==================== enokida_trace_feeder
Figure 1. Pin placement (enokida_trace_feeder).
Scale: 1 px per µm. Pins as bars across the die edge, other pins in gray.
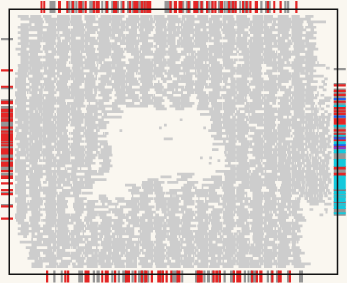

## src/rtl/enokida_trace_pkg.sv

```systemverilog
// Shared constants, the trace record type and sizing helpers for the trace feeder.
package enokida_trace_pkg;

    localparam int TRACE_WIDTH = 160;

    typedef logic [TRACE_WIDTH-1:0] trace_record_t;

    // Occupancy must count 0..depth inclusive, hence one bit more than the pointers.
    function automatic int occ_width(input int depth);
        return $clog2(depth) + 1;
    endfunction

endpackage

```

## src/rtl/enokida_trace_ram.sv

```systemverilog
// Record storage: DEPTH x WIDTH register array, one synchronous write port,
// one combinational read port. Contents are deliberately not reset.
module enokida_trace_ram #(
    parameter int WIDTH = 160,
    parameter int DEPTH = 8
) (
    input  logic                     clk,
    input  logic                     wr_en,
    input  logic [$clog2(DEPTH)-1:0] wr_addr,
    input  logic [WIDTH-1:0]         wr_data,
    input  logic [$clog2(DEPTH)-1:0] rd_addr,
    output logic [WIDTH-1:0]         rd_data
);
    import enokida_trace_pkg::*;

    logic [WIDTH-1:0] mem [DEPTH];

    // Write the addressed slot when a record is accepted.
    always_ff @(posedge clk) begin
        if (wr_en) begin
            mem[wr_addr] <= wr_data;
        end
    end

    assign rd_data = mem[rd_addr];

endmodule

```

## src/rtl/enokida_trace_feeder.sv

```systemverilog
// Trace feeder: circular buffer between the processor tracer and the
// trace-assisted cache, with backpressure, high-water lock and stall statistics.
module enokida_trace_feeder #(
    parameter int TRACE_WIDTH = enokida_trace_pkg::TRACE_WIDTH,
    parameter int DEPTH       = 8,
    parameter int HIGH_WATER  = 6
) (
    input  logic                       clk,
    input  logic                       rst_n,
    input  logic                       tracer_valid_i,
    input  logic [TRACE_WIDTH-1:0]     tracer_record_i,
    output logic                       tracer_ready_o,
    input  logic                       capture_en_i,
    input  logic                       flush_i,
    input  logic                       trace_pop_i,
    output logic [TRACE_WIDTH-1:0]     trace_out_o,
    output logic                       trace_ready_o,
    output logic                       trace_capture_enable_o,
    output logic                       lock_o,
    output logic [$clog2(DEPTH):0]     occupancy_o,
    output logic [31:0]                stall_count_o,
    output logic                       underflow_o
);
    import enokida_trace_pkg::*;

    localparam int PTR_W = $clog2(DEPTH);
    localparam int OCC_W = occ_width(DEPTH);

    logic [PTR_W-1:0]       wr_ptr_reg;
    logic [PTR_W-1:0]       rd_ptr_reg;
    logic [OCC_W-1:0]       occ_reg;
    logic [31:0]            stall_count_reg;
    logic                   underflow_reg;
    logic                   capture_en_reg;
    logic [TRACE_WIDTH-1:0] ram_rd_data;

    logic empty;
    logic full;
    logic push;
    logic pop;
    logic stall;

    assign empty = (occ_reg == '0);
    assign full  = (occ_reg == OCC_W'(DEPTH));

    // Ready depends only on registered state, so the tracer sees no combinational path.
    assign tracer_ready_o = !full && capture_en_reg;
    assign push           = tracer_valid_i && tracer_ready_o;
    assign pop            = trace_pop_i && !empty;
    // Only genuine backpressure counts; offers while capture is off are ignored.
    assign stall          = tracer_valid_i && capture_en_reg && !tracer_ready_o;

    enokida_trace_ram #(
        .WIDTH (TRACE_WIDTH),
        .DEPTH (DEPTH)
    ) u_ram (
        .clk     (clk),
        .wr_en   (push && !flush_i),
        .wr_addr (wr_ptr_reg),
        .wr_data (tracer_record_i),
        .rd_addr (rd_ptr_reg),
        .rd_data (ram_rd_data)
    );

    // The array is not reset, so mask the head while empty to present zeros after reset.
    assign trace_out_o            = empty ? '0 : ram_rd_data;
    assign trace_ready_o          = !empty;
    assign lock_o                 = (occ_reg >= OCC_W'(HIGH_WATER));
    assign occupancy_o            = occ_reg;
    assign stall_count_o          = stall_count_reg;
    assign underflow_o            = underflow_reg;
    assign trace_capture_enable_o = capture_en_reg;

    // Pointers, occupancy, statistics and flags; flush beats push/pop but keeps statistics.
    always_ff @(posedge clk or negedge rst_n) begin
        if (!rst_n) begin
            wr_ptr_reg      <= '0;
            rd_ptr_reg      <= '0;
            occ_reg         <= '0;
            stall_count_reg <= '0;
            underflow_reg   <= 1'b0;
            capture_en_reg  <= 1'b0;
        end else begin
            capture_en_reg <= capture_en_i;

            if (stall && (stall_count_reg != 32'hFFFF_FFFF)) begin
                stall_count_reg <= stall_count_reg + 32'd1;
            end

            if (trace_pop_i && empty) begin
                underflow_reg <= 1'b1;
            end

            if (flush_i) begin
                wr_ptr_reg <= '0;
                rd_ptr_reg <= '0;
                occ_reg    <= '0;
            end else begin
                if (push) begin
                    wr_ptr_reg <= wr_ptr_reg + 1'b1;
                end
                if (pop) begin
                    rd_ptr_reg <= rd_ptr_reg + 1'b1;
                end
                if (push && !pop) begin
                    occ_reg <= occ_reg + 1'b1;
                end else if (pop && !push) begin
                    occ_reg <= occ_reg - 1'b1;
                end
            end
        end
    end

endmodule

```

## config.mk

```make
export PLATFORM = sky130hd
export DESIGN_NAME = enokida_trace_feeder
export DESIGN_NICKNAME = d
export VERILOG_FILES = /design/src/rtl/enokida_trace_pkg.sv /design/src/rtl/enokida_trace_ram.sv /design/src/rtl/enokida_trace_feeder.sv
export SDC_FILE = /design/constraint.sdc
export NUM_CORES = 1
export LEC_CHECK = 0
export CORE_ASPECT_RATIO = 0.8
export CORE_MARGIN = 5
export CORE_UTILIZATION = 63
export DETAILED_ROUTE_END_ITERATION = 6
export PLACE_DENSITY = 0.95
export SLEW_MARGIN = 20
export SYNTH_ARGS = -nofsm -noshare
export SYNTH_HDL_FRONTEND = slang
export SYNTH_SLANG_ARGS = --single-unit
```

## constraint.sdc

```tcl
create_clock -name clk -period 38.5 [get_ports clk]
set_clock_uncertainty 0.05 [all_clocks]
set_input_delay 9.625 -clock clk [delete_from_list [all_inputs] [get_ports clk]]
set_output_delay 9.625 -clock clk [all_outputs]
set_load 0.01 [all_outputs]
```

==================== uart_rx_queue
$ cat src/rtl/uart_rx_queue.sv
// uart_rx_queue: 8N1 UART receiver feeding an 8-entry circular byte queue.
// The CPU pops the head byte by reading I/O address 0; occupancy and
// overrun/framing status are exported to the peripheral wrapper.
module uart_rx_queue (
    input  logic       clk,
    input  logic       rst,
    input  logic       RX,
    input  logic       iocs_n,
    input  logic       iorw_n,
    input  logic [1:0] ioaddr,
    input  logic [4:0] DBH,
    input  logic [7:0] DBL,
    output logic [7:0] rx_data,
    output logic       rx_queue_empty,
    output logic       rx_queue_full,
    output logic [3:0] rx_num_available,
    output logic       rx_overrun,
    output logic       frm_err
);

    localparam int unsigned DIV_W  = 13;
    localparam int unsigned DATA_W = 8;
    localparam int unsigned PTR_W  = 4;
    localparam int unsigned BCNT_W = 4;
    localparam int unsigned DEPTH  = 8;

    localparam logic [1:0] IDLE  = 2'd0;
    localparam logic [1:0] START = 2'd1;
    localparam logic [1:0] DATA  = 2'd2;
    localparam logic [1:0] STOP  = 2'd3;

    logic              rx_meta_q;
    logic              rx_sync_q;
    logic [1:0]        state_q,     state_d;
    logic [DIV_W-1:0]  baud_cnt_q,  baud_cnt_d;
    logic [BCNT_W-1:0] bit_cnt_q,   bit_cnt_d;
    logic [DATA_W-1:0] shift_reg_q, shift_reg_d;
    logic [PTR_W-1:0]  wr_ptr_q,    wr_ptr_d;
    logic [PTR_W-1:0]  rd_ptr_q,    rd_ptr_d;
    logic              rx_overrun_q, rx_overrun_d;
    logic              frm_err_q,    frm_err_d;
    logic [DATA_W-1:0] mem_q [DEPTH];

    logic [DIV_W-1:0]  div;
    logic [PTR_W-1:0]  count;
    logic              tick;
    logic              push;
    logic              pop;

    assign div   = {DBH, DBL};
    assign tick  = (baud_cnt_q == '0);
    assign count = wr_ptr_q - rd_ptr_q;

    assign rx_num_available = count;
    assign rx_queue_full    = (count == 4'd8);
    assign rx_queue_empty   = (count == 4'd0);
    assign rx_data          = mem_q[rd_ptr_q[2:0]];
    assign rx_overrun       = rx_overrun_q;
    assign frm_err          = frm_err_q;

    // Two-flop synchroniser for the asynchronous RX pin; idles high.
    always_ff @(posedge clk or posedge rst) begin
        if (rst) begin
            rx_meta_q <= 1'b1;
            rx_sync_q <= 1'b1;
        end else begin
            rx_meta_q <= RX;
            rx_sync_q <= rx_meta_q;
        end
    end

    // Receive FSM next-state: baud timing, bit sampling and push/error decisions.
    always_comb begin
        state_d      = state_q;
        baud_cnt_d   = baud_cnt_q;
        bit_cnt_d    = bit_cnt_q;
        shift_reg_d  = shift_reg_q;
        push         = 1'b0;
        rx_overrun_d = 1'b0;
        frm_err_d    = 1'b0;

        if (state_q != IDLE && !tick) begin
            baud_cnt_d = baud_cnt_q - DIV_W'(1);
        end

        case (state_q)
            IDLE: begin
                if (!rx_sync_q) begin
                    baud_cnt_d = div >> 1;
                    state_d    = START;
                end
            end
            START: begin
                if (tick) begin
                    if (!rx_sync_q) begin
                        baud_cnt_d = div;
                        bit_cnt_d  = '0;
                        state_d    = DATA;
                    end else begin
                        state_d = IDLE;
                    end
                end
            end
            DATA: begin
                if (tick) begin
                    shift_reg_d = {rx_sync_q, shift_reg_q[DATA_W-1:1]};
                    baud_cnt_d  = div;
                    bit_cnt_d   = bit_cnt_q + BCNT_W'(1);
                    if (bit_cnt_q == BCNT_W'(7)) begin
                        state_d = STOP;
                    end
                end
            end
            STOP: begin
                if (tick) begin
                    if (rx_sync_q) begin
                        if (rx_queue_full) begin
                            rx_overrun_d = 1'b1;
                        end else begin
                            push = 1'b1;
                        end
                    end else begin
                        frm_err_d = 1'b1;
                    end
                    state_d = IDLE;
                end
            end
            default: state_d = IDLE;
        endcase
    end

    // Queue pointer next-state; fullness is judged before a same-cycle pop.
    always_comb begin
        pop      = !iocs_n && iorw_n && (ioaddr == 2'b00) && !rx_queue_empty;
        wr_ptr_d = wr_ptr_q + PTR_W'(push);
        rd_ptr_d = rd_ptr_q + PTR_W'(pop);
    end

    // Control state registers.
    always_ff @(posedge clk or posedge rst) begin
        if (rst) begin
            state_q      <= IDLE;
            baud_cnt_q   <= '0;
            bit_cnt_q    <= '0;
            shift_reg_q  <= '0;
            wr_ptr_q     <= '0;
            rd_ptr_q     <= '0;
            rx_overrun_q <= 1'b0;
            frm_err_q    <= 1'b0;
        end else begin
            state_q      <= state_d;
            baud_cnt_q   <= baud_cnt_d;
            bit_cnt_q    <= bit_cnt_d;
            shift_reg_q  <= shift_reg_d;
            wr_ptr_q     <= wr_ptr_d;
            rd_ptr_q     <= rd_ptr_d;
            rx_overrun_q <= rx_overrun_d;
            frm_err_q    <= frm_err_d;
        end
    end

    // Queue storage; contents are not reset, only the pointers are.
    always_ff @(posedge clk) begin
        if (push) begin
            mem_q[wr_ptr_q[2:0]] <= shift_reg_q;
        end
    end

endmodule

$ cat config.mk
export PLATFORM = sky130hd
export DESIGN_NAME = uart_rx_queue
export DESIGN_NICKNAME = d
export VERILOG_FILES = /design/src/rtl/uart_rx_queue.sv
export SDC_FILE = /design/constraint.sdc
export NUM_CORES = 1
export LEC_CHECK = 0
export ABC_CLOCK_PERIOD_IN_PS = 3800
export CORE_MARGIN = 2
export CORE_UTILIZATION = 50
export CTS_CLUSTER_DIAMETER = 200
export DETAILED_ROUTE_END_ITERATION = 10
export GPL_TIMING_DRIVEN = 0
export PLACE_DENSITY_LB_ADDON = 0.25
export SYNTH_ARGS = -nofsm -noshare
export SYNTH_HDL_FRONTEND = slang
export SYNTH_SLANG_ARGS = --single-unit
$ cat constraint.sdc
create_clock -name clk -period 3.8 [get_ports clk]
set_clock_uncertainty 0.15 [all_clocks]
set_input_delay 0.38 -clock clk [delete_from_list [all_inputs] [get_ports clk]]
set_output_delay 0.38 -clock clk [all_outputs]
set_load 0.05 [all_outputs]
Figure 2. Metal 4 (uart_rx_queue).
Scale: 4 px per µm. Supply wires on this layer in gray. Cells faint in the background.
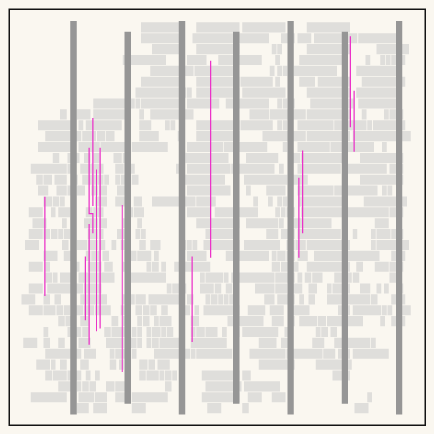
share of all routed wire = 3.3%
main direction = vertical
longest straight run = 49.0 µm
wire length on this layer = 388 µm
nets with wire on the layer = 13

Figure 3. Signal wires on met3 (uart_rx_queue).
Scale: 4 px per µm. Cells faint in the background.
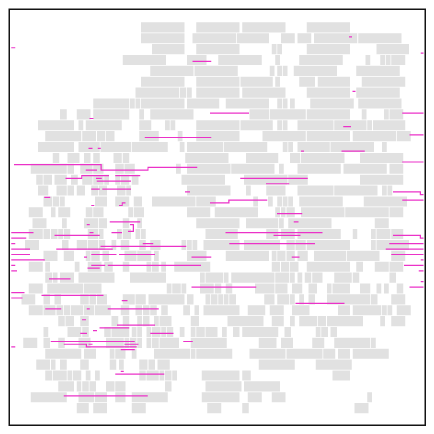
nets with wire on the layer = 70
longest straight run = 23.9 µm
main direction = horizontal
share of all routed wire = 5.2%

==> impl_metrics.tcl, uart_rx_queue <==
# implementation run metrics
set metrics [dict create \
    status "complete, no violations" \
    ys_seq_share_pct 58.4 \
    seq-power_mw 1.35 \
    mostFrequentLayoutCell "nand2_1" \
    p_comb_share_pct 20.3 \
    warning_count 28 \
    drtIter0Drc 276 \
    num_rows 36 \
    met2_usage_pct 38.2 \
    nets 499 \
    h-tree-depth 3 \
    seqCellArea_um2 2900 \
    combGateArea_um2 1970 \
    fmax_mhz 280 \
    cts-root-buf "clkbuf_8" \
    synth-xor-area-share_pct 1.94 \
    endpoint "mem_q[7][7]$_DFFE_PP_" \
    die_h_um 104 \
    final_cell_mix "nand2_1, edfxtp_1, dfrtp_1" \
    nNonClkInverters 14 \
    design.seq.count 103 \
    worst_slew_pin_slew_ps 1140 \
    leakage_nw 2.01 \
    cp-end-kind "flip-flop" \
    die_w_um 104 \
    start_kind "flip-flop" \
    drv_slew 0 \
    powerComb_mw 0.508 \
    top_cell "nand2_1" \
    wl_um 11800 \
    cts.sink_count 103 \
    yosysChipArea_um2 4960 \
    crit_slowest_cell "o311ai_1" \
    path_clk_slew_ps 110 \
]
uart_rx_queue: metal layers:
layer  up-vias  share of wire, %
met5         -                 0
met4         0               3.3
met3        35               5.2
met2       144                50
met1      1760                42
li1       1671                 -
uart_rx_queue: metrics by stage:
stage	TNS (ps)	power (mW)	hold WS, ps	instance area, µm²
4_1_cts	-203	2.50	219	5730
2_1_floorplan	0	1.71	195	4970
5_1_grt	0	2.61	228	5730
3_5_place_dp	-26390	1.86	200	5480
6_report	0	2.50	223	5730
3_3_place_gp	-17180	1.85	199	5480
Figure 4. A small window of the routed layout (enokida_trace_feeder).
Window x 220 to 270, y 173 to 223 µm. Cells in gray, sequential cells in the stronger gray; small squares are vias.
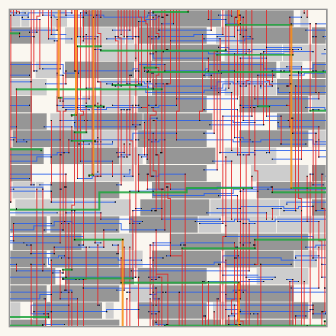
orange -> M4
blue -> M1
green -> M3
red -> M2
most frequent = edfxtp_1 (47), mux4_2 (11), clkdlybuf4s50_1 (9)
netlist names of flops here include = u_ram.mem (47)
cells with their middle in the window = 87
sequential cells in the window = 47

## Picture notes: Figure 1
blue -> occupancy_o  # pins 4, direction output, edge east
red -> tracer_record_i  # pins 160, direction input, edge 54 north, 47 south, 36 west, 23 east
purple -> underflow_o  # pins 1, direction output, edge east
cyan -> stall_count_o  # pins 32, direction output, edge east
all pins by edge = 109 north, 96 east, 96 south, 66 west

==> impl_metrics.tcl, enokida_trace_feeder <==
# implementation run metrics
set metrics [dict create \
    status "complete, no violations" \
    sh_seq_area_pct 66.7 \
    ys_seq_share_pct 78.2 \
    vias_per_cell 6.65 \
    warning_count 27 \
    clkbuf_count 153 \
    nNonClkInverters 6 \
    hold_path_end "underflow_o$_DFFE_PN0P_" \
    post-route-min-period_ps 15290 \
    fin_setup_tns_ps 0 \
    dpl.hpwl_um 63200 \
    drtIter0Drc 3180 \
    final_util_pct 74.1 \
    antenna_cells 21 \
    path_max_fanout 43 \
    leakage_nw 18.3 \
    cts_resized 0 \
    num_rows 93 \
    area_delta_synth_final_pct 17.3 \
    drv_slew 0 \
    overflow 0 \
    seqCellArea_um2 39500 \
    crit_type "reg2out" \
    cp-end-kind "output port" \
    p_per_area_nw_per_um2 64.8 \
    grt_max_degree 75 \
    cts_buffers 116 \
    wl_met2_um 63900 \
    ys_cells 2263 \
    syn_area_um2 50600 \
    final-hold-violation-count 0 \
    top_layer "met5" \
    hp-start "underflow_o$_DFFE_PN0P_" \
    use_met3_pct 5.81 \
    die_h_um 263 \
    crit_required_ps 28820 \
    hold_path_depth 1 \
    yosysWarningCount 0 \
    logic_gate_count 821 \
    async_flop_share_pct 3.32 \
    synthTopCellsByCount "edfxtp_1, mux4_2, nor2_1" \
    busiest_layer "met2" \
    yosysTopAreaCell "edfxtp_1" \
    cp_top_family "buffers and inverters" \
    cts_tree "yes" \
    finalClockPeriodUsage_pct 39.7 \
    hold_path.class "reg2reg" \
    endpoint "trace_out_o[115]" \
    crit_slowest_cell "buf_4" \
    comb_share_pct 17.9 \
    core_area_um2 80100 \
    antenna_found_initial 28 \
    placed_cell_area_um2 55500 \
    cts.sink_count 1324 \
    dp_cells 3604 \
    top_area_share_pct 76.0 \
    wl_per_cell_um 31.6 \
]
## enokida_trace_feeder: report_power, final
group	internal, mW	leakage [nW]	switching [mW]	total [mW]
clock	0.645	1.81	0.503	1.15
sequential	1.60	12.1	0.0242	1.63
combinational	0.532	4.42	0.535	1.07
total	2.78	18.3	1.06	3.84
## enokida_trace_feeder: cells by family after synthesis
group | after synthesis | synth area share [%]
fa+ha+maj | 6 | 0.163
flops | 1324 | 78.2
xor+xnor | 35 | 0.606
compound gates | 12 | 0.151
mux | 484 | 17.5
simple gates | 284 | 2.44
buf+inv | 118 | 0.960

==================== load_store_unit
Figure 5. Clock nets (load_store_unit).
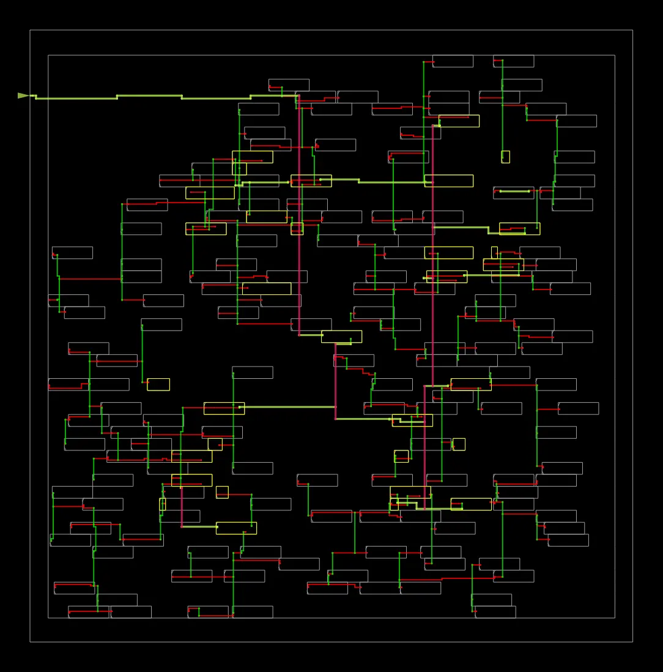

`config.mk`:
```
export PLATFORM = sky130hd
export DESIGN_NAME = load_store_unit
export DESIGN_NICKNAME = d
export VERILOG_FILES = /design/src/rtl/lsu_pkg.sv /design/src/rtl/lsu_align.sv /design/src/rtl/load_store_unit.sv
export SDC_FILE = /design/constraint.sdc
export NUM_CORES = 1
export LEC_CHECK = 0
export CORE_AREA = 4 4 133 135
export CTS_CLUSTER_DIAMETER = 60
export DETAILED_ROUTE_END_ITERATION = 10
export DIE_AREA = 0 0 137 139
export PLACE_DENSITY = 0.81
export SKIP_LAST_GASP = 1
export SLEW_MARGIN = 20
export SYNTH_ARGS = -nofsm -noshare
export SYNTH_HDL_FRONTEND = slang
export SYNTH_SLANG_ARGS = --single-unit
```
`constraint.sdc`:
```
create_clock -name clk -period 5.1 [get_ports clk]
set_clock_uncertainty 0.1 [all_clocks]
set_input_delay 0.765 -clock clk [delete_from_list [all_inputs] [get_ports clk]]
set_output_delay 0.765 -clock clk [all_outputs]
set_load 0.02 [all_outputs]
```
`src/rtl/lsu_pkg.sv`:
```
// Shared encodings for the load/store unit: access sizes, FSM states and the console address.
package lsu_pkg;

    localparam logic [1:0] SZ_B = 2'd0;
    localparam logic [1:0] SZ_H = 2'd1;
    localparam logic [1:0] SZ_W = 2'd2;

    localparam logic [31:0] MMIO_ADDR_DEF = 32'h1000_0000;

    typedef enum logic [2:0] {
        IDLE,
        RD_ISSUE,
        RD_WAIT,
        WR_ISSUE,
        WR_WAIT,
        RESP
    } lsu_state_e;

    // Illegal size or an address not aligned to the access size.
    function automatic logic size_err(input logic [1:0] size, input logic [1:0] addr_lo);
        logic bad;
        case (size)
            SZ_B:    bad = 1'b0;
            SZ_H:    bad = addr_lo[0];
            SZ_W:    bad = (addr_lo != 2'b00);
            default: bad = 1'b1;
        endcase
        return bad;
    endfunction

endpackage

```
`src/rtl/lsu_align.sv`:
```
// Byte-lane handling: load extract/extend, store lane shift and read-modify-write merge.
module lsu_align
    import lsu_pkg::*;
(
    input  logic [1:0]  size,
    input  logic        is_unsigned,
    input  logic [1:0]  addr_lo,
    input  logic [31:0] wdata,
    input  logic [31:0] rword,
    output logic [31:0] st_shifted,
    output logic [31:0] st_merged,
    output logic [31:0] ld_data
);

    logic [4:0]  shamt;
    logic [31:0] lane_mask;
    logic [7:0]  byte_v;
    logic [15:0] half_v;

    always_comb begin
        shamt      = {addr_lo, 3'b000};
        st_shifted = wdata << shamt;

        case (size)
            SZ_B:    lane_mask = 32'h0000_00FF << shamt;
            SZ_H:    lane_mask = 32'h0000_FFFF << shamt;
            default: lane_mask = 32'hFFFF_FFFF;
        endcase
        // Only the addressed lanes take the new data; the rest keep the word read back.
        st_merged = (rword & ~lane_mask) | (st_shifted & lane_mask);

        byte_v = 8'(rword >> shamt);
        half_v = addr_lo[1] ? rword[31:16] : rword[15:0];

        case (size)
            SZ_B:    ld_data = is_unsigned ? {24'h0, byte_v} : {{24{byte_v[7]}}, byte_v};
            SZ_H:    ld_data = is_unsigned ? {16'h0, half_v} : {{16{half_v[15]}}, half_v};
            default: ld_data = rword;
        endcase
    end

endmodule

```
`src/rtl/load_store_unit.sv`:
```
// MEM-stage load/store unit driving a word-only, multi-cycle dmem; sub-word stores use read-modify-write.
module load_store_unit
    import lsu_pkg::*;
#(
    parameter logic [31:0] MMIO_ADDR = MMIO_ADDR_DEF,
    parameter int          TIMEOUT   = 15
) (
    input  logic        clk,
    input  logic        rst,
    input  logic        req_valid,
    output logic        req_ready,
    input  logic        req_store,
    input  logic [1:0]  req_size,
    input  logic        req_unsigned,
    input  logic [31:0] req_addr,
    input  logic [31:0] req_wdata,
    output logic        resp_valid,
    output logic [31:0] resp_rdata,
    output logic        resp_err,
    output logic [31:0] mem_addr,
    output logic [31:0] mem_wdata,
    output logic        mem_read,
    output logic        mem_write,
    input  logic [31:0] mem_rdata,
    input  logic        mem_ready
);

    localparam logic [7:0] TO_LAST = 8'(TIMEOUT - 1);

    lsu_state_e  state_q, state_d;
    logic        store_q, store_d;
    logic [1:0]  size_q, size_d;
    logic        unsigned_q, unsigned_d;
    logic [31:0] addr_q, addr_d;
    logic [31:0] wdata_q, wdata_d;
    logic [31:0] mem_addr_q, mem_addr_d;
    logic [31:0] mem_wdata_q, mem_wdata_d;
    logic [31:0] resp_rdata_q, resp_rdata_d;
    logic        resp_err_q, resp_err_d;
    logic [7:0]  cnt_q, cnt_d;

    logic [1:0]  al_size;
    logic        al_unsigned;
    logic [1:0]  al_addr_lo;
    logic [31:0] al_wdata;
    logic [31:0] al_shifted;
    logic [31:0] al_merged;
    logic [31:0] al_load;

    // In IDLE the aligner sees the incoming request so the store shift is ready at acceptance.
    always_comb begin
        al_size     = (state_q == IDLE) ? req_size        : size_q;
        al_unsigned = (state_q == IDLE) ? req_unsigned    : unsigned_q;
        al_addr_lo  = (state_q == IDLE) ? req_addr[1:0]   : addr_q[1:0];
        al_wdata    = (state_q == IDLE) ? req_wdata       : wdata_q;
    end

    lsu_align u_align (
        .size        (al_size),
        .is_unsigned (al_unsigned),
        .addr_lo     (al_addr_lo),
        .wdata       (al_wdata),
        .rword       (mem_rdata),
        .st_shifted  (al_shifted),
        .st_merged   (al_merged),
        .ld_data     (al_load)
    );

    always_comb begin
        state_d      = state_q;
        store_d      = store_q;
        size_d       = size_q;
        unsigned_d   = unsigned_q;
        addr_d       = addr_q;
        wdata_d      = wdata_q;
        mem_addr_d   = mem_addr_q;
        mem_wdata_d  = mem_wdata_q;
        resp_rdata_d = resp_rdata_q;
        resp_err_d   = resp_err_q;
        cnt_d        = cnt_q;

        case (state_q)
            IDLE: begin
                if (req_valid) begin
                    store_d    = req_store;
                    size_d     = req_size;
                    unsigned_d = req_unsigned;
                    addr_d     = req_addr;
                    wdata_d    = req_wdata;
                    if (size_err(req_size, req_addr[1:0])) begin
                        resp_err_d   = 1'b1;
                        resp_rdata_d = 32'h0;
                        state_d      = RESP;
                    end else begin
                        mem_addr_d  = (req_addr == MMIO_ADDR) ? req_addr : {req_addr[31:2], 2'b00};
                        mem_wdata_d = al_shifted;
                        if (req_store && (req_size == SZ_W || req_addr == MMIO_ADDR))
                            state_d = WR_ISSUE;
                        else
                            state_d = RD_ISSUE;
                    end
                end
            end
            RD_ISSUE: begin
                cnt_d   = 8'h0;
                state_d = RD_WAIT;
            end
            RD_WAIT: begin
                if (mem_ready) begin
                    if (store_q) begin
                        mem_wdata_d = al_merged;
                        state_d     = WR_ISSUE;
                    end else begin
                        resp_rdata_d = al_load;
                        resp_err_d   = 1'b0;
                        state_d      = RESP;
                    end
                end else if (cnt_q == TO_LAST) begin
                    resp_rdata_d = 32'h0;
                    resp_err_d   = 1'b1;
                    state_d      = RESP;
                end else begin
                    cnt_d = cnt_q + 8'h1;
                end
            end
            WR_ISSUE: begin
                cnt_d   = 8'h0;
                state_d = WR_WAIT;
            end
            WR_WAIT: begin
                if (mem_ready) begin
                    resp_rdata_d = 32'h0;
                    resp_err_d   = 1'b0;
                    state_d      = RESP;
                end else if (cnt_q == TO_LAST) begin
                    resp_rdata_d = 32'h0;
                    resp_err_d   = 1'b1;
                    state_d      = RESP;
                end else begin
                    cnt_d = cnt_q + 8'h1;
                end
            end
            RESP: begin
                resp_rdata_d = 32'h0;
                resp_err_d   = 1'b0;
                state_d      = IDLE;
            end
            default: state_d = IDLE;
        endcase
    end

    always_ff @(posedge clk or posedge rst) begin
        if (rst) begin
            state_q      <= IDLE;
            store_q      <= 1'b0;
            size_q       <= SZ_B;
            unsigned_q   <= 1'b0;
            addr_q       <= 32'h0;
            wdata_q      <= 32'h0;
            mem_addr_q   <= 32'h0;
            mem_wdata_q  <= 32'h0;
            resp_rdata_q <= 32'h0;
            resp_err_q   <= 1'b0;
            cnt_q        <= 8'h0;
        end else begin
            state_q      <= state_d;
            store_q      <= store_d;
            size_q       <= size_d;
            unsigned_q   <= unsigned_d;
            addr_q       <= addr_d;
            wdata_q      <= wdata_d;
            mem_addr_q   <= mem_addr_d;
            mem_wdata_q  <= mem_wdata_d;
            resp_rdata_q <= resp_rdata_d;
            resp_err_q   <= resp_err_d;
            cnt_q        <= cnt_d;
        end
    end

    assign req_ready  = (state_q == IDLE);
    assign resp_valid = (state_q == RESP);
    assign resp_rdata = resp_rdata_q;
    assign resp_err   = resp_err_q;
    assign mem_addr   = mem_addr_q;
    assign mem_wdata  = mem_wdata_q;
    assign mem_read   = (state_q == RD_ISSUE);
    assign mem_write  = (state_q == WR_ISSUE);

endmodule

```
==================== led_bcm_driver
[config.mk]
export PLATFORM = sky130hd
export DESIGN_NAME = led_bcm_driver
export DESIGN_NICKNAME = d
export VERILOG_FILES = /design/src/rtl/led_bcm_driver.sv
export SDC_FILE = /design/constraint.sdc
export NUM_CORES = 1
export LEC_CHECK = 0
export ABC_AREA = 1
export CAP_MARGIN = 40
export CELL_PAD_IN_SITES_DETAIL_PLACEMENT = 1
export CELL_PAD_IN_SITES_GLOBAL_PLACEMENT = 1
export CORE_MARGIN = 2
export CORE_UTILIZATION = 40
export DETAILED_ROUTE_END_ITERATION = 16
export DONT_BUFFER_PORTS = 1
export MAX_ROUTING_LAYER = met4
export PLACE_DENSITY = 0.72
export SLEW_MARGIN = 15
export SYNTH_ARGS = -nofsm -noshare
export SYNTH_HDL_FRONTEND = slang
export SYNTH_SLANG_ARGS = --single-unit
[constraint.sdc]
create_clock -name clk -period 13.55 [get_ports clk]
set_input_delay 2.0325 -clock clk [delete_from_list [all_inputs] [get_ports clk]]
set_output_delay 2.0325 -clock clk [all_outputs]
set_load 0.03 [all_outputs]
[src/rtl/led_bcm_driver.sv]
// HUB75 panel driver using binary-coded modulation. Each pass shifts one bit
// plane of one row pair while the previously latched plane is being displayed,
// then latches it and starts that plane's brightness-scaled display window.
module led_bcm_driver #(
    parameter int unsigned COLS      = 64,
    parameter int unsigned ADDR_BITS = 5,
    parameter int unsigned DEPTH     = 8,
    parameter int unsigned DELAY     = 1,
    parameter int unsigned BASE_ON   = 64
) (
    input  logic                                      clk,
    input  logic                                      reset,
    input  logic                                      enable,
    input  logic [7:0]                                brightness,
    output logic [ADDR_BITS-1:0]                      req_addr,
    output logic [$clog2(COLS)-1:0]                   req_col,
    output logic [((DEPTH > 1) ? $clog2(DEPTH) : 1)-1:0] req_plane,
    input  logic [3*DEPTH-1:0]                        rgb0_in,
    input  logic [3*DEPTH-1:0]                        rgb1_in,
    output logic [2:0]                                led_rgb0,
    output logic [2:0]                                led_rgb1,
    output logic [ADDR_BITS-1:0]                      led_addr,
    output logic [1:0]                                blank_ddr,
    output logic [1:0]                                latch_ddr,
    output logic [1:0]                                sclk_ddr,
    output logic                                      frame_start
);
    localparam int unsigned CW = $clog2(COLS);
    localparam int unsigned PW = (DEPTH > 1) ? $clog2(DEPTH) : 1;
    localparam int unsigned NW = ($clog2(COLS) > 3) ? $clog2(COLS) : 3;
    localparam int unsigned WW = $clog2(BASE_ON) + DEPTH;
    localparam int unsigned IW = $clog2(3 * DEPTH);

    typedef enum logic [2:0] {
        S_IDLE,
        S_PREFETCH,
        S_SHIFT,
        S_WAIT,
        S_LATCH
    } state_t;

    state_t                 state_q, state_d;
    logic [NW-1:0]          cnt_q, cnt_d;
    logic [CW-1:0]          col_q, col_d;
    logic [PW-1:0]          plane_q, plane_d;
    logic [ADDR_BITS-1:0]   addr_q, addr_d;
    logic [WW-1:0]          win_q, win_d;
    logic [WW-1:0]          on_q, on_d;
    logic [2:0]             rgb0_q, rgb0_d, rgb1_q, rgb1_d;
    logic [ADDR_BITS-1:0]   led_addr_q, led_addr_d;
    logic [1:0]             blank_q, blank_d, latch_q, latch_d, sclk_q, sclk_d;
    logic                   frame_q, frame_d;

    logic [WW-1:0]          w_c;
    logic [WW-1:0]          on_c;
    logic [IW-1:0]          idx_r_c, idx_g_c, idx_b_c;

    // Window length and brightness-scaled on-time of the plane about to latch
    assign w_c  = WW'(BASE_ON) << plane_q;
    assign on_c = WW'(((WW + 8)'(w_c) * (WW + 8)'(brightness)) >> 8);

    // Bit positions of the current plane inside the packed {b,g,r} pixel
    assign idx_r_c = IW'(plane_q);
    assign idx_g_c = IW'(DEPTH) + IW'(plane_q);
    assign idx_b_c = IW'(2 * DEPTH) + IW'(plane_q);

    // State, counters and registered outputs
    always_ff @(posedge clk or posedge reset) begin
        if (reset) begin
            state_q    <= S_IDLE;
            cnt_q      <= '0;
            col_q      <= '0;
            plane_q    <= '0;
            addr_q     <= '0;
            win_q      <= '0;
            on_q       <= '0;
            rgb0_q     <= '0;
            rgb1_q     <= '0;
            led_addr_q <= '0;
            blank_q    <= 2'b11;
            latch_q    <= 2'b00;
            sclk_q     <= 2'b00;
            frame_q    <= 1'b0;
        end else begin
            state_q    <= state_d;
            cnt_q      <= cnt_d;
            col_q      <= col_d;
            plane_q    <= plane_d;
            addr_q     <= addr_d;
            win_q      <= win_d;
            on_q       <= on_d;
            rgb0_q     <= rgb0_d;
            rgb1_q     <= rgb1_d;
            led_addr_q <= led_addr_d;
            blank_q    <= blank_d;
            latch_q    <= latch_d;
            sclk_q     <= sclk_d;
            frame_q    <= frame_d;
        end
    end

    // Pass sequencing; the display window counts down independently of the state
    always_comb begin
        state_d    = state_q;
        cnt_d      = cnt_q;
        col_d      = col_q;
        plane_d    = plane_q;
        addr_d     = addr_q;
        win_d      = (win_q != '0) ? win_q - WW'(1) : win_q;
        on_d       = (on_q != '0) ? on_q - WW'(1) : on_q;
        rgb0_d     = rgb0_q;
        rgb1_d     = rgb1_q;
        led_addr_d = led_addr_q;
        blank_d    = (on_q != '0) ? 2'b00 : 2'b11;
        latch_d    = 2'b00;
        sclk_d     = 2'b00;
        frame_d    = 1'b0;

        unique case (state_q)
            S_IDLE: begin
                blank_d = 2'b11;
                if (enable) begin
                    state_d = S_PREFETCH;
                    cnt_d   = '0;
                    col_d   = '0;
                end
            end
            S_PREFETCH: begin
                col_d = col_q + CW'(1);
                if (cnt_q == NW'(DELAY - 1)) begin
                    state_d = S_SHIFT;
                    cnt_d   = '0;
                end else begin
                    cnt_d = cnt_q + NW'(1);
                end
            end
            S_SHIFT: begin
                col_d  = col_q + CW'(1);
                sclk_d = 2'b10;
                rgb0_d = {rgb0_in[idx_b_c], rgb0_in[idx_g_c], rgb0_in[idx_r_c]};
                rgb1_d = {rgb1_in[idx_b_c], rgb1_in[idx_g_c], rgb1_in[idx_r_c]};
                if (cnt_q == NW'(COLS - 1)) begin
                    cnt_d   = '0;
                    state_d = (win_q > WW'(1)) ? S_WAIT : S_LATCH;
                end else begin
                    cnt_d = cnt_q + NW'(1);
                end
            end
            S_WAIT: begin
                if (win_q <= WW'(1)) begin
                    state_d = S_LATCH;
                    cnt_d   = '0;
                end
            end
            S_LATCH: begin
                blank_d = 2'b11;
                if (cnt_q == '0) begin
                    latch_d = 2'b11;
                    cnt_d   = NW'(1);
                end else begin
                    cnt_d   = '0;
                    col_d   = '0;
                    frame_d = (plane_q == '0) && (addr_q == '0);
                    if (plane_q == '0) begin
                        led_addr_d = addr_q;
                    end
                    if (plane_q == PW'(DEPTH - 1)) begin
                        plane_d = '0;
                        addr_d  = addr_q + ADDR_BITS'(1);
                    end else begin
                        plane_d = plane_q + PW'(1);
                    end
                    if (enable) begin
                        state_d = S_PREFETCH;
                        win_d   = w_c;
                        on_d    = on_c;
                    end else begin
                        state_d = S_IDLE;
                        win_d   = '0;
                        on_d    = '0;
                    end
                end
            end
            default: state_d = S_IDLE;
        endcase
    end

    assign req_addr    = addr_q;
    assign req_col     = col_q;
    assign req_plane   = plane_q;
    assign led_rgb0    = rgb0_q;
    assign led_rgb1    = rgb1_q;
    assign led_addr    = led_addr_q;
    assign blank_ddr   = blank_q;
    assign latch_ddr   = latch_q;
    assign sclk_ddr    = sclk_q;
    assign frame_start = frame_q;

endmodule

==================== f_pc_predictor_flat
<file path="config.mk">
export PLATFORM = sky130hd
export DESIGN_NAME = f_pc_predictor_flat
export DESIGN_NICKNAME = d
export VERILOG_FILES = /design/src/rtl/f_pc_predictor_if.sv /design/src/rtl/f_pc_predictor.sv /design/src/flat_wrapper.sv
export SDC_FILE = /design/constraint.sdc
export NUM_CORES = 2
export LEC_CHECK = 0
export CORE_MARGIN = 1
export CORE_UTILIZATION = 40
export CTS_BUF_LIST = sky130_fd_sc_hd__clkbuf_4
export CTS_CLUSTER_DIAMETER = 150
export DETAILED_ROUTE_END_ITERATION = 10
export SYNTH_ARGS = -nofsm -noshare
export SYNTH_HDL_FRONTEND = slang
export SYNTH_SLANG_ARGS = --single-unit
export TNS_END_PERCENT = 50
</file>
<file path="constraint.sdc">
create_clock -name clk -period 74 [get_ports clk]
set_input_delay 18.5 -clock clk [delete_from_list [all_inputs] [get_ports clk]]
set_output_delay 18.5 -clock clk [all_outputs]
set_load 0.03 [all_outputs]
</file>
<file path="src/rtl/f_pc_predictor_if.sv">
// Fetch/decode PC-control bundle between the pipeline and the F-stage PC predictor.
// The predictor takes the slave modport; the pipeline side takes master.
interface f_pc_predictor_if;
   logic        stall;
   logic [31:0] f_pc;
   logic        f_pred_taken;
   logic [31:0] f_pred_target;
   logic        d_valid;
   logic [31:0] d_pc;
   logic        d_is_branch;
   logic        d_taken;
   logic [31:0] d_target;
   logic        d_pred_taken;
   logic [31:0] d_pred_target;
   logic        redirect;
   logic        exc_req;
   logic        eret_req;
   logic [31:0] epc;

   modport master (
      output stall, d_valid, d_pc, d_is_branch, d_taken, d_target,
             d_pred_taken, d_pred_target, exc_req, eret_req, epc,
      input  f_pc, f_pred_taken, f_pred_target, redirect
   );

   modport slave (
      input  stall, d_valid, d_pc, d_is_branch, d_taken, d_target,
             d_pred_taken, d_pred_target, exc_req, eret_req, epc,
      output f_pc, f_pred_taken, f_pred_target, redirect
   );
endinterface

</file>
<file path="src/rtl/f_pc_predictor.sv">
// F-stage PC register with a direct-mapped BTB; D-stage resolution corrects mispredictions.
// Define NPC_BHT_EN to add a 2-bit saturating direction counter per BTB entry.
module f_pc_predictor #(
   parameter int unsigned BTB_DEPTH   = 16,
   parameter logic [31:0] RESET_PC    = 32'h0000_3000,
   parameter logic [31:0] EXC_HANDLER = 32'h0000_4180
) (
   input  logic             clk,
   input  logic             reset,
   f_pc_predictor_if.slave  bus
);

   localparam int unsigned IDX   = $clog2(BTB_DEPTH);
   localparam int unsigned TAG_W = 30 - IDX;

   logic [31:0]          pc_q;
   logic [31:0]          next_pc;
   logic [31:0]          correct_pc;
   logic                 mispredict;
   logic                 btb_we;

   logic [BTB_DEPTH-1:0] btb_valid;
   logic [TAG_W-1:0]     btb_tag    [BTB_DEPTH];
   logic [31:0]          btb_target [BTB_DEPTH];
`ifdef NPC_BHT_EN
   logic [1:0]           btb_cnt    [BTB_DEPTH];
`endif

   logic [IDX-1:0]       f_idx, d_idx;
   logic [TAG_W-1:0]     f_tag, d_tag;
   logic                 f_hit, d_hit;

   assign f_idx = pc_q[IDX+1:2];
   assign f_tag = pc_q[31:IDX+2];
   assign d_idx = bus.d_pc[IDX+1:2];
   assign d_tag = bus.d_pc[31:IDX+2];

   // Lookup reads the array directly, so a same-cycle D write is seen only next cycle.
   assign f_hit = btb_valid[f_idx] && (btb_tag[f_idx] == f_tag);
   assign d_hit = btb_valid[d_idx] && (btb_tag[d_idx] == d_tag);

`ifdef NPC_BHT_EN
   assign bus.f_pred_taken = f_hit && btb_cnt[f_idx][1];
`else
   assign bus.f_pred_taken = f_hit;
`endif
   assign bus.f_pred_target = bus.f_pred_taken ? btb_target[f_idx] : '0;
   assign bus.f_pc          = pc_q;

   assign correct_pc   = bus.d_taken ? bus.d_target : bus.d_pc + 32'd4;
   assign mispredict   = bus.d_valid &&
                         ((bus.d_taken != bus.d_pred_taken) ||
                          (bus.d_taken && (bus.d_target != bus.d_pred_target)));
   assign bus.redirect = mispredict && !bus.exc_req && !bus.eret_req;
   assign btb_we       = bus.d_valid && !bus.exc_req && !bus.eret_req;

   always_comb begin
      next_pc = pc_q + 32'd4;
      if (bus.exc_req)           next_pc = EXC_HANDLER;
      else if (bus.eret_req)     next_pc = bus.epc;
      else if (bus.redirect)     next_pc = correct_pc;
      else if (bus.stall)        next_pc = pc_q;
      else if (bus.f_pred_taken) next_pc = bus.f_pred_target;
   end

   always_ff @(posedge clk or posedge reset) begin
      if (reset) pc_q <= RESET_PC;
      else       pc_q <= next_pc;
   end

   always_ff @(posedge clk or posedge reset) begin
      if (reset) begin
         btb_valid <= '0;
         for (int unsigned i = 0; i < BTB_DEPTH; i++) begin
            btb_tag[i]    <= '0;
            btb_target[i] <= '0;
`ifdef NPC_BHT_EN
            btb_cnt[i]    <= 2'b01;
`endif
         end
      end else if (btb_we) begin
         if (bus.d_is_branch) begin
            if (d_hit) begin
               if (bus.d_taken) btb_target[d_idx] <= bus.d_target;
`ifdef NPC_BHT_EN
               if (bus.d_taken) begin
                  if (btb_cnt[d_idx] != 2'b11) btb_cnt[d_idx] <= btb_cnt[d_idx] + 2'd1;
               end else begin
                  if (btb_cnt[d_idx] != 2'b00) btb_cnt[d_idx] <= btb_cnt[d_idx] - 2'd1;
               end
`else
               if (!bus.d_taken) btb_valid[d_idx] <= 1'b0;
`endif
            end else if (bus.d_taken) begin
               btb_valid[d_idx]  <= 1'b1;
               btb_tag[d_idx]    <= d_tag;
               btb_target[d_idx] <= bus.d_target;
`ifdef NPC_BHT_EN
               btb_cnt[d_idx]    <= 2'b10;
`endif
            end
         end else if (bus.d_pred_taken) begin
            // A non-branch predicted taken means the entry at this index is stale.
            btb_valid[d_idx] <= 1'b0;
         end
      end
   end

endmodule

</file>
<file path="src/flat_wrapper.sv">
// flat-port wrapper written by rule: the top's interface ports become plain ports
module f_pc_predictor_flat 
#(
   parameter int unsigned BTB_DEPTH   = 16,
   parameter logic [31:0] RESET_PC    = 32'h0000_3000,
   parameter logic [31:0] EXC_HANDLER = 32'h0000_4180
)
  (clk, reset, bus_stall, bus_d_valid, bus_d_pc, bus_d_is_branch, bus_d_taken, bus_d_target, bus_d_pred_taken, bus_d_pred_target, bus_exc_req, bus_eret_req, bus_epc, bus_f_pc, bus_f_pred_taken, bus_f_pred_target, bus_redirect);
  f_pc_predictor_if bus_i ();
  input  logic clk;
  input  logic reset;
  input wire logic [$bits(bus_i.stall)-1:0] bus_stall;
  input wire logic [$bits(bus_i.d_valid)-1:0] bus_d_valid;
  input wire logic [$bits(bus_i.d_pc)-1:0] bus_d_pc;
  input wire logic [$bits(bus_i.d_is_branch)-1:0] bus_d_is_branch;
  input wire logic [$bits(bus_i.d_taken)-1:0] bus_d_taken;
  input wire logic [$bits(bus_i.d_target)-1:0] bus_d_target;
  input wire logic [$bits(bus_i.d_pred_taken)-1:0] bus_d_pred_taken;
  input wire logic [$bits(bus_i.d_pred_target)-1:0] bus_d_pred_target;
  input wire logic [$bits(bus_i.exc_req)-1:0] bus_exc_req;
  input wire logic [$bits(bus_i.eret_req)-1:0] bus_eret_req;
  input wire logic [$bits(bus_i.epc)-1:0] bus_epc;
  output wire logic [$bits(bus_i.f_pc)-1:0] bus_f_pc;
  output wire logic [$bits(bus_i.f_pred_taken)-1:0] bus_f_pred_taken;
  output wire logic [$bits(bus_i.f_pred_target)-1:0] bus_f_pred_target;
  output wire logic [$bits(bus_i.redirect)-1:0] bus_redirect;
  assign bus_i.stall = bus_stall;
  assign bus_i.d_valid = bus_d_valid;
  assign bus_i.d_pc = bus_d_pc;
  assign bus_i.d_is_branch = bus_d_is_branch;
  assign bus_i.d_taken = bus_d_taken;
  assign bus_i.d_target = bus_d_target;
  assign bus_i.d_pred_taken = bus_d_pred_taken;
  assign bus_i.d_pred_target = bus_d_pred_target;
  assign bus_i.exc_req = bus_exc_req;
  assign bus_i.eret_req = bus_eret_req;
  assign bus_i.epc = bus_epc;
  assign bus_f_pc = bus_i.f_pc;
  assign bus_f_pred_taken = bus_i.f_pred_taken;
  assign bus_f_pred_target = bus_i.f_pred_target;
  assign bus_redirect = bus_i.redirect;
  f_pc_predictor #(.BTB_DEPTH(BTB_DEPTH), .RESET_PC(RESET_PC), .EXC_HANDLER(EXC_HANDLER)) u_core (.clk(clk), .reset(reset), .bus(bus_i));
endmodule
</file>
==================== gf_mult_share_ctrl
==> config.mk <==
export PLATFORM = sky130hd
export DESIGN_NAME = gf_mult_share_ctrl
export DESIGN_NICKNAME = d
export VERILOG_FILES = /design/src/rtl/gf_mult_share_ctrl_pkg.sv /design/src/rtl/gf_rca_mult.sv /design/src/rtl/gf_rr_arbiter.sv /design/src/rtl/gf_mult_share_ctrl.sv
export SDC_FILE = /design/constraint.sdc
export NUM_CORES = 2
export LEC_CHECK = 0
export CORE_MARGIN = 4
export CORE_UTILIZATION = 25
export CTS_BUF_LIST = sky130_fd_sc_hd__clkbuf_4
export DETAILED_ROUTE_END_ITERATION = 16
export SLEW_MARGIN = 15
export SYNTH_ARGS = -nofsm -noshare
export SYNTH_HDL_FRONTEND = slang
export SYNTH_HIERARCHICAL = 1
export SYNTH_SLANG_ARGS = --single-unit
==> constraint.sdc <==
create_clock -name clk -period 35.5 [get_ports clk]
set_input_delay 7.1 -clock clk [delete_from_list [all_inputs] [get_ports clk]]
set_output_delay 7.1 -clock clk [all_outputs]
set_load 0.005 [all_outputs]
==> src/rtl/gf_mult_share_ctrl_pkg.sv <==
// ============================================================================
// Module  : gf_mult_share_ctrl_pkg
// Brief   : Shared types and helpers for the time-shared GF/integer multiplier.
// Revision: 1.0 - initial release
// ============================================================================
`default_nettype none

package gf_mult_share_ctrl_pkg;

    typedef enum logic [1:0] {
        ST_IDLE = 2'd0,
        ST_EXEC = 2'd1,
        ST_RESP = 2'd2
    } state_t;

    localparam int c_MIN_REQ = 2;
    localparam int c_MAX_REQ = 4;

    function automatic bit num_req_legal(input int n);
        return (n >= c_MIN_REQ) && (n <= c_MAX_REQ);
    endfunction

    // Index width never drops below one bit so a 2-requester build still has a pointer.
    function automatic int idx_width(input int n);
        return (n <= 2) ? 1 : $clog2(n);
    endfunction

endpackage

`default_nettype wire

==> src/rtl/gf_rca_mult.sv <==
// ============================================================================
// Module  : gf_rca_mult
// Brief   : Combinational shift-and-add multiplier, carry-less or unsigned.
// Revision: 1.0 - initial release
// ============================================================================
`default_nettype none

module gf_rca_mult #(
    parameter int DATA_WIDTH = 32
) (
    input  logic [DATA_WIDTH-1:0]   i_a,
    input  logic [DATA_WIDTH-1:0]   i_b,
    input  logic                    i_gf,
    output logic [2*DATA_WIDTH-1:0] o_p
);

    logic [2*DATA_WIDTH-1:0] w_acc;
    logic [2*DATA_WIDTH-1:0] w_pp;

    // Same partial-product array for both modes; only the accumulate operator differs.
    always_comb begin
        w_acc = '0;
        w_pp  = '0;
        for (int i = 0; i < DATA_WIDTH; i++) begin
            w_pp  = i_b[i] ? ({{DATA_WIDTH{1'b0}}, i_a} << i) : '0;
            w_acc = i_gf ? (w_acc ^ w_pp) : (w_acc + w_pp);
        end
        o_p = w_acc;
    end

endmodule

`default_nettype wire

==> src/rtl/gf_rr_arbiter.sv <==
// ============================================================================
// Module  : gf_rr_arbiter
// Brief   : Combinational round-robin picker: first request at or after pointer.
// Revision: 1.0 - initial release
// ============================================================================
`default_nettype none

module gf_rr_arbiter
    import gf_mult_share_ctrl_pkg::*;
#(
    parameter int NUM_REQ = 2,
    parameter int IDX_W   = 1
) (
    input  logic [NUM_REQ-1:0] i_req,
    input  logic [IDX_W-1:0]   i_ptr,
    output logic [NUM_REQ-1:0] o_grant,
    output logic [IDX_W-1:0]   o_idx,
    output logic               o_any
);

    always_comb begin
        o_grant = '0;
        o_idx   = '0;
        o_any   = 1'b0;
        for (int k = 0; k < NUM_REQ; k++) begin
            if (!o_any && i_req[(int'(i_ptr) + k) % NUM_REQ]) begin
                o_grant[(int'(i_ptr) + k) % NUM_REQ] = 1'b1;
                o_idx = IDX_W'((int'(i_ptr) + k) % NUM_REQ);
                o_any = 1'b1;
            end
        end
    end

endmodule

`default_nettype wire

==> src/rtl/gf_mult_share_ctrl.sv <==
// ============================================================================
// Module  : gf_mult_share_ctrl
// Brief   : Round-robin time-sharing of one multiplier among NUM_REQ clients.
// Revision: 1.0 - initial release
// ============================================================================
`default_nettype none

module gf_mult_share_ctrl
    import gf_mult_share_ctrl_pkg::*;
#(
    parameter int DATA_WIDTH = 32,
    parameter int NUM_REQ    = 2
) (
    input  logic                            clk,
    input  logic                            rst_n,
    input  logic [NUM_REQ-1:0]              i_req_valid,
    output logic [NUM_REQ-1:0]              o_req_ready,
    input  logic [NUM_REQ-1:0]              i_req_gf,
    input  logic [NUM_REQ*DATA_WIDTH-1:0]   i_req_a,
    input  logic [NUM_REQ*DATA_WIDTH-1:0]   i_req_b,
    output logic [NUM_REQ-1:0]              o_rsp_valid,
    input  logic [NUM_REQ-1:0]              i_rsp_ready,
    output logic [2*DATA_WIDTH-1:0]         o_rsp_data,
    output logic                            o_busy
);

    localparam int IDX_W = idx_width(NUM_REQ);

    if (!num_req_legal(NUM_REQ)) begin : g_bad_num_req
        $error("gf_mult_share_ctrl: NUM_REQ must be in 2..4");
    end

    state_t                  r_state;
    state_t                  w_state_nxt;
    logic [IDX_W-1:0]        r_ptr;
    logic [IDX_W-1:0]        r_owner;
    logic [DATA_WIDTH-1:0]   r_op_a;
    logic [DATA_WIDTH-1:0]   r_op_b;
    logic                    r_op_gf;
    logic [2*DATA_WIDTH-1:0] r_rsp_data;

    logic [NUM_REQ-1:0]      w_grant;
    logic [IDX_W-1:0]        w_grant_idx;
    logic                    w_any;
    logic [NUM_REQ-1:0]      w_owner_oh;
    logic [IDX_W-1:0]        w_ptr_nxt;
    logic [2*DATA_WIDTH-1:0] w_prod;
    logic [NUM_REQ-1:0]      w_req_ready;
    logic [NUM_REQ-1:0]      w_rsp_valid;
    logic                    w_accept;
    logic                    w_handshake;

    gf_rr_arbiter #(
        .NUM_REQ (NUM_REQ),
        .IDX_W   (IDX_W)
    ) u_arb (
        .i_req   (i_req_valid),
        .i_ptr   (r_ptr),
        .o_grant (w_grant),
        .o_idx   (w_grant_idx),
        .o_any   (w_any)
    );

    gf_rca_mult #(
        .DATA_WIDTH (DATA_WIDTH)
    ) u_mult (
        .i_a  (r_op_a),
        .i_b  (r_op_b),
        .i_gf (r_op_gf),
        .o_p  (w_prod)
    );

    assign w_owner_oh = {{(NUM_REQ-1){1'b0}}, 1'b1} << r_owner;
    assign w_ptr_nxt  = (r_owner == IDX_W'(NUM_REQ - 1)) ? '0 : r_owner + 1'b1;

    always_comb begin
        w_state_nxt = r_state;
        w_req_ready = '0;
        w_rsp_valid = '0;
        w_accept    = 1'b0;
        w_handshake = 1'b0;
        case (r_state)
            ST_IDLE: begin
                if (w_any) begin
                    w_req_ready = w_grant;
                    w_accept    = 1'b1;
                    w_state_nxt = ST_EXEC;
                end
            end
            ST_EXEC: begin
                w_state_nxt = ST_RESP;
            end
            ST_RESP: begin
                w_rsp_valid = w_owner_oh;
                if (i_rsp_ready[r_owner]) begin
                    w_handshake = 1'b1;
                    w_state_nxt = ST_IDLE;
                end
            end
            default: begin
                w_state_nxt = ST_IDLE;
            end
        endcase
    end

    always_ff @(posedge clk or negedge rst_n) begin
        if (!rst_n) begin
            r_state <= ST_IDLE;
        end else begin
            r_state <= w_state_nxt;
        end
    end

    always_ff @(posedge clk or negedge rst_n) begin
        if (!rst_n) begin
            r_ptr      <= '0;
            r_owner    <= '0;
            r_op_a     <= '0;
            r_op_b     <= '0;
            r_op_gf    <= 1'b0;
            r_rsp_data <= '0;
        end else begin
            if (w_accept) begin
                r_owner <= w_grant_idx;
                r_op_a  <= i_req_a[w_grant_idx*DATA_WIDTH +: DATA_WIDTH];
                r_op_b  <= i_req_b[w_grant_idx*DATA_WIDTH +: DATA_WIDTH];
                r_op_gf <= i_req_gf[w_grant_idx];
            end
            if (r_state == ST_EXEC) begin
                r_rsp_data <= w_prod;
            end
            if (w_handshake) begin
                r_ptr <= w_ptr_nxt;
            end
        end
    end

    // The grant is combinational from live requests, so mask it while reset is held.
    assign o_req_ready = rst_n ? w_req_ready : '0;
    assign o_rsp_valid = w_rsp_valid;
    assign o_rsp_data  = r_rsp_data;
    assign o_busy      = (r_state != ST_IDLE);

endmodule

`default_nettype wire


==> notes/layouts.md <==
Pictures saved along the way, in no particular order.

Metal 4.
Plate I
Scale: 1 px per µm. Supply wires on this layer in gray. Cells faint in the background.
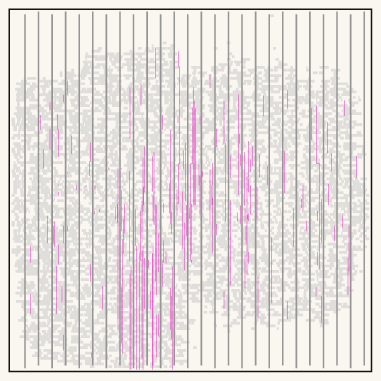
Plate II
Scale: 1 px per µm. Supply wires on this layer in gray. Cells faint in the background.
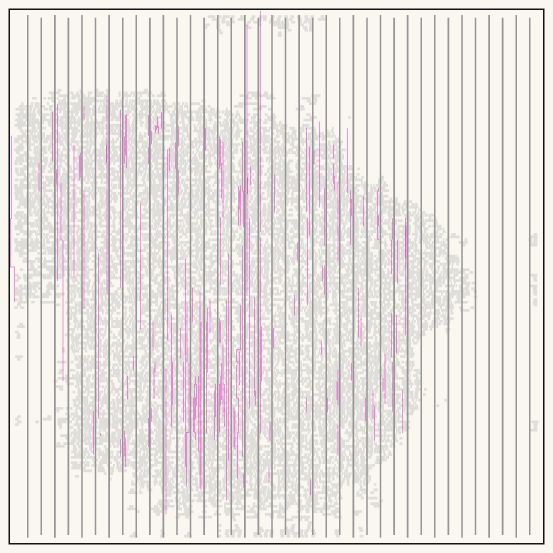
Plate III
Scale: 3 px per µm. Supply wires on this layer in gray. Cells faint in the background.
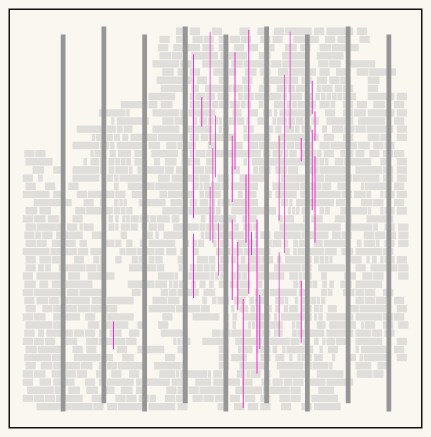
| from | picture |
|---|---|
| load_store_unit | Plate III |
| gf_mult_share_ctrl | Plate II |
| f_pc_predictor_flat | Plate I |
The one with the smallest die is Plate III.
The one with the largest die is Plate II.

Figure 6. Clock nets (gf_mult_share_ctrl).
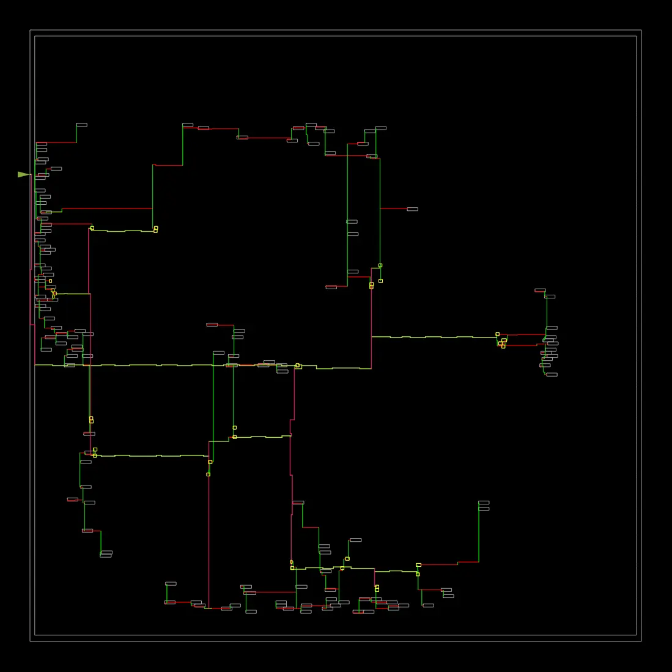
skew final: 105 ps
flop count: 133
Clock Buffer Count: 17
clk sinks: 133

Figure 7. Pin placement (gf_mult_share_ctrl).
Pins as bars across the die edge, other pins in gray.
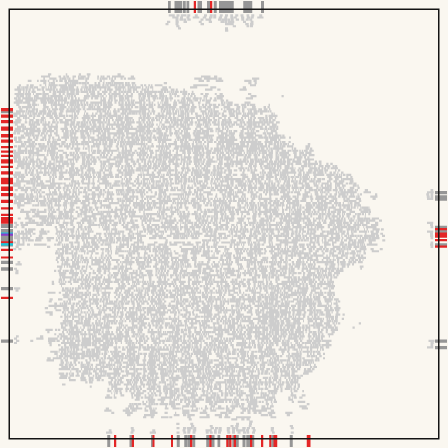
red -> o_rsp_data  # pins 64, direction output, edge 40 west, 16 south, 6 east, 2 north
cyan -> i_req_valid  # pins 2, direction input, edge west
purple -> o_busy  # pins 1, direction output, edge west
all pins by edge = 67 west, 60 south, 54 north, 24 east

==> impl_metrics.tcl, gf_mult_share_ctrl <==
# implementation run metrics
set metrics [dict create \
    die_h_um 533 \
    sh_seq_area_pct 3.26 \
    layout_setup_ws_ps -2130 \
    status "complete, but fails checks" \
    largest_cell_class "logic gates" \
    met1_length_um 118000 \
    final-hold-violation-count 0 \
    top_level_ports 205 \
    post-route-min-period_ps 37630 \
    yosysTopAreaCell "ha_1" \
    worstSetupStartpoint "r_op_b[1]$_DFFE_PN0P_" \
    path_clk_slew_ps 180 \
    gp_congestion 0.895 \
    cts_resized 404 \
    rsz0062_at_grt "yes" \
    num_rows 192 \
    cts_tree "yes" \
    crit_slowest_cell "or4_4" \
    grt_use_total_pct 17.3 \
    crit_arrival_ps 38490 \
    fin_setup_tns_ps -20220 \
    path_max_fanout 6 \
    busiest_layer "met2" \
    finalClockPeriodUsage_pct 106 \
    drtIter0Drc 4285 \
    antenna_found_initial 17 \
    dpl.hpwl_um 202000 \
    top_cell "ha_1" \
    num_tap_cells 3589 \
    placed_cell_area_um2 96900 \
    fin_hold_ws_ps 518 \
    endpoint "o_rsp_data[61]$_DFFE_PN0N_" \
    violations "negative setup slack" \
    area_leaders "ha_1, and2_1, a21oi_1" \
    h-tree-depth 4 \
    die_area_um2 284000 \
    combGateArea_um2 66400 \
    die_w_um 533 \
    yosysWarningCount 6 \
    setup_violations 15 \
    fmax_mhz 26.6 \
]
==> gf_mult_share_ctrl: kinds of logic after synthesis <==
| group | share of synthesized area, % |
|---|---|
| AND-OR/OR-AND | 28.4 |
| XOR/XNOR | 11.2 |
| adder cells (fa/ha/maj) | 21.3 |
| buffers and inverters | 4.85 |
| flip-flops | 4.83 |
| multiplexers | 3.42 |
| AND/OR/NAND/NOR | 26.0 |
Figure 8. A small window of the routed layout (led_bcm_driver).
Window x 74 to 124, y 74 to 124 µm. Cells in gray, sequential cells in the stronger gray; small squares are vias.
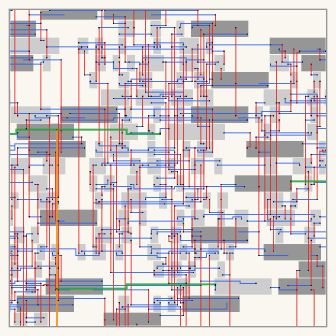
blue -> M1
green -> M3
orange -> M4
red -> M2
most frequent = nand2_1 (27), dfrtp_1 (19), inv_1 (12)
netlist names of flops here include = cnt_q (6), win_q (5), req_col (4)
sequential cells in the window = 19
cells with their middle in the window = 137

==> impl_metrics.tcl, led_bcm_driver <==
# implementation run metrics
set metrics [dict create \
    dp_cells 1094 \
    design.seq.count 66 \
    dr.pass1.iters 4 \
    top_logic_kind "simple AND/OR/NAND/NOR gates" \
    die_area_um2 17300 \
    largest_cell_class "logic gates" \
    die_h_um 132 \
    final_area_um2 6970 \
    die_w_um 132 \
    finalClockPeriodUsage_pct 39.7 \
    worst_r2r_path_depth 23 \
    cts-root-buf "clkbuf_16" \
    final_util_pct 43.9 \
    area_leaders "dfrtp_1, nand2_1, fa_1" \
    nNonClkBuffers 4 \
    warning_count 33 \
    dpl.hpwl_um 13300 \
    post-route-min-period_ps 5380 \
    cp-end-kind "flip-flop" \
    vias_per_cell 4.95 \
    nets 1033 \
    h-tree-depth 3 \
    area_delta_synth_final_pct 7.01 \
    ff_type "dfrtp_1" \
    slew_headroom_pct 57.6 \
    fmax_mhz 186 \
    ctsHoldBuffers 0 \
    synth.area.mux_share_pct 0 \
    cts_setup_buffers 0 \
    yosysUniqueCellTypes 45 \
    crit_top_cell "inv_1" \
    worstPathCellList "inv_1, nor2_1, fa_1, fa_1, fa_1, inv_1, fa_1, inv_1, ha_1, nand2_1, inv_1, a21oi_1, nand3b_1, nand3_1, nand2_1, nand2_1, inv_1" \
    top_area_share_pct 25.0 \
    cts_tree "yes" \
    status "complete, no violations" \
    top_cell "nand2_1" \
    synth-xor-area-share_pct 3.23 \
    clock_latency_ps 340 \
    cts_resized 0 \
    grt_pass1_wl_um 28200 \
    num_rows 46 \
    timing.rr.start "req_plane[0]$_DFFE_PP0P_" \
    dp_slack_ps 7830 \
    drc_errors 0 \
    reg2reg_slack_ps 8300 \
    grt_max_degree 54 \
    yosysChipArea_um2 6510 \
    finalClockSkew_ps 10.3 \
    fp_nets 1040 \
    ys_seq_share_pct 25.4 \
    clkbuf_count 10 \
    reg_top3 "on_q (14), win_q (14)" \
    cp_top_family "adder cells" \
    hp-start "cnt_q[5]$_DFFE_PP0P_" \
    antenna_cells 0 \
    crit_arrival_ps 5620 \
    ant_nets 0 \
    crit_type "in2reg" \
    clk_share_pct 4.24 \
    drtIter0Drc 210 \
    layout_setup_ws_ps 8170 \
]
[led_bcm_driver: worst reg2reg max path: cells and delay by family, from the launching register on]
kind	cells	cell delay (ps)
and+or+nand+nor	10	910
DFF	1	360
adders and majority gates	6	2740
buffers and inverters	7	1130
[led_bcm_driver: layer usage]
layer  vias up  GRT usage (%)  part of all wire, %
met5         -              -                    0
met4         0           4.29                 0.80
met3        10           3.51                  3.3
met2        85           33.8                   48
met1      2632           26.4                   48
li1       2773              -                    -
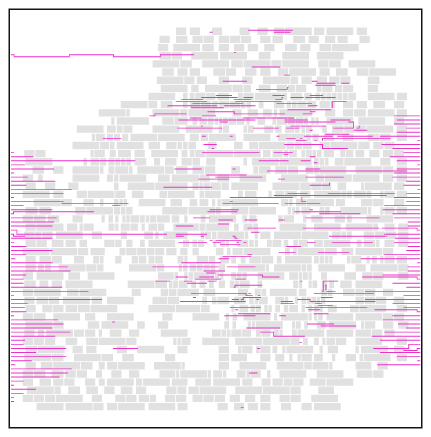
Figure 9: load_store_unit, signal wires on met3.
Scale: 3 px per µm. Cells faint in the background.
nets with wire on the layer = 241
share of all routed wire = 11%

Notes on Figure 5 above:
cts bufs inserted: 17
flop count: 146
Skew-Pair Late Insertion Delay: 430 ps
Clock Buffer Count: 20

==> impl_metrics.tcl, load_store_unit <==
# implementation run metrics
set metrics [dict create \
    timing.rr.start "state_q[1]$_DFFE_PP0P_" \
    die_w_um 137 \
    die_h_um 139 \
    crit_arrival_ps 3060 \
    dpl.hpwl_um 18100 \
    met1_length_um 10100 \
    drtIter0Drc 828 \
    async_flop_share_pct 100 \
    top_level_ports 205 \
    fin_hold_ws_ps 383 \
    path_max_fanout 51 \
    status "complete, no violations" \
    rsz0062_at_grt "no" \
    layout_setup_ws_ps 1180 \
    overflow 0 \
    top_cell "dfrtp_1" \
    fa_ha_area_share_pct 0.308 \
    top_layer "met4" \
    ys_ff 146 \
    dp_cells 1146 \
    reg2reg_slack_ps 1400 \
    setup_violations 0 \
    grt_pass1_wl_um 40000 \
    largest_cell_class "logic gates" \
    grt_use_total_pct 26.7 \
    core_area_um2 16500 \
    buf_share_pct 19.5 \
    grt_max_degree 83 \
    finalNonFillerCells 1179 \
    clk_share_pct 5.74 \
    final_util_pct 66.2 \
]
[load_store_unit: critical path: stages (launching register included)]
cell and delay, ps:
dfrtp_1 550, or3_2 980, inv_4 330, clkdlybuf4s50_1 760
Figure 10. Clock nets (f_pc_predictor_flat).
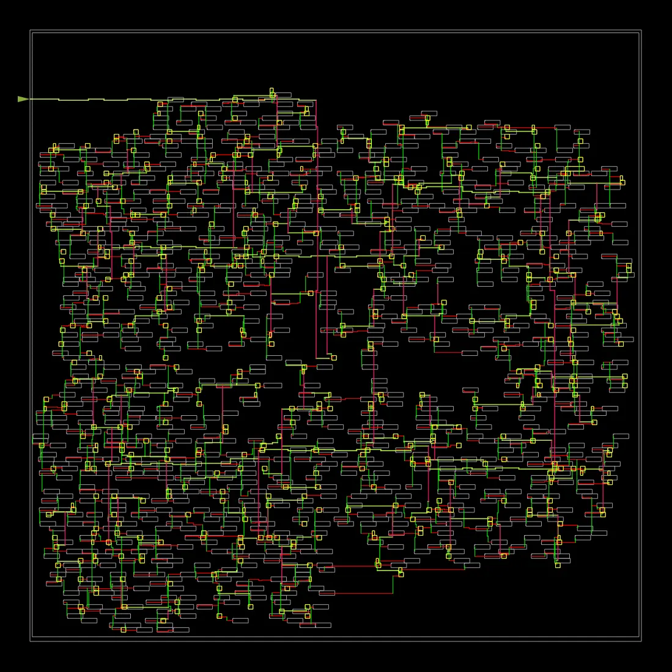
clk sinks: 976

Figure 11. A small window of the routed layout (f_pc_predictor_flat).
Window x 246 to 296, y 246 to 296 µm. Cells in gray, sequential cells in the stronger gray; small squares are vias.
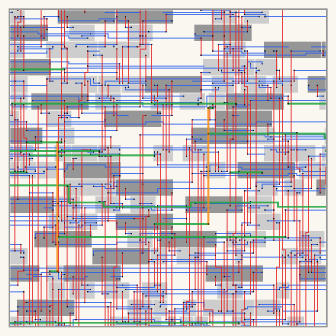
red -> M2
blue -> M1
green -> M3
orange -> M4
most frequent = mux2_2 (32), dfrtp_1 (26), mux2i_1 (12)
sequential cells in the window = 26
netlist names of flops here include = u_core.btb_tag (26)
cells with their middle in the window = 104

==> impl_metrics.tcl, f_pc_predictor_flat <==
# implementation run metrics
set metrics [dict create \
    wl_per_cell_um 30.4 \
    ys_sh_aoi_pct 4.32 \
    rsz0062_at_grt "no" \
    cts-root-buf "clkbuf_4" \
    endpoint "bus_redirect" \
    wl_met2_um 80700 \
    ctsHoldBuffers 0 \
    drtIter0Drc 3477 \
    layout_setup_ws_ps 33310 \
    setup_violations 0 \
    top_area_share_pct 47.4 \
    hold_path_depth 2 \
    top_cell "dfrtp_1" \
    die_area_um2 130000 \
    cp.depth 7 \
    drv_slew 0 \
    hold_path.class "reg2reg" \
    nets 4088 \
    largest_register_ffs 512 \
    cts_resized 0 \
    fin_setup_tns_ps 0 \
    avgSynthCellArea_um2 13.9 \
    ys_seq_share_pct 47.5 \
    die_w_um 361 \
    async_flop_share_pct 100 \
    ys_ff 976 \
    top_layer "met5" \
    timing.critical_path.buf_inv 2 \
    overflow 0 \
    yosysUniqueCellTypes 83 \
    clockBufferDepth 4 \
    final_util_pct 45.8 \
    final-hold-violation-count 0 \
    fp_nets 3844 \
    gp_congestion 0.980 \
    drc_errors 0 \
    dp_slack_ps 33300 \
    crit_top_cell "clkdlybuf4s50_1" \
    grt_pass1_vias 35600 \
    top_level_ports 203 \
    num_rows 131 \
    cts_tree "yes" \
    met3WireLength_um 16800 \
    post-route-min-period_ps 40690 \
    ant_nets 0 \
    drive_gt1_share_pct 45.4 \
    status "complete, no violations" \
    placed_cell_area_um2 55000 \
    syn_area_um2 51500 \
    reg2reg_slack_ps 67860 \
    hp-start "u_core.btb_target[371]$_DFFE_PP0P_" \
    crit_type "in2out" \
    crit_required_ps 55500 \
    worstPathCellList "clkdlybuf4s50_1, xor2_1, nor4_2, nand4_1, nor4_1, a21oi_4, clkdlybuf4s50_1" \
    final_area_um2 58400 \
    dpl.hpwl_um 107000 \
    mostFrequentLayoutCell "dfrtp_1" \
    fin_hold_ws_ps 482 \
    die_h_um 361 \
    fa_ha_area_share_pct 0.122 \
    crit_slowest_cell "nor4_2" \
    h-tree-depth 5 \
    largest_register "u_core.btb_target" \
]
-- f_pc_predictor_flat: area by class of cell --
cell class                      instances  area [µm²]  share of cell area (%)
Multi-Input combinational cell       2320       25400                    43.5
Sequential cell                       976       24400                    41.9
Clock buffer                          416        3120                    5.35
Timing Repair Buffer                  316        2890                    4.95
Tap cell                             1662        2080                    3.56
Clock inverter                         54         235                   0.403
Inverter                               46         183                   0.313
Antenna cell                           16        40.0                  0.0686
-- f_pc_predictor_flat: metal layers --
layer / global-route usage, % / vias up
li1: - / 14500
met3: 7.59 / 369
met5: 0 / -
met2: 41.2 / 1687
met1: 37.1 / 18800
met4: 10.4 / 18

==================== vc_input_buffer_flat
Figure 12. Clock nets (vc_input_buffer_flat).
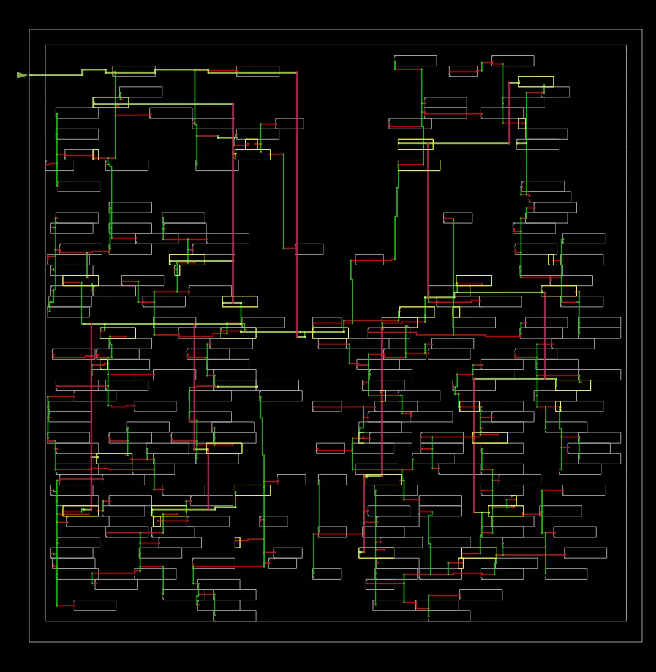

File: config.mk
export PLATFORM = sky130hd
export DESIGN_NAME = vc_input_buffer_flat
export DESIGN_NICKNAME = d
export VERILOG_FILES = /design/src/rtl/vc_input_buffer_if.sv /design/src/rtl/vc_input_buffer.sv /design/src/flat_wrapper.sv
export SDC_FILE = /design/constraint.sdc
export NUM_CORES = 1
export LEC_CHECK = 0
export ABC_AREA = 1
export CAP_MARGIN = 20
export CELL_PAD_IN_SITES_DETAIL_PLACEMENT = 0
export CELL_PAD_IN_SITES_GLOBAL_PLACEMENT = 2
export CORE_MARGIN = 4
export CORE_UTILIZATION = 41
export CTS_CLUSTER_SIZE = 25
export DETAILED_ROUTE_END_ITERATION = 16
export PLACE_DENSITY_LB_ADDON = 0.1
export SYNTH_ARGS = -nofsm -noshare
export SYNTH_HDL_FRONTEND = slang
export SYNTH_SLANG_ARGS = --single-unit
File: constraint.sdc
create_clock -name clk -period 5.05 [get_ports clk]
set_clock_uncertainty 0.2 [all_clocks]
set_input_delay 0.7575 -clock clk [delete_from_list [all_inputs] [get_ports clk]]
set_output_delay 0.7575 -clock clk [all_outputs]
set_load 0.1 [all_outputs]
File: src/rtl/vc_input_buffer_if.sv
// vc_input_buffer_if
//   Flit-level port bundle of one router input-port VC buffer.
//   Upstream side : ivalid, ivch, ihead, itail, idata (flit in)
//   Downstream side: oready (in), ovalid, oen, ovch, odata (flit out)
//   Status side   : ocredit (per-VC credit pulse), oerr (sticky error)
//   slave  modport - the buffer's view
//   master modport - the surrounding router / test environment view
interface vc_input_buffer_if #(
   parameter int DATA_WIDTH = 8
);
   logic                  ivalid;
   logic [1:0]            ivch;
   logic                  ihead;
   logic                  itail;
   logic [DATA_WIDTH-1:0] idata;
   logic                  oready;
   logic                  ovalid;
   logic                  oen;
   logic [1:0]            ovch;
   logic [DATA_WIDTH-1:0] odata;
   logic [3:0]            ocredit;
   logic                  oerr;

   modport slave (
      input  ivalid, ivch, ihead, itail, idata, oready,
      output ovalid, oen, ovch, odata, ocredit, oerr
   );

   modport master (
      output ivalid, ivch, ihead, itail, idata, oready,
      input  ovalid, oen, ovch, odata, ocredit, oerr
   );
endinterface

File: src/rtl/vc_input_buffer.sv
// vc_input_buffer
//   Per-input-port virtual-channel flit buffer. Four VC FIFOs of DEPTH
//   entries {head, tail, data}; forwards one whole packet at a time
//   (head..tail) to route computation, raising oen on the head flit, and
//   returns a one-cycle credit pulse per freed entry.
//   clk   - single clock, all state on posedge
//   reset - synchronous, active-low
//   bus   - vc_input_buffer_if.slave: flit in, flit out, credits, error
module vc_input_buffer #(
   parameter int DEPTH      = 4,
   parameter int DATA_WIDTH = 8
) (
   input logic              clk,
   input logic              reset,
   vc_input_buffer_if.slave bus
);
   localparam int AW = $clog2(DEPTH);
   localparam int CW = AW + 1;
   localparam int EW = DATA_WIDTH + 2;

   localparam logic [0:0] ST_IDLE   = 1'b0;
   localparam logic [0:0] ST_LOCKED = 1'b1;

   logic [EW-1:0]         mem [4][DEPTH];
   logic [AW-1:0]         wptr [4];
   logic [AW-1:0]         rptr [4];
   logic [CW-1:0]         cnt [4];
   logic [0:0]            state;
   logic [1:0]            lock_vc;
   logic [1:0]            rr;
   logic [3:0]            ocredit_q;
   logic                  oerr_q;
   logic [1:0]            ovch_q;
   logic [DATA_WIDTH-1:0] odata_q;

   logic [3:0]            nonempty;
   logic [3:0]            fhead;
   logic [3:0]            ftail;
   logic [DATA_WIDTH-1:0] fdata [4];
   logic                  sel_valid;
   logic [1:0]            sel_vc;
   logic                  deq;
   logic [1:0]            deq_vc;
   logic                  discard;
   logic                  found;
   logic [1:0]            idx;
   logic                  full;
   logic                  accept;
   logic                  drop;
   logic [3:0]            enq_v;
   logic [3:0]            deq_v;

   // Front-of-FIFO view of every VC (show-ahead).
   always_comb begin
      for (int unsigned v = 0; v < 4; v++) begin
         nonempty[v] = (cnt[v] != '0);
         {fhead[v], ftail[v], fdata[v]} = mem[v][rptr[v]];
      end
   end

   // Output selection: round-robin among head-fronted VCs in IDLE,
   // otherwise the locked VC. A headless front in IDLE is discarded only
   // when nothing is eligible, lowest VC first.
   always_comb begin
      sel_valid = 1'b0;
      sel_vc    = lock_vc;
      deq       = 1'b0;
      deq_vc    = lock_vc;
      discard   = 1'b0;
      found     = 1'b0;
      idx       = '0;
      if (state == ST_IDLE) begin
         for (int unsigned k = 0; k < 4; k++) begin
            idx = rr + 2'(k);
            if (!found && nonempty[idx] && fhead[idx]) begin
               found  = 1'b1;
               sel_vc = idx;
            end
         end
         if (found) begin
            sel_valid = 1'b1;
            deq       = bus.oready;
            deq_vc    = sel_vc;
         end else begin
            // scan high-to-low so the lowest offending VC wins
            for (int unsigned k = 0; k < 4; k++) begin
               if (nonempty[3-k] && !fhead[3-k]) begin
                  discard = 1'b1;
                  deq     = 1'b1;
                  deq_vc  = 2'(3 - k);
               end
            end
         end
      end else begin
         sel_valid = nonempty[lock_vc];
         deq       = nonempty[lock_vc] & bus.oready;
      end
   end

   // A full FIFO still accepts a write when it is drained the same cycle.
   always_comb begin
      full   = (cnt[bus.ivch] == CW'(DEPTH));
      accept = bus.ivalid & (~full | (deq & (deq_vc == bus.ivch)));
      drop   = bus.ivalid & ~accept;
      enq_v  = accept ? (4'b0001 << bus.ivch) : 4'b0000;
      deq_v  = deq    ? (4'b0001 << deq_vc)   : 4'b0000;
   end

   always_ff @(posedge clk) begin
      if (accept) begin
         mem[bus.ivch][wptr[bus.ivch]] <= {bus.ihead, bus.itail, bus.idata};
      end
   end

   always_ff @(posedge clk) begin
      if (!reset) begin
         for (int unsigned v = 0; v < 4; v++) begin
            wptr[v] <= '0;
            rptr[v] <= '0;
            cnt[v]  <= '0;
         end
         state     <= ST_IDLE;
         lock_vc   <= '0;
         rr        <= '0;
         ocredit_q <= '0;
         oerr_q    <= 1'b0;
         ovch_q    <= '0;
         odata_q   <= '0;
      end else begin
         for (int unsigned v = 0; v < 4; v++) begin
            if (enq_v[v]) wptr[v] <= wptr[v] + AW'(1);
            if (deq_v[v]) rptr[v] <= rptr[v] + AW'(1);
            if (enq_v[v] && !deq_v[v]) begin
               cnt[v] <= cnt[v] + CW'(1);
            end else if (deq_v[v] && !enq_v[v]) begin
               cnt[v] <= cnt[v] - CW'(1);
            end
         end
         ocredit_q <= deq_v;
         oerr_q    <= oerr_q | drop | discard |
                      ((state == ST_LOCKED) & deq & fhead[lock_vc]);
         if (sel_valid) begin
            ovch_q  <= sel_vc;
            odata_q <= fdata[sel_vc];
         end
         if (state == ST_IDLE) begin
            if (sel_valid && deq) begin
               rr <= sel_vc + 2'd1;
               if (!ftail[sel_vc]) begin
                  state   <= ST_LOCKED;
                  lock_vc <= sel_vc;
               end
            end
         end else if (deq && ftail[lock_vc]) begin
            state <= ST_IDLE;
         end
      end
   end

   assign bus.ovalid  = sel_valid;
   assign bus.oen     = sel_valid & (state == ST_IDLE);
   assign bus.ovch    = sel_valid ? sel_vc : ovch_q;
   assign bus.odata   = sel_valid ? fdata[sel_vc] : odata_q;
   assign bus.ocredit = ocredit_q;
   assign bus.oerr    = oerr_q;
endmodule

File: src/flat_wrapper.sv
// flat-port wrapper written by rule: the top's interface ports become plain ports
module vc_input_buffer_flat 
#(
   parameter int DEPTH      = 4,
   parameter int DATA_WIDTH = 8
)
  (clk, reset, bus_ivalid, bus_ivch, bus_ihead, bus_itail, bus_idata, bus_oready, bus_ovalid, bus_oen, bus_ovch, bus_odata, bus_ocredit, bus_oerr);
  vc_input_buffer_if #(.DATA_WIDTH(DATA_WIDTH)) bus_i ();
  input logic clk;
  input logic reset;
  input wire logic [$bits(bus_i.ivalid)-1:0] bus_ivalid;
  input wire logic [$bits(bus_i.ivch)-1:0] bus_ivch;
  input wire logic [$bits(bus_i.ihead)-1:0] bus_ihead;
  input wire logic [$bits(bus_i.itail)-1:0] bus_itail;
  input wire logic [$bits(bus_i.idata)-1:0] bus_idata;
  input wire logic [$bits(bus_i.oready)-1:0] bus_oready;
  output wire logic [$bits(bus_i.ovalid)-1:0] bus_ovalid;
  output wire logic [$bits(bus_i.oen)-1:0] bus_oen;
  output wire logic [$bits(bus_i.ovch)-1:0] bus_ovch;
  output wire logic [$bits(bus_i.odata)-1:0] bus_odata;
  output wire logic [$bits(bus_i.ocredit)-1:0] bus_ocredit;
  output wire logic [$bits(bus_i.oerr)-1:0] bus_oerr;
  assign bus_i.ivalid = bus_ivalid;
  assign bus_i.ivch = bus_ivch;
  assign bus_i.ihead = bus_ihead;
  assign bus_i.itail = bus_itail;
  assign bus_i.idata = bus_idata;
  assign bus_i.oready = bus_oready;
  assign bus_ovalid = bus_i.ovalid;
  assign bus_oen = bus_i.oen;
  assign bus_ovch = bus_i.ovch;
  assign bus_odata = bus_i.odata;
  assign bus_ocredit = bus_i.ocredit;
  assign bus_oerr = bus_i.oerr;
  vc_input_buffer #(.DEPTH(DEPTH), .DATA_WIDTH(DATA_WIDTH)) u_core (.clk(clk), .reset(reset), .bus(bus_i));
endmodule
==================== math_divider_seq
File: src/rtl/math_divider_seq.sv
// Sequential restoring divider: one quotient bit per clock, valid/ready on both sides.
// Define MATH_DIVIDER_SIGNED_EN for two's-complement operands (truncating toward zero).
module math_divider_seq #(
   parameter int WIDTH = 8
) (
   input  logic             clk,
   input  logic             rst_n,
   input  logic             in_valid,
   output logic             in_ready,
   input  logic [WIDTH-1:0] dividend,
   input  logic [WIDTH-1:0] divisor,
   output logic             out_valid,
   input  logic             out_ready,
   output logic [WIDTH-1:0] quotient,
   output logic [WIDTH-1:0] remainder,
   output logic             div_by_zero
);
   typedef enum logic [1:0] {IDLE, BUSY, DONE} state_t;

   localparam int CW = $clog2(WIDTH);
   localparam logic [CW-1:0] LAST = CW'(WIDTH - 1);

   state_t           state_q;
   logic [CW-1:0]    cnt_q;
   logic [WIDTH-1:0] divisor_q;
   logic [WIDTH:0]   partial_q;
   logic [WIDTH-1:0] shift_q;
   logic [WIDTH-1:0] quotient_q;
   logic [WIDTH-1:0] remainder_q;
   logic             dbz_q;
   logic             out_valid_q;

   logic [WIDTH+1:0] shifted;
   logic [WIDTH+1:0] trial;
   logic             borrow;
   logic [WIDTH:0]   partial_d;
   logic [WIDTH-1:0] shift_d;
   logic [WIDTH-1:0] a_mag;
   logic [WIDTH-1:0] b_mag;
   logic [WIDTH-1:0] q_fin;
   logic [WIDTH-1:0] r_fin;

`ifdef MATH_DIVIDER_SIGNED_EN
   logic qneg_q;
   logic rneg_q;
`endif

   assign in_ready    = rst_n && (state_q == IDLE);
   assign out_valid   = out_valid_q;
   assign quotient    = quotient_q;
   assign remainder   = remainder_q;
   assign div_by_zero = dbz_q;

   // partial_q never exceeds divisor-1, so the shifted value fits WIDTH+1 bits;
   // the extra top bit of the subtraction is the borrow.
   always_comb begin
      shifted   = {partial_q, shift_q[WIDTH-1]};
      trial     = shifted - {2'b00, divisor_q};
      borrow    = trial[WIDTH+1];
      partial_d = borrow ? shifted[WIDTH:0] : trial[WIDTH:0];
      shift_d   = {shift_q[WIDTH-2:0], ~borrow};
`ifdef MATH_DIVIDER_SIGNED_EN
      a_mag = dividend[WIDTH-1] ? WIDTH'(-dividend) : dividend;
      b_mag = divisor[WIDTH-1]  ? WIDTH'(-divisor)  : divisor;
      q_fin = qneg_q ? WIDTH'(-shift_d) : shift_d;
      r_fin = rneg_q ? WIDTH'(-partial_d[WIDTH-1:0]) : partial_d[WIDTH-1:0];
`else
      a_mag = dividend;
      b_mag = divisor;
      q_fin = shift_d;
      r_fin = partial_d[WIDTH-1:0];
`endif
   end

   always_ff @(posedge clk or negedge rst_n) begin
      if (!rst_n) begin
         state_q     <= IDLE;
         cnt_q       <= '0;
         divisor_q   <= '0;
         partial_q   <= '0;
         shift_q     <= '0;
         quotient_q  <= '0;
         remainder_q <= '0;
         dbz_q       <= 1'b0;
         out_valid_q <= 1'b0;
`ifdef MATH_DIVIDER_SIGNED_EN
         qneg_q      <= 1'b0;
         rneg_q      <= 1'b0;
`endif
      end else begin
         case (state_q)
            IDLE: begin
               if (in_valid) begin
                  if (divisor == '0) begin
                     quotient_q  <= '1;
                     remainder_q <= dividend;
                     dbz_q       <= 1'b1;
                     out_valid_q <= 1'b1;
                     state_q     <= DONE;
                  end else begin
                     divisor_q <= b_mag;
                     partial_q <= '0;
                     shift_q   <= a_mag;
                     cnt_q     <= '0;
`ifdef MATH_DIVIDER_SIGNED_EN
                     qneg_q    <= dividend[WIDTH-1] ^ divisor[WIDTH-1];
                     rneg_q    <= dividend[WIDTH-1];
`endif
                     state_q   <= BUSY;
                  end
               end
            end
            BUSY: begin
               partial_q <= partial_d;
               shift_q   <= shift_d;
               cnt_q     <= cnt_q + 1'b1;
               if (cnt_q == LAST) begin
                  quotient_q  <= q_fin;
                  remainder_q <= r_fin;
                  dbz_q       <= 1'b0;
                  out_valid_q <= 1'b1;
                  state_q     <= DONE;
               end
            end
            DONE: begin
               if (out_ready) begin
                  out_valid_q <= 1'b0;
                  state_q     <= IDLE;
               end
            end
            default: state_q <= IDLE;
         endcase
      end
   end
endmodule

File: config.mk
export PLATFORM = sky130hd
export DESIGN_NAME = math_divider_seq
export DESIGN_NICKNAME = d
export VERILOG_FILES = /design/src/rtl/math_divider_seq.sv
export SDC_FILE = /design/constraint.sdc
export NUM_CORES = 1
export LEC_CHECK = 0
export ABC_CLOCK_PERIOD_IN_PS = 2250
export CORE_ASPECT_RATIO = 2
export CORE_MARGIN = 5
export CORE_UTILIZATION = 49
export CTS_CLUSTER_SIZE = 8
export DETAILED_ROUTE_END_ITERATION = 7
export PLACE_DENSITY = 0.78
export SETUP_SLACK_MARGIN = 0.02
export SYNTH_ARGS = -nofsm -noshare
export SYNTH_HDL_FRONTEND = slang
export SYNTH_SLANG_ARGS = --single-unit
File: constraint.sdc
create_clock -name clk -period 2.25 [get_ports clk]
set_clock_uncertainty 0.2 [all_clocks]
set_input_delay 0.45 -clock clk [delete_from_list [all_inputs] [get_ports clk]]
set_output_delay 0.45 -clock clk [all_outputs]
set_load 0.02 [all_outputs]
==================== interval_timer
===== src/rtl/interval_pkg.sv =====
// Shared encodings and sizing for the work/rest interval timer.
// Phase codes are also the values driven on the phase output.
package interval_pkg;

    localparam logic [1:0] PH_IDLE = 2'd0;
    localparam logic [1:0] PH_WORK = 2'd1;
    localparam logic [1:0] PH_REST = 2'd2;
    localparam logic [1:0] PH_DONE = 2'd3;

    localparam int DIV_W = 32;

    localparam int unsigned DEF_CLK_HZ  = 50_000_000;
    localparam int unsigned DEF_TICK_HZ = 1;

    // Cycles per countdown step; callers must keep the result >= 2.
    function automatic int unsigned tick_div(input int unsigned clk_hz,
                                             input int unsigned tick_hz);
        return clk_hz / tick_hz;
    endfunction

    localparam int unsigned TICK_DIV = tick_div(DEF_CLK_HZ, DEF_TICK_HZ);

endpackage


===== src/rtl/interval_tick_gen.sv =====
// Seconds divider: counts 0..DIV-1 while enabled and flags the wrap cycle.
// The tick is combinational so the FSM acts on the same edge the divider wraps.
module tick_gen
    import interval_pkg::*;
#(
    parameter int unsigned DIV = TICK_DIV
) (
    input  logic clk,
    input  logic rst,
    input  logic en,
    input  logic clr,
    output logic tick
);

    logic [DIV_W-1:0] cnt;
    logic             wrap;

    assign wrap = (cnt == DIV_W'(DIV - 1));
    assign tick = en && wrap;

    always_ff @(posedge clk or posedge rst) begin
        // NOTE: sequential state uses <= so every register samples pre-edge values.
        if (rst) begin
            cnt <= '0;
        end else if (clr) begin
            cnt <= '0;
        end else if (en) begin
            cnt <= wrap ? '0 : cnt + DIV_W'(1);
        end
    end

endmodule


===== src/rtl/interval_timer.sv =====
// Work/rest interval timer: counts programmed work and rest phases down in
// seconds over a programmed number of rounds; all outputs are registered.
module interval_timer
    import interval_pkg::*;
#(
    parameter int unsigned CLK_HZ  = 50_000_000,
    parameter int unsigned TICK_HZ = 1
) (
    input  logic       clk,
    input  logic       rst,
    input  logic       start,
    input  logic       pause,
    input  logic       abort,
    input  logic [7:0] work_sec,
    input  logic [7:0] rest_sec,
    input  logic [3:0] rounds,
    output logic [7:0] T,
    output logic [1:0] phase,
    output logic [3:0] round_cnt,
    output logic       paused,
    output logic       done,
    output logic       buzz
);

    localparam int unsigned DIV = tick_div(CLK_HZ, TICK_HZ);

    logic [7:0] work_q;
    logic [7:0] rest_q;
    logic [3:0] rounds_q;

    logic [7:0] work_in;
    logic [3:0] rounds_in;
    logic       active;
    logic       start_ok;
    logic       pause_ok;
    logic       tick;
    logic       tick_ok;
    logic       last_sec;
    logic       enter;
    logic       div_en;

    // Priority abort > start > pause > tick is resolved here.
    always_comb begin
        // NOTE: every signal gets a default first so no path can infer a latch.
        work_in   = (work_sec == 8'd0) ? 8'd1 : work_sec;
        rounds_in = (rounds == 4'd0) ? 4'd1 : rounds;
        active    = (phase == PH_WORK) || (phase == PH_REST);
        start_ok  = start && !abort && !active;
        pause_ok  = pause && !abort && active;
        tick_ok   = tick && !abort && !pause_ok;
        last_sec  = (T == 8'd1);
        enter     = start_ok || (tick_ok && last_sec);
        div_en    = active && !paused;
    end

    tick_gen #(
        .DIV (DIV)
    ) u_tick_gen (
        .clk  (clk),
        .rst  (rst),
        .en   (div_en),
        .clr  (enter),
        .tick (tick)
    );

    always_ff @(posedge clk or posedge rst) begin
        if (rst) begin
            // NOTE: the latched settings are reset too, keeping X off the compare paths.
            work_q    <= 8'd0;
            rest_q    <= 8'd0;
            rounds_q  <= 4'd0;
            phase     <= PH_IDLE;
            T         <= 8'd0;
            round_cnt <= 4'd0;
            paused    <= 1'b0;
            done      <= 1'b0;
            buzz      <= 1'b0;
        end else begin
            buzz <= enter;
            if (abort) begin
                phase     <= PH_IDLE;
                T         <= 8'd0;
                round_cnt <= 4'd0;
                paused    <= 1'b0;
                done      <= 1'b0;
            end else if (start_ok) begin
                work_q    <= work_in;
                rest_q    <= rest_sec;
                rounds_q  <= rounds_in;
                phase     <= PH_WORK;
                T         <= work_in;
                round_cnt <= 4'd1;
                paused    <= 1'b0;
                done      <= 1'b0;
            end else begin
                if (pause_ok) begin
                    paused <= !paused;
                end
                if (tick_ok) begin
                    if (!last_sec) begin
                        T <= T - 8'd1;
                    end else if (phase == PH_WORK && round_cnt == rounds_q) begin
                        phase <= PH_DONE;
                        T     <= 8'd0;
                        done  <= 1'b1;
                    end else if (phase == PH_WORK && rest_q != 8'd0) begin
                        phase <= PH_REST;
                        T     <= rest_q;
                    end else begin
                        // End of REST, or WORK with no rest: next round.
                        phase     <= PH_WORK;
                        round_cnt <= round_cnt + 4'd1;
                        T         <= work_q;
                    end
                end
            end
        end
    end

endmodule

===== config.mk =====
export PLATFORM = sky130hd
export DESIGN_NAME = interval_timer
export DESIGN_NICKNAME = d
export VERILOG_FILES = /design/src/rtl/interval_pkg.sv /design/src/rtl/interval_tick_gen.sv /design/src/rtl/interval_timer.sv
export SDC_FILE = /design/constraint.sdc
export NUM_CORES = 1
export LEC_CHECK = 0
export CELL_PAD_IN_SITES_DETAIL_PLACEMENT = 1
export CELL_PAD_IN_SITES_GLOBAL_PLACEMENT = 2
export CORE_MARGIN = 8
export CORE_UTILIZATION = 35
export DETAILED_ROUTE_END_ITERATION = 8
export PLACE_DENSITY_LB_ADDON = 0.1
export SYNTH_ARGS = -nofsm -noshare
export SYNTH_HDL_FRONTEND = slang
export SYNTH_HIERARCHICAL = 1
export SYNTH_SLANG_ARGS = --single-unit

===== constraint.sdc =====
create_clock -name clk -period 3.4 [get_ports clk]
set_input_delay 0.68 -clock clk [delete_from_list [all_inputs] [get_ports clk]]
set_output_delay 0.68 -clock clk [all_outputs]
set_load 0.005 [all_outputs]

Figure 13. Clock nets (math_divider_seq).
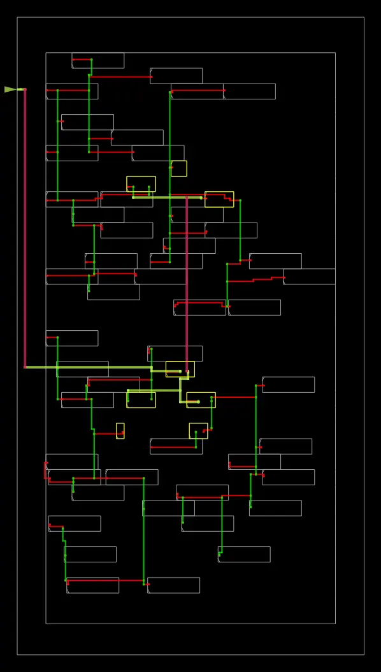
Clock Buffer Count: 6
flop count: 48

==> impl_metrics.tcl, math_divider_seq <==
# implementation run metrics
set metrics [dict create \
    h-tree-depth 2 \
    fin_setup_tns_ps -964 \
    antenna_cells 0 \
    status "complete, but fails checks" \
    top_level_ports 39 \
    final-hold-violation-count 0 \
    dp_cells 403 \
    vias_per_cell 5.73 \
    start_kind "flip-flop" \
    edf_count 0 \
    endpoint "partial_q[8]$_DFFE_PN0P_" \
    finalClockPeriodUsage_pct 110 \
    path_max_fanout 2 \
    setup_violations 15 \
    rsz0062_at_grt "yes" \
    layout_setup_ws_ps -227 \
    area_leaders "dfrtp_1, nor2_1, ha_1" \
    async_flop_share_pct 100 \
    warning_count 29 \
    busiest_layer "met2" \
    dpl.hpwl_um 5200 \
    ant_nets 0 \
    comb_share_pct 39.8 \
    logic_gate_count 195 \
    violations "negative setup slack" \
    antenna_found_initial 0 \
    top_layer "met4" \
    synth.area.mux_share_pct 5.85 \
]
math_divider_seq: sequential cells by signal, summed over array words and instances (netlist names):
name         cells
cnt_q            3
div_by_zero      1
divisor_q        8
out_valid        1
partial_q        9
quotient         8
remainder        8
shift_q          8
state_q          2
math_divider_seq: critical path: stages, from the launching register on:
cell and delay, ps:
dfrtp_1 410, inv_2 90, ha_4 130, inv_2 40, fa_2 370, a211oi_4 270, o21bai_2 110, a221o_1 320
or4_1 400, nand3_1 80
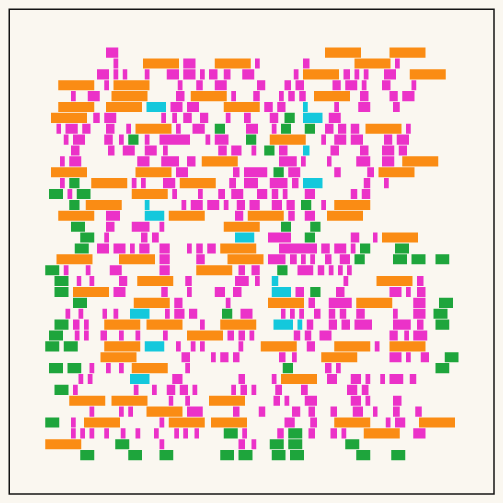
Figure 14: interval_timer, cells colored by class.
Scale: 4 px per µm.
magenta -> remaining logic cells  # cells 345
cyan -> clock drivers and dummy loads  # cells 15
green -> remaining buffers and delay cells  # cells 61
orange -> registers  # cells 69
flop share of the area: 37.1%
Row Count: 38
final core utilization: 43.1%

==> impl_metrics.tcl, interval_timer <==
# implementation run metrics
set metrics [dict create \
    area_delta_synth_final_pct 21.1 \
    yosysUniqueCellTypes 58 \
    worstSetupStartpoint "u_tick_gen/cnt[0]$_DFFE_PP0P_" \
    comb_share_pct 42.5 \
    met1_length_um 5870 \
    combGateArea_um2 1980 \
    dpl.hpwl_um 7850 \
    rsz0062_at_grt "no" \
    post-route-min-period_ps 3110 \
    endpoint "u_tick_gen/cnt[7]$_DFFE_PP0P_" \
    cts_setup_buffers 0 \
    synthTopCellsByCount "nand2_1, dfrtp_1, nor2_1" \
    final-hold-violation-count 0 \
    grt_use_total_pct 15.5 \
    status "complete, no violations" \
    slew_headroom_pct 44.7 \
    fa_ha_area_share_pct 1.63 \
    busiest_layer "met1" \
    reg2reg_slack_ps 290 \
    cts_buffers 9 \
    worst_slew_pin_slew_ps 822 \
]
-- interval_timer: stage by stage --
step	area, µm²	hold slack (ps)	setup slack [ps]
after floorplan	3840	438	311
after global placement	4450	453	67.6
after detailed placement	4450	461	-107
after CTS	4610	479	61.9
after global routing	4650	493	12.7
final	4650	477	287
-- interval_timer: critical path: stages (launching register included) --
cell,delay (ps)
dfrtp_1,420
ha_1,230
and4_1,230
nand3_1,130
nor4_2,330
and2_2,260
o311ai_4,170
a21oi_4,220
o211ai_1,210
nor2_1,370
and3_1,230
xnor2_1,120
nor2_1,60
Figure 15. Pin placement (vc_input_buffer_flat).
Scale: 2 px per µm. Pins as bars across the die edge, other pins in gray.
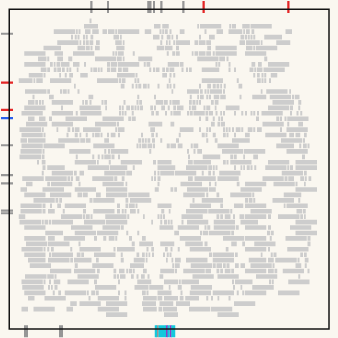
red -> bus_ocredit  # pins 4, direction output, edge 2 north, 2 west
blue -> bus_ihead  # pins 1, direction input, edge west
cyan -> bus_odata  # pins 8, direction output, edge south
purple -> bus_ovch  # pins 2, direction output, edge south
all pins by edge = 15 south, 9 west, 9 north
Die Y: 159 µm
IO Port Bufs: 32

Figure 16. A small window of the routed layout (vc_input_buffer_flat).
Window x 94 to 144, y 94 to 144 µm. Cells in gray, sequential cells in the stronger gray; small squares are vias.
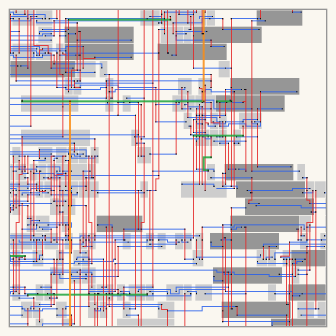
green -> M3
orange -> M4
blue -> M1
red -> M2
most frequent = nand2_1 (33), inv_1 (16), edfxtp_1 (16)
netlist names of flops here include = u_core.mem (6), u_core.cnt (5), u_core.wptr (3)
cells with their middle in the window = 134
sequential cells in the window = 18

Notes on Figure 12 above:
cts bufs inserted: 24
Clock Buffer Count: 32

==> impl_metrics.tcl, vc_input_buffer_flat <==
# implementation run metrics
set metrics [dict create \
    status "complete, no violations" \
    yosysUniqueCellTypes 51 \
    fin_hold_ws_ps 274 \
    grt_use_total_pct 18.5 \
    ff_type "edfxtp_1" \
    worst_r2r_path_depth 27 \
    timing.critical_path.buf_inv 3 \
    dr.pass1.iters 5 \
    layout_setup_ws_ps 278 \
    grt_pass1_vias 6432 \
    ys_ff 208 \
    dpl.hpwl_um 16800 \
    top_logic_kind "simple AND/OR/NAND/NOR gates" \
    top_area_share_pct 60.3 \
    max_stage_delay_ps 470 \
    slew_headroom_pct 34.4 \
    yosysWarningCount 0 \
    hp-start "u_core.ovch_q[1]$_SDFF_PN0_" \
    path_max_fanout 21 \
    crit_arrival_ps 3810 \
    crit_slowest_cell "edfxtp_1" \
]
[vc_input_buffer_flat: final cells by class]
class                   count  share of cell area [%]
flip-flops and latches    208                    55.3
multi-input cells         544                    26.5
clock buffers              32                    6.05
repair buffers             59                    5.65
well taps                 285                    3.26
inverters                  73                    2.61
clock inverters             9                   0.641
[vc_input_buffer_flat: metal layers]
metal  vias to the layer above  part of all wire (%)  global-route usage (%)
met2                       124                    46                    29.6
met1                      3148                    48                    26.5
met3                        39                   4.1                    2.64
li1                       3125                     -                       -
met4                         0                   2.5                    5.01
met5                         -                     0                       0

==================== irq_ctrl_flat
Figure 17. Clock nets (irq_ctrl_flat).
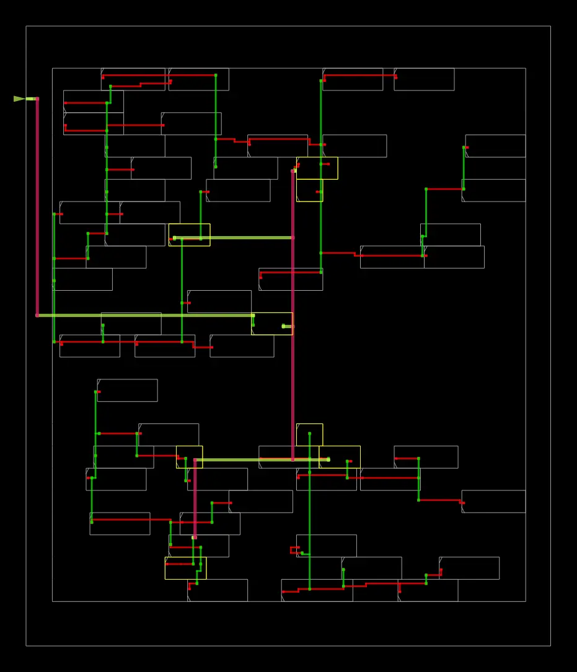

--- src/rtl/irq_ctrl_if.sv ---
// irq_ctrl_if: 8-bit CPU register port (AD/DI/DO/rw/cs) for the interrupt controller.
interface irq_ctrl_if;
    logic [3:0] AD;
    logic [7:0] DI;
    logic [7:0] DO;
    logic       rw;
    logic       cs;

    modport master (output AD, DI, rw, cs, input DO);
    modport slave  (input AD, DI, rw, cs, output DO);
endinterface

--- src/rtl/irq_ctrl.sv ---
// irq_ctrl: parametrised interrupt controller with level/edge pending latches,
// per-source masks, global enable, and a fixed-priority vector register.
// Optional macro IRQ_CTRL_NMI_EN adds an edge-latched nmi output for source NMI_SRC.
module irq_ctrl #(
    parameter int unsigned N_SRC       = 8,
    parameter int unsigned SYNC_STAGES = 2,
    parameter int unsigned NMI_SRC     = 0
) (
    input  logic             clk,
    input  logic             rst,
    irq_ctrl_if.slave        bus,
    input  logic [N_SRC-1:0] src,
    output logic             irq
`ifdef IRQ_CTRL_NMI_EN
    ,
    output logic             nmi
`endif
);

    typedef enum logic [3:0] {
        RAW_L   = 4'h0, RAW_H,  PEND_L,  PEND_H,
        MASK_L,         MASK_H, EDGE_L,  EDGE_H,
        VECTOR,         CTRL,   SWSET_L, SWSET_H,
        RSV_C,          RSV_D,  RSV_E,   RSV_F
    } reg_addr_t;

    if (N_SRC < 1 || N_SRC > 16) begin : g_bad_nsrc
        $error("irq_ctrl: N_SRC must be 1..16");
    end
    if (SYNC_STAGES > 3) begin : g_bad_sync
        $error("irq_ctrl: SYNC_STAGES must be 0..3");
    end
    if (NMI_SRC >= N_SRC) begin : g_bad_nmi
        $error("irq_ctrl: NMI_SRC must be below N_SRC");
    end

    reg_addr_t        addr;
    logic             wr_en;
    logic [N_SRC-1:0] s;
    logic [N_SRC-1:0] prev;
    logic [N_SRC-1:0] pend;
    logic [N_SRC-1:0] mask;
    logic [N_SRC-1:0] edge_sel;
    logic             gie;
    logic [N_SRC-1:0] lane;
    logic [N_SRC-1:0] wbits;
    logic [N_SRC-1:0] set;
    logic [N_SRC-1:0] clr;
    logic [N_SRC-1:0] active;
    logic             any;
    logic [3:0]       vec_idx;
    logic             nmi_bit;
    logic [7:0]       rdata;

    assign addr  = reg_addr_t'(bus.AD);
    assign wr_en = bus.cs & ~bus.rw;

    // Synchroniser chain; s is src delayed by SYNC_STAGES clocks.
    if (SYNC_STAGES == 0) begin : g_nosync
        assign s = src;
    end else begin : g_sync
        logic [N_SRC-1:0] stage [SYNC_STAGES];
        always_ff @(posedge clk) begin
            if (rst) begin
                for (int unsigned i = 0; i < SYNC_STAGES; i++) stage[i] <= '0;
            end else begin
                stage[0] <= src;
                for (int unsigned i = 1; i < SYNC_STAGES; i++) stage[i] <= stage[i-1];
            end
        end
        assign s = stage[SYNC_STAGES-1];
    end

    // Map the 8-bit write byte onto source bits; AD[0] picks the low or high byte lane.
    always_comb begin
        lane  = '0;
        wbits = '0;
        for (int unsigned i = 0; i < N_SRC; i++) begin
            lane[i]  = (bus.AD[0] == (i >= 8));
            wbits[i] = lane[i] & bus.DI[3'(i % 8)];
        end
    end

    // Per-bit set/clear terms; set always dominates clear in the pending update.
    always_comb begin
        set = (s & ~edge_sel) | (s & ~prev & edge_sel);
        clr = '0;
        if (wr_en && addr inside {SWSET_L, SWSET_H}) set = set | wbits;
        if (wr_en && addr inside {PEND_L, PEND_H})   clr = wbits;
        if (wr_en && addr == CTRL && bus.DI[1])      clr = '1;
    end

    // Fixed priority: lowest enabled pending index wins.
    always_comb begin
        active  = pend & mask;
        any     = |active;
        vec_idx = '0;
        for (int unsigned i = N_SRC; i > 0; i--) begin
            if (active[i-1]) vec_idx = 4'(i - 1);
        end
    end

    // Register state and the registered irq output.
    always_ff @(posedge clk) begin
        if (rst) begin
            prev     <= '0;
            pend     <= '0;
            mask     <= '0;
            edge_sel <= '0;
            gie      <= 1'b0;
            irq      <= 1'b0;
        end else begin
            prev <= s;
            pend <= (pend & ~clr) | set;
            if (wr_en && addr inside {MASK_L, MASK_H}) mask     <= (mask & ~lane) | wbits;
            if (wr_en && addr inside {EDGE_L, EDGE_H}) edge_sel <= (edge_sel & ~lane) | wbits;
            if (wr_en && addr == CTRL)                 gie      <= bus.DI[0];
            irq <= gie & (|(pend & mask));
        end
    end

`ifdef IRQ_CTRL_NMI_EN
    logic nmi_latch;

    // NMI latch: rising edge of NMI_SRC, independent of MASK/GIE/EDGE; set beats CTRL bit7 clear.
    always_ff @(posedge clk) begin
        if (rst) begin
            nmi_latch <= 1'b0;
            nmi       <= 1'b0;
        end else begin
            nmi_latch <= (nmi_latch & ~(wr_en && addr == CTRL && bus.DI[7]))
                       | (s[NMI_SRC] & ~prev[NMI_SRC]);
            nmi       <= nmi_latch;
        end
    end

    assign nmi_bit = nmi_latch;
`else
    assign nmi_bit = 1'b0;
`endif

    function automatic logic [7:0] lane_of(input logic [N_SRC-1:0] v, input logic hi);
        logic [15:0] w;
        w            = '0;
        w[N_SRC-1:0] = v;
        return hi ? w[15:8] : w[7:0];
    endfunction

    // Combinational read mux; reads have no side effects.
    always_comb begin
        rdata = '0;
        case (addr)
            RAW_L,  RAW_H:  rdata = lane_of(s, bus.AD[0]);
            PEND_L, PEND_H: rdata = lane_of(pend, bus.AD[0]);
            MASK_L, MASK_H: rdata = lane_of(mask, bus.AD[0]);
            EDGE_L, EDGE_H: rdata = lane_of(edge_sel, bus.AD[0]);
            VECTOR:         rdata = any ? {4'b1000, vec_idx} : 8'h00;
            CTRL:           rdata = {nmi_bit, 6'b000000, gie};
            default:        rdata = '0;
        endcase
    end

    assign bus.DO = rdata;

endmodule

--- src/flat_wrapper.sv ---
// flat-port wrapper written by rule: the top's interface ports become plain ports
module irq_ctrl_flat 
#(
    parameter int unsigned N_SRC       = 8,
    parameter int unsigned SYNC_STAGES = 2,
    parameter int unsigned NMI_SRC     = 0
)
  (clk, rst, src, irq, bus_AD, bus_DI, bus_rw, bus_cs, bus_DO);
  irq_ctrl_if bus_i ();
  input  logic clk;
  input  logic rst;
  input  logic [N_SRC-1:0] src;
  output logic irq;
  input wire logic [$bits(bus_i.AD)-1:0] bus_AD;
  input wire logic [$bits(bus_i.DI)-1:0] bus_DI;
  input wire logic [$bits(bus_i.rw)-1:0] bus_rw;
  input wire logic [$bits(bus_i.cs)-1:0] bus_cs;
  output wire logic [$bits(bus_i.DO)-1:0] bus_DO;
  assign bus_i.AD = bus_AD;
  assign bus_i.DI = bus_DI;
  assign bus_i.rw = bus_rw;
  assign bus_i.cs = bus_cs;
  assign bus_DO = bus_i.DO;
  irq_ctrl #(.N_SRC(N_SRC), .SYNC_STAGES(SYNC_STAGES), .NMI_SRC(NMI_SRC)) u_core (.clk(clk), .rst(rst), .bus(bus_i), .src(src), .irq(irq));
endmodule
--- config.mk ---
export PLATFORM = sky130hd
export DESIGN_NAME = irq_ctrl_flat
export DESIGN_NICKNAME = d
export VERILOG_FILES = /design/src/rtl/irq_ctrl_if.sv /design/src/rtl/irq_ctrl.sv /design/src/flat_wrapper.sv
export SDC_FILE = /design/constraint.sdc
export NUM_CORES = 1
export LEC_CHECK = 0
export CAP_MARGIN = 10
export CORE_ASPECT_RATIO = 1.2
export CORE_MARGIN = 3
export CORE_UTILIZATION = 53
export DETAILED_ROUTE_END_ITERATION = 8
export PLACE_DENSITY = 0.78
export SLEW_MARGIN = 10
export SYNTH_ARGS = -nofsm -noshare
export SYNTH_HDL_FRONTEND = slang
export SYNTH_SLANG_ARGS = --single-unit
--- constraint.sdc ---
create_clock -name clk -period 1.7 [get_ports clk]
set_clock_uncertainty 0.15 [all_clocks]
set_input_delay 0.255 -clock clk [delete_from_list [all_inputs] [get_ports clk]]
set_output_delay 0.255 -clock clk [all_outputs]
set_load 0.005 [all_outputs]
==================== if_fetch_queue
## config.mk

```make
export PLATFORM = sky130hd
export DESIGN_NAME = if_fetch_queue
export DESIGN_NICKNAME = d
export VERILOG_FILES = /design/src/rtl/if_fetch_queue.sv
export SDC_FILE = /design/constraint.sdc
export NUM_CORES = 1
export LEC_CHECK = 0
export ABC_AREA = 1
export CORE_ASPECT_RATIO = 1.4
export CORE_MARGIN = 8
export CORE_UTILIZATION = 45
export CTS_CLUSTER_SIZE = 28
export DETAILED_ROUTE_END_ITERATION = 10
export PLACE_DENSITY = 0.78
export SYNTH_ARGS = -nofsm -noshare
export SYNTH_HDL_FRONTEND = slang
export SYNTH_SLANG_ARGS = --single-unit
```

## constraint.sdc

```tcl
create_clock -name clk -period 6.4 [get_ports clk]
set_input_delay 0.64 -clock clk [delete_from_list [all_inputs] [get_ports clk]]
set_output_delay 0.64 -clock clk [all_outputs]
set_load 0.1 [all_outputs]
```

## src/rtl/if_fetch_queue.sv

```systemverilog
// Instruction fetch stage: owns the PC, issues in-order requests over a split
// address/data handshake and buffers returned words for decode.
module if_fetch_queue #(
  parameter logic [31:0] RESET_PC = 32'hBFC0_0000,
  parameter int          DEPTH    = 4
) (
  input  logic        clk,
  input  logic        rst_n,
  output logic        inst_req,
  output logic [31:0] inst_addr,
  input  logic        inst_addr_ok,
  input  logic [31:0] inst_rdata,
  input  logic        inst_data_ok,
  input  logic        redirect_valid,
  input  logic [31:0] redirect_pc,
  input  logic        de_ready,
  output logic        de_valid,
  output logic [31:0] de_pc,
  output logic [31:0] de_instruction,
  output logic [5:0]  de_opcode,
  output logic [4:0]  de_rs,
  output logic [4:0]  de_rt,
  output logic [4:0]  de_rd,
  output logic [5:0]  de_funct,
  output logic        de_addr_err
);

  localparam int AW = $clog2(DEPTH);
  localparam int CW = AW + 1;

  logic [31:0]      pc;
  logic [31:0]      q_pc    [DEPTH];
  logic [31:0]      q_instr [DEPTH];
  logic [DEPTH-1:0] q_filled;
  logic [DEPTH-1:0] q_err;
  logic [AW-1:0]    head;
  logic [AW-1:0]    tail;
  logic [AW-1:0]    fill_ptr;
  logic [CW-1:0]    count;
  logic [CW-1:0]    pend_cnt;
  logic [CW-1:0]    drop_cnt;
  logic [CW-1:0]    redir_drop;
  logic             err_stop;

  logic can_fetch;
  logic req_acc;
  logic alloc_err;
  logic fill;
  logic drop_ok;
  logic pop;

  assign can_fetch = (count < CW'(DEPTH)) && (drop_cnt == '0) && !err_stop;
  assign inst_req  = can_fetch && (pc[1:0] == 2'b00);
  assign inst_addr = pc;
  assign req_acc   = inst_req && inst_addr_ok;
  assign alloc_err = can_fetch && (pc[1:0] != 2'b00);

  // Requests are filled strictly in order, so a single fill pointer tracks the
  // oldest unfilled entry; pend_cnt guards it against stray responses.
  assign fill    = inst_data_ok && (drop_cnt == '0) && (pend_cnt != '0);
  assign drop_ok = inst_data_ok && (drop_cnt != '0);

  assign de_valid = q_filled[head] && !redirect_valid;
  assign pop      = de_valid && de_ready;

  assign redir_drop = pend_cnt + CW'(req_acc) - CW'(fill)
                    + (drop_ok ? drop_cnt - CW'(1) : drop_cnt);

  assign de_pc          = q_pc[head];
  assign de_instruction = q_instr[head];
  assign de_addr_err    = q_err[head];
  assign de_opcode      = de_instruction[31:26];
  assign de_rs          = de_instruction[25:21];
  assign de_rt          = de_instruction[20:16];
  assign de_rd          = de_instruction[15:11];
  assign de_funct       = de_instruction[5:0];

  always_ff @(posedge clk or negedge rst_n) begin
    if (!rst_n) begin
      pc       <= RESET_PC;
      head     <= '0;
      tail     <= '0;
      fill_ptr <= '0;
      count    <= '0;
      pend_cnt <= '0;
      drop_cnt <= '0;
      err_stop <= 1'b0;
      q_filled <= '0;
      q_err    <= '0;
      for (int i = 0; i < DEPTH; i++) begin
        q_pc[i]    <= '0;
        q_instr[i] <= '0;
      end
    end else if (redirect_valid) begin
      // Everything in flight (including a request accepted this very cycle)
      // is owed a response that must be thrown away.
      pc       <= redirect_pc;
      head     <= '0;
      tail     <= '0;
      fill_ptr <= '0;
      count    <= '0;
      pend_cnt <= '0;
      drop_cnt <= redir_drop;
      err_stop <= 1'b0;
      q_filled <= '0;
      q_err    <= '0;
    end else begin
      if (drop_ok)
        drop_cnt <= drop_cnt - CW'(1);
      if (req_acc) begin
        q_pc[tail]     <= pc;
        q_filled[tail] <= 1'b0;
        q_err[tail]    <= 1'b0;
        tail           <= tail + AW'(1);
        pc             <= pc + 32'd4;
      end else if (alloc_err) begin
        q_pc[tail]     <= pc;
        q_instr[tail]  <= '0;
        q_filled[tail] <= 1'b1;
        q_err[tail]    <= 1'b1;
        tail           <= tail + AW'(1);
        err_stop       <= 1'b1;
      end
      if (fill) begin
        q_instr[fill_ptr]  <= inst_rdata;
        q_filled[fill_ptr] <= 1'b1;
        fill_ptr           <= fill_ptr + AW'(1);
      end
      if (pop) begin
        q_filled[head] <= 1'b0;
        q_err[head]    <= 1'b0;
        head           <= head + AW'(1);
      end
      count    <= count + CW'(req_acc | alloc_err) - CW'(pop);
      pend_cnt <= pend_cnt + CW'(req_acc) - CW'(fill);
    end
  end

endmodule

```

==================== an_rx_detect
### src/rtl/an_rx_detect.sv
// an_rx_detect: recovers the AN range-tone keying state from the two delta-sigma streams
module an_rx_detect #(
  parameter int C_DEC_N = 64,
  parameter int C_ENV_N = 256,
  parameter int C_THR = 4096,
  parameter int C_DEB = 2,
  localparam int EW = $clog2(C_ENV_N * C_DEC_N / 2 + 1)
) (
  input  logic          CK_i,
  input  logic          RST_i,
  input  logic          DS_L_i,
  input  logic          DS_R_i,
  output logic [EW-1:0] L_ENVs_o,
  output logic [EW-1:0] R_ENVs_o,
  output logic          FRAME_EE_o,
  output logic          L_ON_o,
  output logic          R_ON_o,
  output logic          LXR_o,
  output logic          LXR_VALID_o
);
  localparam int DW = $clog2(C_DEC_N);
  localparam int OW = $clog2(C_DEC_N + 1);
  localparam int VW = C_ENV_N > 1 ? $clog2(C_ENV_N) : 1;
  localparam int CW = $clog2(C_DEB + 1);
  localparam logic [OW-1:0] HALF = OW'(C_DEC_N / 2);
  typedef enum logic [1:0] {S_NONE = 2'b00, S_R = 2'b01, S_L = 2'b10, S_BOTH = 2'b11} state_t;
  function automatic logic [OW-1:0] dev_of(input logic [OW-1:0] s);
    return s >= HALF ? s - HALF : HALF - s;
  endfunction
  logic [DW-1:0] dec_ctr;
  logic [OW-1:0] l_ones, r_ones, l_samp, r_samp, l_cnt, r_cnt;
  logic          samp_vld, wrap, last, upd;
  logic [VW-1:0] env_ctr;
  logic [EW-1:0] l_acc, r_acc, l_sum, r_sum;
  state_t        state, cand, cls;
  logic [CW-1:0] cnt;
  assign wrap  = dec_ctr == DW'(C_DEC_N - 1);
  assign last  = env_ctr == VW'(C_ENV_N - 1);
  assign l_cnt = l_ones + OW'(DS_L_i);
  assign r_cnt = r_ones + OW'(DS_R_i);
  assign l_sum = l_acc + EW'(dev_of(l_samp));
  assign r_sum = r_acc + EW'(dev_of(r_samp));
  assign cls   = state_t'({L_ON_o, R_ON_o});
  always_ff @(posedge CK_i) begin
    if (RST_i) begin
      dec_ctr  <= '0;
      l_ones   <= '0;
      r_ones   <= '0;
      l_samp   <= '0;
      r_samp   <= '0;
      samp_vld <= 1'b0;
    end else begin
      dec_ctr  <= wrap ? '0 : dec_ctr + DW'(1);
      l_ones   <= wrap ? '0 : l_cnt;
      r_ones   <= wrap ? '0 : r_cnt;
      samp_vld <= wrap;
      if (wrap) begin
        l_samp <= l_cnt;
        r_samp <= r_cnt;
      end
    end
  end
  always_ff @(posedge CK_i) begin
    if (RST_i) begin
      env_ctr    <= '0;
      l_acc      <= '0;
      r_acc      <= '0;
      L_ENVs_o   <= '0;
      R_ENVs_o   <= '0;
      L_ON_o     <= 1'b0;
      R_ON_o     <= 1'b0;
      FRAME_EE_o <= 1'b0;
    end else begin
      FRAME_EE_o <= samp_vld && last;
      if (samp_vld) begin
        env_ctr <= last ? '0 : env_ctr + VW'(1);
        l_acc   <= last ? '0 : l_sum;
        r_acc   <= last ? '0 : r_sum;
        if (last) begin
          L_ENVs_o <= l_sum;
          R_ENVs_o <= r_sum;
          L_ON_o   <= int'(l_sum) >= C_THR;
          R_ON_o   <= int'(r_sum) >= C_THR;
        end
      end
    end
  end
  // candidate/count update on the FRAME_EE cycle, state commit one cycle later
  always_ff @(posedge CK_i) begin
    if (RST_i) begin
      state       <= S_NONE;
      cand        <= S_NONE;
      cnt         <= '0;
      upd         <= 1'b0;
      LXR_o       <= 1'b0;
      LXR_VALID_o <= 1'b0;
    end else begin
      upd <= FRAME_EE_o;
      if (FRAME_EE_o) begin
        cand <= cls;
        cnt  <= cls != cand ? CW'(1) : cnt == CW'(C_DEB) ? cnt : cnt + CW'(1);
      end
      if (upd && cnt == CW'(C_DEB) && state != cand) begin
        state       <= cand;
        LXR_VALID_o <= cand == S_L || cand == S_R;
        LXR_o       <= cand == S_R ? 1'b1 : cand == S_L ? 1'b0 : LXR_o;
      end
    end
  end
endmodule

### config.mk
export PLATFORM = sky130hd
export DESIGN_NAME = an_rx_detect
export DESIGN_NICKNAME = d
export VERILOG_FILES = /design/src/rtl/an_rx_detect.sv
export SDC_FILE = /design/constraint.sdc
export NUM_CORES = 1
export LEC_CHECK = 0
export CORE_UTILIZATION = 50
export CTS_BUF_LIST = sky130_fd_sc_hd__clkbuf_8
export CTS_CLUSTER_SIZE = 30
export DETAILED_ROUTE_END_ITERATION = 10
export PLACE_DENSITY = 0.76
export SETUP_SLACK_MARGIN = 0.5
export SYNTH_ARGS = -nofsm -noshare
export SYNTH_HDL_FRONTEND = slang
export SYNTH_SLANG_ARGS = --single-unit
### constraint.sdc
create_clock -name CK_i -period 5.4 [get_ports CK_i]
set_clock_uncertainty 0.15 [all_clocks]
set_input_delay 1.35 -clock CK_i [delete_from_list [all_inputs] [get_ports CK_i]]
set_output_delay 1.35 -clock CK_i [all_outputs]
set_load 0.005 [all_outputs]
==================== pad_hdx_ctrl
### config.mk
export PLATFORM = sky130hd
export DESIGN_NAME = pad_hdx_ctrl
export DESIGN_NICKNAME = d
export VERILOG_FILES = /design/src/rtl/pad_hdx_pkg.sv /design/src/rtl/pad_hdx_bitclk.sv /design/src/rtl/pad_hdx_ctrl.sv
export SDC_FILE = /design/constraint.sdc
export NUM_CORES = 1
export LEC_CHECK = 0
export ABC_AREA = 1
export CAP_MARGIN = 20
export CORE_UTILIZATION = 35
export DETAILED_ROUTE_END_ITERATION = 6
export PLACE_DENSITY = 0.62
export REMOVE_ABC_BUFFERS = 1
export SLEW_MARGIN = 40
export SYNTH_ARGS = -nofsm -noshare
export SYNTH_HDL_FRONTEND = slang
export SYNTH_SLANG_ARGS = --single-unit
### constraint.sdc
create_clock -name PCLK -period 1.6 [get_ports PCLK]
set_input_delay 0.24 -clock PCLK [delete_from_list [all_inputs] [get_ports PCLK]]
set_output_delay 0.24 -clock PCLK [all_outputs]
set_load 0.01 [all_outputs]
### src/rtl/pad_hdx_pkg.sv
// Shared state type, parity helper and default sizing for the pad_hdx_ctrl
// half-duplex single-wire link controller.
package pad_hdx_pkg;

  localparam int unsigned PAD_HDX_DATA_WIDTH     = 8;
  localparam int unsigned PAD_HDX_BIT_CYCLES     = 4;
  localparam int unsigned PAD_HDX_TURN_CYCLES    = 2;
  localparam int unsigned PAD_HDX_TIMEOUT_CYCLES = 16;

  typedef enum logic [3:0] {
    ST_IDLE,
    ST_START,
    ST_SEND,
    ST_PAR,
    ST_TURN,
    ST_WAIT,
    ST_RECV,
    ST_RPAR,
    ST_GUARD
  } pad_hdx_state_e;

  // Even parity: 1 when the word holds an odd number of ones.
  function automatic logic pad_hdx_even_par(input logic [63:0] i_word);
    return ^i_word;
  endfunction

endpackage

### src/rtl/pad_hdx_bitclk.sv
// Bit-period counter for pad_hdx_ctrl: emits a bit-boundary strobe and a
// mid-bit sample strobe; restartable to align with START or a start bit.
module pad_hdx_bitclk
  import pad_hdx_pkg::*;
#(
  parameter int unsigned BIT_CYCLES = PAD_HDX_BIT_CYCLES
) (
  input  logic i_clk,
  input  logic i_rst_n,
  input  logic i_restart,
  output logic o_bit_end,
  output logic o_sample
);

  localparam int unsigned PCW = $clog2(BIT_CYCLES + 1);
  localparam logic [PCW-1:0] P_LAST    = PCW'(BIT_CYCLES - 1);
  localparam logic [PCW-1:0] P_MID     = PCW'(BIT_CYCLES / 2);
  // The restart cycle itself counts as phase 0, so the next cycle is phase 1.
  localparam logic [PCW-1:0] P_RESTART = PCW'(1 % BIT_CYCLES);

  logic [PCW-1:0] r_cnt;

  always_ff @(posedge i_clk or negedge i_rst_n) begin
    if (!i_rst_n) begin
      r_cnt <= '0;
    end else if (i_restart) begin
      r_cnt <= P_RESTART;
    end else if (r_cnt == P_LAST) begin
      r_cnt <= '0;
    end else begin
      r_cnt <= r_cnt + PCW'(1);
    end
  end

  assign o_bit_end = (r_cnt == '0);
  assign o_sample  = (r_cnt == P_MID);

endmodule

### src/rtl/pad_hdx_ctrl.sv
// Half-duplex single-wire link controller behind a bidirectional pad.
// Optional even parity in both directions when PAD_HDX_PARITY_EN is defined.
module pad_hdx_ctrl
  import pad_hdx_pkg::*;
#(
  parameter int unsigned DATA_WIDTH     = PAD_HDX_DATA_WIDTH,
  parameter int unsigned BIT_CYCLES     = PAD_HDX_BIT_CYCLES,
  parameter int unsigned TURN_CYCLES    = PAD_HDX_TURN_CYCLES,
  parameter int unsigned TIMEOUT_CYCLES = PAD_HDX_TIMEOUT_CYCLES
) (
  input  logic                  PCLK,
  input  logic                  PRESETn,
  input  logic                  tx_valid,
  output logic                  tx_ready,
  input  logic [DATA_WIDTH-1:0] tx_data,
  input  logic                  tx_rx_en,
  output logic                  rx_valid,
  output logic [DATA_WIDTH-1:0] rx_data,
  output logic                  rx_timeout,
  output logic                  rx_parity_err,
  output logic                  busy,
  output logic                  switch_mode_pad,
  output logic                  data_in_internal,
  input  logic                  data_out_internal
);

  localparam int unsigned BCW  = $clog2(DATA_WIDTH + 1);
  localparam int unsigned WMAX = (TURN_CYCLES > TIMEOUT_CYCLES) ? TURN_CYCLES : TIMEOUT_CYCLES;
  localparam int unsigned WCW  = $clog2(WMAX + 1);
  localparam logic [BCW-1:0] LAST_BIT  = BCW'(DATA_WIDTH - 1);
  localparam logic [WCW-1:0] TURN_LAST = WCW'(TURN_CYCLES - 1);
  localparam logic [WCW-1:0] TO_LAST   = WCW'(TIMEOUT_CYCLES - 1);
  localparam logic           SKIP_START = (BIT_CYCLES >= 2);

  pad_hdx_state_e        r_state;
  logic [DATA_WIDTH-1:0] r_txsh;
  logic [DATA_WIDTH-1:0] r_rxsh;
  logic [DATA_WIDTH-1:0] r_rx_data;
  logic [BCW-1:0]        r_bcnt;
  logic [WCW-1:0]        r_wcnt;
  logic                  r_rx_en;
  logic                  r_skip;
  logic                  r_tx_ready;
  logic                  r_busy;
  logic                  r_sm;
  logic                  r_din;
  logic                  r_rx_valid;
  logic                  r_rx_timeout;
`ifdef PAD_HDX_PARITY_EN
  logic                  r_par;
  logic                  r_rx_perr;
`endif

  logic                  w_restart;
  logic                  w_bit_end;
  logic                  w_sample;
  logic [DATA_WIDTH-1:0] w_rx_next;

  assign w_restart = ((r_state == ST_IDLE) && tx_valid) ||
                     ((r_state == ST_WAIT) && !data_out_internal);
  assign w_rx_next = (r_rxsh << 1) | DATA_WIDTH'(data_out_internal);

  pad_hdx_bitclk #(
    .BIT_CYCLES(BIT_CYCLES)
  ) u_bitclk (
    .i_clk     (PCLK),
    .i_rst_n   (PRESETn),
    .i_restart (w_restart),
    .o_bit_end (w_bit_end),
    .o_sample  (w_sample)
  );

  always_ff @(posedge PCLK or negedge PRESETn) begin
    if (!PRESETn) begin
      r_state      <= ST_IDLE;
      r_txsh       <= '0;
      r_rxsh       <= '0;
      r_rx_data    <= '0;
      r_bcnt       <= '0;
      r_wcnt       <= '0;
      r_rx_en      <= 1'b0;
      r_skip       <= 1'b0;
      r_tx_ready   <= 1'b1;
      r_busy       <= 1'b0;
      r_sm         <= 1'b1;
      r_din        <= 1'b1;
      r_rx_valid   <= 1'b0;
      r_rx_timeout <= 1'b0;
`ifdef PAD_HDX_PARITY_EN
      r_par        <= 1'b0;
      r_rx_perr    <= 1'b0;
`endif
    end else begin
      r_rx_valid   <= 1'b0;
      r_rx_timeout <= 1'b0;
`ifdef PAD_HDX_PARITY_EN
      r_rx_perr    <= 1'b0;
`endif
      case (r_state)
        ST_IDLE: begin
          if (tx_valid) begin
            r_state    <= ST_START;
            r_txsh     <= tx_data;
            r_rx_en    <= tx_rx_en;
            r_tx_ready <= 1'b0;
            r_busy     <= 1'b1;
            r_sm       <= 1'b0;
            r_din      <= 1'b0;
`ifdef PAD_HDX_PARITY_EN
            r_par      <= pad_hdx_even_par(64'(tx_data));
`endif
          end
        end
        ST_START: begin
          if (w_bit_end) begin
            r_state <= ST_SEND;
            r_din   <= r_txsh[DATA_WIDTH-1];
            r_txsh  <= r_txsh << 1;
            r_bcnt  <= '0;
          end
        end
        ST_SEND: begin
          if (w_bit_end) begin
            if (r_bcnt == LAST_BIT) begin
`ifdef PAD_HDX_PARITY_EN
              r_state <= ST_PAR;
              r_din   <= r_par;
`else
              r_state <= r_rx_en ? ST_TURN : ST_GUARD;
              r_sm    <= 1'b1;
              r_din   <= 1'b1;
              r_wcnt  <= '0;
`endif
            end else begin
              r_bcnt <= r_bcnt + BCW'(1);
              r_din  <= r_txsh[DATA_WIDTH-1];
              r_txsh <= r_txsh << 1;
            end
          end
        end
`ifdef PAD_HDX_PARITY_EN
        ST_PAR: begin
          if (w_bit_end) begin
            r_state <= r_rx_en ? ST_TURN : ST_GUARD;
            r_sm    <= 1'b1;
            r_din   <= 1'b1;
            r_wcnt  <= '0;
          end
        end
`endif
        ST_TURN: begin
          if (r_wcnt == TURN_LAST) begin
            r_state <= ST_WAIT;
            r_wcnt  <= '0;
          end else begin
            r_wcnt <= r_wcnt + WCW'(1);
          end
        end
        ST_WAIT: begin
          if (!data_out_internal) begin
            r_state <= ST_RECV;
            r_bcnt  <= '0;
            r_skip  <= SKIP_START;
          end else if (r_wcnt == TO_LAST) begin
            r_state      <= ST_GUARD;
            r_rx_timeout <= 1'b1;
            r_wcnt       <= '0;
          end else begin
            r_wcnt <= r_wcnt + WCW'(1);
          end
        end
        ST_RECV: begin
          // With BIT_CYCLES>=2 the first mid-bit strobe lands inside the start bit.
          if (w_sample) begin
            if (r_skip) begin
              r_skip <= 1'b0;
            end else begin
              r_rxsh <= w_rx_next;
              if (r_bcnt == LAST_BIT) begin
`ifdef PAD_HDX_PARITY_EN
                r_state <= ST_RPAR;
`else
                r_state    <= ST_GUARD;
                r_rx_data  <= w_rx_next;
                r_rx_valid <= 1'b1;
                r_wcnt     <= '0;
`endif
              end else begin
                r_bcnt <= r_bcnt + BCW'(1);
              end
            end
          end
        end
`ifdef PAD_HDX_PARITY_EN
        ST_RPAR: begin
          if (w_sample) begin
            r_state    <= ST_GUARD;
            r_rx_data  <= r_rxsh;
            r_rx_valid <= 1'b1;
            r_rx_perr  <= pad_hdx_even_par(64'({r_rxsh, data_out_internal}));
            r_wcnt     <= '0;
          end
        end
`endif
        ST_GUARD: begin
          if (r_wcnt == TURN_LAST) begin
            r_state    <= ST_IDLE;
            r_tx_ready <= 1'b1;
            r_busy     <= 1'b0;
          end else begin
            r_wcnt <= r_wcnt + WCW'(1);
          end
        end
        default: begin
          r_state    <= ST_IDLE;
          r_tx_ready <= 1'b1;
          r_busy     <= 1'b0;
          r_sm       <= 1'b1;
          r_din      <= 1'b1;
        end
      endcase
    end
  end

  assign tx_ready         = r_tx_ready;
  assign busy             = r_busy;
  assign switch_mode_pad  = r_sm;
  assign data_in_internal = r_din;
  assign rx_valid         = r_rx_valid;
  assign rx_data          = r_rx_data;
  assign rx_timeout       = r_rx_timeout;
`ifdef PAD_HDX_PARITY_EN
  assign rx_parity_err    = r_rx_perr;
`else
  assign rx_parity_err    = 1'b0;
`endif

endmodule

Figure 18. Cells colored by class (pad_hdx_ctrl).
Scale: 6 px per µm.
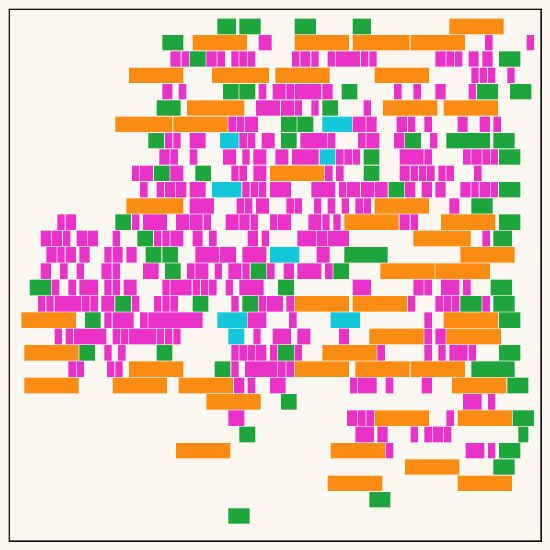
magenta -> remaining logic cells  # cells 293
orange -> registers  # cells 47
green -> remaining buffers and delay cells  # cells 64
cyan -> clock drivers and dummy loads  # cells 8

==> impl_metrics.tcl, pad_hdx_ctrl <==
# implementation run metrics
set metrics [dict create \
    fin_hold_ws_ps 381 \
    vdd.ir_drop.worst_uv 616 \
    synth_cells 345 \
    internal-power_mw 3.26 \
    h-tree-depth 2 \
    yosysTopAreaCell "dfrtp_1" \
    clk_share_pct 2.66 \
    powerComb_mw 3.30 \
    largest_cell_class "logic gates" \
    p_per_area_nw_per_um2 1650 \
    syn_area_um2 2610 \
    core_area_um2 7250 \
    design.seq.count 47 \
    path_max_fanout 4 \
    cp-end-kind "flip-flop" \
    rr_endpoint "r_state[0]$_DFFE_PN0P_" \
    synth.area.mux_share_pct 0 \
    cp.depth 11 \
    cts.sink_count 47 \
    ys_ff 47 \
    finalClockPeriodUsage_pct 96.1 \
    gp_congestion 0.881 \
    nNonClkInverters 45 \
    edf_count 0 \
    met1_length_um 2590 \
    die_w_um 88.4 \
    reg2reg_slack_ps 60 \
    sh_seq_area_pct 33.9 \
    wl_met2_um 2640 \
    placed_cell_area_um2 3140 \
    fmax_mhz 651 \
    synthTopCellsByCount "nand2_1, dfrtp_1, inv_1" \
    nNonClkBuffers 64 \
    ant_nets 0 \
    status "complete, no violations" \
    hold_path.class "in2async" \
    seqCellArea_um2 1180 \
    final_util_pct 48.1 \
]
## pad_hdx_ctrl: what timing repair did
| item | 4_1_cts | 5_1_grt |
|---|---|---|
| hold endpoints to repair | 15 | 0 |
| hold buffers | 1 | 0 |
| setup endpoints to repair | 11 | 35 |
| pin swaps | 0 | 9 |
| gates resized | 7 | 33 |
| buffers inserted | 1 | 15 |
## pad_hdx_ctrl: sequential cells by signal (all words and copies together), names as in the netlist, 3 cells and up
name            count
r_bcnt              4
r_rxsh              7
r_state             4
r_txsh              8
r_wcnt              5
rx_data             8
u_bitclk.r_cnt      3
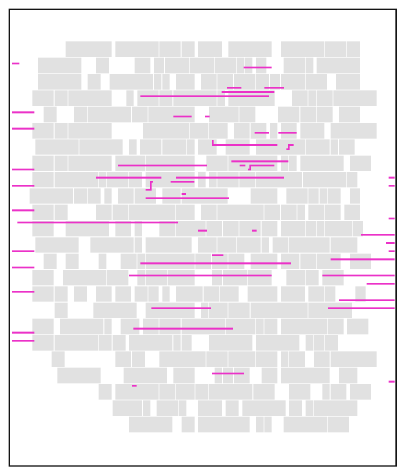
Figure 19: irq_ctrl_flat, signal wires on met3.
Scale: 6 px per µm. Cells faint in the background.
main direction = horizontal
wire length on this layer = 338 µm
GR Util met3: 4.87%
final WL: 5820 µm
vias after detailed routing: 1886

About Figure 17:
Clock Buffer Count: 5
clk sinks: 50
clock-net power: 0.726 mW
Skew-Pair Late Insertion Delay: 310 ps

==> impl_metrics.tcl, irq_ctrl_flat <==
# implementation run metrics
set metrics [dict create \
    crit_required_ps 1290 \
    mostFrequentLayoutCell "dfxtp_1" \
    drive_gt1_share_pct 36.8 \
    nFillCells 237 \
    worst_slew_pin_slew_ps 279 \
    max_stage_delay_ps 350 \
    ctsHoldBuffers 0 \
    crit_type "reg2out" \
    hp-start "u_core.g_sync.stage[0][7]$_SDFF_PP0_" \
    fin_setup_tns_ps -2050 \
    hold_path.class "reg2reg" \
    setup_violations 23 \
    violations "negative setup slack" \
    yosysUniqueCellTypes 35 \
    internal-power_mw 1.67 \
    avgSynthCellArea_um2 10.4 \
    ys_ff 50 \
    warning_count 28 \
    antenna_found_initial 0 \
    grt_use_met1_pct 27.1 \
    final_util_pct 80.5 \
    fin_hold_ws_ps 296 \
    drv_slew 0 \
    placed_cell_area_um2 2800 \
    nNonClkInverters 9 \
    hold_path_end "u_core.g_sync.stage[0][15]$_SDFF_PP0_" \
    drc_errors 0 \
    worstSetupStartpoint "u_core.pend[6]$_SDFF_PP0_" \
    top_level_ports 33 \
    path_max_fanout 4 \
    ys_seq_share_pct 46.4 \
    cts_buffers 5 \
    design.seq.count 50 \
    status "complete, but fails checks" \
    comb_share_pct 37.0 \
    finalNonFillerCells 337 \
    timing.critical_path.buf_inv 3 \
    cts_tree "yes" \
    p_comb_share_pct 12.2 \
    num_tap_cells 52 \
    sh_seq_area_pct 33.5 \
    dp_slack_ps -836 \
    final_cell_mix "dfxtp_1, buf_4, nor2b_1" \
    cts-root-buf "clkbuf_8" \
    ant_nets 0 \
    pwr-share-seq_pct 55.3 \
    grt_pass1_vias 1840 \
    power.total_mw 2.23 \
    slew_headroom_pct 81.4 \
    die_area_um2 4870 \
    layout_setup_ws_ps -293 \
    top_layer "met4" \
    dr.pass1.iters 4 \
    nets 308 \
    endpoint "bus_DO[1]" \
    dp_cells 322 \
    fmax_mhz 502 \
    seqCellArea_um2 1020 \
    area_delta_synth_final_pct 41.2 \
    hold_path_depth 1 \
    ys_sh_aoi_pct 12.7 \
    synth_cells 208 \
    fp_nets 232 \
    met2_usage_pct 42.3 \
    grt_pass1_wl_um 8600 \
]
==> irq_ctrl_flat: power by group through the flow <==
| stage | clock network [mW] | registers [mW] | logic [mW] |
|---|---|---|---|
| CTS | 0.741 | 1.23 | 0.259 |
| global placement | 0 | 1.26 | 0.240 |
| detailed placement | 0 | 1.26 | 0.244 |
| floorplan | 0 | 1.25 | 0.111 |
| global route | 0.799 | 1.24 | 0.291 |
| finish | 0.726 | 1.23 | 0.272 |
==> irq_ctrl_flat: worst reg2reg max path: stages, from the launching register on <==
cell,delay (ps)
dfxtp_2,370
a22o_1,160
and4b_1,220
buf_4,150
buf_4,120
nor3b_1,180
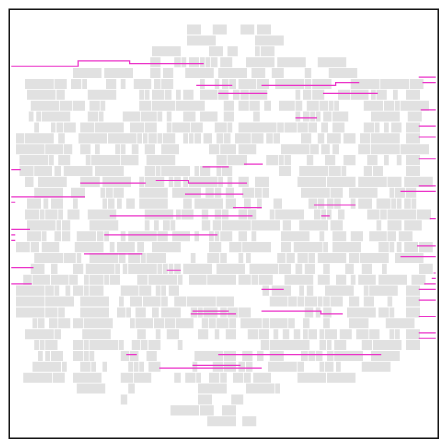
Figure 20: an_rx_detect, signal wires on met3.
Scale: 4 px per µm. Cells faint in the background.
main direction = horizontal
longest straight run = 40.5 µm
wire length on this layer = 512 µm
share of all routed wire = 4.7%
nets with wire on the layer = 44

Figure 21. A small window of the routed layout (an_rx_detect).
Window x 55 to 105, y 55 to 105 µm. Cells in gray, sequential cells in the stronger gray; small squares are vias.
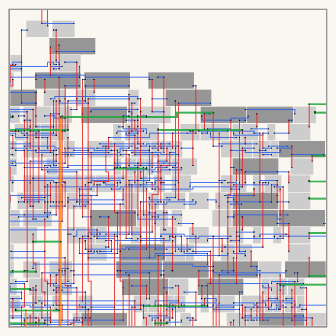
orange -> M4
blue -> M1
green -> M3
red -> M2
cells with their middle in the window = 149
sequential cells in the window = 24
netlist names of flops here include = L_ENVs_o (9), l_acc (9), cnt (2)
most frequent = dfxtp_1 (24), nor2_1 (17), clkdlybuf4s50_1 (11)

==> impl_metrics.tcl, an_rx_detect <==
# implementation run metrics
set metrics [dict create \
    fin_setup_tns_ps 0 \
    met2_usage_pct 33.7 \
    wl_um 10800 \
    p_per_area_nw_per_um2 215 \
    overflow 0 \
    area_delta_synth_final_pct 10.3 \
    grt_use_total_pct 19.8 \
    combGateArea_um2 3050 \
    final_area_um2 6060 \
    max_stage_delay_ps 400 \
    layout_setup_ws_ps 2030 \
    grt_pass1_vias 4007 \
    num_tap_cells 136 \
    drive_gt1_share_pct 5.92 \
    fin_hold_ws_ps 306 \
    ctsHoldBuffers 0 \
    drc_errors 0 \
    synthTopCellsByCount "dfxtp_1, nor2_1, a21oi_1" \
    final_cell_mix "dfxtp_1, nor2_1, a21oi_1" \
    crit_required_ps 5530 \
    nNonClkInverters 22 \
    ys_cells 616 \
    logic_gate_count 456 \
    buf_share_pct 6.11 \
    clock_power_mw 0.445 \
    fmax_mhz 297 \
    warning_count 27 \
    timing.critical_path.buf_inv 2 \
    final-hold-violation-count 0 \
    drtIter0Drc 173 \
    cts-root-buf "clkbuf_8" \
    yosysWarningCount 0 \
    h-tree-depth 3 \
    clockBufferDepth 2 \
    cp-end-kind "flip-flop" \
    antenna_cells 0 \
    clock_latency_ps 370 \
    wl_per_cell_um 13.9 \
    post-route-min-period_ps 3370 \
    status "complete, no violations" \
    grt_use_met1_pct 25.0 \
    finalNonFillerCells 778 \
    hold_path.class "reg2reg" \
    fp_nets 649 \
]
[an_rx_detect: path summary, 6_finish.rpt]
kind	to	slack, ps	depth (start not counted)
setup / recovery	l_acc[6]$_SDFFE_PP0P_	2030	12
hold / removal	dec_ctr[0]$_SDFF_PP0_	310	1
setup reg to reg	l_acc[6]$_SDFFE_PP0P_	2030	12
hold reg to reg	dec_ctr[0]$_SDFF_PP0_	310	1
Figure 22. Signal wires on met3 (if_fetch_queue).
Scale: 2 px per µm. Cells faint in the background.
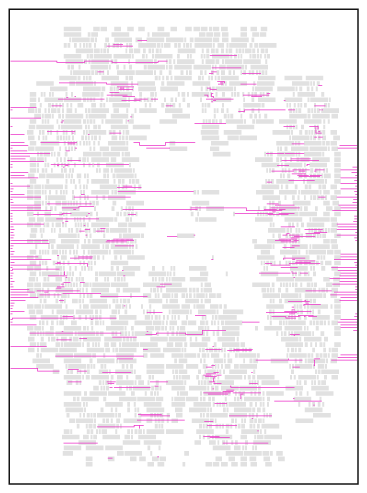
longest straight run = 52.0 µm
share of all routed wire = 7.0%
wire length on this layer = 3050 µm
main direction = horizontal
nets with wire on the layer = 263
GR Util met3: 4.19%
final WL: 43800 µm
vias after detailed routing: 13900

==> impl_metrics.tcl, if_fetch_queue <==
# implementation run metrics
set metrics [dict create \
    status "complete, no violations" \
    worst_slew_pin_slew_ps 1190 \
    h-tree-depth 2 \
    path_max_fanout 62 \
    area_leaders "dfrtp_1, nand2_1, nor2_1" \
    worst_r2r_path_depth 17 \
    fmax_mhz 210 \
    yosysUniqueCellTypes 37 \
    fp_nets 2046 \
    dp_cells 2477 \
    endpoint "de_instruction[7]" \
    cts-root-buf "clkbuf_16" \
    ys_cells 1953 \
    cp.depth 5 \
    hold_path.class "in2async" \
    cts.sink_count 312 \
    slew_headroom_pct 20.8 \
    fa_ha_area_share_pct 1.98 \
    drc_errors 0 \
    yosysWarningCount 0 \
    post-route-min-period_ps 4770 \
    cts_buffers 34 \
    die_w_um 174 \
    start_kind "flip-flop" \
    vdd.ir_drop.worst_uv 491 \
    path_clk_slew_ps 60 \
    drv_cap 0 \
    fin_hold_ws_ps 69.1 \
    die_area_um2 41100 \
    final_cell_mix "nand2_1, dfrtp_1, nor2_1" \
    gp_congestion 0.904 \
    fp_util_pct 45.1 \
    timing.rr.start "drop_cnt[0]$_DFF_PN0_" \
    fin_setup_tns_ps 0 \
    async_flop_share_pct 100 \
    crit_slowest_cell "clkdlybuf4s50_1" \
    dpl.hpwl_um 29200 \
    synth.area.mux_share_pct 0 \
    mostFrequentLayoutCell "nand2_1" \
    final_util_pct 53.5 \
    ys_ff 312 \
    top_cell "nand2_1" \
    p_per_area_nw_per_um2 541 \
    finalNonFillerCells 2536 \
    reg2reg_slack_ps 3220 \
    clock_latency_ps 520 \
    setup_violations 0 \
    cts_setup_buffers 0 \
    synth-xor-area-share_pct 0.840 \
    cp_top_family "buffers and inverters" \
    clockBufferDepth 3 \
    ff_type "dfrtp_1" \
    rsz0062_at_grt "no" \
    area_delta_synth_final_pct 18.6 \
]
-- if_fetch_queue: where the power goes --
part	total (mW)	internal [mW]	switching [mW]
logic	5.44	1.21	4.24
registers	2.63	2.35	0.280
clock network	1.97	1.16	0.806
-- if_fetch_queue: area by class of cell --
class | instances | area (µm²) | area share [%]
timing repair buffer | 209 | 2070 | 11.2
inverter | 121 | 458 | 2.47
sequential | 312 | 7820 | 42.2
tap | 456 | 571 | 3.08
multi-input combinational | 1379 | 6510 | 35.1
clock buffer | 48 | 983 | 5.30
clock inverter | 11 | 136 | 0.735


==> gallery <==
Pin placement.
(a)
Scale: 1.5 px per µm. Pins as bars across the die edge, other pins in gray.
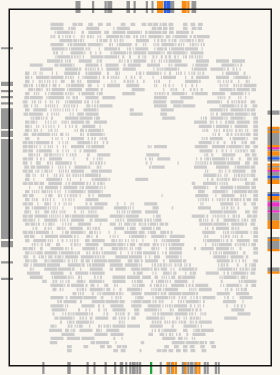
(b)
Scale: 4 px per µm. Pins as bars across the die edge, other pins in gray.
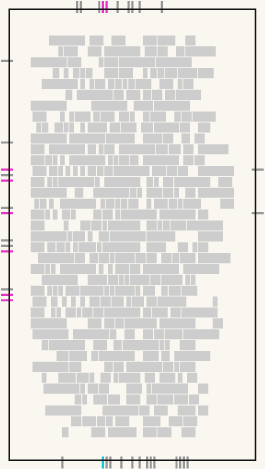
(c)
Scale: 4 px per µm. Pins as bars across the die edge, other pins in gray.
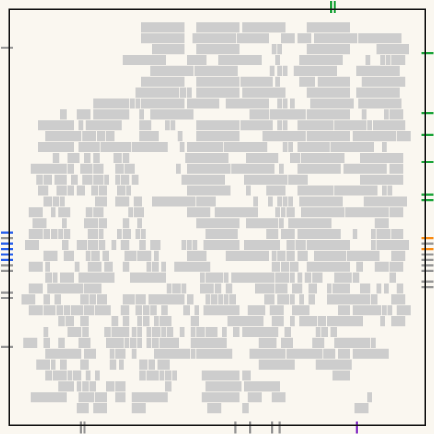
(d)
Scale: 3 px per µm. Pins as bars across the die edge, other pins in gray.
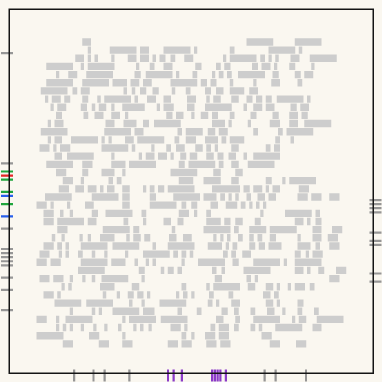
(e)
Scale: 4 px per µm. Pins as bars across the die edge, other pins in gray.
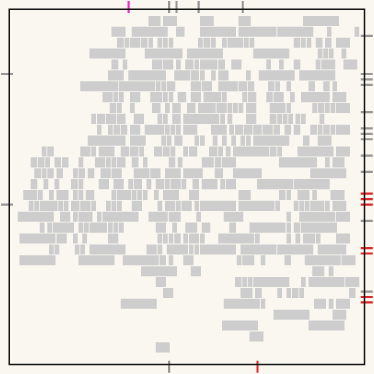
(f)
Scale: 1 px per µm. Pins as bars across the die edge, other pins in gray.
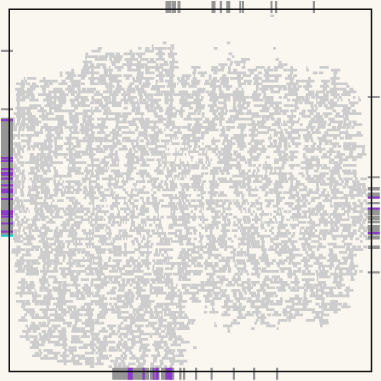
(d) is interval_timer.
(b) is math_divider_seq.
(e) is pad_hdx_ctrl.
(a) is if_fetch_queue.
(f) is f_pc_predictor_flat.
(c) is uart_rx_queue.


## Gallery

A small window of the routed layout.
image #1
Window x 38 to 88, y 38 to 88 µm. Cells in gray, sequential cells in the stronger gray; small squares are vias.
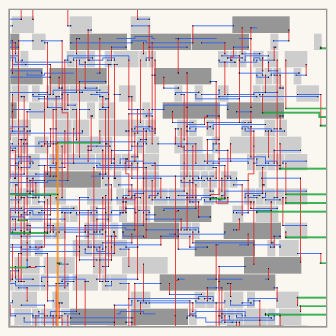
image #2
Window x 66 to 116, y 66 to 116 µm. Cells in gray, sequential cells in the stronger gray; small squares are vias.
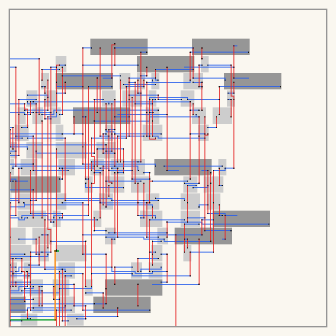
image #3
Window x 105 to 155, y 152 to 202 µm. Cells in gray, sequential cells in the stronger gray; small squares are vias.
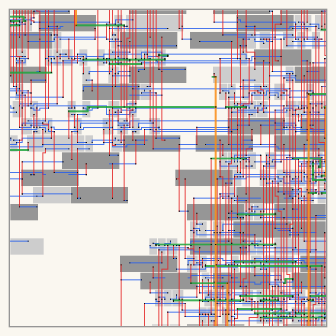
image #4
Window x 53 to 103, y 53 to 103 µm. Cells in gray, sequential cells in the stronger gray; small squares are vias.
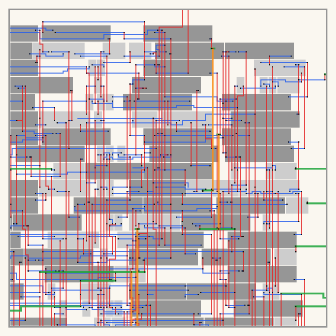
image #5
Window x 78 to 128, y 79 to 129 µm. Cells in gray, sequential cells in the stronger gray; small squares are vias.
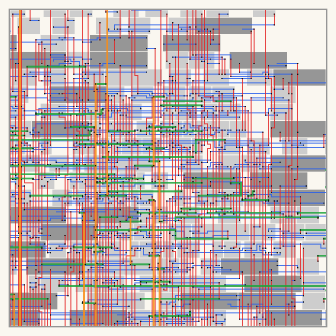
Image #3 comes from if_fetch_queue.
Image #2 comes from interval_timer.
Image #5 comes from load_store_unit.
Image #1 comes from pad_hdx_ctrl.
Image #4 comes from uart_rx_queue.

No activity file was given, so power comes from the tool's default toggle rates.
